######## design 1 ########
**Design 1: clock wiring as the flow saved it**

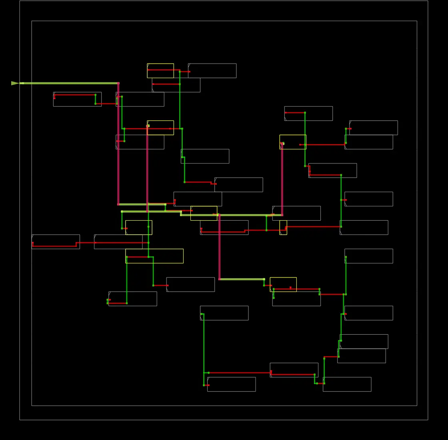

`src/rtl/sub_fp8_seq_pkg.sv`:
```
// ============================================================================
// sub_fp8_seq_pkg : FP8 field widths, special encodings, FSM states, packing
// Revision: 1.0
// ============================================================================
`default_nettype none

package sub_fp8_seq_pkg;

    localparam int FP8_EXP_W = 3;
    localparam int FP8_MAN_W = 4;

    localparam logic [7:0] FP8_QNAN = 8'h78;
    localparam logic [7:0] FP8_PINF = 8'h70;

    localparam logic [2:0] S_IDLE  = 3'd0;
    localparam logic [2:0] S_ALIGN = 3'd1;
    localparam logic [2:0] S_ARITH = 3'd2;
    localparam logic [2:0] S_NORM  = 3'd3;
    localparam logic [2:0] S_DONE  = 3'd4;

    // Zero wins over overflow, overflow over underflow flush.
    function automatic logic [7:0] fp8_pack(
        input logic                 s,
        input logic [FP8_EXP_W-1:0] e,
        input logic [FP8_MAN_W:0]   m
    );
        logic [7:0] res;
        if (m == '0)
            res = 8'h00;
        else if (e == 3'd7)
            res = {s, FP8_PINF[6:0]};
        else if (e == 3'd0)
            res = {s, 7'h00};
        else
            res = {s, e, m[FP8_MAN_W-1:0]};
        return res;
    endfunction

endpackage

`default_nettype wire

```
`src/rtl/sub_fp8_seq_adder.sv`:
```
// ============================================================================
// adder_nbit_cin : N-bit adder with carry in/out, selectable architecture
// Revision: 1.0
// ============================================================================
`default_nettype none

module adder_nbit_cin #(
    parameter int N         = 4,
    parameter int IMPL_TYPE = 0
) (
    input  logic [N-1:0] a,
    input  logic [N-1:0] b,
    input  logic         cin,
    output logic [N-1:0] sum,
    output logic         cout
);

    generate
        if (IMPL_TYPE == 0) begin : g_behav
            assign {cout, sum} = {1'b0, a} + {1'b0, b} + {{N{1'b0}}, cin};
        end else begin : g_ripple
            logic [N:0] w_c;
            assign w_c[0] = cin;
            for (genvar i = 0; i < N; i++) begin : g_bit
                assign sum[i]   = a[i] ^ b[i] ^ w_c[i];
                assign w_c[i+1] = (a[i] & b[i]) | (w_c[i] & (a[i] ^ b[i]));
            end
            assign cout = w_c[N];
        end
    endgenerate

endmodule

`default_nettype wire

```
`src/rtl/sub_fp8_seq_classify.sv`:
```
// ============================================================================
// fp8_classify : decodes zero/Inf/NaN and the 5-bit hidden-one mantissa
// Revision: 1.0
// ============================================================================
`default_nettype none

module fp8_classify
    import sub_fp8_seq_pkg::*;
(
    input  logic [6:0]         mag,
    output logic               is_zero,
    output logic               is_inf,
    output logic               is_nan,
    output logic [FP8_MAN_W:0] man5
);

    logic [FP8_EXP_W-1:0] w_exp;
    logic [FP8_MAN_W-1:0] w_man;

    assign w_exp   = mag[6:4];
    assign w_man   = mag[3:0];
    assign is_zero = (w_exp == 3'd0) && (w_man == '0);
    assign is_inf  = (w_exp == 3'd7) && (w_man == '0);
    assign is_nan  = (w_exp == 3'd7) && (w_man != '0);
    assign man5    = {~is_zero, w_man};

endmodule

`default_nettype wire

```
`src/rtl/sub_fp8_seq.sv`:
```
// ============================================================================
// sub_fp8_seq : serial FP8 subtractor a - b with valid/ready handshakes
// Revision: 1.0
// ============================================================================
`default_nettype none

module sub_fp8_seq #(
    parameter int IMPL_TYPE = 0
) (
    input  logic       clk,
    input  logic       rst_n,
    input  logic       in_valid,
    output logic       in_ready,
    input  logic [7:0] a,
    input  logic [7:0] b,
    output logic       out_valid,
    input  logic       out_ready,
    output logic [7:0] result,
    output logic       busy
);
    import sub_fp8_seq_pkg::*;

    logic [2:0]           r_state;
    logic [2:0]           r_cnt;
    logic [FP8_MAN_W:0]   r_man_l;
    logic [FP8_MAN_W:0]   r_man_s;
    logic [FP8_EXP_W-1:0] r_exp;
    logic                 r_sign;
    logic                 r_eff_sub;
    logic [7:0]           r_result;

    logic [7:0]           w_nb;
    logic                 w_a_zero, w_a_inf, w_a_nan;
    logic                 w_b_zero, w_b_inf, w_b_nan;
    logic [FP8_MAN_W:0]   w_a_man, w_b_man;
    logic                 w_a_big;
    logic [FP8_EXP_W-1:0] w_l_exp, w_s_exp, w_exp_d, w_exp_adj, w_exp_step;
    logic [FP8_MAN_W:0]   w_l_man, w_s_man;
    logic [FP8_MAN_W+1:0] w_msum, w_mop;
    logic                 w_spec;
    logic [7:0]           w_spec_res;
    logic                 w_norm_stop;
    logic                 w_unused_d_co, w_unused_m_co, w_unused_e_co;

    assign w_nb = {~b[7], b[6:0]};

    fp8_classify u_cls_a (.mag(a[6:0]), .is_zero(w_a_zero), .is_inf(w_a_inf), .is_nan(w_a_nan), .man5(w_a_man));
    fp8_classify u_cls_b (.mag(b[6:0]), .is_zero(w_b_zero), .is_inf(w_b_inf), .is_nan(w_b_nan), .man5(w_b_man));

    // Magnitude ordering; a tie keeps a as the larger operand.
    assign w_a_big = (a[6:0] >= b[6:0]);
    assign w_l_exp = w_a_big ? a[6:4] : b[6:4];
    assign w_s_exp = w_a_big ? b[6:4] : a[6:4];
    assign w_l_man = w_a_big ? w_a_man : w_b_man;
    assign w_s_man = w_a_big ? w_b_man : w_a_man;

    adder_nbit_cin #(.N(FP8_EXP_W), .IMPL_TYPE(IMPL_TYPE)) u_exp_diff (
        .a(w_l_exp), .b(~w_s_exp), .cin(1'b1), .sum(w_exp_d), .cout(w_unused_d_co)
    );

    always_comb begin
        w_spec     = 1'b1;
        w_spec_res = FP8_QNAN;
        if (w_a_nan || w_b_nan)
            w_spec_res = FP8_QNAN;
        else if (w_a_inf && w_b_inf && (a[7] != w_nb[7]))
            w_spec_res = FP8_QNAN;
        else if (w_a_inf)
            w_spec_res = {a[7], FP8_PINF[6:0]};
        else if (w_b_inf)
            w_spec_res = {w_nb[7], FP8_PINF[6:0]};
        else if (w_a_zero && w_b_zero)
            w_spec_res = 8'h00;
        else
            w_spec = 1'b0;
    end

    // Subtraction as L + ~S + 1; L >= S after alignment so bit 5 stays clear.
    assign w_mop = r_eff_sub ? ~{1'b0, r_man_s} : {1'b0, r_man_s};

    adder_nbit_cin #(.N(FP8_MAN_W+2), .IMPL_TYPE(IMPL_TYPE)) u_man_add (
        .a({1'b0, r_man_l}), .b(w_mop), .cin(r_eff_sub), .sum(w_msum), .cout(w_unused_m_co)
    );

    assign w_exp_step = (r_state == S_ARITH) ? 3'b001 : 3'b111;

    adder_nbit_cin #(.N(FP8_EXP_W), .IMPL_TYPE(IMPL_TYPE)) u_exp_adj (
        .a(r_exp), .b(w_exp_step), .cin(1'b0), .sum(w_exp_adj), .cout(w_unused_e_co)
    );

    assign w_norm_stop = (r_man_l == '0) || r_man_l[FP8_MAN_W] || (r_exp == '0);

    always_ff @(posedge clk or negedge rst_n) begin
        if (!rst_n) begin
            r_state   <= S_IDLE;
            r_cnt     <= '0;
            r_man_l   <= '0;
            r_man_s   <= '0;
            r_exp     <= '0;
            r_sign    <= 1'b0;
            r_eff_sub <= 1'b0;
            r_result  <= 8'h00;
        end else begin
            case (r_state)
                S_IDLE: begin
                    if (in_valid) begin
                        if (w_spec) begin
                            r_result <= w_spec_res;
                            r_state  <= S_DONE;
                        end else begin
                            r_sign    <= w_a_big ? a[7] : w_nb[7];
                            r_exp     <= w_l_exp;
                            r_man_l   <= w_l_man;
                            r_man_s   <= w_s_man;
                            r_cnt     <= w_exp_d;
                            r_eff_sub <= (a[7] != w_nb[7]);
                            r_state   <= S_ALIGN;
                        end
                    end
                end
                S_ALIGN: begin
                    if (r_cnt != '0) begin
                        r_man_s <= r_man_s >> 1;
                        r_cnt   <= r_cnt - 3'd1;
                    end else begin
                        r_state <= S_ARITH;
                    end
                end
                S_ARITH: begin
                    if (w_msum[FP8_MAN_W+1]) begin
                        r_man_l <= w_msum[FP8_MAN_W+1:1];
                        r_exp   <= w_exp_adj;
                    end else begin
                        r_man_l <= w_msum[FP8_MAN_W:0];
                    end
                    r_state <= S_NORM;
                end
                S_NORM: begin
                    if (w_norm_stop) begin
                        r_result <= fp8_pack(r_sign, r_exp, r_man_l);
                        r_state  <= S_DONE;
                    end else begin
                        r_man_l <= r_man_l << 1;
                        r_exp   <= w_exp_adj;
                    end
                end
                S_DONE: begin
                    if (out_ready)
                        r_state <= S_IDLE;
                end
                default: r_state <= S_IDLE;
            endcase
        end
    end

    assign in_ready  = (r_state == S_IDLE);
    assign busy      = (r_state != S_IDLE);
    assign out_valid = (r_state == S_DONE);
    assign result    = r_result;

endmodule

`default_nettype wire

```
`config.mk`:
```
export PLATFORM = sky130hd
export DESIGN_NAME = sub_fp8_seq
export DESIGN_NICKNAME = d
export VERILOG_FILES = /design/src/rtl/sub_fp8_seq_pkg.sv /design/src/rtl/sub_fp8_seq_adder.sv /design/src/rtl/sub_fp8_seq_classify.sv /design/src/rtl/sub_fp8_seq.sv
export SDC_FILE = /design/constraint.sdc
export NUM_CORES = 1
export LEC_CHECK = 0
export CORE_AREA = 2 2 76 78
export DETAILED_ROUTE_END_ITERATION = 12
export DIE_AREA = 0 0 78 80
export HOLD_SLACK_MARGIN = 0.08
export PLACE_DENSITY = 0.65
export SETUP_SLACK_MARGIN = 0.1
export SYNTH_ARGS = -nofsm -noshare
export SYNTH_HDL_FRONTEND = slang
export SYNTH_SLANG_ARGS = --single-unit
```
`constraint.sdc`:
```
create_clock -name clk -period 3.19 [get_ports clk]
set_input_delay 0.638 -clock clk [delete_from_list [all_inputs] [get_ports clk]]
set_output_delay 0.638 -clock clk [all_outputs]
set_load 0.05 [all_outputs]
```
######## design 2 ########
==> config.mk <==
export PLATFORM = sky130hd
export DESIGN_NAME = chess_clock_multi
export DESIGN_NICKNAME = d
export VERILOG_FILES = /design/src/rtl/chess_clock_multi.sv
export SDC_FILE = /design/constraint.sdc
export NUM_CORES = 1
export LEC_CHECK = 0
export ABC_AREA = 0
export CORE_ASPECT_RATIO = 1.2
export CORE_MARGIN = 2
export CORE_UTILIZATION = 46
export DETAILED_ROUTE_END_ITERATION = 7
export GPL_TIMING_DRIVEN = 0
export PLACE_DENSITY = 0.72
export SETUP_SLACK_MARGIN = 0.3
export SLEW_MARGIN = 10
export SYNTH_ARGS = -nofsm -noshare
export SYNTH_HDL_FRONTEND = slang
export SYNTH_SLANG_ARGS = --single-unit
export TNS_END_PERCENT = 1
==> constraint.sdc <==
create_clock -name clk -period 3.8 [get_ports clk]
set_clock_uncertainty 0.05 [all_clocks]
set_input_delay 0.76 -clock clk [delete_from_list [all_inputs] [get_ports clk]]
set_output_delay 0.76 -clock clk [all_outputs]
set_load 0.05 [all_outputs]
==> src/rtl/chess_clock_multi.sv <==
// chess_clock_multi
//   N-player chess clock. Each player owns an MM:SS BCD countdown that is
//   loaded from a 3-bit preset code. Only the player held in the active
//   register counts down, one second per TICK_DIV clocks, while the FSM is in
//   RUN. A player reaching 00:00 holds there, raises its flag bit and moves
//   the FSM to FLAGGED. Only a load leaves FLAGGED.
//
//   Optional build macro: CHESS_CLOCK_INCREMENT_EN
//     When defined, a switch of the active player while running adds INC_SEC
//     seconds (Fischer increment) to the outgoing player. The result
//     saturates at 99:59.
//
// Ports
//   clk        system clock
//   reset      asynchronous active-low reset
//   load       preset load strobe; all players load, flags clear, FSM -> IDLE
//   preset     3 bits per player; player p uses preset[3p+2:3p]
//   start      start/resume strobe
//   pause      pause strobe
//   active     requested active player; values >= NUM_PLAYERS are ignored
//   m/c/d/u    registered BCD digits of the active player (MM:SS)
//   flag       per-player flag-fall bits
//   running    high while the FSM is in RUN
//   state_dbg  current FSM state (0 IDLE, 1 RUN, 2 PAUSED, 3 FLAGGED)
//
// Handshake: there is no valid/ready flow. Every strobe is sampled on each
//   rising clk edge. When several arrive together, load beats pause, and
//   pause beats start.
module chess_clock_multi #(
  parameter int NUM_PLAYERS = 2,
  parameter int PID_W       = 3,
  parameter int TICK_DIV    = 50000000,
  parameter int INC_SEC     = 5
) (
  input  logic                     clk,
  input  logic                     reset,
  input  logic                     load,
  input  logic [3*NUM_PLAYERS-1:0] preset,
  input  logic                     start,
  input  logic                     pause,
  input  logic [PID_W-1:0]         active,
  output logic [3:0]               m,
  output logic [3:0]               c,
  output logic [3:0]               d,
  output logic [3:0]               u,
  output logic [NUM_PLAYERS-1:0]   flag,
  output logic                     running,
  output logic [1:0]               state_dbg
);

  if (NUM_PLAYERS < 2 || NUM_PLAYERS > 8 || (1 << PID_W) < NUM_PLAYERS ||
      TICK_DIV < 2 || INC_SEC < 0 || INC_SEC > 59) begin : g_param_err
    $error("chess_clock_multi: illegal parameter combination");
  end

  localparam int PRESC_W = $clog2(TICK_DIV);
  localparam logic [PRESC_W-1:0] TICK_LAST = PRESC_W'(TICK_DIV - 1);

  typedef enum logic [1:0] {
    S_IDLE    = 2'd0,
    S_RUN     = 2'd1,
    S_PAUSED  = 2'd2,
    S_FLAGGED = 2'd3
  } state_t;

  // Preset code -> {m, c, d, u}. The seconds are always 00.
  function automatic logic [15:0] preset_time(input logic [2:0] code);
    logic [7:0] mins;
    case (code)
      3'b000:  mins = 8'h05;
      3'b001:  mins = 8'h10;
      3'b010:  mins = 8'h15;
      3'b011:  mins = 8'h20;
      3'b100:  mins = 8'h30;
      default: mins = 8'h70;
    endcase
    return {mins, 8'h00};
  endfunction

  // One-second BCD decrement. The caller guarantees that t is not 00:00.
  function automatic logic [15:0] bcd_dec(input logic [15:0] t);
    logic [3:0] tm, tc, td, tu;
    {tm, tc, td, tu} = t;
    if (tu != 4'd0) tu = tu - 4'd1;
    else begin
      tu = 4'd9;
      if (td != 4'd0) td = td - 4'd1;
      else begin
        td = 4'd5;
        if (tc != 4'd0) tc = tc - 4'd1;
        else begin
          tc = 4'd9;
          tm = tm - 4'd1;
        end
      end
    end
    return {tm, tc, td, tu};
  endfunction

`ifdef CHESS_CLOCK_INCREMENT_EN
  localparam logic [6:0] INC_ADD = 7'(INC_SEC);
  // The switch tick and the increment fold into a single add.
  localparam logic [6:0] INC_NET = (INC_SEC > 0) ? 7'(INC_SEC - 1) : 7'd0;

  // Add seconds to an MM:SS value, saturating at 99:59.
  function automatic logic [15:0] bcd_add_sat(input logic [15:0] t,
                                              input logic [6:0]  add_s);
    logic [13:0] secs, mins, s;
    secs = 14'(t[15:12]) * 14'd600 + 14'(t[11:8]) * 14'd60 +
           14'(t[7:4]) * 14'd10 + 14'(t[3:0]) + 14'(add_s);
    if (secs > 14'd5999) secs = 14'd5999;
    mins = secs / 14'd60;
    s    = secs % 14'd60;
    return {4'(mins / 14'd10), 4'(mins % 14'd10), 4'(s / 14'd10), 4'(s % 14'd10)};
  endfunction

  logic inc_en;
  logic cur_flag;
`endif

  state_t                 state_q, state_d;
  logic [PRESC_W-1:0]     presc_q, presc_d;
  logic [PID_W-1:0]       active_q, active_d;
  logic [15:0]            time_q [NUM_PLAYERS];
  logic [15:0]            time_d [NUM_PLAYERS];
  logic [NUM_PLAYERS-1:0] flag_q, flag_d;
  logic [15:0]            disp_q, disp_d;
  logic                   running_q, running_d;

  logic        act_chg, tick, hit_zero;
  logic [15:0] cur, dec_val, new_val;

  // Datapath: active sampling, prescaler, per-player digits and flags.
  always_comb begin
    active_d = (int'(active) < NUM_PLAYERS) ? active : active_q;
    act_chg  = (active_d != active_q);
    cur      = '0;
`ifdef CHESS_CLOCK_INCREMENT_EN
    cur_flag = 1'b0;
`endif
    for (int p = 0; p < NUM_PLAYERS; p++) begin
      if (active_q == PID_W'(p)) begin
        cur = time_q[p];
`ifdef CHESS_CLOCK_INCREMENT_EN
        cur_flag = flag_q[p];
`endif
      end
    end
    tick = (state_q == S_RUN) && (presc_q == TICK_LAST);
    // A player already at 00:00 stays there and flags on its first tick.
    dec_val  = (cur == 16'h0000) ? cur : bcd_dec(cur);
    hit_zero = tick && (dec_val == 16'h0000);
    new_val  = tick ? dec_val : cur;
`ifdef CHESS_CLOCK_INCREMENT_EN
    inc_en = (state_q == S_RUN) && act_chg && !cur_flag;
    if (inc_en) begin
      if (!tick) new_val = bcd_add_sat(cur, INC_ADD);
      else if (INC_SEC > 0) begin
        new_val  = bcd_add_sat(cur, INC_NET);
        hit_zero = 1'b0;
      end
    end
`endif
    if (load || act_chg)     presc_d = '0;
    else if (state_q == S_RUN) presc_d = tick ? '0 : presc_q + 1'b1;
    else                     presc_d = presc_q;
    // The decrement on a switch edge still goes to the outgoing player.
    for (int p = 0; p < NUM_PLAYERS; p++) begin
      if (load) begin
        time_d[p] = preset_time(preset[3*p +: 3]);
        flag_d[p] = 1'b0;
      end else begin
        time_d[p] = time_q[p];
        flag_d[p] = flag_q[p];
        if (active_q == PID_W'(p)) begin
          time_d[p] = new_val;
          if (hit_zero) flag_d[p] = 1'b1;
        end
      end
    end
  end

  // FSM next state
  always_comb begin
    state_d = state_q;
    if (load) state_d = S_IDLE;
    else begin
      case (state_q)
        S_IDLE, S_PAUSED: if (start && !pause) state_d = S_RUN;
        S_RUN: begin
          if (hit_zero)   state_d = S_FLAGGED;
          else if (pause) state_d = S_PAUSED;
        end
        S_FLAGGED: state_d = S_FLAGGED;
        default:   state_d = S_IDLE;
      endcase
    end
  end

  // FSM / display outputs
  always_comb begin
    disp_d    = cur;
    running_d = (state_d == S_RUN);
  end

  // FSM state register
  always_ff @(posedge clk or negedge reset) begin
    if (!reset) state_q <= S_IDLE;
    else        state_q <= state_d;
  end

  always_ff @(posedge clk or negedge reset) begin
    if (!reset) begin
      presc_q   <= '0;
      active_q  <= '0;
      flag_q    <= '0;
      disp_q    <= '0;
      running_q <= 1'b0;
      for (int p = 0; p < NUM_PLAYERS; p++) time_q[p] <= '0;
    end else begin
      presc_q   <= presc_d;
      active_q  <= active_d;
      flag_q    <= flag_d;
      disp_q    <= disp_d;
      running_q <= running_d;
      for (int p = 0; p < NUM_PLAYERS; p++) time_q[p] <= time_d[p];
    end
  end

  assign {m, c, d, u} = disp_q;
  assign flag         = flag_q;
  assign running      = running_q;
  assign state_dbg    = state_q;

endmodule

######## design 3 ########
[src/rtl/time_set_ctrl.sv]
//-----------------------------------------------------------------------------
// time_set_ctrl
//
// Timekeeping and time-set controller for the watch. A divider turns clk
// into a 1 s tick that advances hour:min:sec while in RUN. A four-state mode
// FSM (RUN -> SET_H -> SET_M -> SET_S -> RUN) is stepped by btn_mode presses.
// In the SET states btn_inc presses advance only the selected field, with
// wrap and no carry. blink_on flags the field being edited so the downstream
// blink stage flashes it.
//
// Button presses are detected on the rising edge of the (already debounced
// and synchronised) level inputs. Each press is registered for one cycle
// before it acts, so a press sampled at edge N changes state/fields at N+1.
//
// Optional feature macro: AUTO_REPEAT_EN
//   Defined     : holding btn_inc in a SET state auto-repeats the increment,
//                 first after REPEAT_DELAY cycles, then every REPEAT_RATE.
//   Not defined : exactly one increment per press; no hold counter.
//
// Parameters:
//   TICK_DIV      clk cycles per 1 s tick (2 .. 2^26)
//   REPEAT_DELAY  hold cycles before the first auto-repeat increment
//   REPEAT_RATE   cycles between subsequent auto-repeat increments
//
// Ports:
//   clk       in   system clock, rising edge
//   rst_n     in   asynchronous active-low reset
//   btn_mode  in   mode button level, high = pressed
//   btn_inc   in   increment button level, high = pressed
//   hour      out  [4:0] hours 0..23
//   min       out  [5:0] minutes 0..59
//   sec       out  [5:0] seconds 0..59
//   blink_on  out  [2:0] blink enables {hour, min, sec}
//   running   out  high while in RUN
//-----------------------------------------------------------------------------
`timescale 1ns/1ps

module time_set_ctrl #(
    parameter int TICK_DIV     = 50000000,
    parameter int REPEAT_DELAY = 25000000,
    parameter int REPEAT_RATE  = 5000000
) (
    input  logic       clk,
    input  logic       rst_n,
    input  logic       btn_mode,
    input  logic       btn_inc,
    output logic [4:0] hour,
    output logic [5:0] min,
    output logic [5:0] sec,
    output logic [2:0] blink_on,
    output logic       running
);

    localparam int DIV_W = $clog2(TICK_DIV);

    // Elaboration-time parameter legality checks.
    if (TICK_DIV < 2 || TICK_DIV > (1 << 26)) begin : g_bad_tick_div
        $error("time_set_ctrl: TICK_DIV out of range 2..2^26");
    end
    if (REPEAT_DELAY < 1 || REPEAT_RATE < 1) begin : g_bad_repeat
        $error("time_set_ctrl: REPEAT_DELAY and REPEAT_RATE must be >= 1");
    end

    typedef enum logic [1:0] {
        ST_RUN   = 2'd0,
        ST_SET_H = 2'd1,
        ST_SET_M = 2'd2,
        ST_SET_S = 2'd3
    } state_t;

    state_t             state_q, state_d;
    logic [4:0]         hour_q, hour_d;
    logic [5:0]         min_q, min_d;
    logic [5:0]         sec_q, sec_d;
    logic [DIV_W-1:0]   div_q, div_d;
    logic [2:0]         blink_q, blink_d;
    logic               running_q, running_d;
    logic               prev_mode_q, prev_inc_q;
    logic               mode_pls_q, mode_pls_d;
    logic               inc_pls_q, inc_pls_d;

    logic               mode_edge;
    logic               inc_edge;
    logic               inc_evt;
    logic               tick;

    // Wrapping increments. The >= compare keeps the result legal even if a
    // field were ever out of range.
    function automatic logic [5:0] inc_mod60(input logic [5:0] v);
        return (v >= 6'd59) ? 6'd0 : v + 6'd1;
    endfunction

    function automatic logic [4:0] inc_mod24(input logic [4:0] v);
        return (v >= 5'd23) ? 5'd0 : v + 5'd1;
    endfunction

    assign mode_edge  = btn_mode & ~prev_mode_q;
    assign inc_edge   = btn_inc & ~prev_inc_q;
    assign mode_pls_d = mode_edge;
    assign inc_pls_d  = inc_edge;

`ifdef AUTO_REPEAT_EN
    localparam int REP_MAX = (REPEAT_DELAY > REPEAT_RATE) ? REPEAT_DELAY : REPEAT_RATE;
    localparam int REP_W   = $clog2(REP_MAX + 1);

    logic [REP_W-1:0] rep_cnt_q, rep_cnt_d;
    logic [REP_W-1:0] rep_target;
    logic             rep_phase_q, rep_phase_d;
    logic             rep_pls_q, rep_pls_d;

    // rep_cnt counts consecutive held cycles since the press (phase 0) or
    // since the last repeat (phase 1). Reaching the phase target fires one
    // repeat and restarts counting toward REPEAT_RATE. Any mode press,
    // a released button or being in RUN clears everything.
    always_comb begin
        rep_target  = rep_phase_q ? REP_W'(REPEAT_RATE) : REP_W'(REPEAT_DELAY);
        rep_cnt_d   = '0;
        rep_phase_d = 1'b0;
        rep_pls_d   = 1'b0;
        if (btn_inc && (state_q != ST_RUN) && !mode_edge) begin
            if (rep_cnt_q == rep_target) begin
                rep_pls_d   = 1'b1;
                rep_cnt_d   = REP_W'(1);
                rep_phase_d = 1'b1;
            end else begin
                rep_cnt_d   = rep_cnt_q + REP_W'(1);
                rep_phase_d = rep_phase_q;
            end
        end
    end

    always_ff @(posedge clk or negedge rst_n) begin
        if (!rst_n) begin
            rep_cnt_q   <= '0;
            rep_phase_q <= 1'b0;
            rep_pls_q   <= 1'b0;
        end else begin
            rep_cnt_q   <= rep_cnt_d;
            rep_phase_q <= rep_phase_d;
            rep_pls_q   <= rep_pls_d;
        end
    end

    assign inc_evt = inc_pls_q | rep_pls_q;
`else
    assign inc_evt = inc_pls_q;
`endif

    // Next-state, divider and field update.
    always_comb begin
        state_d = state_q;
        hour_d  = hour_q;
        min_d   = min_q;
        sec_d   = sec_q;
        div_d   = div_q;
        tick    = 1'b0;

        case (state_q)
            ST_RUN: begin
                if (div_q == DIV_W'(TICK_DIV - 1)) begin
                    tick  = 1'b1;
                    div_d = '0;
                end else begin
                    div_d = div_q + DIV_W'(1);
                end
                if (tick) begin
                    sec_d = inc_mod60(sec_q);
                    if (sec_q >= 6'd59) begin
                        min_d = inc_mod60(min_q);
                        if (min_q >= 6'd59) begin
                            hour_d = inc_mod24(hour_q);
                        end
                    end
                end
                // A coincident tick is still applied; only the state and the
                // divider are affected by the mode press. inc is ignored here.
                if (mode_pls_q) begin
                    state_d = ST_SET_H;
                    div_d   = '0;
                end
            end
            ST_SET_H: begin
                div_d = '0;
                if (mode_pls_q) begin
                    state_d = ST_SET_M;
                end else if (inc_evt) begin
                    hour_d = inc_mod24(hour_q);
                end
            end
            ST_SET_M: begin
                div_d = '0;
                if (mode_pls_q) begin
                    state_d = ST_SET_S;
                end else if (inc_evt) begin
                    min_d = inc_mod60(min_q);
                end
            end
            ST_SET_S: begin
                // Divider is already 0 here, so the first tick after return
                // to RUN lands a full TICK_DIV cycles later.
                div_d = '0;
                if (mode_pls_q) begin
                    state_d = ST_RUN;
                end else if (inc_evt) begin
                    sec_d = inc_mod60(sec_q);
                end
            end
            default: begin
                state_d = ST_RUN;
                div_d   = '0;
            end
        endcase
    end

    // Registered outputs follow the next state so they change on the same
    // edge as the state itself.
    always_comb begin
        blink_d   = 3'b000;
        running_d = 1'b0;
        case (state_d)
            ST_RUN:   running_d = 1'b1;
            ST_SET_H: blink_d   = 3'b100;
            ST_SET_M: blink_d   = 3'b010;
            ST_SET_S: blink_d   = 3'b001;
            default:  running_d = 1'b1;
        endcase
    end

    always_ff @(posedge clk or negedge rst_n) begin
        if (!rst_n) begin
            state_q     <= ST_RUN;
            hour_q      <= '0;
            min_q       <= '0;
            sec_q       <= '0;
            div_q       <= '0;
            blink_q     <= 3'b000;
            running_q   <= 1'b1;
            prev_mode_q <= 1'b0;
            prev_inc_q  <= 1'b0;
            mode_pls_q  <= 1'b0;
            inc_pls_q   <= 1'b0;
        end else begin
            state_q     <= state_d;
            hour_q      <= hour_d;
            min_q       <= min_d;
            sec_q       <= sec_d;
            div_q       <= div_d;
            blink_q     <= blink_d;
            running_q   <= running_d;
            prev_mode_q <= btn_mode;
            prev_inc_q  <= btn_inc;
            mode_pls_q  <= mode_pls_d;
            inc_pls_q   <= inc_pls_d;
        end
    end

    assign hour     = hour_q;
    assign min      = min_q;
    assign sec      = sec_q;
    assign blink_on = blink_q;
    assign running  = running_q;

endmodule

[config.mk]
export PLATFORM = sky130hd
export DESIGN_NAME = time_set_ctrl
export DESIGN_NICKNAME = d
export VERILOG_FILES = /design/src/rtl/time_set_ctrl.sv
export SDC_FILE = /design/constraint.sdc
export NUM_CORES = 1
export LEC_CHECK = 0
export ABC_AREA = 0
export CAP_MARGIN = 40
export CORE_ASPECT_RATIO = 0.7
export CORE_MARGIN = 8
export CORE_UTILIZATION = 57
export DETAILED_ROUTE_END_ITERATION = 6
export HOLD_SLACK_MARGIN = 0.15
export PLACE_DENSITY = 0.82
export REMOVE_ABC_BUFFERS = 1
export SYNTH_ARGS = -nofsm -noshare
export SYNTH_HDL_FRONTEND = slang
export SYNTH_SLANG_ARGS = --single-unit
[constraint.sdc]
create_clock -name clk -period 2.75 [get_ports clk]
set_clock_uncertainty 0.2 [all_clocks]
set_input_delay 0.55 -clock clk [delete_from_list [all_inputs] [get_ports clk]]
set_output_delay 0.55 -clock clk [all_outputs]
set_load 0.05 [all_outputs]
######## design 4 ########
### src/rtl/mvu_pkg.sv
// mvu_pkg: shared MVU widths, AGU defaults, AGU config bundle and FSM encodings.
//   BDBANKA        data bank address width
//   BCNTDWN        total-beat countdown width
//   AGU_NJUMPS_DEF default number of nested AGU loop levels
//   BAGULEN        per-level loop length field width
//   agu_cfg_t      base / per-level jump / per-level length / countdown bundle
package mvu_pkg;

  localparam int BDBANKA        = 15;
  localparam int BCNTDWN        = 29;
  localparam int AGU_NJUMPS_DEF = 5;
  localparam int BAGULEN        = 15;

  typedef struct packed {
    logic [BDBANKA-1:0]                       base;
    logic [AGU_NJUMPS_DEF-1:0][BDBANKA-1:0]   jump;
    logic [AGU_NJUMPS_DEF-1:0][BAGULEN-1:0]   length;
    logic [BCNTDWN-1:0]                       cntdwn;
  } agu_cfg_t;

  localparam logic [1:0] AGU_IDLE = 2'd0;
  localparam logic [1:0] AGU_RUN  = 2'd1;
  localparam logic [1:0] AGU_DONE = 2'd2;

endpackage

### src/rtl/mvu_jump_agu_lvl.sv
// mvu_jump_agu_lvl: one loop level of the jump AGU.
//   clk, rst   clock, synchronous active-high reset
//   load_i     latch len_i as reload value and preset the counter
//   len_i      per-level length (level runs len_i+1 iterations)
//   step_i     decrement the counter (this level advances)
//   reload_i   restore the counter to the latched length (a higher level advanced)
//   is_zero_o  counter has reached zero (this level is on its last iteration)
module mvu_jump_agu_lvl
  import mvu_pkg::*;
#(
  parameter int BLEN = BAGULEN
) (
  input  logic            clk,
  input  logic            rst,
  input  logic            load_i,
  input  logic [BLEN-1:0] len_i,
  input  logic            step_i,
  input  logic            reload_i,
  output logic            is_zero_o
);

  localparam logic [BLEN-1:0] ONE = BLEN'(1);

  logic [BLEN-1:0] cnt_q, len_q;

  always_ff @(posedge clk) begin
    if (rst) begin
      cnt_q <= '0;
      len_q <= '0;
    end else if (load_i) begin
      len_q <= len_i;
      cnt_q <= len_i;
    end else if (step_i) begin
      cnt_q <= cnt_q - ONE;
    end else if (reload_i) begin
      cnt_q <= len_q;
    end
  end

  assign is_zero_o = (cnt_q == '0);

endmodule

### src/rtl/mvu_jump_agu.sv
// mvu_jump_agu: N-level nested-loop address generator for MVU bank reads.
//   clk, rst    clock, synchronous active-high reset
//   start       one-cycle pulse, accepted only in IDLE, latches the config
//   base        first address
//   jump        signed per-level step, slice i = level i (level 0 innermost)
//   length      per-level reload value, level i runs length[i]+1 iterations
//   cntdwn      number of beats to emit (0: straight to DONE, no beats)
//   addr        current address, addr_valid qualifies addr and z
//   addr_ready  beat accepted on addr_valid & addr_ready
//   z           z[i]=1: current beat closes a level-i loop
//   busy        high while beats are being produced
//   done        one-cycle pulse after the final beat is accepted
module mvu_jump_agu
  import mvu_pkg::*;
#(
  parameter int NJUMPS = AGU_NJUMPS_DEF,
  parameter int BADDR  = BDBANKA,
  parameter int BLEN   = BAGULEN,
  parameter int BCNT   = BCNTDWN
) (
  input  logic                          clk,
  input  logic                          rst,
  input  logic                          start,
  input  logic [BADDR-1:0]              base,
  input  logic [NJUMPS-1:0][BADDR-1:0]  jump,
  input  logic [NJUMPS-1:0][BLEN-1:0]   length,
  input  logic [BCNT-1:0]               cntdwn,
  output logic [BADDR-1:0]              addr,
  output logic                          addr_valid,
  input  logic                          addr_ready,
  output logic [NJUMPS-1:0]             z,
  output logic                          busy,
  output logic                          done
);

  localparam logic [BCNT-1:0] CNT_ONE = BCNT'(1);

  logic [1:0]                     state_q, state_d;
  logic [BADDR-1:0]               addr_q;
  logic [BCNT-1:0]                cnt_q;
  logic [NJUMPS-1:0][BADDR-1:0]   jump_q;

  logic              load, adv;
  logic [NJUMPS-1:0] lvl_zero, lvl_step, lvl_reload;
  // nz_below[i]: some level below i still has iterations left
  logic [NJUMPS:0]   nz_below;
  logic [BADDR-1:0]  jsel;

  assign load = (state_q == AGU_IDLE) && start && (cntdwn != '0);
  assign adv  = (state_q == AGU_RUN) && addr_ready;

  assign nz_below[0] = 1'b0;

  // Priority encoder: the lowest non-zero level steps, every level below it
  // reloads, levels above hold. With all levels at zero, every level reloads.
  for (genvar i = 0; i < NJUMPS; i++) begin : g_lvl
    assign nz_below[i+1] = nz_below[i] | ~lvl_zero[i];
    assign lvl_step[i]   = adv & ~nz_below[i] & ~lvl_zero[i];
    assign lvl_reload[i] = adv & ~nz_below[i] &  lvl_zero[i];
    assign z[i]          = addr_valid & ~nz_below[i+1];

    mvu_jump_agu_lvl #(.BLEN(BLEN)) u_lvl (
      .clk       (clk),
      .rst       (rst),
      .load_i    (load),
      .len_i     (length[i]),
      .step_i    (lvl_step[i]),
      .reload_i  (lvl_reload[i]),
      .is_zero_o (lvl_zero[i])
    );
  end

  // Full wrap (no level steps) takes the outermost jump.
  always_comb begin
    jsel = jump_q[NJUMPS-1];
    for (int i = 0; i < NJUMPS; i++)
      if (lvl_step[i]) jsel = jump_q[i];
  end

  always_comb begin
    state_d = state_q;
    case (state_q)
      AGU_IDLE: if (start) state_d = (cntdwn != '0) ? AGU_RUN : AGU_DONE;
      AGU_RUN:  if (adv && cnt_q == CNT_ONE) state_d = AGU_DONE;
      default:  state_d = AGU_IDLE;
    endcase
  end

  always_ff @(posedge clk) begin
    if (rst) begin
      state_q <= AGU_IDLE;
      addr_q  <= '0;
      cnt_q   <= '0;
      jump_q  <= '0;
    end else begin
      state_q <= state_d;
      if (load) begin
        addr_q <= base;
        cnt_q  <= cntdwn;
        jump_q <= jump;
      end else if (adv) begin
        addr_q <= addr_q + jsel;
        cnt_q  <= cnt_q - CNT_ONE;
      end
    end
  end

  assign addr       = addr_q;
  assign addr_valid = (state_q == AGU_RUN);
  assign busy       = (state_q == AGU_RUN);
  assign done       = (state_q == AGU_DONE);

endmodule

### config.mk
export PLATFORM = sky130hd
export DESIGN_NAME = mvu_jump_agu
export DESIGN_NICKNAME = d
export VERILOG_FILES = /design/src/rtl/mvu_pkg.sv /design/src/rtl/mvu_jump_agu_lvl.sv /design/src/rtl/mvu_jump_agu.sv
export SDC_FILE = /design/constraint.sdc
export NUM_CORES = 1
export LEC_CHECK = 0
export CORE_ASPECT_RATIO = 0.9
export CORE_UTILIZATION = 50
export DETAILED_ROUTE_END_ITERATION = 8
export PLACE_DENSITY_LB_ADDON = 0.08
export SYNTH_ARGS = -nofsm -noshare
export SYNTH_HDL_FRONTEND = slang
export SYNTH_HIERARCHICAL = 1
export SYNTH_SLANG_ARGS = --single-unit
### constraint.sdc
create_clock -name clk -period 4.61 [get_ports clk]
set_input_delay 0.6915 -clock clk [delete_from_list [all_inputs] [get_ports clk]]
set_output_delay 0.6915 -clock clk [all_outputs]
set_load 0.02 [all_outputs]
**Design 4: clock wiring as the flow saved it**

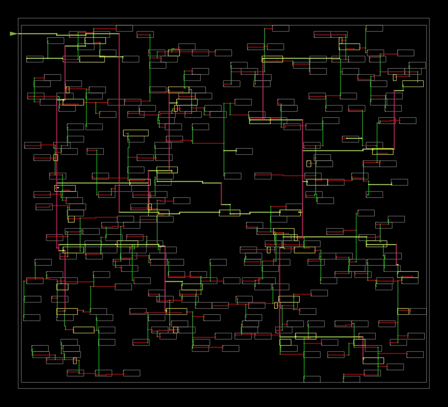
number of sequential cells in the layout: 271
P_clk: 2280 uW
final worst clock skew: 0.0104 ns
clock buffers created by TritonCTS: 29

==> impl_metrics.csv, design 4 <==
group,metric,value,unit
synthesis,synth_simple_gate_area_share,0.252,
power_and_ir_drop,power.combinational.total,1600,uW
drt,wl_per_cell,17.8,um
status,outcome,"finished, final reports clean",
synthesis,synth.yosys.seq_area_share,0.374,
power_and_ir_drop,clock_power_share,0.345,
synthesis,synth-async-reset-ratio,0,
clock_tree,cts.reportedPaths.clkPinSlew,0.06,ns
synthesis,net_count_entering_floorplan,2088,
placed_design,place_inst,2359,
power_and_ir_drop,total_leakage_power,0.00654,uW
worst_setup_path,crit_path_end,"addr[14]$_SDFFE_PP0P_",
min_path,hold_end,"jump_q[44]$_SDFFE_PP0P_",
flow_run,drv_cap,0,
synthesis,synth.cell_area,14500,um2
power_and_ir_drop,power.density,369,nW/um2
timing,tns,0,ns
==> design 4: final cells by class <==
| class | count | area (um2) |
|---|---|---|
| diodes | 1 | 2.50 |
| clock buffers | 43 | 828 |
| clock inverters | 6 | 82.6 |
| fillers | 2555 | 10300 |
| inverters | 25 | 101 |
| multi-input cells | 1436 | 8440 |
| flip-flops and latches | 271 | 5430 |
| well taps | 360 | 450 |
| repair buffers | 269 | 2590 |
**Design 3: pin placement**

Pins as bars across the die edge, other pins in grey.
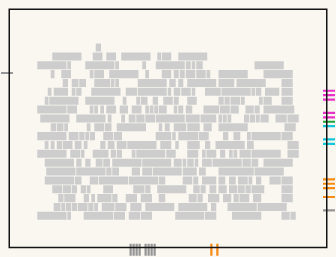
| colour | port | pins | direction | edge |
|---|---|---|---|---|
| magenta | `hour` | 5 | output | east |
| green | `running` | 1 | output | east |
| orange | `min` | 6 | output | 4 east, 2 south |
| cyan | `blink_on` | 3 | output | east |
buffers added on ports: 24
chip height: 72.7 um
die x size: 97.1 um

==> impl_metrics.csv, design 3 <==
group,metric,value,unit
clock_tree,worst_skew_pair.late_latency,0.30,ns
die,coreArea,4380,um2
worst_setup_path,slowest_stage,"sky130_fd_sc_hd__or4b_1",
die,placement_rows,20,
clock_tree,tritoncts.num_buffers,5,
drt,totalWireLength,5040,um
worst_setup_path,reg2reg_setup_slack,0.18,ns
layout,final_layout_size_suffix_gt1_frac,0.0903,
layout,largest_register_ff_count,26,
layout,area_share_clock_buf_inv,0.0384,
power_and_ir_drop,power.share.switching,0.377,
synthesis,topCellsByArea,"sky130_fd_sc_hd__dfrtp_1 (50%), sky130_fd_sc_hd__nor2_1 (4.7%), sky130_fd_sc_hd__xnor2_1 (4.3%)",
power_and_ir_drop,max_power_group,"registers",
clock_tree,cts_tree,"built",
timing,timing.final.setup_violations,0,
layout,comb-cell-share,0.407,
layout,number_of_multi_input_logic_gates,194,
synthesis,synth.yosys.seq_area_share,0.506,
worst_setup_path,timing.reg2reg.worst_path_depth,5,
worst_setup_path,crit-reg2reg-launch,"div_q[8]$_DFF_PN0_",
status,outcome,"finished, final reports clean",
power_and_ir_drop,intPower,1450,uW
layout,finalNetCount,295,
grt,grt_util_met3,0.0464,
synthesis,mux_area_frac,0,
design 3: per-stage QoR:
| stage | utilization | setup WS [ns] | hold WS, ns | instance area, um2 |
|---|---|---|---|---|
| 2_1_floorplan | - | 0.226 | 0.0544 | 2570 |
| 3_3_place_gp | 0.661 | 0.279 | 0.191 | 2890 |
| 3_5_place_dp | 0.663 | 0.206 | 0.192 | 2900 |
| 4_1_cts | 0.689 | 0.185 | 0.175 | 3020 |
| 5_1_grt | 0.692 | 0.0666 | 0.213 | 3030 |
| 6_report | 0.692 | 0.183 | 0.145 | 3030 |
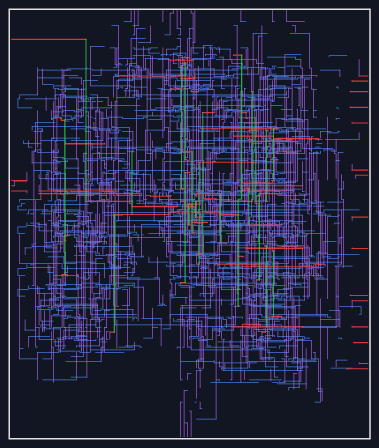
**Above:** design 2 (signal wires by layer).
| colour | layer | wire length |
|---|---|---|
| red | met3 | 532 um |
| purple | met2 | 5550 um |
| blue | met1 | 4610 um |
| green | met4 | 540 um |
total routing resource utilization after global routing: 0.227
average routed wire per standard cell: 17.4 um

**Design 2: clock wiring as the flow saved it**

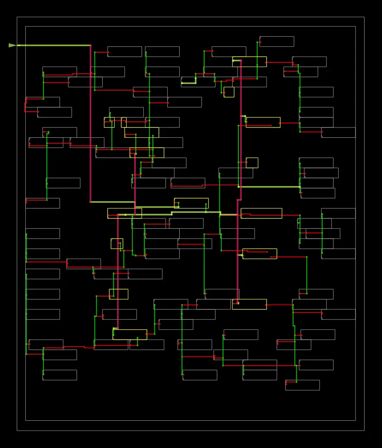
worst skew pair latency: 0.34 ns
clock buf count: 11

==> impl_metrics.csv, design 2 <==
group,metric,value,unit
power_and_ir_drop,power_clock,891,uW
power_and_ir_drop,total_leakage_power,0.00231,uW
grt,initial_antenna_violation_count,0,
power_and_ir_drop,max_power_group,"registers",
die,fp_util,0.469,
clock_tree,cts_tree,"built",
worst_setup_path,timing.reg2reg.worst_path_depth,13,
timing,timing_worst_slew_pin_value,0.689,ns
placed_design,port_buffers,34,
layout,final_util,0.558,
drt,maxUsedRoutingLayer,"met4",
placed_design,dpl_worst_slack,0.459,ns
layout,num_antenna_cells,0,
synthesis,yosysWarningCount,0,
status,outcome,"finished, final reports clean",
synthesis,ys_top_logic_family,"simple AND/OR/NAND/NOR gates",
synthesis,post-synth-top-area-fraction,0.465,
grt,grt_start_max_net_pins,59,
worst_setup_path,slowest_stage,"sky130_fd_sc_hd__nor4_1",
die,coreArea,9420,um2
layout,stdcell_area,5260,um2
design 2: per-stage QoR:
step                hold WS (ns)  setup TNS [ns]  instances
floorplan                  0.409               0        472
global placement           0.424          -75.70        629
detailed placement         0.419               0        630
CTS                        0.276               0        646
global route               0.297               0        646
finish                     0.270               0        646
design 2: layout make-up:
type                    count  area [um2]
plain buffers              23         125
clock buffers              11         243
clock inverters             5        62.6
fillers                   837        4160
inverters                  11        41.3
multi-input cells         356        2210
flip-flops and latches     82        2050
well taps                 123         154
repair buffers             35         365
**Design 1: signal wires by layer**

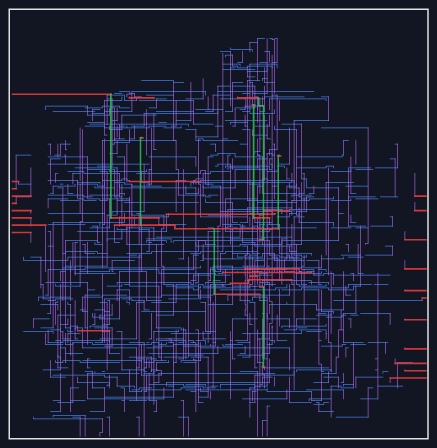
| colour | layer | wire length |
|---|---|---|
| purple | met2 | 2390 um |
| red | met3 | 229 um |
| green | met4 | 129 um |
| blue | met1 | 2590 um |
sum of routed wire length over all layers: 5330 um
total routing resource utilization after global routing: 0.185
average routed wire per standard cell: 14.1 um
overall via count from detail_route: 2075

## Picture notes: 'clock wiring as the flow saved it' of design 1
clock buf count: 7
worst skew pair latency: 0.29 ns
clock buffers created by TritonCTS: 5

==> impl_metrics.csv, design 1 <==
group,metric,value,unit
worst_setup_path,crit-reg2reg-launch,"r_eff_sub$_DFFE_PN0P_",
power_and_ir_drop,max_power_group,"combinational logic",
status,outcome,"finished, final reports clean",
layout,final_layout_top_logic_cells,"sky130_fd_sc_hd__nor2_1 (32), sky130_fd_sc_hd__clkdlybuf4s50_1 (30), sky130_fd_sc_hd__dfrtp_1 (29)",
layout,cell_kind_with_the_greatest_summed_area,"multi-input combinational cells",
worst_setup_path,critical_path.max_stage_delay,0.50,ns
layout,comb-cell-share,0.525,
worst_setup_path,worst-path-stages,12,
synthesis,post_synth_xor_area_fraction,0.0412,
drt,maxUsedRoutingLayer,"met4",
power_and_ir_drop,power.combinational.total,2170,uW
power_and_ir_drop,power,3330,uW
drt,drt.antenna.violating_nets,0,
die,placement_rows,27,
grt,grt_start_max_net_pins,30,
grt,vias_in_the_first_global_route,1943,
synthesis,topCellsByArea,"sky130_fd_sc_hd__dfrtp_1 (31%), sky130_fd_sc_hd__ha_1 (7.5%), sky130_fd_sc_hd__nor2_1 (5.1%)",
synthesis,yosysWarningCount,0,
power_and_ir_drop,power.share.switching,0.493,
synthesis,ys_cells,271,
die,chip_area,6240,um2
timing,grt_setup_unrepaired,"no",
synthesis,post-synth-top-area-fraction,0.310,
drt,post_drt_via_cell_ratio,5.47,
synthesis,ys_sh_aoi,0.214,
synthesis,net_count_entering_floorplan,307,
==> design 1: through the flow <==
step | hold WS, ns | instances | utilization
after floorplan | 0.342 | 271 | -
after global placement | 0.461 | 371 | 0.505
after detailed placement | 0.469 | 371 | 0.505
after global routing | 0.511 | 379 | 0.526
final | 0.476 | 379 | 0.526
after CTS | 0.484 | 379 | 0.526
==> design 1: state kept, by name, indices dropped and copies added, names as in the netlist <==
name       count
r_exp          3
r_state        3
result         8
r_man_l        5
r_cnt          3
r_eff_sub      1
r_sign         1
r_man_s        5

######## design 5 ########
**Design 5: signal metal coverage by tile**

9 x 10 tiles, from dark blue (low) to red (high), scaled to the fullest tile. Values are wire area over tile area, all layers added.
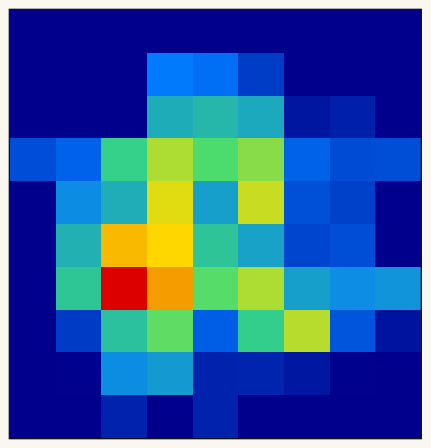

### src/rtl/m10_pll_top.sv
// -----------------------------------------------------------------------------
// m10_pll_top
//   Behavioural stand-in for the ALTPLL used on the MAX10 LTPI link. It
//   produces a gated copy of the reference clock plus two even-integer divided
//   clocks that are phase aligned to it. It raises `locked` after a fixed
//   number of reference edges. Downstream SDR/LVDS logic holds itself in reset
//   until `locked` is high.
//
// Parameters
//   LOCK_CYCLES : inclk0 rising edges after reset release until lock (>= 1)
//   DIV_C1      : divisor for c1 (even, >= 2)
//   DIV_C2      : divisor for c2 (even, >= 2)
//
// Ports
//   inclk0 : in  reference clock, the only clock in the block
//   areset : in  asynchronous active-high reset
//   c0     : out inclk0 gated by the lock enable
//   c1     : out inclk0 / DIV_C1, 50% duty
//   c2     : out inclk0 / DIV_C2, 50% duty
//   locked : out lock indication, sticky until the next reset
// -----------------------------------------------------------------------------

// Divide-by-DIV clock generator. It counts only once `locked_i` was already
// high before the edge, so every divider starts on the same reference edge.
module m10_pll_div #(
    parameter int DIV = 2
) (
    input  logic clk_i,
    input  logic rst_i,
    input  logic locked_i,
    output logic clk_o
);
    localparam int            DW   = (DIV > 2) ? $clog2(DIV) : 1;
    localparam logic [DW-1:0] HALF = DW'(DIV / 2);
    localparam logic [DW-1:0] LAST = DW'(DIV - 1);

    logic [DW-1:0] cnt_q, cnt_d;
    logic          out_q, out_d;

    always_comb begin
        cnt_d = '0;
        out_d = 1'b0;
        if (locked_i) begin
            // High while cnt is in the lower half, so the first post-lock
            // edge (cnt = 0) is a rising edge on the output.
            out_d = (cnt_q < HALF);
            cnt_d = (cnt_q == LAST) ? '0 : cnt_q + 1'b1;
        end
    end

    always_ff @(posedge clk_i or posedge rst_i) begin
        if (rst_i) begin
            cnt_q <= '0;
            out_q <= 1'b0;
        end else begin
            cnt_q <= cnt_d;
            out_q <= out_d;
        end
    end

    assign clk_o = out_q;
endmodule

module m10_pll_top #(
    parameter int LOCK_CYCLES = 16,
    parameter int DIV_C1      = 2,
    parameter int DIV_C2      = 4
) (
    input  logic inclk0,
    input  logic areset,
    output logic c0,
    output logic c1,
    output logic c2,
    output logic locked
);
    // Elaboration-time parameter guards.
    if (LOCK_CYCLES < 1) begin : g_bad_lock
        $error("m10_pll_top: LOCK_CYCLES must be >= 1");
    end
    if ((DIV_C1 < 2) || ((DIV_C1 % 2) != 0)) begin : g_bad_div_c1
        $error("m10_pll_top: DIV_C1 must be even and >= 2");
    end
    if ((DIV_C2 < 2) || ((DIV_C2 % 2) != 0)) begin : g_bad_div_c2
        $error("m10_pll_top: DIV_C2 must be even and >= 2");
    end

    localparam int            LW       = (LOCK_CYCLES >= 1) ? $clog2(LOCK_CYCLES + 1) : 1;
    localparam logic [LW-1:0] LOCK_MAX = LW'(LOCK_CYCLES);

    logic [LW-1:0] lock_cnt_q, lock_cnt_d;
    logic          locked_q, locked_d;
    logic          c0_en_q;

    // Lock counter: counts reference edges after release and freezes at lock.
    always_comb begin
        lock_cnt_d = lock_cnt_q;
        locked_d   = locked_q;
        if (!locked_q) begin
            lock_cnt_d = lock_cnt_q + 1'b1;
            locked_d   = (lock_cnt_d == LOCK_MAX);
        end
    end

    always_ff @(posedge inclk0 or posedge areset) begin
        if (areset) begin
            lock_cnt_q <= '0;
            locked_q   <= 1'b0;
        end else begin
            lock_cnt_q <= lock_cnt_d;
            locked_q   <= locked_d;
        end
    end

    // The c0 enable changes only while inclk0 is low. This makes the AND gate
    // below glitch-free. The first full c0 pulse starts on the reference edge
    // after the one that set locked.
    always_ff @(negedge inclk0 or posedge areset) begin
        if (areset) begin
            c0_en_q <= 1'b0;
        end else begin
            c0_en_q <= locked_q;
        end
    end

    assign c0     = inclk0 & c0_en_q;
    assign locked = locked_q;

    m10_pll_div #(.DIV(DIV_C1)) u_div_c1 (
        .clk_i    (inclk0),
        .rst_i    (areset),
        .locked_i (locked_q),
        .clk_o    (c1)
    );

    m10_pll_div #(.DIV(DIV_C2)) u_div_c2 (
        .clk_i    (inclk0),
        .rst_i    (areset),
        .locked_i (locked_q),
        .clk_o    (c2)
    );
endmodule

### config.mk
export PLATFORM = sky130hd
export DESIGN_NAME = m10_pll_top
export DESIGN_NICKNAME = d
export VERILOG_FILES = /design/src/rtl/m10_pll_top.sv
export SDC_FILE = /design/constraint.sdc
export NUM_CORES = 1
export LEC_CHECK = 0
export ABC_CLOCK_PERIOD_IN_PS = 2750
export CELL_PAD_IN_SITES_DETAIL_PLACEMENT = 1
export CELL_PAD_IN_SITES_GLOBAL_PLACEMENT = 2
export CORE_AREA = 5 5 42 44
export CTS_BUF_LIST = sky130_fd_sc_hd__clkbuf_8
export DETAILED_ROUTE_END_ITERATION = 8
export DIE_AREA = 0 0 47 49
export PLACE_DENSITY = 0.83
export SYNTH_ARGS = -nofsm -noshare
export SYNTH_HDL_FRONTEND = slang
export SYNTH_SLANG_ARGS = --single-unit
### constraint.sdc
create_clock -name inclk0 -period 2.75 [get_ports inclk0]
set_clock_uncertainty 0.1 [all_clocks]
set_input_delay 0.55 -clock inclk0 [delete_from_list [all_inputs] [get_ports inclk0]]
set_output_delay 0.55 -clock inclk0 [all_outputs]
set_load 0.1 [all_outputs]
######## design 6 ########
$ cat config.mk
export PLATFORM = sky130hd
export DESIGN_NAME = keccak_round_sequencer_flat
export DESIGN_NICKNAME = d
export VERILOG_FILES = /design/src/rtl/keccak_round_sequencer_if.sv /design/src/rtl/keccak_round_sequencer.sv /design/src/flat_wrapper.sv
export SDC_FILE = /design/constraint.sdc
export NUM_CORES = 1
export LEC_CHECK = 0
export CORE_ASPECT_RATIO = 0.8
export CORE_MARGIN = 3
export CORE_UTILIZATION = 29
export DETAILED_ROUTE_END_ITERATION = 7
export SYNTH_ARGS = -nofsm -noshare
export SYNTH_HDL_FRONTEND = slang
export SYNTH_SLANG_ARGS = --single-unit
$ cat constraint.sdc
create_clock -name clk -period 1.5 [get_ports clk]
set_input_delay 0.15 -clock clk [delete_from_list [all_inputs] [get_ports clk]]
set_output_delay 0.15 -clock clk [all_outputs]
set_load 0.01 [all_outputs]
$ cat src/rtl/keccak_round_sequencer_if.sv
// Purpose: handshake/bus bundle between the Keccak round sequencer and its
//          host and step engines (theta, rho, pi, chi, iota).
// Signals:
//   start       host -> seq   begin a permutation (sampled only while idle)
//   abort       host -> seq   synchronous abort, returns the sequencer to idle
//   step_ready  eng  -> seq   per-engine ready, bit i = engine i finished
//   step_start  seq  -> eng   one-hot, single-cycle start pulse
//   turn        seq  -> eng   current round index (round-constant select)
//   busy        seq  -> host  high whenever the sequencer is not idle
//   done        seq  -> host  single-cycle completion pulse
//   error       seq  -> host  sticky watchdog flag
// Modports: master = sequencer side, slave = host/engine side.
interface keccak_round_sequencer_if #(
  parameter int unsigned TURN_W = 5
);
  logic              start;
  logic              abort;
  logic [4:0]        step_ready;
  logic [4:0]        step_start;
  logic [TURN_W-1:0] turn;
  logic              busy;
  logic              done;
  logic              error;

  modport master (
    input  start, abort, step_ready,
    output step_start, turn, busy, done, error
  );

  modport slave (
    output start, abort, step_ready,
    input  step_start, turn, busy, done, error
  );
endinterface

$ cat src/rtl/keccak_round_sequencer.sv
// Purpose: schedules the five Keccak step engines for NUM_ROUNDS rounds.
//          Each step: one-cycle start pulse (ISSUE), one cycle in which ready
//          is ignored (GAP), then wait for that engine's ready (WAIT).
// Ports:
//   clk     rising-edge clock
//   rst     asynchronous reset, active-low
//   seq_if  keccak_round_sequencer_if.master (start/abort/step_ready in,
//           step_start/turn/busy/done/error out, all registered)
// Configuration: define ROUND_TIMEOUT_EN to enable the per-step watchdog
//   (TIMEOUT_CYCLES); otherwise error is tied low and WAIT waits forever.
module keccak_round_sequencer #(
  parameter int unsigned NUM_ROUNDS     = 24,
  parameter int unsigned TURN_W         = 5,
  parameter int unsigned TIMEOUT_CYCLES = 1024
) (
  input  logic                     clk,
  input  logic                     rst,
  keccak_round_sequencer_if.master seq_if
);
  localparam int unsigned NUM_STEPS = 5;
  localparam int unsigned STEP_W    = 3;
  localparam logic [STEP_W-1:0] LAST_STEP = STEP_W'(NUM_STEPS - 1);
  localparam logic [TURN_W-1:0] LAST_TURN = TURN_W'(NUM_ROUNDS - 1);

  // Elaboration-time parameter sanity check.
  if (NUM_ROUNDS < 1 || NUM_ROUNDS > (1 << TURN_W) || TIMEOUT_CYCLES < 2) begin : g_bad_cfg
    $error("keccak_round_sequencer: illegal parameter combination");
  end

  typedef enum logic [2:0] {
    S_IDLE  = 3'd0,
    S_ISSUE = 3'd1,
    S_GAP   = 3'd2,
    S_WAIT  = 3'd3,
    S_DONE  = 3'd4
  } state_e;

  state_e              state_q, state_d;
  logic [STEP_W-1:0]   step_q, step_d;
  logic [TURN_W-1:0]   turn_q, turn_d;
  logic [NUM_STEPS-1:0] step_start_q;
  logic                busy_q;
  logic                done_q;

`ifdef ROUND_TIMEOUT_EN
  localparam int unsigned CNT_W = $clog2(TIMEOUT_CYCLES + 1);
  logic [CNT_W-1:0] cnt_q, cnt_d;
  logic             error_q, error_d;
`endif

  // Next-state logic.
  always_comb begin
    state_d = state_q;
    step_d  = step_q;
    turn_d  = turn_q;
`ifdef ROUND_TIMEOUT_EN
    cnt_d   = cnt_q;
    error_d = error_q;
`endif
    case (state_q)
      S_IDLE: begin
        if (seq_if.start) begin
          state_d = S_ISSUE;
          step_d  = '0;
          turn_d  = '0;
`ifdef ROUND_TIMEOUT_EN
          error_d = 1'b0;
`endif
        end
      end
      S_ISSUE: begin
        state_d = S_GAP;
`ifdef ROUND_TIMEOUT_EN
        cnt_d   = '0;
`endif
      end
      S_GAP: begin
        state_d = S_WAIT;
`ifdef ROUND_TIMEOUT_EN
        cnt_d   = cnt_q + CNT_W'(1);
`endif
      end
      S_WAIT: begin
`ifdef ROUND_TIMEOUT_EN
        cnt_d = cnt_q + CNT_W'(1);
`endif
        if (seq_if.step_ready[step_q]) begin
          if (step_q < LAST_STEP) begin
            state_d = S_ISSUE;
            step_d  = step_q + STEP_W'(1);
          end else if (turn_q < LAST_TURN) begin
            state_d = S_ISSUE;
            step_d  = '0;
            turn_d  = turn_q + TURN_W'(1);
          end else begin
            state_d = S_DONE;
          end
        end
`ifdef ROUND_TIMEOUT_EN
        else if (cnt_q == CNT_W'(TIMEOUT_CYCLES - 1)) begin
          // This WAIT cycle is the TIMEOUT_CYCLES-th counted cycle.
          state_d = S_IDLE;
          error_d = 1'b1;
        end
`endif
      end
      S_DONE:  state_d = S_IDLE;
      default: state_d = S_IDLE;
    endcase

    // Abort overrides everything, including a start seen in IDLE.
    if (seq_if.abort) begin
      state_d = S_IDLE;
      step_d  = step_q;
      turn_d  = turn_q;
`ifdef ROUND_TIMEOUT_EN
      error_d = error_q;
`endif
    end
  end

  // State and registered outputs; step_start/busy are decoded from the next state.
  always_ff @(posedge clk or negedge rst) begin
    if (!rst) begin
      state_q      <= S_IDLE;
      step_q       <= '0;
      turn_q       <= '0;
      step_start_q <= '0;
      busy_q       <= 1'b0;
      done_q       <= 1'b0;
    end else begin
      state_q      <= state_d;
      step_q       <= step_d;
      turn_q       <= turn_d;
      step_start_q <= (state_d == S_ISSUE) ? (NUM_STEPS'(1) << step_d) : '0;
      busy_q       <= (state_d != S_IDLE);
      done_q       <= (state_q == S_DONE) && !seq_if.abort;
    end
  end

`ifdef ROUND_TIMEOUT_EN
  // Watchdog counter and sticky error flag.
  always_ff @(posedge clk or negedge rst) begin
    if (!rst) begin
      cnt_q   <= '0;
      error_q <= 1'b0;
    end else begin
      cnt_q   <= cnt_d;
      error_q <= error_d;
    end
  end
  assign seq_if.error = error_q;
`else
  assign seq_if.error = 1'b0;
`endif

  assign seq_if.step_start = step_start_q;
  assign seq_if.turn       = turn_q;
  assign seq_if.busy       = busy_q;
  assign seq_if.done       = done_q;

endmodule

$ cat src/flat_wrapper.sv
// flat-port wrapper written by rule: the top's interface ports become plain ports
module keccak_round_sequencer_flat 
#(
  parameter int unsigned NUM_ROUNDS     = 24,
  parameter int unsigned TURN_W         = 5,
  parameter int unsigned TIMEOUT_CYCLES = 1024
)
  (clk, rst, seq_if_start, seq_if_abort, seq_if_step_ready, seq_if_step_start, seq_if_turn, seq_if_busy, seq_if_done, seq_if_error);
  keccak_round_sequencer_if #(.TURN_W(TURN_W)) seq_if_i ();
  input  logic clk;
  input  logic rst;
  input wire logic [$bits(seq_if_i.start)-1:0] seq_if_start;
  input wire logic [$bits(seq_if_i.abort)-1:0] seq_if_abort;
  input wire logic [$bits(seq_if_i.step_ready)-1:0] seq_if_step_ready;
  output wire logic [$bits(seq_if_i.step_start)-1:0] seq_if_step_start;
  output wire logic [$bits(seq_if_i.turn)-1:0] seq_if_turn;
  output wire logic [$bits(seq_if_i.busy)-1:0] seq_if_busy;
  output wire logic [$bits(seq_if_i.done)-1:0] seq_if_done;
  output wire logic [$bits(seq_if_i.error)-1:0] seq_if_error;
  assign seq_if_i.start = seq_if_start;
  assign seq_if_i.abort = seq_if_abort;
  assign seq_if_i.step_ready = seq_if_step_ready;
  assign seq_if_step_start = seq_if_i.step_start;
  assign seq_if_turn = seq_if_i.turn;
  assign seq_if_busy = seq_if_i.busy;
  assign seq_if_done = seq_if_i.done;
  assign seq_if_error = seq_if_i.error;
  keccak_round_sequencer #(.NUM_ROUNDS(NUM_ROUNDS), .TURN_W(TURN_W), .TIMEOUT_CYCLES(TIMEOUT_CYCLES)) u_core (.clk(clk), .rst(rst), .seq_if(seq_if_i));
endmodule
######## design 7 ########
File: src/rtl/jt6295_serial_multi.sv
// Time-multiplexed ADPCM voice sequencer: CH voices share one ROM port, one slot per cen4,
// and produce a serial nibble stream tagged with channel and attenuation.
module jt6295_serial_multi #(
    parameter int unsigned CH   = 4,
    parameter int unsigned AW   = 18,
    parameter int unsigned ATTW = 4,
    localparam int unsigned CW  = $clog2(CH)
) (
    input  logic            rst,
    input  logic            clk,
    input  logic            cen,
    input  logic            cen4,
    input  logic [AW-1:0]   start_addr,
    input  logic [AW-1:0]   stop_addr,
    input  logic [ATTW-1:0] att,
    input  logic            loop,
    input  logic [CH-1:0]   start,
    input  logic [CH-1:0]   stop,
    output logic [CH-1:0]   busy,
    output logic [AW-1:0]   rom_addr,
    input  logic [7:0]      rom_data,
    output logic            pipe_en,
    output logic [ATTW-1:0] pipe_att,
    output logic [3:0]      pipe_data,
    output logic [CW-1:0]   pipe_ch
);

    logic [CW-1:0]   slot_q, slot_d;
    logic [CH-1:0]   start_l_q, start_l_d;
    logic [CH-1:0]   stop_l_q, stop_l_d;
    logic [CH-1:0]   busy_q, busy_d;
    logic [CH-1:0]   lp_q, lp_d;
    logic [AW:0]     cnt_q [CH];
    logic [AW:0]     cnt_d [CH];
    logic [AW-1:0]   end_q [CH];
    logic [AW-1:0]   end_d [CH];
    logic [AW-1:0]   ld_q [CH];
    logic [AW-1:0]   ld_d [CH];
    logic [ATTW-1:0] att_q [CH];
    logic [ATTW-1:0] att_d [CH];

    logic            s1_sel_q, s1_sel_d;
    logic            s1_en_q, s1_en_d;
    logic [ATTW-1:0] s1_att_q, s1_att_d;
    logic [CW-1:0]   s1_ch_q, s1_ch_d;

    logic            pipe_en_q, pipe_en_d;
    logic [ATTW-1:0] pipe_att_q, pipe_att_d;
    logic [3:0]      pipe_data_q, pipe_data_d;
    logic [CW-1:0]   pipe_ch_q, pipe_ch_d;

    logic [AW:0]     cur_cnt;
    logic            cur_over;
    logic            cur_en;

    assign cur_cnt  = cnt_q[slot_q];
    assign cur_over = cur_cnt[AW:1] >= end_q[slot_q];
    // All terms use pre-update state, so the stop nibble and the loop-wrap slot stay silent.
    assign cur_en   = busy_q[slot_q] & ~start_l_q[slot_q] & ~stop_l_q[slot_q] & ~cur_over;

    always_comb begin
        slot_d      = slot_q;
        start_l_d   = start_l_q;
        stop_l_d    = stop_l_q;
        busy_d      = busy_q;
        lp_d        = lp_q;
        cnt_d       = cnt_q;
        end_d       = end_q;
        ld_d        = ld_q;
        att_d       = att_q;
        s1_sel_d    = s1_sel_q;
        s1_en_d     = s1_en_q;
        s1_att_d    = s1_att_q;
        s1_ch_d     = s1_ch_q;
        pipe_en_d   = pipe_en_q;
        pipe_att_d  = pipe_att_q;
        pipe_data_d = pipe_data_q;
        pipe_ch_d   = pipe_ch_q;

        if (cen4) begin
            slot_d = (slot_q == CW'(CH - 1)) ? '0 : slot_q + CW'(1);
            start_l_d[slot_q] = 1'b0;
            stop_l_d[slot_q]  = 1'b0;

            if (start_l_q[slot_q]) begin
                cnt_d[slot_q]  = {start_addr, 1'b0};
                end_d[slot_q]  = stop_addr;
                ld_d[slot_q]   = start_addr;
                att_d[slot_q]  = att;
                lp_d[slot_q]   = loop;
                busy_d[slot_q] = 1'b1;
            end else if (stop_l_q[slot_q]) begin
                busy_d[slot_q] = 1'b0;
            end else if (busy_q[slot_q]) begin
                if (cur_over) begin
                    if (lp_q[slot_q]) begin
                        cnt_d[slot_q] = {ld_q[slot_q], 1'b0};
                    end else begin
                        busy_d[slot_q] = 1'b0;
                    end
                end else begin
                    cnt_d[slot_q] = cur_cnt + 1'b1;
                end
            end

            s1_sel_d = cur_cnt[0];
            s1_en_d  = cur_en;
            s1_att_d = att_q[slot_q];
            s1_ch_d  = slot_q;

            pipe_en_d   = s1_en_q;
            pipe_att_d  = s1_att_q;
            pipe_ch_d   = s1_ch_q;
            pipe_data_d = s1_sel_q ? rom_data[3:0] : rom_data[7:4];
        end

        // Set after clear: a request arriving on its own service slot waits for the next pass.
        if (cen) begin
            start_l_d = start_l_d | start;
            stop_l_d  = stop_l_d | stop;
        end
    end

    always_ff @(posedge clk or posedge rst) begin
        if (rst) begin
            slot_q      <= '0;
            start_l_q   <= '0;
            stop_l_q    <= '0;
            busy_q      <= '0;
            lp_q        <= '0;
            s1_sel_q    <= 1'b0;
            s1_en_q     <= 1'b0;
            s1_att_q    <= '0;
            s1_ch_q     <= '0;
            pipe_en_q   <= 1'b0;
            pipe_att_q  <= '0;
            pipe_data_q <= '0;
            pipe_ch_q   <= '0;
            for (int i = 0; i < int'(CH); i++) begin
                cnt_q[i] <= '0;
                end_q[i] <= '0;
                ld_q[i]  <= '0;
                att_q[i] <= '0;
            end
        end else begin
            slot_q      <= slot_d;
            start_l_q   <= start_l_d;
            stop_l_q    <= stop_l_d;
            busy_q      <= busy_d;
            lp_q        <= lp_d;
            s1_sel_q    <= s1_sel_d;
            s1_en_q     <= s1_en_d;
            s1_att_q    <= s1_att_d;
            s1_ch_q     <= s1_ch_d;
            pipe_en_q   <= pipe_en_d;
            pipe_att_q  <= pipe_att_d;
            pipe_data_q <= pipe_data_d;
            pipe_ch_q   <= pipe_ch_d;
            for (int i = 0; i < int'(CH); i++) begin
                cnt_q[i] <= cnt_d[i];
                end_q[i] <= end_d[i];
                ld_q[i]  <= ld_d[i];
                att_q[i] <= att_d[i];
            end
        end
    end

    assign busy      = busy_q;
    assign rom_addr  = cur_cnt[AW:1];
    assign pipe_en   = pipe_en_q;
    assign pipe_att  = pipe_att_q;
    assign pipe_data = pipe_data_q;
    assign pipe_ch   = pipe_ch_q;

endmodule

File: config.mk
export PLATFORM = sky130hd
export DESIGN_NAME = jt6295_serial_multi
export DESIGN_NICKNAME = d
export VERILOG_FILES = /design/src/rtl/jt6295_serial_multi.sv
export SDC_FILE = /design/constraint.sdc
export NUM_CORES = 1
export LEC_CHECK = 0
export CORE_MARGIN = 4
export CORE_UTILIZATION = 32
export DETAILED_ROUTE_END_ITERATION = 8
export HOLD_SLACK_MARGIN = 0.05
export PLACE_DENSITY = 0.46
export SLEW_MARGIN = 20
export SYNTH_ARGS = -nofsm -noshare
export SYNTH_HDL_FRONTEND = slang
export SYNTH_SLANG_ARGS = --single-unit
File: constraint.sdc
create_clock -name clk -period 11.9 [get_ports clk]
set_input_delay 2.38 -clock clk [delete_from_list [all_inputs] [get_ports clk]]
set_output_delay 2.38 -clock clk [all_outputs]
set_load 0.005 [all_outputs]
**Design 5: signal wires by layer**

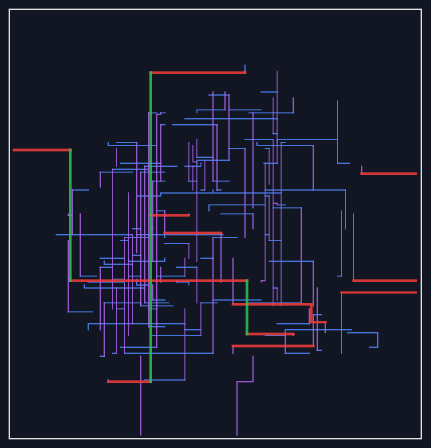
| colour | layer | wire length |
|---|---|---|
| purple | met2 | 510 um |
| green | met4 | 56.4 um |
| blue | met1 | 316 um |
| red | met3 | 102 um |

Notes on 'signal metal coverage by tile' of design 5 above:
tiles over half the peak: 14%
nearly empty tiles: 40%
densest ninth of the die: centre
mean over tiles: 0.074

==> impl_metrics.csv, design 5 <==
group,metric,value,unit
status,violations,"setup timing",
grt,grt.met2_usage,0.136,
grt,globalRouteTotalUtil,0.120,
min_path,hold_end,"u_div_c1.cnt_q$_DFF_PP0_",
timing,timing_max_transition_violations_final,0,
drt,routedLengthMet1,315,um
synthesis,synth.cell_area,477,um2
worst_setup_path,cp_data_required_time,2.10,ns
drt,drt_iter0_markers,0,
drt,route.vias.total,344,
timing,slew_headroom,0.815,
synthesis,topCellsByArea,"sky130_fd_sc_hd__dfrtp_1 (52%), sky130_fd_sc_hd__ha_1 (7.9%), sky130_fd_sc_hd__xnor2_1 (5.5%)",
timing,final_worst_slack,-0.351,ns
drt,drt.antenna.violating_nets,0,
layout,layoutNonFillerInstCount,68,
layout,layout_top_registers,"lock_cnt_q x5, u_div_c2.cnt_q x2",
min_path,timing.hold.worst.class,"reg2reg",
timing,timing.final.setup_violations,2,
layout,seqAreaFraction,0.426,
synthesis,post_synth_xor_area_fraction,0.0735,
status,outcome,"complete, but fails checks",
clock_tree,worst_skew_pair.late_latency,0.35,ns
worst_setup_path,slowest_stage,"sky130_fd_sc_hd__dfrtn_1",
design 5: through the flow:
step / worst slack (ns) / area (um2) / setup TNS [ns]
after global routing: -0.391 / 646 / -0.391
after global placement: -0.868 / 549 / -0.868
after CTS: -0.364 / 646 / -0.364
after detailed placement: -0.867 / 549 / -0.867
final: -0.351 / 646 / -0.351
after floorplan: 0.0453 / 479 / 0
design 5: report_power, final:
group          leakage (uW)  internal, uW  switching [uW]
Clock             0.0000626           269             216
Combinational      0.000123          2.28            3.38
Sequential         0.000124           162               0
Total              0.000310           433             219
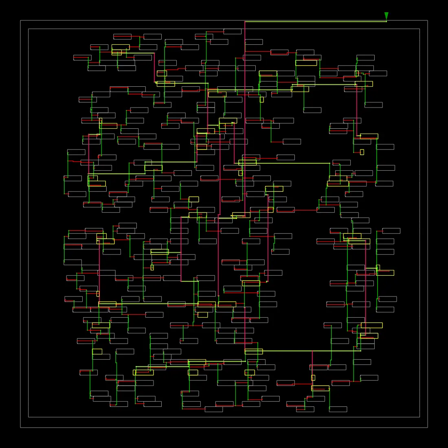
**Above:** design 7 (clock wiring as the flow saved it).
clock buffers created by TritonCTS: 31
clock buf count: 45
number of sequential cells in the layout: 273
number of clock sinks seen by CTS: 273
final worst clock skew: 0.0276 ns

==> impl_metrics.csv, design 7 <==
group,metric,value,unit
drt,drt_iter0_markers,321,
worst_setup_path,crit_fanout,41,
drt,post_drt_via_cell_ratio,5.07,
drt,route.detailed.drc,0,
power_and_ir_drop,pwr-share-seq,0.331,
timing,timing.final.setup_violations,0,
min_path,timing.hold.worst.class,"reg2reg",
placed_design,place.gp.congestion,0.727,
layout,finalNetCount,1060,
layout,final_util,0.381,
status,outcome,"finished, final reports clean",
placed_design,place_inst,1475,
power_and_ir_drop,total_leakage_power,0.00649,uW
layout,final_layout_size_suffix_gt1_frac,0.375,
synthesis,topCellsByArea,"sky130_fd_sc_hd__dfrtp_1 (52%), sky130_fd_sc_hd__mux2_2 (19%), sky130_fd_sc_hd__mux4_2 (10%)",
layout,layout_top_registers,"cnt_q x76, end_q x72, ld_q x72",
synthesis,post_synth_xor_area_fraction,0.00929,
grt,grt_util_met3,0.0221,
clock_tree,clock_tree.buffer_depth,3,
drt,drt.antenna.violating_nets,0,
==> design 7: layout make-up <==
type / count / area [um2] / area share
clock buffers: 45 / 928 / 0.0597
clock inverters: 12 / 166 / 0.0107
inverters: 32 / 128 / 0.00821
multi-input cells: 533 / 5810 / 0.373
flip-flops and latches: 273 / 6840 / 0.440
well taps: 532 / 666 / 0.0428
repair buffers: 105 / 1020 / 0.0656
==> design 7: power by group through the flow <==
stage                     Sequential (uW)  Combinational (uW)  Clock, uW
final                                1660                2350       1010
after global routing                 1720                2560       1080
after CTS                            1670                2390       1050
after detailed placement             1680                2380          0
after global placement               1680                2360          0
after floorplan                      1550                1780          0
**Design 6: signal wires by layer**

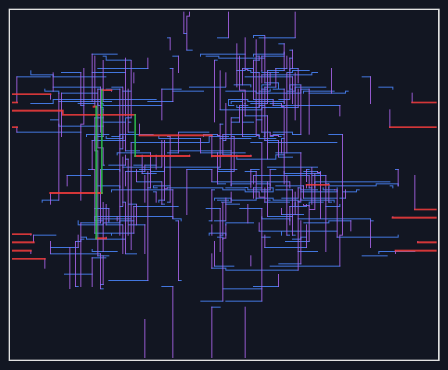
| colour | layer | wire length |
|---|---|---|
| red | met3 | 118 um |
| purple | met2 | 1060 um |
| blue | met1 | 1050 um |
| green | met4 | 45.6 um |

**Design 6: clock wiring as the flow saved it**

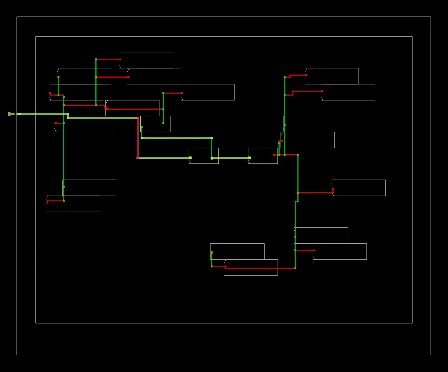
number of sequential cells in the layout: 18
P_clk: 323 uW
clock buffers created by TritonCTS: 3

==> impl_metrics.csv, design 6 <==
group,metric,value,unit
status,outcome,"complete, but fails checks",
status,violations,"setup timing",
synthesis,netlist_top_cells_count,"sky130_fd_sc_hd__dfrtp_1 (18), sky130_fd_sc_hd__nand2_1 (9), sky130_fd_sc_hd__nor2_1 (7)",
timing,timing.final.setup_violations,10,
layout,flow.area_growth_from_synthesis,49.5,%
clock_tree,cts_tree,"built",
synthesis,yosys-stat-area,972,um2
worst_setup_path,crit_path_end,"u_core.seq_if.step_start[3]$_DFF_PN0_",
synthesis,net_count_entering_floorplan,103,
power_and_ir_drop,powerSeq,560,uW
timing,timing.final.crit_share,1.10,
synthesis,synth-async-reset-ratio,1.00,
clock_tree,cts_htree_levels,1,
synthesis,post_synth_xor_area_fraction,0,
placed_design,place_inst,167,
die,fp_util,0.308,
clock_tree,clock-root-buffer,"sky130_fd_sc_hd__clkbuf_8",
synthesis,ys_top_logic_family,"simple AND/OR/NAND/NOR gates",
worst_setup_path,crit_path_start_kind,"flop",
timing,final_worst_slack,-0.147,ns
die,placement_rows,18,
power_and_ir_drop,power.combinational.total,434,uW
clock_tree,post_cts.repair.setup_buffers,0,
synthesis,yosysWarningCount,0,
layout,finalNetCount,143,
die,ioPinCount,22,
drt,post_drt_via_cell_ratio,5.05,
-- design 6: logic make-up after synthesis --
logic type | after synthesis
mux | 3
flops | 18
buf+inv | 8
simple gates | 37
fa+ha+maj | 2
other cells | 1
compound gates | 23
-- design 6: area by class of cell --
class | instances | area (um2)
sequential | 18 | 452
inverter | 3 | 11.3
fill | 305 | 1700
clock buffer | 3 | 41.3
multi-input combinational | 66 | 549
timing repair buffer | 40 | 350
tap | 40 | 50.0
-- design 6: worst max-delay path: cells and delay by family, from the launching register on --
kind | cells | cell delay, ns
compound gates | 3 | 0.61
simple gates | 2 | 0.54
flops | 1 | 0.39

==> layout pictures side by side <==
Sequential cells grouped by signal name.
Other sequential cells in the stronger grey, the rest of the logic in the fainter grey.
(a)
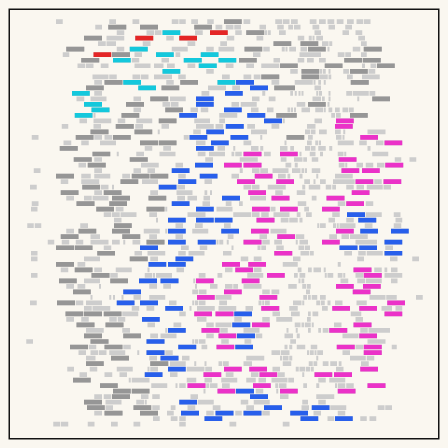
(b)
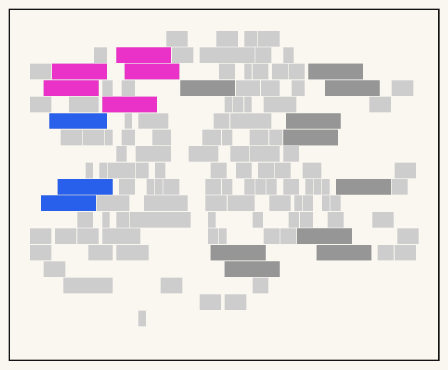
(c)
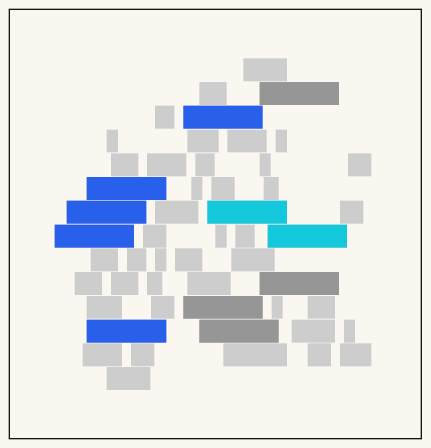
design 6 -> (b)
design 7 -> (a)
design 5 -> (c)
The one with the most cells is (a).


######## design 8 ########
**Design 8: clock wiring as the flow saved it**

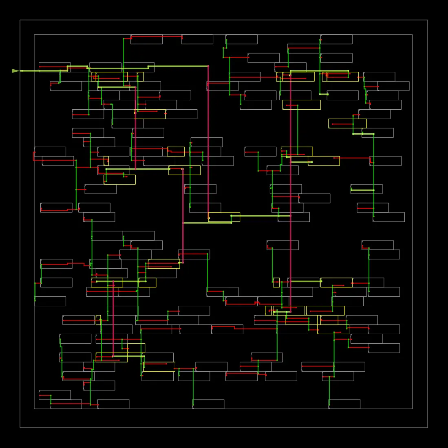

`src/rtl/ram2_req_ctrl_pkg.sv`:
```
// Shared widths, token width and FSM state encoding for the RAM2 request front-end.
package ram2_req_ctrl_pkg;

  localparam int unsigned MEM_ADDR_W  = 18;
  localparam int unsigned MEM_VALUE_W = 16;
  localparam int unsigned ACT_W       = 32;
  localparam int unsigned WAIT_CNT_W  = 16;

  typedef enum logic [1:0] {
    IDLE     = 2'd0,
    EXE_BUSY = 2'd1,
    IF_BUSY  = 2'd2,
    RESP     = 2'd3
  } req_state_e;

  function automatic logic exe_pending(input logic rd, input logic wr);
    return rd | wr;
  endfunction

endpackage

```
`src/rtl/ram2_req_ctrl_act_gen.sv`:
```
// ram2_act_gen: 32-bit transaction token counter, +1 per inc strobe, wraps to 0.
module ram2_act_gen
  import ram2_req_ctrl_pkg::*;
(
  input  logic             clk,
  input  logic             rst,
  input  logic             inc,
  output logic [ACT_W-1:0] act
);

  logic [ACT_W-1:0] act_q;

  always_ff @(posedge clk or negedge rst) begin
    if (!rst) begin
      act_q <= '0;
    end else if (inc) begin
      act_q <= act_q + {{(ACT_W-1){1'b0}}, 1'b1};
    end
  end

  assign act = act_q;

endmodule

```
`src/rtl/ram2_req_ctrl.sv`:
```
// RAM2 request front-end: arbitrates IF/EXE accesses (EXE wins), issues a token
// per access and returns controller data. Optional retry timer: RAM2_REQ_TIMEOUT_EN.
module ram2_req_ctrl
  import ram2_req_ctrl_pkg::*;
#(
  parameter int unsigned ADDR_W  = MEM_ADDR_W,
  parameter int unsigned DATA_W  = MEM_VALUE_W,
  parameter int unsigned TIMEOUT = 64
) (
  input  logic              clk,
  input  logic              rst,
  input  logic              if_req,
  input  logic [ADDR_W-1:0] if_addr,
  input  logic              exe_rd,
  input  logic              exe_wr,
  input  logic [ADDR_W-1:0] exe_addr,
  input  logic [DATA_W-1:0] exe_wdata,
  input  logic              if_work_done,
  input  logic              exe_work_done,
  input  logic [DATA_W-1:0] if_result,
  input  logic [DATA_W-1:0] exe_result,
  output logic              need_to_work_if,
  output logic              need_to_work_exe,
  output logic              mem_rd,
  output logic              exe_mem_wr,
  output logic [ADDR_W-1:0] mem_addr_if,
  output logic [ADDR_W-1:0] mem_addr_exe,
  output logic [DATA_W-1:0] mem_value_exe,
  output logic [ACT_W-1:0]  mem_act,
  output logic              if_valid,
  output logic [DATA_W-1:0] if_data,
  output logic              exe_valid,
  output logic [DATA_W-1:0] exe_data,
  output logic              stall
`ifdef RAM2_REQ_TIMEOUT_EN
  ,
  output logic              err_timeout
`endif
);

  if (TIMEOUT < 2) begin : g_timeout_chk
    $error("ram2_req_ctrl: TIMEOUT must be at least 2");
  end

  req_state_e        state_q, state_d;
  logic              ntw_if_q, ntw_if_d;
  logic              ntw_exe_q, ntw_exe_d;
  logic              rd_q, rd_d;
  logic              wr_q, wr_d;
  logic [ADDR_W-1:0] addr_if_q, addr_if_d;
  logic [ADDR_W-1:0] addr_exe_q, addr_exe_d;
  logic [DATA_W-1:0] value_exe_q, value_exe_d;
  logic              if_valid_q, if_valid_d;
  logic              exe_valid_q, exe_valid_d;
  logic [DATA_W-1:0] if_data_q, if_data_d;
  logic [DATA_W-1:0] exe_data_q, exe_data_d;
  logic              issue;
  logic              retry;
  logic              timeout_hit;

`ifdef RAM2_REQ_TIMEOUT_EN
  localparam logic [WAIT_CNT_W-1:0] TO_LAST = WAIT_CNT_W'(TIMEOUT - 1);

  logic [WAIT_CNT_W-1:0] wait_cnt_q;
  logic                  err_q;

  assign timeout_hit = (wait_cnt_q == TO_LAST);

  always_ff @(posedge clk or negedge rst) begin
    if (!rst) begin
      wait_cnt_q <= '0;
      err_q      <= 1'b0;
    end else begin
      if (issue || retry) begin
        wait_cnt_q <= '0;
      end else if (state_q == EXE_BUSY || state_q == IF_BUSY) begin
        wait_cnt_q <= wait_cnt_q + {{(WAIT_CNT_W-1){1'b0}}, 1'b1};
      end
      if (retry) begin
        err_q <= 1'b1;
      end
    end
  end

  assign err_timeout = err_q;
`else
  assign timeout_hit = 1'b0;
`endif

  always_comb begin
    state_d     = state_q;
    ntw_if_d    = ntw_if_q;
    ntw_exe_d   = ntw_exe_q;
    rd_d        = rd_q;
    wr_d        = wr_q;
    addr_if_d   = addr_if_q;
    addr_exe_d  = addr_exe_q;
    value_exe_d = value_exe_q;
    if_data_d   = if_data_q;
    exe_data_d  = exe_data_q;
    if_valid_d  = 1'b0;
    exe_valid_d = 1'b0;
    issue       = 1'b0;
    retry       = 1'b0;

    case (state_q)
      IDLE: begin
        if (exe_pending(exe_rd, exe_wr)) begin
          // A simultaneous rd+wr is treated as a plain read.
          addr_exe_d  = exe_addr;
          value_exe_d = exe_wdata;
          rd_d        = exe_rd;
          wr_d        = exe_wr & ~exe_rd;
          ntw_exe_d   = 1'b1;
          issue       = 1'b1;
          state_d     = EXE_BUSY;
        end else if (if_req) begin
          addr_if_d = if_addr;
          ntw_if_d  = 1'b1;
          issue     = 1'b1;
          state_d   = IF_BUSY;
        end
      end
      EXE_BUSY: begin
        if (exe_work_done) begin
          if (rd_q) begin
            exe_data_d = exe_result;
          end
          ntw_exe_d   = 1'b0;
          rd_d        = 1'b0;
          wr_d        = 1'b0;
          exe_valid_d = 1'b1;
          state_d     = RESP;
        end else if (timeout_hit) begin
          retry = 1'b1;
        end
      end
      IF_BUSY: begin
        if (if_work_done) begin
          if_data_d  = if_result;
          ntw_if_d   = 1'b0;
          if_valid_d = 1'b1;
          state_d    = RESP;
        end else if (timeout_hit) begin
          retry = 1'b1;
        end
      end
      RESP: begin
        state_d = IDLE;
      end
      default: begin
        state_d = IDLE;
      end
    endcase
  end

  always_ff @(posedge clk or negedge rst) begin
    if (!rst) begin
      state_q     <= IDLE;
      ntw_if_q    <= 1'b0;
      ntw_exe_q   <= 1'b0;
      rd_q        <= 1'b0;
      wr_q        <= 1'b0;
      addr_if_q   <= '0;
      addr_exe_q  <= '0;
      value_exe_q <= '0;
      if_data_q   <= '0;
      exe_data_q  <= '0;
      if_valid_q  <= 1'b0;
      exe_valid_q <= 1'b0;
    end else begin
      state_q     <= state_d;
      ntw_if_q    <= ntw_if_d;
      ntw_exe_q   <= ntw_exe_d;
      rd_q        <= rd_d;
      wr_q        <= wr_d;
      addr_if_q   <= addr_if_d;
      addr_exe_q  <= addr_exe_d;
      value_exe_q <= value_exe_d;
      if_data_q   <= if_data_d;
      exe_data_q  <= exe_data_d;
      if_valid_q  <= if_valid_d;
      exe_valid_q <= exe_valid_d;
    end
  end

  ram2_act_gen u_act (
    .clk (clk),
    .rst (rst),
    .inc (issue | retry),
    .act (mem_act)
  );

  assign need_to_work_if  = ntw_if_q;
  assign need_to_work_exe = ntw_exe_q;
  assign mem_rd           = rd_q;
  assign exe_mem_wr       = wr_q;
  assign mem_addr_if      = addr_if_q;
  assign mem_addr_exe     = addr_exe_q;
  assign mem_value_exe    = value_exe_q;
  assign if_valid         = if_valid_q;
  assign if_data          = if_data_q;
  assign exe_valid        = exe_valid_q;
  assign exe_data         = exe_data_q;
  // Gated by reset so every output reads 0 while reset is held.
  assign stall = rst & (if_req | exe_rd | exe_wr) & ~(if_valid_q | exe_valid_q);

endmodule

```
`config.mk`:
```
export PLATFORM = sky130hd
export DESIGN_NAME = ram2_req_ctrl
export DESIGN_NICKNAME = d
export VERILOG_FILES = /design/src/rtl/ram2_req_ctrl_pkg.sv /design/src/rtl/ram2_req_ctrl_act_gen.sv /design/src/rtl/ram2_req_ctrl.sv
export SDC_FILE = /design/constraint.sdc
export NUM_CORES = 1
export LEC_CHECK = 0
export ABC_AREA = 1
export CORE_MARGIN = 4
export CORE_UTILIZATION = 44
export DETAILED_ROUTE_END_ITERATION = 12
export PLACE_DENSITY = 0.81
export SLEW_MARGIN = 15
export SYNTH_ARGS = -nofsm -noshare
export SYNTH_HDL_FRONTEND = slang
export SYNTH_SLANG_ARGS = --single-unit
```
`constraint.sdc`:
```
create_clock -name clk -period 2.1 [get_ports clk]
set_input_delay 0.525 -clock clk [delete_from_list [all_inputs] [get_ports clk]]
set_output_delay 0.525 -clock clk [all_outputs]
set_load 0.05 [all_outputs]
```
######## design 9 ########
$ cat src/rtl/mips_pkg.sv
// mips_pkg - definitions shared by the MEM-stage data-memory access logic.
//   * MIPS load/store opcodes (IR[31:26])
//   * byte-enable constants
//   * access sequencer state encoding
//   * small opcode classification helpers
package mips_pkg;

  // Load/store opcodes
  localparam logic [5:0] OP_LB  = 6'b100000;
  localparam logic [5:0] OP_LH  = 6'b100001;
  localparam logic [5:0] OP_LW  = 6'b100011;
  localparam logic [5:0] OP_LBU = 6'b100100;
  localparam logic [5:0] OP_LHU = 6'b100101;
  localparam logic [5:0] OP_SB  = 6'b101000;
  localparam logic [5:0] OP_SH  = 6'b101001;
  localparam logic [5:0] OP_SW  = 6'b101011;

  // Byte enables, bit i = byte lane i (little-endian)
  localparam logic [3:0] BE_NONE    = 4'b0000;
  localparam logic [3:0] BE_BYTE0   = 4'b0001;
  localparam logic [3:0] BE_LO_HALF = 4'b0011;
  localparam logic [3:0] BE_HI_HALF = 4'b1100;
  localparam logic [3:0] BE_ALL     = 4'b1111;

  // Access sequencer states
  typedef enum logic [1:0] {
    S_IDLE = 2'd0,
    S_REQ  = 2'd1,
    S_DONE = 2'd2
  } state_t;

  // True for any of the eight decoded load/store opcodes
  function automatic logic op_is_mem(input logic [5:0] op);
    case (op)
      OP_LB, OP_LH, OP_LW, OP_LBU, OP_LHU,
      OP_SB, OP_SH, OP_SW: op_is_mem = 1'b1;
      default:             op_is_mem = 1'b0;
    endcase
  endfunction

  // True for the five load opcodes
  function automatic logic op_is_load(input logic [5:0] op);
    case (op)
      OP_LB, OP_LH, OP_LW, OP_LBU, OP_LHU: op_is_load = 1'b1;
      default:                             op_is_load = 1'b0;
    endcase
  endfunction

  // True for the three store opcodes
  function automatic logic op_is_store(input logic [5:0] op);
    case (op)
      OP_SB, OP_SH, OP_SW: op_is_store = 1'b1;
      default:             op_is_store = 1'b0;
    endcase
  endfunction

endpackage

$ cat src/rtl/dmem_lane_align.sv
// dmem_lane_align - combinational byte-lane handling for data-memory accesses.
// Store side works on the instruction currently in EX/MEM; load side works on
// the op/offset captured when the request was issued, so the load result does
// not depend on EX/MEM while the access is outstanding.
// Ports:
//   i_op         opcode of the instruction in EX/MEM
//   i_ao_lo      effective address bits [1:0] of that instruction
//   i_rd2        store source value
//   i_ld_op      opcode captured at request issue
//   i_ld_off     address bits [1:0] captured at request issue
//   i_rdata      raw read word from memory
//   o_is_mem     i_op is a decoded load/store
//   o_misaligned i_op violates its natural alignment
//   o_be         byte enables for i_op
//   o_wdata      lane-replicated store data for i_op
//   o_load_ext   extended load result for i_ld_op
module dmem_lane_align (
  input  logic [5:0]  i_op,
  input  logic [1:0]  i_ao_lo,
  input  logic [31:0] i_rd2,
  input  logic [5:0]  i_ld_op,
  input  logic [1:0]  i_ld_off,
  input  logic [31:0] i_rdata,
  output logic        o_is_mem,
  output logic        o_misaligned,
  output logic [3:0]  o_be,
  output logic [31:0] o_wdata,
  output logic [31:0] o_load_ext
);
  import mips_pkg::*;

  logic [7:0]  w_byte;
  logic [15:0] w_half;

  assign o_is_mem = op_is_mem(i_op);

  // Alignment check: words need offset 0, halves need an even offset
  always_comb begin
    o_misaligned = 1'b0;
    case (i_op)
      OP_LW, OP_SW:          o_misaligned = (i_ao_lo != 2'b00);
      OP_LH, OP_LHU, OP_SH:  o_misaligned = i_ao_lo[0];
      default:               o_misaligned = 1'b0;
    endcase
  end

  // Byte-enable generation; loads always fetch the whole word
  always_comb begin
    o_be = BE_NONE;
    case (i_op)
      OP_SB:                               o_be = BE_BYTE0 << i_ao_lo;
      OP_SH:                               o_be = i_ao_lo[1] ? BE_HI_HALF : BE_LO_HALF;
      OP_SW, OP_LB, OP_LH, OP_LW,
      OP_LBU, OP_LHU:                      o_be = BE_ALL;
      default:                             o_be = BE_NONE;
    endcase
  end

  // Store data replicated across every lane so memory picks it up via o_be
  always_comb begin
    o_wdata = 32'd0;
    case (i_op)
      OP_SB:   o_wdata = {4{i_rd2[7:0]}};
      OP_SH:   o_wdata = {2{i_rd2[15:0]}};
      OP_SW:   o_wdata = i_rd2;
      default: o_wdata = 32'd0;
    endcase
  end

  // Byte lane selection for loads
  always_comb begin
    w_byte = 8'd0;
    case (i_ld_off)
      2'd0:    w_byte = i_rdata[7:0];
      2'd1:    w_byte = i_rdata[15:8];
      2'd2:    w_byte = i_rdata[23:16];
      2'd3:    w_byte = i_rdata[31:24];
      default: w_byte = 8'd0;
    endcase
  end

  // Half lane selection for loads
  always_comb begin
    w_half = 16'd0;
    if (i_ld_off[1]) begin
      w_half = i_rdata[31:16];
    end else begin
      w_half = i_rdata[15:0];
    end
  end

  // Sign or zero extension by load type
  always_comb begin
    o_load_ext = 32'd0;
    case (i_ld_op)
      OP_LB:   o_load_ext = {{24{w_byte[7]}}, w_byte};
      OP_LBU:  o_load_ext = {24'd0, w_byte};
      OP_LH:   o_load_ext = {{16{w_half[15]}}, w_half};
      OP_LHU:  o_load_ext = {16'd0, w_half};
      OP_LW:   o_load_ext = i_rdata;
      default: o_load_ext = 32'd0;
    endcase
  end

endmodule

$ cat src/rtl/dmem_access_ctrl.sv
// dmem_access_ctrl - MEM-stage data-memory access sequencer.
// Decodes the EX/MEM instruction, runs one req/ack transaction per aligned
// load/store, stalls the upstream pipeline while it is in flight, and aborts
// an access that waits TIMEOUT_CYCLES request cycles without an ack.
// Ports:
//   CLK, reset        clock; synchronous active-high reset
//   IR_MEM, AO_MEM    EX/MEM instruction and effective address
//   RD2_MEM           store source value
//   mem_req/we/addr/wdata/be   registered request to data memory
//   mem_ack, mem_rdata         memory completion and read word
//   stall, mem_bubble          freeze upstream / insert NOP into MEM/WB
//   load_data, load_valid      extended load result (one-cycle valid)
//   addr_err                   misaligned access (combinational, IDLE only)
//   timeout_err                access aborted by timeout (one cycle)
module dmem_access_ctrl #(
  parameter int unsigned TIMEOUT_CYCLES = 255
) (
  input  logic        CLK,
  input  logic        reset,
  input  logic [31:0] IR_MEM,
  input  logic [31:0] AO_MEM,
  input  logic [31:0] RD2_MEM,
  output logic        mem_req,
  output logic        mem_we,
  output logic [31:0] mem_addr,
  output logic [31:0] mem_wdata,
  output logic [3:0]  mem_be,
  input  logic        mem_ack,
  input  logic [31:0] mem_rdata,
  output logic        stall,
  output logic        mem_bubble,
  output logic [31:0] load_data,
  output logic        load_valid,
  output logic        addr_err,
  output logic        timeout_err
);
  import mips_pkg::*;

  // Counter value on the last request cycle allowed before abort
  localparam logic [15:0] TMO_LAST = 16'(TIMEOUT_CYCLES - 1);

  state_t      r_state;
  logic [15:0] r_tmo_cnt;
  logic [5:0]  r_op;
  logic [1:0]  r_off;
  logic        r_mem_req;
  logic        r_mem_we;
  logic [31:0] r_mem_addr;
  logic [31:0] r_mem_wdata;
  logic [3:0]  r_mem_be;
  logic [31:0] r_load_data;
  logic        r_load_valid;
  logic        r_timeout_err;

  logic        w_is_mem;
  logic        w_misaligned;
  logic [3:0]  w_be;
  logic [31:0] w_wdata;
  logic [31:0] w_load_ext;
  logic        w_issue;
  logic        w_op_is_load;
  logic        w_unused_ir;

  // Only the opcode field of the instruction matters here
  assign w_unused_ir = ^IR_MEM[25:0];

  dmem_lane_align u_lane_align (
    .i_op         (IR_MEM[31:26]),
    .i_ao_lo      (AO_MEM[1:0]),
    .i_rd2        (RD2_MEM),
    .i_ld_op      (r_op),
    .i_ld_off     (r_off),
    .i_rdata      (mem_rdata),
    .o_is_mem     (w_is_mem),
    .o_misaligned (w_misaligned),
    .o_be         (w_be),
    .o_wdata      (w_wdata),
    .o_load_ext   (w_load_ext)
  );

  // Detection happens only in IDLE, so the instruction still sitting in
  // EX/MEM during DONE is not issued a second time.
  assign w_issue      = (r_state == S_IDLE) && w_is_mem && !w_misaligned;
  assign addr_err     = (r_state == S_IDLE) && w_is_mem && w_misaligned;
  assign stall        = w_issue || (r_state == S_REQ);
  assign mem_bubble   = stall;
  assign w_op_is_load = op_is_load(r_op);

  assign mem_req     = r_mem_req;
  assign mem_we      = r_mem_we;
  assign mem_addr    = r_mem_addr;
  assign mem_wdata   = r_mem_wdata;
  assign mem_be      = r_mem_be;
  assign load_data   = r_load_data;
  assign load_valid  = r_load_valid;
  assign timeout_err = r_timeout_err;

  // Access sequencer: state, request registers, timeout counter, results
  always_ff @(posedge CLK) begin
    if (reset) begin
      r_state       <= S_IDLE;
      r_tmo_cnt     <= 16'd0;
      r_op          <= 6'd0;
      r_off         <= 2'd0;
      r_mem_req     <= 1'b0;
      r_mem_we      <= 1'b0;
      r_mem_addr    <= 32'd0;
      r_mem_wdata   <= 32'd0;
      r_mem_be      <= 4'd0;
      r_load_data   <= 32'd0;
      r_load_valid  <= 1'b0;
      r_timeout_err <= 1'b0;
    end else begin
      case (r_state)
        S_IDLE: begin
          r_load_valid  <= 1'b0;
          r_timeout_err <= 1'b0;
          if (w_issue) begin
            // Request fields are frozen here for the whole REQ phase
            r_state     <= S_REQ;
            r_mem_req   <= 1'b1;
            r_mem_we    <= op_is_store(IR_MEM[31:26]);
            r_mem_addr  <= {AO_MEM[31:2], 2'b00};
            r_mem_wdata <= w_wdata;
            r_mem_be    <= w_be;
            r_op        <= IR_MEM[31:26];
            r_off       <= AO_MEM[1:0];
            r_tmo_cnt   <= 16'd0;
          end else begin
            r_state <= S_IDLE;
          end
        end
        S_REQ: begin
          if (mem_ack) begin
            // Ack wins even on the terminal count cycle
            r_state       <= S_DONE;
            r_mem_req     <= 1'b0;
            r_load_data   <= w_op_is_load ? w_load_ext : 32'd0;
            r_load_valid  <= w_op_is_load;
            r_timeout_err <= 1'b0;
          end else if (r_tmo_cnt == TMO_LAST) begin
            r_state       <= S_DONE;
            r_mem_req     <= 1'b0;
            r_load_data   <= 32'd0;
            r_load_valid  <= w_op_is_load;
            r_timeout_err <= 1'b1;
          end else begin
            r_tmo_cnt <= r_tmo_cnt + 16'd1;
          end
        end
        S_DONE: begin
          r_state       <= S_IDLE;
          r_load_valid  <= 1'b0;
          r_timeout_err <= 1'b0;
        end
        default: begin
          r_state       <= S_IDLE;
          r_mem_req     <= 1'b0;
          r_load_valid  <= 1'b0;
          r_timeout_err <= 1'b0;
        end
      endcase
    end
  end

endmodule

$ cat config.mk
export PLATFORM = sky130hd
export DESIGN_NAME = dmem_access_ctrl
export DESIGN_NICKNAME = d
export VERILOG_FILES = /design/src/rtl/mips_pkg.sv /design/src/rtl/dmem_lane_align.sv /design/src/rtl/dmem_access_ctrl.sv
export SDC_FILE = /design/constraint.sdc
export NUM_CORES = 1
export LEC_CHECK = 0
export ABC_AREA = 1
export CORE_MARGIN = 2
export CORE_UTILIZATION = 41
export CTS_CLUSTER_SIZE = 10
export DETAILED_ROUTE_END_ITERATION = 8
export PLACE_DENSITY = 0.84
export SLEW_MARGIN = 10
export SYNTH_ARGS = -nofsm -noshare
export SYNTH_HDL_FRONTEND = slang
export SYNTH_SLANG_ARGS = --single-unit
$ cat constraint.sdc
create_clock -name CLK -period 1.55 [get_ports CLK]
set_clock_uncertainty 0.2 [all_clocks]
set_input_delay 0.155 -clock CLK [delete_from_list [all_inputs] [get_ports CLK]]
set_output_delay 0.155 -clock CLK [all_outputs]
set_load 0.01 [all_outputs]
######## design 10 ########
[config.mk]
export PLATFORM = sky130hd
export DESIGN_NAME = demux4_stream
export DESIGN_NICKNAME = d
export VERILOG_FILES = /design/src/rtl/demux4_pkg.sv /design/src/rtl/demux4_slot.sv /design/src/rtl/demux4_stream.sv
export SDC_FILE = /design/constraint.sdc
export NUM_CORES = 1
export LEC_CHECK = 0
export CORE_UTILIZATION = 50
export CTS_CLUSTER_SIZE = 24
export DETAILED_ROUTE_END_ITERATION = 8
export PLACE_DENSITY = 0.95
export SLEW_MARGIN = 20
export SYNTH_ARGS = -nofsm -noshare
export SYNTH_HDL_FRONTEND = slang
export SYNTH_SLANG_ARGS = --single-unit
[constraint.sdc]
create_clock -name clk -period 10.25 [get_ports clk]
set_input_delay 2.05 -clock clk [delete_from_list [all_inputs] [get_ports clk]]
set_output_delay 2.05 -clock clk [all_outputs]
set_load 0.01 [all_outputs]
[src/rtl/demux4_pkg.sv]
// rtl/demux4_pkg.sv - shared types and constants for the demux4_stream block
// Contents:
//   NUM_CH     number of output channels
//   chan_t     channel index type
//   RR_RESET   round-robin pointer reset value
//   next_chan  round-robin successor (3 wraps to 0)
package demux4_pkg;

    localparam int NUM_CH = 4;

    typedef logic [1:0] chan_t;

    localparam chan_t RR_RESET = 2'd0;

    function automatic chan_t next_chan(input chan_t c);
        return c + 2'd1;
    endfunction

endpackage

[src/rtl/demux4_slot.sv]
// rtl/demux4_slot.sv - single-entry output register with valid flag and deliver counter
// Ports:
//   clk        clock, rising edge
//   rst        asynchronous active-high reset
//   load       write load_data into the slot this cycle
//   load_data  beat to store
//   ready      consumer accepts the held beat
//   valid      slot holds a beat
//   data       held beat (retains last value while empty)
//   cnt        number of delivered beats, wraps
module demux4_slot #(
    parameter int WIDTH = 8,
    parameter int CNT_W = 8
) (
    input  logic             clk,
    input  logic             rst,
    input  logic             load,
    input  logic [WIDTH-1:0] load_data,
    input  logic             ready,
    output logic             valid,
    output logic [WIDTH-1:0] data,
    output logic [CNT_W-1:0] cnt
);

    logic deliver;

    assign deliver = valid & ready;

    always_ff @(posedge clk or posedge rst) begin
        if (rst) begin
            valid <= 1'b0;
            data  <= '0;
            cnt   <= '0;
        end else begin
            // A load in the same cycle as a deliver refills the slot, so
            // valid stays high and the consumer sees no bubble.
            if (load) begin
                data  <= load_data;
                valid <= 1'b1;
            end else if (deliver) begin
                valid <= 1'b0;
            end
            if (deliver) begin
                cnt <= cnt + CNT_W'(1);
            end
        end
    end

endmodule

[src/rtl/demux4_stream.sv]
// rtl/demux4_stream.sv - one-to-four stream demultiplexer with per-channel output slots
// Optional feature: define DEMUX4_STREAM_RR_EN for round-robin routing (sel ignored).
// Ports:
//   clk        clock, rising edge
//   rst        asynchronous active-high reset
//   in_data    inbound beat
//   in_valid   inbound beat present
//   in_ready   inbound beat accepted this cycle
//   sel        destination channel (explicit routing)
//   out_data   channel k at [k*WIDTH +: WIDTH]
//   out_valid  per-channel beat held
//   out_ready  per-channel consumer accepts
//   xfer_cnt   channel k delivered-beat count at [k*CNT_W +: CNT_W]
module demux4_stream
    import demux4_pkg::*;
#(
    parameter int WIDTH = 8,
    parameter int CNT_W = 8
) (
    input  logic                    clk,
    input  logic                    rst,
    input  logic [WIDTH-1:0]        in_data,
    input  logic                    in_valid,
    output logic                    in_ready,
    input  logic [1:0]              sel,
    output logic [NUM_CH*WIDTH-1:0] out_data,
    output logic [NUM_CH-1:0]       out_valid,
    input  logic [NUM_CH-1:0]       out_ready,
    output logic [NUM_CH*CNT_W-1:0] xfer_cnt
);

    chan_t             dest;
    logic              accept;
    logic [NUM_CH-1:0] load;

`ifdef DEMUX4_STREAM_RR_EN
    chan_t rr_ptr;
    logic  unused_sel;

    assign unused_sel = ^sel;
    assign dest       = rr_ptr;

    // The pointer moves only on accept, so a blocked channel stalls the
    // input instead of being skipped.
    always_ff @(posedge clk or posedge rst) begin
        if (rst) begin
            rr_ptr <= RR_RESET;
        end else if (accept) begin
            rr_ptr <= next_chan(rr_ptr);
        end
    end
`else
    assign dest = sel;
`endif

    // Ready when the destination slot is empty, or when it is full but its
    // consumer takes the held beat in this same cycle (pass-through refill).
    assign in_ready = ~rst & (~out_valid[dest] | out_ready[dest]);
    assign accept   = in_valid & in_ready;

    always_comb begin
        load = '0;
        for (int k = 0; k < NUM_CH; k++) begin
            load[k] = accept && (dest == chan_t'(k));
        end
    end

    for (genvar k = 0; k < NUM_CH; k++) begin : g_slot
        demux4_slot #(
            .WIDTH(WIDTH),
            .CNT_W(CNT_W)
        ) u_slot (
            .clk      (clk),
            .rst      (rst),
            .load     (load[k]),
            .load_data(in_data),
            .ready    (out_ready[k]),
            .valid    (out_valid[k]),
            .data     (out_data[k*WIDTH +: WIDTH]),
            .cnt      (xfer_cnt[k*CNT_W +: CNT_W])
        );
    end

endmodule

==> gallery <==
Sequential cells grouped by signal name.
Other sequential cells in the stronger grey, the rest of the logic in the fainter grey.
panel A
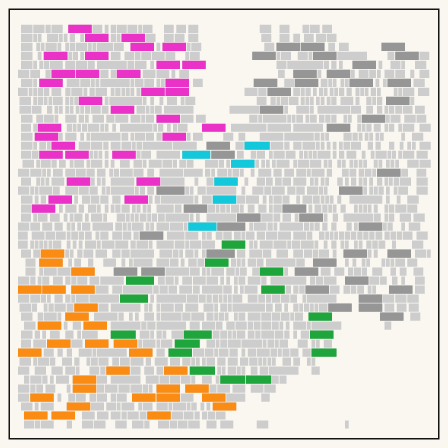
panel B
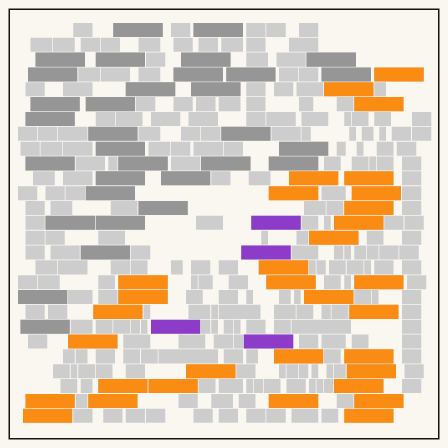
panel C
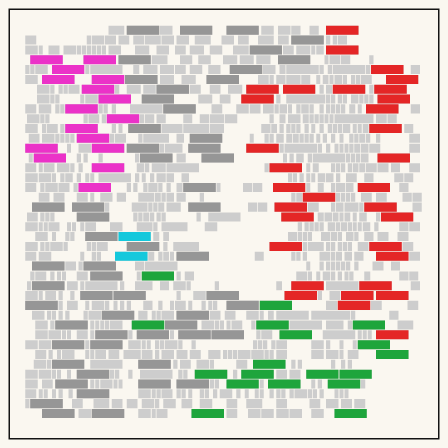
design 9 -> panel A
design 10 -> panel B
design 8 -> panel C

**Design 9: clock wiring as the flow saved it**

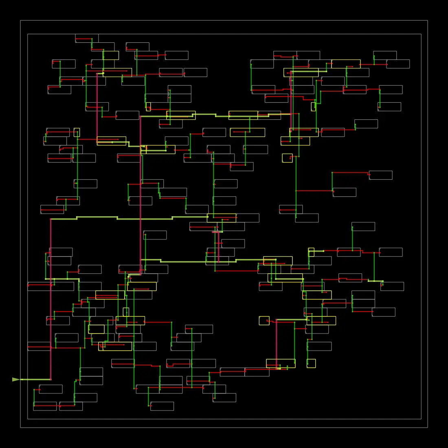
number of sequential cells in the layout: 128
worst skew pair latency: 0.43 ns
clock buffers created by TritonCTS: 17
number of clock sinks seen by CTS: 128
P_clk: 4120 uW

==> impl_metrics.csv, design 9 <==
group,metric,value,unit
status,outcome,"complete, but fails checks",
status,violations,"setup timing",
layout,nonClockBufferCount,337,
synthesis,adder_share,0.00388,
synthesis,ys_seq_elements,128,
worst_setup_path,reg2reg_to,"load_data[20]$_SDFFE_PP0P_",
die,chip_area,16800,um2
power_and_ir_drop,power.share.switching,0.262,
timing,timing_max_transition_violations_final,0,
timing,report.final.hold_viol_count,0,
die,ioPinCount,238,
synthesis,synth-async-reset-ratio,0,
min_path,worst_hold_path_cell_count,3,
clock_tree,cts_htree_levels,4,
timing,final_worst_slack,-0.245,ns
timing,timing.final.setup_violations,128,
layout,bufAreaShareNonClock,0.291,
drt,route.detailed.drc,0,
[design 9: critical path: stages, from the launching register on]
cell and delay (ns):
sky130_fd_sc_hd__dfxtp_4 0.38, sky130_fd_sc_hd__nor2_4 0.12, sky130_fd_sc_hd__nand2_2 0.08, sky130_fd_sc_hd__inv_2 0.09, sky130_fd_sc_hd__nand2_4 0.08, sky130_fd_sc_hd__nor2_4 0.10, sky130_fd_sc_hd__nand3b_1 0.20, sky130_fd_sc_hd__buf_6 0.22
sky130_fd_sc_hd__nand2_1 0.07, sky130_fd_sc_hd__nand2_1 0.06, sky130_fd_sc_hd__a21oi_1 0.13
**Design 10: pin placement**

Pins as bars across the die edge, other pins in grey.
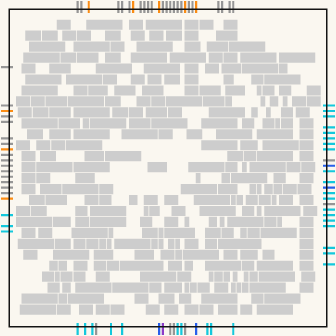
| colour | port | pins | direction | edge |
|---|---|---|---|---|
| orange | `in_data` | 8 | input | 5 north, 3 west |
| cyan | `xfer_cnt` | 32 | output | 19 east, 10 south, 3 west |
| blue | `out_valid` | 4 | output | 2 east, 2 south |
| purple | `in_ready` | 1 | output | south |
all pins by edge: 26 north, 23 east, 20 west, 17 south
die x size: 78.5 um
buffers added on ports: 85
chip height: 78.5 um

==> impl_metrics.csv, design 10 <==
group,metric,value,unit
status,outcome,"finished, final reports clean",
grt,grt.met2_usage,0.349,
power_and_ir_drop,power.share.switching,0.276,
power_and_ir_drop,max_power_group,"registers",
drt,drt.antenna.violating_nets,0,
synthesis,post_synth_xor_area_fraction,0.0839,
clock_tree,cts_sinks,68,
layout,stdcell_area,4000,um2
layout,number_of_multi_input_logic_gates,131,
drt,maxUsedRoutingLayer,"met4",
grt,grt_util_met3,0.0535,
layout,final_common_cell,"sky130_fd_sc_hd__clkdlybuf4s50_1",
worst_setup_path,crit-reg2reg-launch,"g_slot[2].u_slot.valid$_DFFE_PP0P_",
min_path,min-delay-start,"g_slot[0].u_slot.cnt[7]$_DFFE_PP0P_",
drt,met2WireLength,2840,um
power_and_ir_drop,share_comb_of_total_power,0.280,
die,coreArea,5570,um2
synthesis,top_area_cell,"sky130_fd_sc_hd__dfrtp_1",
-- design 10: worst max path at each step --
stage / start / endpoint / slack [ns] / cells after the start
6_report: sel[0] / in_ready / 4.48 / 5
5_1_grt: sel[0] / in_ready / 4.37 / 5
4_1_cts: sel[0] / in_ready / 4.46 / 5
3_5_place_dp: sel[0] / in_ready / 4.48 / 5
3_3_place_gp: sel[0] / in_ready / 4.50 / 5
2_1_floorplan: rst / in_ready / 4.04 / 3
-- design 10: sequential cells by signal, summed over array words and instances (netlist names) --
signal / cells
g_slot.u_slot.cnt: 32
g_slot.u_slot.data: 32
g_slot.u_slot.valid: 4
**Design 8: signal wires by layer**

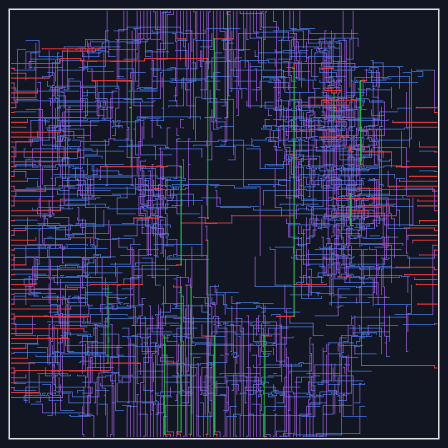
| colour | layer | wire length |
|---|---|---|
| blue | met1 | 6060 um |
| purple | met2 | 7660 um |
| green | met4 | 513 um |
| red | met3 | 1130 um |

## Picture notes: 'clock wiring as the flow saved it' of design 8
clock buf count: 25
final worst clock skew: 0.00839 ns
number of sequential cells in the layout: 124
number of clock sinks seen by CTS: 124
clock buffers created by TritonCTS: 17

==> impl_metrics.csv, design 8 <==
group,metric,value,unit
clock_tree,cts-resized-gates,83,
timing,timing.final.crit_share,0.956,
layout,number_of_multi_input_logic_gates,433,
power_and_ir_drop,power,13300,uW
clock_tree,clock_tree.buffer_depth,2,
layout,final_layout_top_logic_cells,"sky130_fd_sc_hd__nand2_1 (290), sky130_fd_sc_hd__dfrtp_1 (124), sky130_fd_sc_hd__clkdlybuf4s50_1 (87)",
power_and_ir_drop,power.density,1620,nW/um2
timing,timing.final.crit_period,2.01,ns
drt,wl_per_cell,15.2,um
die,fp_util,0.449,
layout,comb-cell-share,0.247,
drt,drt.antenna.violating_nets,0,
synthesis,post-synth-top-area-fraction,0.578,
power_and_ir_drop,powerSeq,3830,uW
layout,nonClockBufferCount,228,
die,placement_rows,40,
worst_setup_path,worstSetupEndpointType,"output port",
synthesis,post_synth_num_cell_types,26,
synthesis,synth_cells,618,
status,outcome,"finished, final reports clean",
synthesis,net_count_entering_floorplan,713,
grt,globalRouteTotalUtil,0.227,
grt,globalRoute.totalOverflow,0,
[design 8: cells by family (layout without fill, tap and decap cells)]
group | count (synthesis) | in the layout | synth area share
other cells | 0 | 1 | 0
mux | 16 | 16 | 0.0335
compound gates | 13 | 13 | 0.0135
buf+inv | 61 | 308 | 0.0468
fa+ha+maj | 4 | 4 | 0.00932
simple gates | 381 | 381 | 0.288
flops | 124 | 124 | 0.578
xor+xnor | 19 | 19 | 0.0310
[design 8: routing by layer]
layer  vias up  part of all wire
li1       2373                 -
met1      2333              0.39
met2       216              0.50
met3        39             0.074
met5         -                 0
met4         0             0.033

######## design 11 ########
[config.mk]
export PLATFORM = sky130hd
export DESIGN_NAME = uart_ctrl_flat
export DESIGN_NICKNAME = d
export VERILOG_FILES = /design/src/rtl/uart_ctrl_if.sv /design/src/rtl/uart_ctrl.sv /design/src/flat_wrapper.sv
export SDC_FILE = /design/constraint.sdc
export NUM_CORES = 1
export LEC_CHECK = 0
export CAP_MARGIN = 20
export CORE_ASPECT_RATIO = 0.6
export CORE_MARGIN = 2
export CORE_UTILIZATION = 61
export CTS_CLUSTER_SIZE = 40
export DETAILED_ROUTE_END_ITERATION = 10
export GPL_ROUTABILITY_DRIVEN = 0
export HOLD_SLACK_MARGIN = 0.05
export PLACE_DENSITY = 0.85
export SETUP_SLACK_MARGIN = 0.3
export SLEW_MARGIN = 0
export SYNTH_ARGS = -nofsm -noshare
export SYNTH_HDL_FRONTEND = slang
export SYNTH_SLANG_ARGS = --single-unit
[constraint.sdc]
create_clock -name clk -period 4.9 [get_ports clk]
set_clock_uncertainty 0.2 [all_clocks]
set_input_delay 0.98 -clock clk [delete_from_list [all_inputs] [get_ports clk]]
set_output_delay 0.98 -clock clk [all_outputs]
set_load 0.01 [all_outputs]
[src/rtl/uart_ctrl_if.sv]
// uart_ctrl_if: CPU-side register bus of the UART controller.
//   addr   2   word address (0 DATA, 1 STATUS, 2 CTRL, 3 BAUD)
//   wdata  16  write data
//   we     1   write strobe
//   re     1   read strobe (never together with we)
//   rdata  16  registered read data, valid the cycle after re
// master = bus side (CPU / testbench), slave = uart_ctrl.
interface uart_ctrl_if;
   logic [1:0]  addr;
   logic [15:0] wdata;
   logic        we;
   logic        re;
   logic [15:0] rdata;

   modport master (output addr, output wdata, output we, output re, input rdata);
   modport slave  (input addr, input wdata, input we, input re, output rdata);
endinterface

[src/rtl/uart_ctrl.sv]
// uart_ctrl: register-side front end of the UART.
//   Owns a TX FIFO, an RX FIFO, sticky overflow flags and a 4-word register map, and drives the
//   control inputs of one uart instance. Single clock, synchronous active-low reset.
// Ports:
//   clk, rst          clock and synchronous reset (rst=0 resets)
//   bus               uart_ctrl_if.slave register bus (addr/wdata/we/re/rdata)
//   baudrate          BAUD register          stopbits  CTRL[3:2]
//   rxe, txe          CTRL[0], CTRL[1]       tx_data   last launched byte
//   tx_rdy            one-cycle launch pulse tx_complete byte fully sent
//   rx_data           received byte          rx_complete receive done (level, edge-detected)
//   irq               interrupt
// Optional feature: define UART_CTRL_IRQ_EN to add the IRQEN bits CTRL[6:4] and a live irq;
// without it CTRL[6:4] read 0 and irq is tied low.
module uart_ctrl #(
   parameter int unsigned FIFO_DEPTH = 8,
   parameter logic [15:0] BAUD_RST   = 16'd434
) (
   input  logic        clk,
   input  logic        rst,
   uart_ctrl_if.slave  bus,
   output logic [15:0] baudrate,
   output logic [1:0]  stopbits,
   output logic        rxe,
   output logic        txe,
   output logic [7:0]  tx_data,
   output logic        tx_rdy,
   input  logic        tx_complete,
   input  logic [7:0]  rx_data,
   input  logic        rx_complete,
   output logic        irq
);

   localparam int unsigned AW = $clog2(FIFO_DEPTH);
   localparam int unsigned CW = AW + 1;

   typedef enum logic [0:0] {StIdle, StBusy} tx_state_e;

   tx_state_e   state_q;
   logic [3:0]  ctrl_q;
   logic [15:0] baud_q;
   logic [15:0] rdata_q;
   logic [7:0]  tx_data_q;
   logic        tx_rdy_q;
   logic        rx_prev_q;
   logic        rx_ovr_q, tx_ovr_q;
   logic [AW-1:0] rx_wr_q, rx_rd_q, tx_wr_q, tx_rd_q;
   logic [CW-1:0] rx_cnt_q, tx_cnt_q;
   logic [7:0]  rx_mem [FIFO_DEPTH];
   logic [7:0]  tx_mem [FIFO_DEPTH];
`ifdef UART_CTRL_IRQ_EN
   logic [2:0]  irqen_q;  // {txidle_en, ovr_en, rx_en}
   logic        irq_q;
`endif

   logic rx_empty, rx_full, tx_empty, tx_full, tx_busy;
   logic rd_data, wr_data;
   logic rx_edge, rx_pop, rx_push, rx_drop;
   logic tx_launch, tx_push, tx_drop;
   logic [15:0] status, ctrl_rd, rd_val;

   assign rx_empty = (rx_cnt_q == '0);
   assign rx_full  = (rx_cnt_q == CW'(FIFO_DEPTH));
   assign tx_empty = (tx_cnt_q == '0);
   assign tx_full  = (tx_cnt_q == CW'(FIFO_DEPTH));
   assign tx_busy  = (state_q == StBusy);

   assign rd_data = bus.re && (bus.addr == 2'd0);
   assign wr_data = bus.we && (bus.addr == 2'd0);

   // A pop in the same cycle frees a slot, so a push into a full FIFO is still accepted.
   assign rx_edge = rx_complete && !rx_prev_q && ctrl_q[0];
   assign rx_pop  = rd_data && !rx_empty;
   assign rx_push = rx_edge && (!rx_full || rx_pop);
   assign rx_drop = rx_edge && rx_full && !rx_pop;

   assign tx_launch = (state_q == StIdle) && ctrl_q[1] && !tx_empty;
   assign tx_push   = wr_data && (!tx_full || tx_launch);
   assign tx_drop   = wr_data && tx_full && !tx_launch;

   assign status = {8'h00, tx_ovr_q, rx_ovr_q, tx_busy, tx_full, tx_empty, rx_full, rx_empty, 1'b0};
`ifdef UART_CTRL_IRQ_EN
   assign ctrl_rd = {9'h000, irqen_q, ctrl_q};
`else
   assign ctrl_rd = {12'h000, ctrl_q};
`endif

   always_comb begin
      rd_val = '0;
      case (bus.addr)
         2'd0:    if (!rx_empty) rd_val = {8'h00, rx_mem[rx_rd_q]};
         2'd1:    rd_val = status;
         2'd2:    rd_val = ctrl_rd;
         default: rd_val = baud_q;
      endcase
   end

   // FIFO storage needs no reset; pointers and counts define validity.
   always_ff @(posedge clk) begin
      if (rx_push) rx_mem[rx_wr_q] <= rx_data;
      if (tx_push) tx_mem[tx_wr_q] <= bus.wdata[7:0];
   end

   always_ff @(posedge clk) begin
      if (!rst) begin
         state_q   <= StIdle;
         ctrl_q    <= '0;
         baud_q    <= BAUD_RST;
         rdata_q   <= '0;
         tx_data_q <= '0;
         tx_rdy_q  <= 1'b0;
         rx_prev_q <= 1'b0;
         rx_ovr_q  <= 1'b0;
         tx_ovr_q  <= 1'b0;
         rx_wr_q   <= '0;
         rx_rd_q   <= '0;
         tx_wr_q   <= '0;
         tx_rd_q   <= '0;
         rx_cnt_q  <= '0;
         tx_cnt_q  <= '0;
`ifdef UART_CTRL_IRQ_EN
         irqen_q   <= '0;
         irq_q     <= 1'b0;
`endif
      end else begin
         rx_prev_q <= rx_complete;
         tx_rdy_q  <= 1'b0;

         if (bus.we) begin
            case (bus.addr)
               2'd1: begin
                  if (bus.wdata[6]) rx_ovr_q <= 1'b0;
                  if (bus.wdata[7]) tx_ovr_q <= 1'b0;
               end
               2'd2: begin
                  ctrl_q <= bus.wdata[3:0];
`ifdef UART_CTRL_IRQ_EN
                  irqen_q <= bus.wdata[6:4];
`endif
               end
               2'd3:    baud_q <= bus.wdata;
               default: ;  // DATA writes go through tx_push
            endcase
         end

         // A new overflow in the same cycle as a clear keeps the flag set.
         if (rx_drop) rx_ovr_q <= 1'b1;
         if (tx_drop) tx_ovr_q <= 1'b1;

         if (bus.re) rdata_q <= rd_val;

         if (rx_push) rx_wr_q <= rx_wr_q + AW'(1);
         if (rx_pop)  rx_rd_q <= rx_rd_q + AW'(1);
         rx_cnt_q <= rx_cnt_q + CW'(rx_push) - CW'(rx_pop);

         if (tx_push)   tx_wr_q <= tx_wr_q + AW'(1);
         if (tx_launch) tx_rd_q <= tx_rd_q + AW'(1);
         tx_cnt_q <= tx_cnt_q + CW'(tx_push) - CW'(tx_launch);

         case (state_q)
            StIdle: begin
               if (tx_launch) begin
                  tx_data_q <= tx_mem[tx_rd_q];
                  tx_rdy_q  <= 1'b1;
                  state_q   <= StBusy;
               end
            end
            StBusy: begin
               // Dropping txe abandons the in-flight byte.
               if (!ctrl_q[1] || tx_complete) state_q <= StIdle;
            end
            default: state_q <= StIdle;
         endcase

`ifdef UART_CTRL_IRQ_EN
         irq_q <= (irqen_q[0] & ~rx_empty) | (irqen_q[1] & (rx_ovr_q | tx_ovr_q)) |
                  (irqen_q[2] & tx_empty & ~tx_busy);
`endif
      end
   end

   assign bus.rdata = rdata_q;
   assign baudrate  = baud_q;
   assign stopbits  = ctrl_q[3:2];
   assign txe       = ctrl_q[1];
   assign rxe       = ctrl_q[0];
   assign tx_data   = tx_data_q;
   assign tx_rdy    = tx_rdy_q;
`ifdef UART_CTRL_IRQ_EN
   assign irq = irq_q;
`else
   assign irq = 1'b0;
`endif

endmodule

[src/flat_wrapper.sv]
// flat-port wrapper written by rule: the top's interface ports become plain ports
module uart_ctrl_flat 
#(
   parameter int unsigned FIFO_DEPTH = 8,
   parameter logic [15:0] BAUD_RST   = 16'd434
)
  (clk, rst, baudrate, stopbits, rxe, txe, tx_data, tx_rdy, tx_complete, rx_data, rx_complete, irq, bus_addr, bus_wdata, bus_we, bus_re, bus_rdata);
  uart_ctrl_if bus_i ();
  input  logic clk;
  input  logic rst;
  output logic [15:0] baudrate;
  output logic [1:0] stopbits;
  output logic rxe;
  output logic txe;
  output logic [7:0] tx_data;
  output logic tx_rdy;
  input  logic tx_complete;
  input  logic [7:0] rx_data;
  input  logic rx_complete;
  output logic irq;
  input wire logic [$bits(bus_i.addr)-1:0] bus_addr;
  input wire logic [$bits(bus_i.wdata)-1:0] bus_wdata;
  input wire logic [$bits(bus_i.we)-1:0] bus_we;
  input wire logic [$bits(bus_i.re)-1:0] bus_re;
  output wire logic [$bits(bus_i.rdata)-1:0] bus_rdata;
  assign bus_i.addr = bus_addr;
  assign bus_i.wdata = bus_wdata;
  assign bus_i.we = bus_we;
  assign bus_i.re = bus_re;
  assign bus_rdata = bus_i.rdata;
  uart_ctrl #(.FIFO_DEPTH(FIFO_DEPTH), .BAUD_RST(BAUD_RST)) u_core (.clk(clk), .rst(rst), .bus(bus_i), .baudrate(baudrate), .stopbits(stopbits), .rxe(rxe), .txe(txe), .tx_data(tx_data), .tx_rdy(tx_rdy), .tx_complete(tx_complete), .rx_data(rx_data), .rx_complete(rx_complete), .irq(irq));
endmodule
######## design 12 ########
### src/rtl/serial_ule_comparator.sv
// Bit-serial unsigned I0 <= I1 comparator, MSB first, valid/ready on both sides.
// Optional macro SERIAL_ULE_EARLY_EXIT_EN: finish on the first differing bit pair.
module serial_ule_comparator #(
    parameter int WIDTH = 8
) (
    input  logic             CLK,
    input  logic             RESETN,
    input  logic             in_valid,
    output logic             in_ready,
    input  logic [WIDTH-1:0] I0,
    input  logic [WIDTH-1:0] I1,
    output logic             out_valid,
    input  logic             out_ready,
    output logic             O,
    output logic             eq
);

    localparam int IW = (WIDTH > 1) ? $clog2(WIDTH) : 1;

    localparam logic [1:0] IDLE  = 2'd0;
    localparam logic [1:0] SHIFT = 2'd1;
    localparam logic [1:0] DONE  = 2'd2;

    logic [1:0]       state;
    logic [WIDTH-1:0] a_q;
    logic [WIDTH-1:0] b_q;
    logic [IW-1:0]    idx;
    logic             decided;
    logic             lt;

    logic a_bit;
    logic b_bit;
    logic first_diff;
    logic last;

    // Current bit pair and whether it is the deciding one
    always_comb begin
        a_bit      = a_q[idx];
        b_bit      = b_q[idx];
        first_diff = (a_bit != b_bit) && !decided;
        last       = (idx == '0);
    end

    // Handshake flags and result; result forced low outside DONE
    always_comb begin
        in_ready  = (state == IDLE);
        out_valid = (state == DONE);
        O         = out_valid && (decided ? lt : 1'b1);
        eq        = out_valid && !decided;
    end

    // Control FSM plus operand and decision registers
    always_ff @(posedge CLK) begin
        if (!RESETN) begin
            state   <= IDLE;
            a_q     <= '0;
            b_q     <= '0;
            idx     <= '0;
            decided <= 1'b0;
            lt      <= 1'b0;
        end else begin
            case (state)
                IDLE: begin
                    if (in_valid) begin
                        a_q     <= I0;
                        b_q     <= I1;
                        decided <= 1'b0;
                        lt      <= 1'b0;
                        idx     <= IW'(WIDTH - 1);
                        state   <= SHIFT;
                    end
                end
                SHIFT: begin
                    if (first_diff) begin
                        lt      <= ~a_bit;
                        decided <= 1'b1;
                    end
`ifdef SERIAL_ULE_EARLY_EXIT_EN
                    if (last || first_diff)
                        state <= DONE;
                    else
                        idx <= idx - 1'b1;
`else
                    if (last)
                        state <= DONE;
                    else
                        idx <= idx - 1'b1;
`endif
                end
                DONE: begin
                    if (out_ready)
                        state <= IDLE;
                end
                default: state <= IDLE;
            endcase
        end
    end

endmodule

### config.mk
export PLATFORM = sky130hd
export DESIGN_NAME = serial_ule_comparator
export DESIGN_NICKNAME = d
export VERILOG_FILES = /design/src/rtl/serial_ule_comparator.sv
export SDC_FILE = /design/constraint.sdc
export NUM_CORES = 1
export LEC_CHECK = 0
export CAP_MARGIN = 20
export CORE_MARGIN = 5
export CORE_UTILIZATION = 48
export CTS_CLUSTER_DIAMETER = 100
export DETAILED_ROUTE_END_ITERATION = 6
export DONT_BUFFER_PORTS = 1
export PLACE_DENSITY = 0.75
export SETUP_SLACK_MARGIN = 0.15
export SLEW_MARGIN = 40
export SYNTH_ARGS = -nofsm -noshare
export SYNTH_HDL_FRONTEND = slang
export SYNTH_SLANG_ARGS = --single-unit
### constraint.sdc
create_clock -name CLK -period 3.6 [get_ports CLK]
set_input_delay 0.72 -clock CLK [delete_from_list [all_inputs] [get_ports CLK]]
set_output_delay 0.72 -clock CLK [all_outputs]
set_load 0.05 [all_outputs]
######## design 13 ########
<file path="src/rtl/mem_bus_interconnect_pkg.sv">
// Shared memory-bus types: command, read result, address window, window hit test.
// Latency: n/a (types and a combinational helper only).
// Backpressure: n/a.
package mem_bus_interconnect_pkg;

   localparam int          BUS_ADDR_W          = 30;
   localparam logic [29:0] PC_VALID_RANGE_BASE = 30'h0010_0000;
   localparam int          RAM_WIDTH           = 12;

   typedef logic [31:0] result_t;

   typedef struct packed {
      logic        mem_read;
      logic [3:0]  mask_byte;
      logic [31:0] write_data;
   } cmd_t;

   typedef struct packed {
      logic [29:0] base;
      logic [29:0] size;
   } window_t;

   // One extra bit on the upper bound so a window ending at 2**30 does not wrap to 0.
   function automatic logic in_window(input logic [29:0] addr, input window_t w);
      logic [30:0] hi;
      hi = {1'b0, w.base} + {1'b0, w.size};
      return ({1'b0, addr} >= {1'b0, w.base}) && ({1'b0, addr} < hi);
   endfunction

endpackage

</file>
<file path="src/rtl/mem_bus_interconnect_arb.sv">
// Bus arbiter: one-hot grant over req, round-robin (RR_MODE=1) or fixed priority (index 0 highest).
// Latency: combinational grant in the request cycle; last_gnt updates on the following edge.
// Backpressure: masters not granted simply keep req high; no grant at all while rst is high.
module rr_arbiter
#(
   parameter int N       = 2,
   parameter int RR_MODE = 1,
   parameter int IW      = (N > 1) ? $clog2(N) : 1
)
(
   input  logic          clk,
   input  logic          rst,
   input  logic [N-1:0]  req,
   output logic [N-1:0]  gnt,
   output logic [IW-1:0] gnt_idx
);

   logic [IW-1:0] last_gnt;
   logic [IW-1:0] cand;
   logic          found;

   // Search order starts just after the last winner in RR mode, at index 0 otherwise.
   always_comb begin
      gnt     = '0;
      gnt_idx = '0;
      found   = 1'b0;
      cand    = '0;
      if (!rst) begin
         for (int k = 0; k < N; k++) begin
            if (RR_MODE != 0) cand = IW'((int'(last_gnt) + 1 + k) % N);
            else              cand = IW'(k);
            if (!found && req[cand]) begin
               found       = 1'b1;
               gnt[cand]   = 1'b1;
               gnt_idx     = cand;
            end
         end
      end
   end

   // Reset to the top index so master 0 is first in line.
   always_ff @(posedge clk) begin
      if (rst)        last_gnt <= IW'(N - 1);
      else if (found) last_gnt <= gnt_idx;
   end

endmodule

</file>
<file path="src/rtl/mem_bus_interconnect.sv">
// N-master / M-slave memory interconnect: arbitrate, decode onto address windows, route read data, log misses.
// Latency: grant and slave strobe in cycle t; rvalid/result/err in t+1; one transaction per cycle.
// Backpressure: losing masters hold m_req until m_gnt; slaves cannot stall. Ports: m_* master side, s_* slave side, err_* miss log.
module mem_bus_interconnect
   import mem_bus_interconnect_pkg::*;
#(
   parameter int      NUM_MASTERS = 2,
   parameter int      NUM_SLAVES  = 2,
   parameter int      ADDR_W      = 30,
   parameter window_t WINDOWS [NUM_SLAVES] = '{
      '{base: PC_VALID_RANGE_BASE, size: 30'(2**RAM_WIDTH)},
      '{base: 30'h100,             size: 30'd4}},
   parameter int      RR_MODE     = 1
)
(
   input  logic                                     clk,
   input  logic                                     rst,
   input  logic [NUM_MASTERS-1:0]                   m_req,
   input  logic [NUM_MASTERS-1:0][ADDR_W-1:0]       m_address,
   input  logic [NUM_MASTERS-1:0]                   m_we,
   input  cmd_t [NUM_MASTERS-1:0]                   m_cmd,
   output logic [NUM_MASTERS-1:0]                   m_gnt,
   output logic [NUM_MASTERS-1:0]                   m_rvalid,
   output result_t                                  m_result,
   output logic [NUM_MASTERS-1:0]                   m_err,
   output logic [NUM_SLAVES-1:0][ADDR_W-1:0]        s_address,
   output logic [NUM_SLAVES-1:0]                    s_we,
   output cmd_t [NUM_SLAVES-1:0]                    s_cmd,
   input  result_t [NUM_SLAVES-1:0]                 s_result,
   output logic [15:0]                              err_count,
   output logic [ADDR_W-1:0]                        err_address
);

   localparam int MIW = (NUM_MASTERS > 1) ? $clog2(NUM_MASTERS) : 1;
   localparam int SIW = (NUM_SLAVES  > 1) ? $clog2(NUM_SLAVES)  : 1;

   logic [MIW-1:0]    gnt_idx;
   logic              any_gnt;
   logic [ADDR_W-1:0] g_addr;
   logic              g_we;
   cmd_t              g_cmd;
   logic              sel_vld;
   logic [SIW-1:0]    sel_idx;
   logic              strobe;

   // Registered response of the cycle-t transaction.
   logic              rd_pend;
   logic              er_pend;
   logic [MIW-1:0]    rsp_master;
   logic [SIW-1:0]    rsp_slave;

   rr_arbiter #(.N(NUM_MASTERS), .RR_MODE(RR_MODE), .IW(MIW)) u_arb (
      .clk     (clk),
      .rst     (rst),
      .req     (m_req),
      .gnt     (m_gnt),
      .gnt_idx (gnt_idx)
   );

   assign any_gnt = |m_gnt;
   assign g_addr  = m_address[gnt_idx];
   assign g_we    = m_we[gnt_idx];
   assign g_cmd   = m_cmd[gnt_idx];

   // Walk from the top index down so the lowest-indexed overlapping window wins.
   always_comb begin
      sel_vld = 1'b0;
      sel_idx = '0;
      for (int i = NUM_SLAVES - 1; i >= 0; i--) begin
         if (in_window(BUS_ADDR_W'(g_addr), WINDOWS[i])) begin
            sel_vld = 1'b1;
            sel_idx = SIW'(i);
         end
      end
   end

   // Address and write data fan out to every slave; only the selected one sees a strobe.
   always_comb begin
      strobe = 1'b0;
      for (int i = 0; i < NUM_SLAVES; i++) begin
         strobe                = any_gnt && sel_vld && (sel_idx == SIW'(i));
         s_address[i]          = g_addr - ADDR_W'(WINDOWS[i].base);
         s_we[i]               = g_we && strobe;
         s_cmd[i]              = g_cmd;
         s_cmd[i].mem_read     = g_cmd.mem_read && strobe;
      end
   end

   always_ff @(posedge clk) begin
      if (rst) begin
         rd_pend     <= 1'b0;
         er_pend     <= 1'b0;
         rsp_master  <= '0;
         rsp_slave   <= '0;
         err_count   <= '0;
         err_address <= '0;
      end else begin
         // A read miss still answers (with zero data) so the master is never left waiting.
         rd_pend    <= any_gnt && g_cmd.mem_read;
         er_pend    <= any_gnt && !sel_vld;
         rsp_master <= gnt_idx;
         rsp_slave  <= sel_idx;
         if (any_gnt && !sel_vld) begin
            err_address <= g_addr;
            if (err_count != 16'hFFFF) err_count <= err_count + 16'd1;
         end
      end
   end

   // Gated by rst so a reset in t+1 drops the outstanding response immediately.
   always_comb begin
      m_rvalid = '0;
      m_err    = '0;
      m_result = '0;
      if (!rst) begin
         if (rd_pend) begin
            m_rvalid[rsp_master] = 1'b1;
            if (!er_pend) m_result = s_result[rsp_slave];
         end
         if (er_pend) m_err[rsp_master] = 1'b1;
      end
   end

endmodule

</file>
<file path="config.mk">
export PLATFORM = sky130hd
export DESIGN_NAME = mem_bus_interconnect
export DESIGN_NICKNAME = d
export VERILOG_FILES = /design/src/rtl/mem_bus_interconnect_pkg.sv /design/src/rtl/mem_bus_interconnect_arb.sv /design/src/rtl/mem_bus_interconnect.sv
export SDC_FILE = /design/constraint.sdc
export NUM_CORES = 1
export LEC_CHECK = 0
export ABC_CLOCK_PERIOD_IN_PS = 5600
export CAP_MARGIN = 10
export CELL_PAD_IN_SITES_DETAIL_PLACEMENT = 1
export CELL_PAD_IN_SITES_GLOBAL_PLACEMENT = 1
export CORE_AREA = 4 4 164 166
export CTS_BUF_LIST = sky130_fd_sc_hd__clkbuf_8
export DETAILED_ROUTE_END_ITERATION = 7
export DIE_AREA = 0 0 168 170
export GPL_TIMING_DRIVEN = 0
export PLACE_DENSITY_LB_ADDON = 0.1
export SYNTH_ARGS = -nofsm -noshare
export SYNTH_HDL_FRONTEND = slang
export SYNTH_HIERARCHICAL = 1
export SYNTH_SLANG_ARGS = --single-unit
</file>
<file path="constraint.sdc">
create_clock -name clk -period 5.6 [get_ports clk]
set_clock_uncertainty 0.15 [all_clocks]
set_input_delay 0.56 -clock clk [delete_from_list [all_inputs] [get_ports clk]]
set_output_delay 0.56 -clock clk [all_outputs]
set_load 0.1 [all_outputs]
</file>
######## design 14 ########
$ cat config.mk
export PLATFORM = sky130hd
export DESIGN_NAME = uart_lsu_bridge
export DESIGN_NICKNAME = d
export VERILOG_FILES = /design/src/rtl/uart_lsu_bridge.sv
export SDC_FILE = /design/constraint.sdc
export NUM_CORES = 1
export LEC_CHECK = 0
export ABC_AREA = 1
export CAP_MARGIN = 20
export CORE_UTILIZATION = 37
export DETAILED_ROUTE_END_ITERATION = 8
export PLACE_DENSITY_LB_ADDON = 0.1
export SLEW_MARGIN = 10
export SYNTH_ARGS = -nofsm -noshare
export SYNTH_HDL_FRONTEND = slang
export SYNTH_SLANG_ARGS = --single-unit
$ cat constraint.sdc
create_clock -name i_clk -period 1.4 [get_ports i_clk]
set_input_delay 0.14 -clock i_clk [delete_from_list [all_inputs] [get_ports i_clk]]
set_output_delay 0.14 -clock i_clk [all_outputs]
set_load 0.1 [all_outputs]
$ cat src/rtl/uart_lsu_bridge.sv
// LSU peripheral-port register front-end for the UART: TX push, RX pop with frame
// decode, baud programming, sticky error status and a level interrupt.
module uart_lsu_bridge #(
  parameter logic [15:0] BRD_RST = 16'd325,
  parameter int unsigned RX_LAT  = 2
) (
  input  logic        i_clk,
  input  logic        i_rst,
  input  logic        i_cs,
  input  logic        i_wr_en,
  input  logic        i_rd_en,
  input  logic [4:0]  i_addr,
  input  logic [31:0] i_wdata,
  output logic [31:0] o_rdata,
  output logic        o_ack,
  output logic [7:0]  o_tx_data,
  output logic        o_tx_wr,
  output logic        o_rx_get,
  output logic [15:0] o_brd,
  input  logic        i_tx_empty,
  input  logic        i_tx_full,
  input  logic        i_rx_avail,
  input  logic        i_rx_full,
  input  logic [9:0]  i_rx_frame,
  output logic        o_irq
);

  typedef enum logic [1:0] {StIdle, StTxPush, StRxWait, StResp} state_e;

  localparam logic [2:0] RxLastCnt = 3'(RX_LAT);

  state_e      r_state, w_state_nxt;
  logic [2:0]  r_cnt;
  logic [31:0] r_rdata;
  logic [7:0]  r_tx_data;
  logic [15:0] r_brd;
  logic [1:0]  r_ctrl;
  logic        r_tx_ovf, r_rx_unf, r_fe;
  logic        r_irq;

  logic        w_accept, w_write, w_aligned;
  logic        w_sel_tx, w_sel_rx, w_sel_st, w_sel_baud, w_sel_ctrl;
  logic        w_wr_acc, w_rd_acc;
  logic        w_tx_ovf_set, w_rx_unf_set, w_fe_set, w_rx_done, w_frame_err;
  logic [2:0]  w_w1c;
  logic [31:0] w_rd_val;
  logic        w_unused;

  // Simultaneous read+write requests resolve to a write.
  assign w_accept   = (r_state == StIdle) & i_cs & (i_wr_en | i_rd_en);
  assign w_write    = i_wr_en;
  assign w_wr_acc   = w_accept & w_write;
  assign w_rd_acc   = w_accept & ~w_write;
  assign w_aligned  = (i_addr[1:0] == 2'b00);
  assign w_sel_tx   = w_aligned & (i_addr[4:2] == 3'd0);
  assign w_sel_rx   = w_aligned & (i_addr[4:2] == 3'd1);
  assign w_sel_st   = w_aligned & (i_addr[4:2] == 3'd2);
  assign w_sel_baud = w_aligned & (i_addr[4:2] == 3'd3);
  assign w_sel_ctrl = w_aligned & (i_addr[4:2] == 3'd4);

  assign w_rx_done    = (r_state == StRxWait) & (r_cnt == RxLastCnt);
  assign w_frame_err  = i_rx_frame[0] | ~i_rx_frame[9];
  assign w_tx_ovf_set = w_wr_acc & w_sel_tx & i_tx_full;
  assign w_rx_unf_set = w_rd_acc & w_sel_rx & ~i_rx_avail;
  assign w_fe_set     = w_rx_done & w_frame_err;
  assign w_w1c        = (w_wr_acc & w_sel_st) ? i_wdata[6:4] : 3'b000;

  assign w_unused = ^i_wdata[31:16];

  // RXDATA is not muxed here; its value arrives from the frame capture path.
  always_comb begin
    w_rd_val = '0;
    if (w_sel_st) begin
      w_rd_val[6:0] = {r_fe, r_rx_unf, r_tx_ovf, i_rx_full, i_rx_avail, i_tx_full, i_tx_empty};
    end else if (w_sel_baud) begin
      w_rd_val[15:0] = r_brd;
    end else if (w_sel_ctrl) begin
      w_rd_val[1:0] = r_ctrl;
    end
  end

  always_ff @(posedge i_clk) begin
    if (i_rst) begin
      r_state <= StIdle;
    end else begin
      r_state <= w_state_nxt;
    end
  end

  always_comb begin
    w_state_nxt = r_state;
    unique case (r_state)
      StIdle: begin
        if (w_accept) begin
          if (w_write & w_sel_tx & ~i_tx_full) begin
            w_state_nxt = StTxPush;
          end else if (~w_write & w_sel_rx & i_rx_avail) begin
            w_state_nxt = StRxWait;
          end else begin
            w_state_nxt = StResp;
          end
        end
      end
      StTxPush: w_state_nxt = StIdle;
      StRxWait: if (r_cnt == RxLastCnt) w_state_nxt = StResp;
      StResp:   w_state_nxt = StIdle;
      default:  w_state_nxt = StIdle;
    endcase
  end

  always_comb begin
    o_ack    = (r_state == StTxPush) | (r_state == StResp);
    o_tx_wr  = (r_state == StTxPush);
    o_rx_get = (r_state == StRxWait) & (r_cnt == 3'd0);
  end

  always_ff @(posedge i_clk) begin
    if (i_rst) begin
      r_cnt     <= '0;
      r_rdata   <= '0;
      r_tx_data <= '0;
      r_brd     <= BRD_RST;
      r_ctrl    <= '0;
      r_tx_ovf  <= 1'b0;
      r_rx_unf  <= 1'b0;
      r_fe      <= 1'b0;
      r_irq     <= 1'b0;
    end else begin
      r_cnt <= (r_state == StRxWait) ? r_cnt + 3'd1 : 3'd0;

      if (w_rd_acc & ~(w_sel_rx & i_rx_avail)) begin
        r_rdata <= w_rd_val;
      end else if (w_rx_done) begin
        r_rdata <= {23'd0, w_frame_err, i_rx_frame[8:1]};
      end

      if (w_wr_acc & w_sel_tx & ~i_tx_full) r_tx_data <= i_wdata[7:0];
      if (w_wr_acc & w_sel_baud) r_brd <= i_wdata[15:0];
      if (w_wr_acc & w_sel_ctrl) r_ctrl <= i_wdata[1:0];

      // Set wins over a same-cycle clear.
      r_tx_ovf <= (r_tx_ovf & ~w_w1c[0]) | w_tx_ovf_set;
      r_rx_unf <= (r_rx_unf & ~w_w1c[1]) | w_rx_unf_set;
      r_fe     <= (r_fe & ~w_w1c[2]) | w_fe_set;

      r_irq <= (r_ctrl[0] & i_rx_avail) | (r_ctrl[1] & i_tx_empty) |
               r_tx_ovf | r_rx_unf | r_fe;
    end
  end

  assign o_rdata   = r_rdata;
  assign o_tx_data = r_tx_data;
  assign o_brd     = r_brd;
  assign o_irq     = r_irq;

endmodule

**Design 14: sequential cells grouped by signal name**

Other sequential cells in the stronger grey, the rest of the logic in the fainter grey.
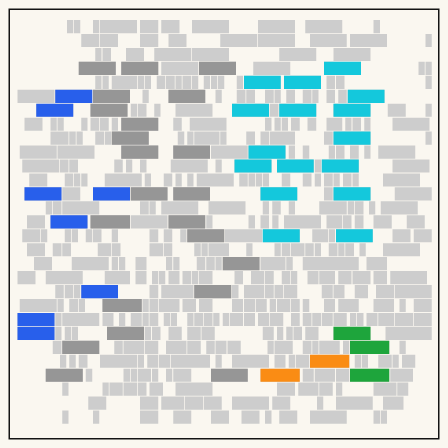
| colour | name in the netlist | placed flops |
|---|---|---|
| cyan | `o_rdata` | 16 |
| orange | `r_state` | 2 |
| green | `r_cnt` | 3 |
| blue | `o_tx_data` | 8 |
power dissipated in sequential cells: 1520 uW
Finished Core Util: 0.662
register area: 1030 um2
sequential portion of the cell area: 0.243

==> impl_metrics.csv, design 14 <==
group,metric,value,unit
layout,nonClockBufferCount,119,
placed_design,detailedPlacementHpwl,5250,um
grt,globalRoute.totalOverflow,0,
clock_tree,cts_sinks,51,
power_and_ir_drop,worst_vdd_ir,0.692,mV
worst_setup_path,reg2reg_to,"o_rdata[2]$_SDFFE_PP0P_",
placed_design,dpl_worst_slack,-0.330,ns
power_and_ir_drop,power,3570,uW
timing,clock-skew-final,0.00569,ns
timing,timing.final.crit_period,1.39,ns
worst_setup_path,critical_path.max_stage_delay,0.33,ns
die,chip_area,6970,um2
grt,grt.met2_usage,0.317,
timing,timing.hold.ws,0.408,ns
timing,grt_setup_unrepaired,"yes",
layout,stdcell_area,4230,um2
die,die_h,83.5,um
status,outcome,"finished, final reports clean",
drt,route.detailed.drc,0,
design 14: what timing repair did:
item | 4_1_cts | 5_1_grt
pin swaps | 5 | 6
buffers inserted | 4 | 1
resized | 21 | 23
endpoints found under the setup margin | 31 | 42
design 14: logic make-up after synthesis:
family,share of synthesized area
compound gates,0.101
flops,0.416
buf+inv,0.122
xor+xnor,0.00357
simple gates,0.340
fa+ha+maj,0.0153
other cells,0.00153
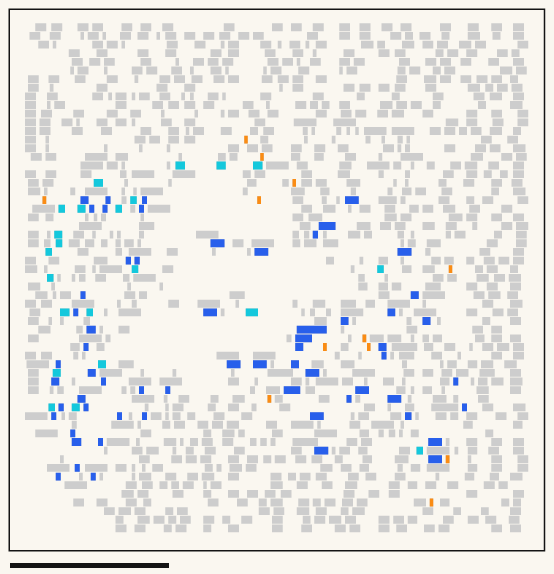
**Above:** design 13 (logic cells by family).
Bar = 50 um.
| colour | family | cells | most used |
|---|---|---|---|
| orange | inverters | 12 | inv_1 |
| blue | inverting AOI/OAI gates | 61 | a21oi_1 |
| cyan | AND and OR gates | 22 | or3_1 |

==> impl_metrics.csv, design 13 <==
group,metric,value,unit
status,outcome,"finished, final reports clean",
synthesis,synth_simple_gate_area_share,0.237,
grt,globalRouteTotalUtil,0.182,
timing,slew_headroom,0.269,
timing,timing_max_transition_violations_final,0,
drt,routedLengthMet1,11200,um
layout,filler_instances,3035,
synthesis,syn_area_per_cell,8.19,um2
clock_tree,post_cts.repair.setup_buffers,0,
grt,initial_antenna_violation_count,0,
layout,final_common_cell,"sky130_fd_sc_hd__clkdlybuf4s50_1",
timing,timing.final.crit_share,0.950,
synthesis,post_synth_num_cell_types,54,
synthesis,adder_share,0.0155,
worst_setup_path,timing_worst_setup_path_type,"in2out",
synthesis,synth_cells,592,
worst_setup_path,crit_fanout,10,
worst_setup_path,cpMostUsedCell,"sky130_fd_sc_hd__buf_4",
die,die_h,170,um
timing,timing.final.setup_violations,0,
synthesis,yosys-stat-area,4850,um2
design 13: state kept, by name (all words and copies together) (netlist names):
name,flops
rsp_slave,1
er_pend,1
rd_pend,1
err_address,30
err_count,16
u_arb/last_gnt,1
rsp_master,1
design 13: where the power goes:
group          internal [uW]  leakage [uW]  switching, uW
clock                   91.0     0.0000461            155
combinational            415       0.00298           1000
sequential               385      0.000418           13.6
total                    890       0.00345           1170
design 13: stage by stage:
stage                     total power, uW   util
after global routing                 2140  0.377
after CTS                            2090  0.375
after floorplan                      1400      -
after global placement               1830  0.371
final                                2060  0.377
after detailed placement             1840  0.371
**Design 11: signal wires by layer**

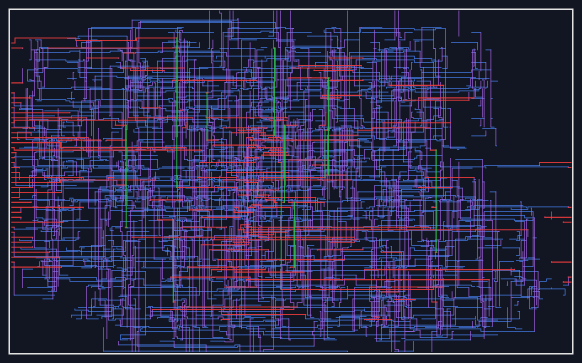
| colour | layer | wire length |
|---|---|---|
| red | met3 | 1940 um |
| blue | met1 | 8260 um |
| green | met4 | 297 um |
| purple | met2 | 8470 um |

**Design 11: clock wiring as the flow saved it**

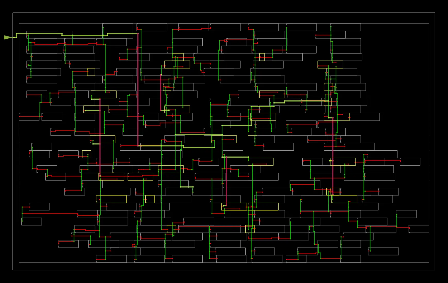
number of clock sinks seen by CTS: 200
clock buf count: 18
worst skew pair latency: 0.43 ns

==> impl_metrics.csv, design 11 <==
group,metric,value,unit
synthesis,synth.cell_area,8180,um2
layout,flow.area_growth_from_synthesis,19.0,%
status,outcome,"finished, final reports clean",
clock_tree,cts_htree_levels,4,
drt,totalWireLength,19000,um
worst_setup_path,crit_fanout,19,
clock_tree,hold_buffers,0,
clock_tree,clock-root-buffer,"sky130_fd_sc_hd__clkbuf_16",
min_path,min-delay-start,"u_core.bus.rdata[10]$_SDFFE_PN0P_",
die,chip_area,14400,um2
synthesis,ys_cells,600,
worst_setup_path,reg2reg_to,"u_core.tx_cnt_q[2]$_SDFF_PN0_",
clock_tree,cts_tree,"built",
layout,cell_kind_with_the_greatest_summed_area,"flip-flops and latches",
layout,finalNetCount,726,
layout,layoutNonFillerInstCount,862,
clock_tree,clock_tree.buffer_depth,2,
==> design 11: power breakdown <==
part	total, uW	leakage, uW	internal, uW	switching [uW]
combinational	336	0.00127	156	180
sequential	1860	0.00174	1830	34.2
clock	1410	0.000281	766	639
total	3600	0.00329	2750	853
==> design 11: cells by family (layout without fill, tap and decap cells) <==
family          after synthesis  count (layout)  synth area share
simple gates                185             185             0.118
flops                       200             200             0.646
buf+inv                      44             135            0.0245
compound gates               78              78            0.0600
xor+xnor                      9               9           0.00964
fa+ha+maj                    16              16            0.0263
mux                          67              67             0.115
other cells                   1               2          0.000459
**Design 12: logic cells by family**

Bar = 20 um.
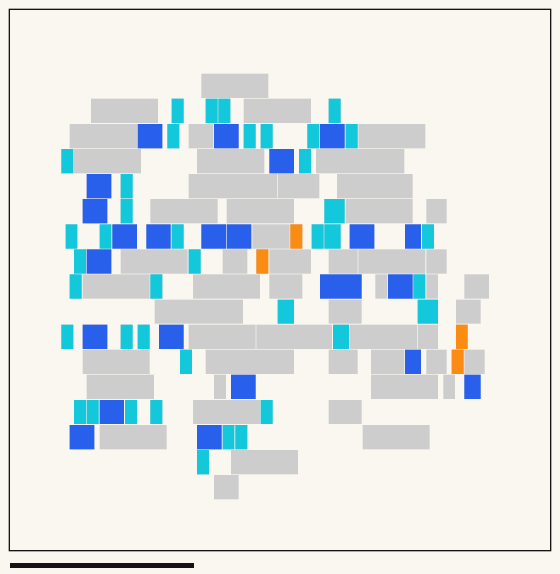
| colour | family | cells | most used |
|---|---|---|---|
| cyan | NAND gates | 40 | nand2_1 |
| blue | inverting AOI/OAI gates | 23 | a21boi_0 |
| orange | inverters | 4 | inv_1 |

==> impl_metrics.csv, design 12 <==
group,metric,value,unit
status,outcome,"finished, final reports clean",
worst_setup_path,crit_family,"AND-OR/OR-AND gates",
power_and_ir_drop,total_leakage_power,0.000473,uW
synthesis,top_area_cell,"sky130_fd_sc_hd__dfxtp_1",
worst_setup_path,crit-reg2reg-launch,"idx[0]$_SDFFE_PN0P_",
layout,flow.area_growth_from_synthesis,3.21,%
clock_tree,cts-resized-gates,0,
synthesis,synth.cell_area,1130,um2
synthesis,most_common_cell,"sky130_fd_sc_hd__nand2_1",
clock_tree,clock-root-buffer,"sky130_fd_sc_hd__clkbuf_4",
die,fp_util,0.506,
placed_design,port_buffers,0,
clock_tree,cts_htree_levels,1,
timing,timing_worst_slew_pin_value,0.678,ns
timing,slew_headroom,0.547,
drt,drt.antenna.violating_nets,0,
drt,drt_iter0_markers,20,
synthesis,synth_cells,121,
timing,grt_setup_unrepaired,"no",
drt,route.vias.total,823,
worst_setup_path,crit_fanout,5,
timing,timing_max_transition_violations_final,0,
worst_setup_path,worstSetupEndpointType,"output port",
die,placement_rows,17,
clock_tree,hold_buffers,0,
timing,timing.final.crit_period,2.46,ns
placed_design,placed_area,1140,um2
synthesis,ys_cells,121,
-- design 12: power by group --
group          switching (uW)  internal [uW]  total [uW]
clock                    74.7           43.4         118
sequential               21.2            279         300
combinational            75.4           54.8         130
total                     171            377         548
-- design 12: cell type report --
type	count	area, um2
multi-input combinational	87	623
inverter	4	15.0
fill	236	1070
sequential	23	460
clock buffer	4	26.3
tap	28	35.0
timing repair buffer	1	7.51
-- design 12: worst register-to-register path: cells and delay by family, from the launching register on --
kind,cells,cell delay [ns]
compound gates,1,0.08
flops,1,0.48
mux,3,1.08


==> notes/layouts.md <==
Pictures saved along the way, in no particular order.

Logic cells by family.
picture 1
Bar = 20 um.
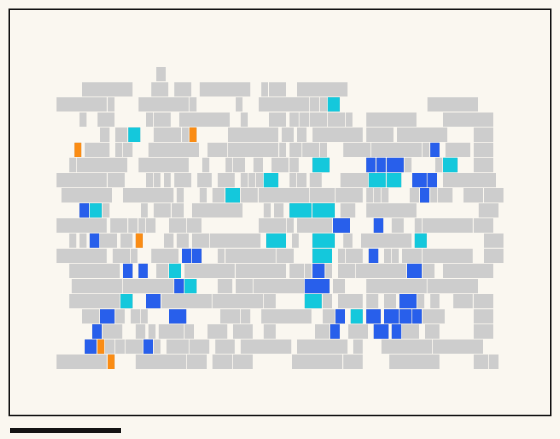
picture 2
Bar = 50 um.
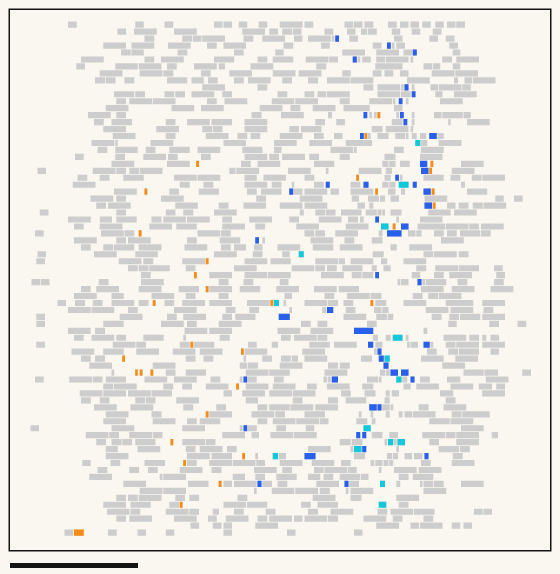
picture 3
Bar = 10 um.
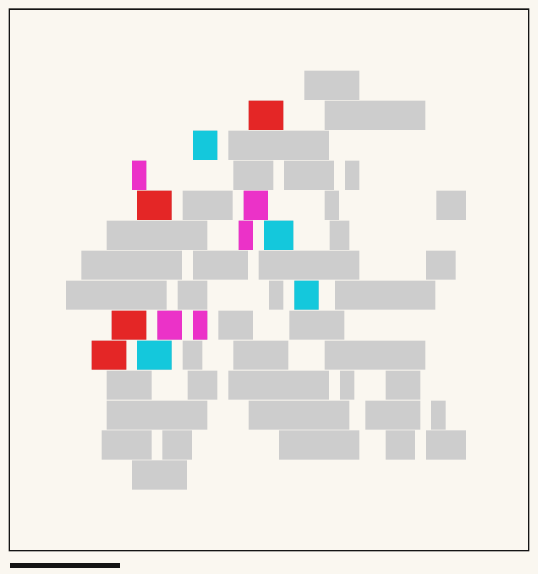
picture 4
Bar = 50 um.
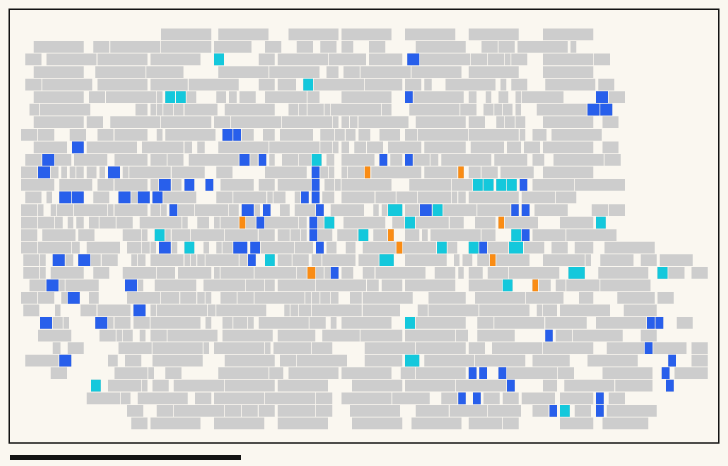
picture 5
Bar = 50 um.
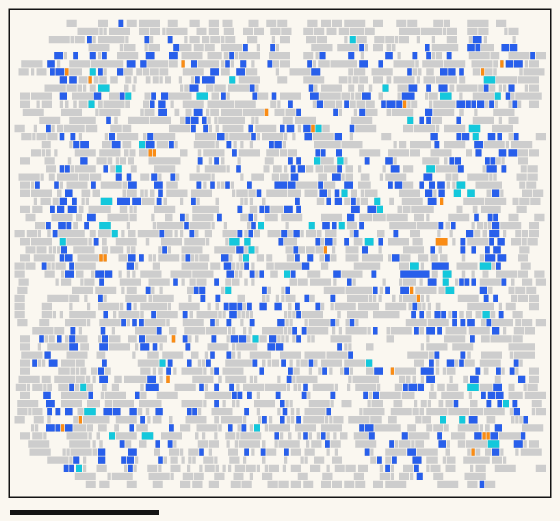
picture 6
Bar = 20 um.
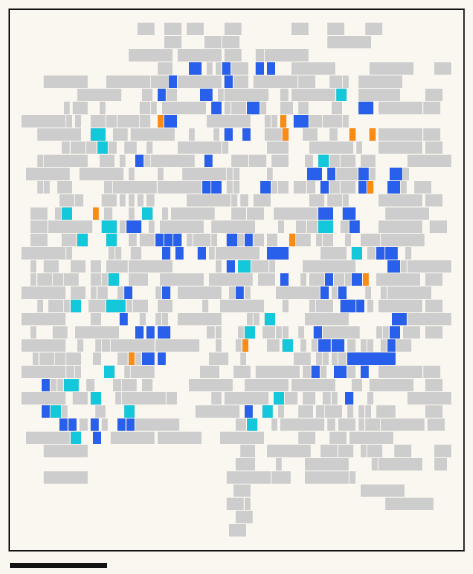
| from | picture |
|---|---|
| design 2 | picture 6 |
| design 11 | picture 4 |
| design 5 | picture 3 |
| design 4 | picture 5 |
| design 3 | picture 1 |
| design 7 | picture 2 |
- fewest cells: picture 3

Key to picture 1:
| colour | family | cells | most used |
|---|---|---|---|
| cyan | AND and OR gates | 20 | or3_1 |
| blue | inverting AOI/OAI gates | 35 | o21ai_0 |
| orange | inverters | 5 | inv_1 |


==> notes/layouts.md <==
Pictures saved along the way, in no particular order.

Signal wires by layer.
image #1
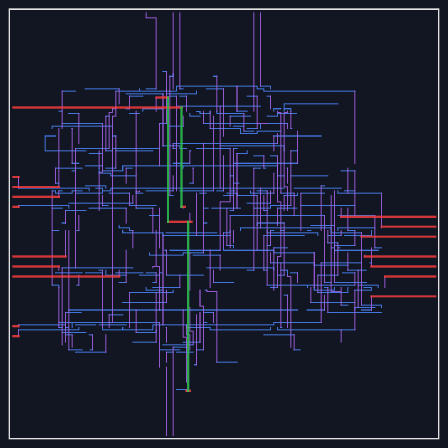
image #2
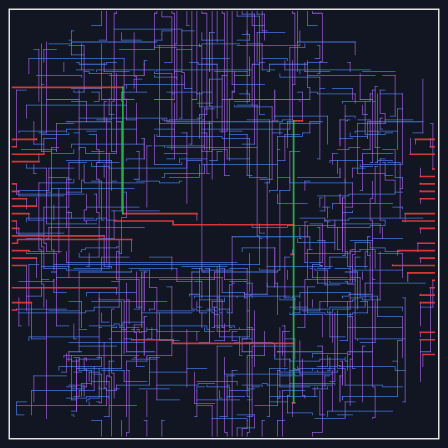
image #3
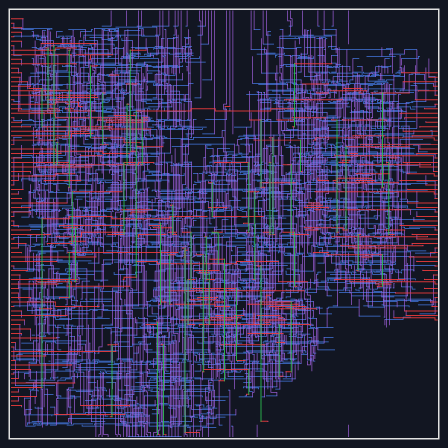
image #4
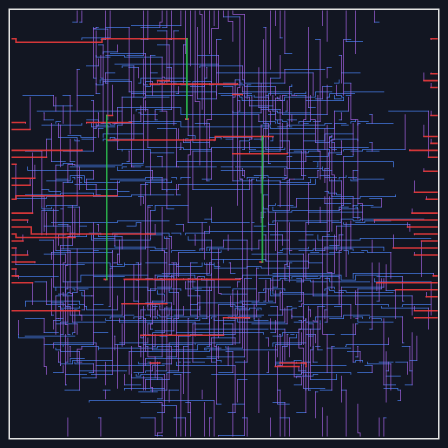
image #5
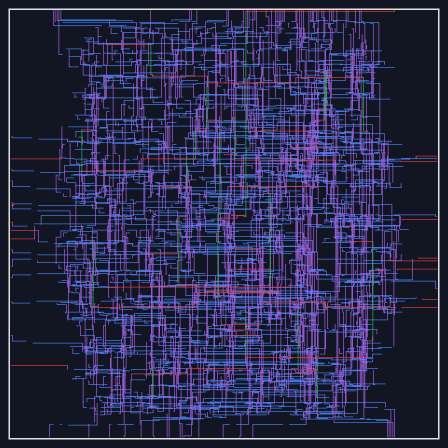
image #6
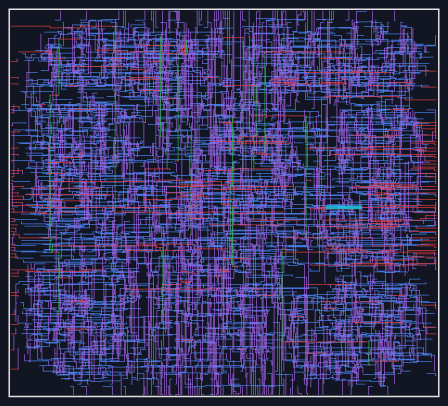
image #6: design 4
image #3: design 9
image #1: design 12
image #2: design 10
image #4: design 14
image #5: design 7
Of these, least wire: image #1

Power is estimated from default activity; no workload was simulated.
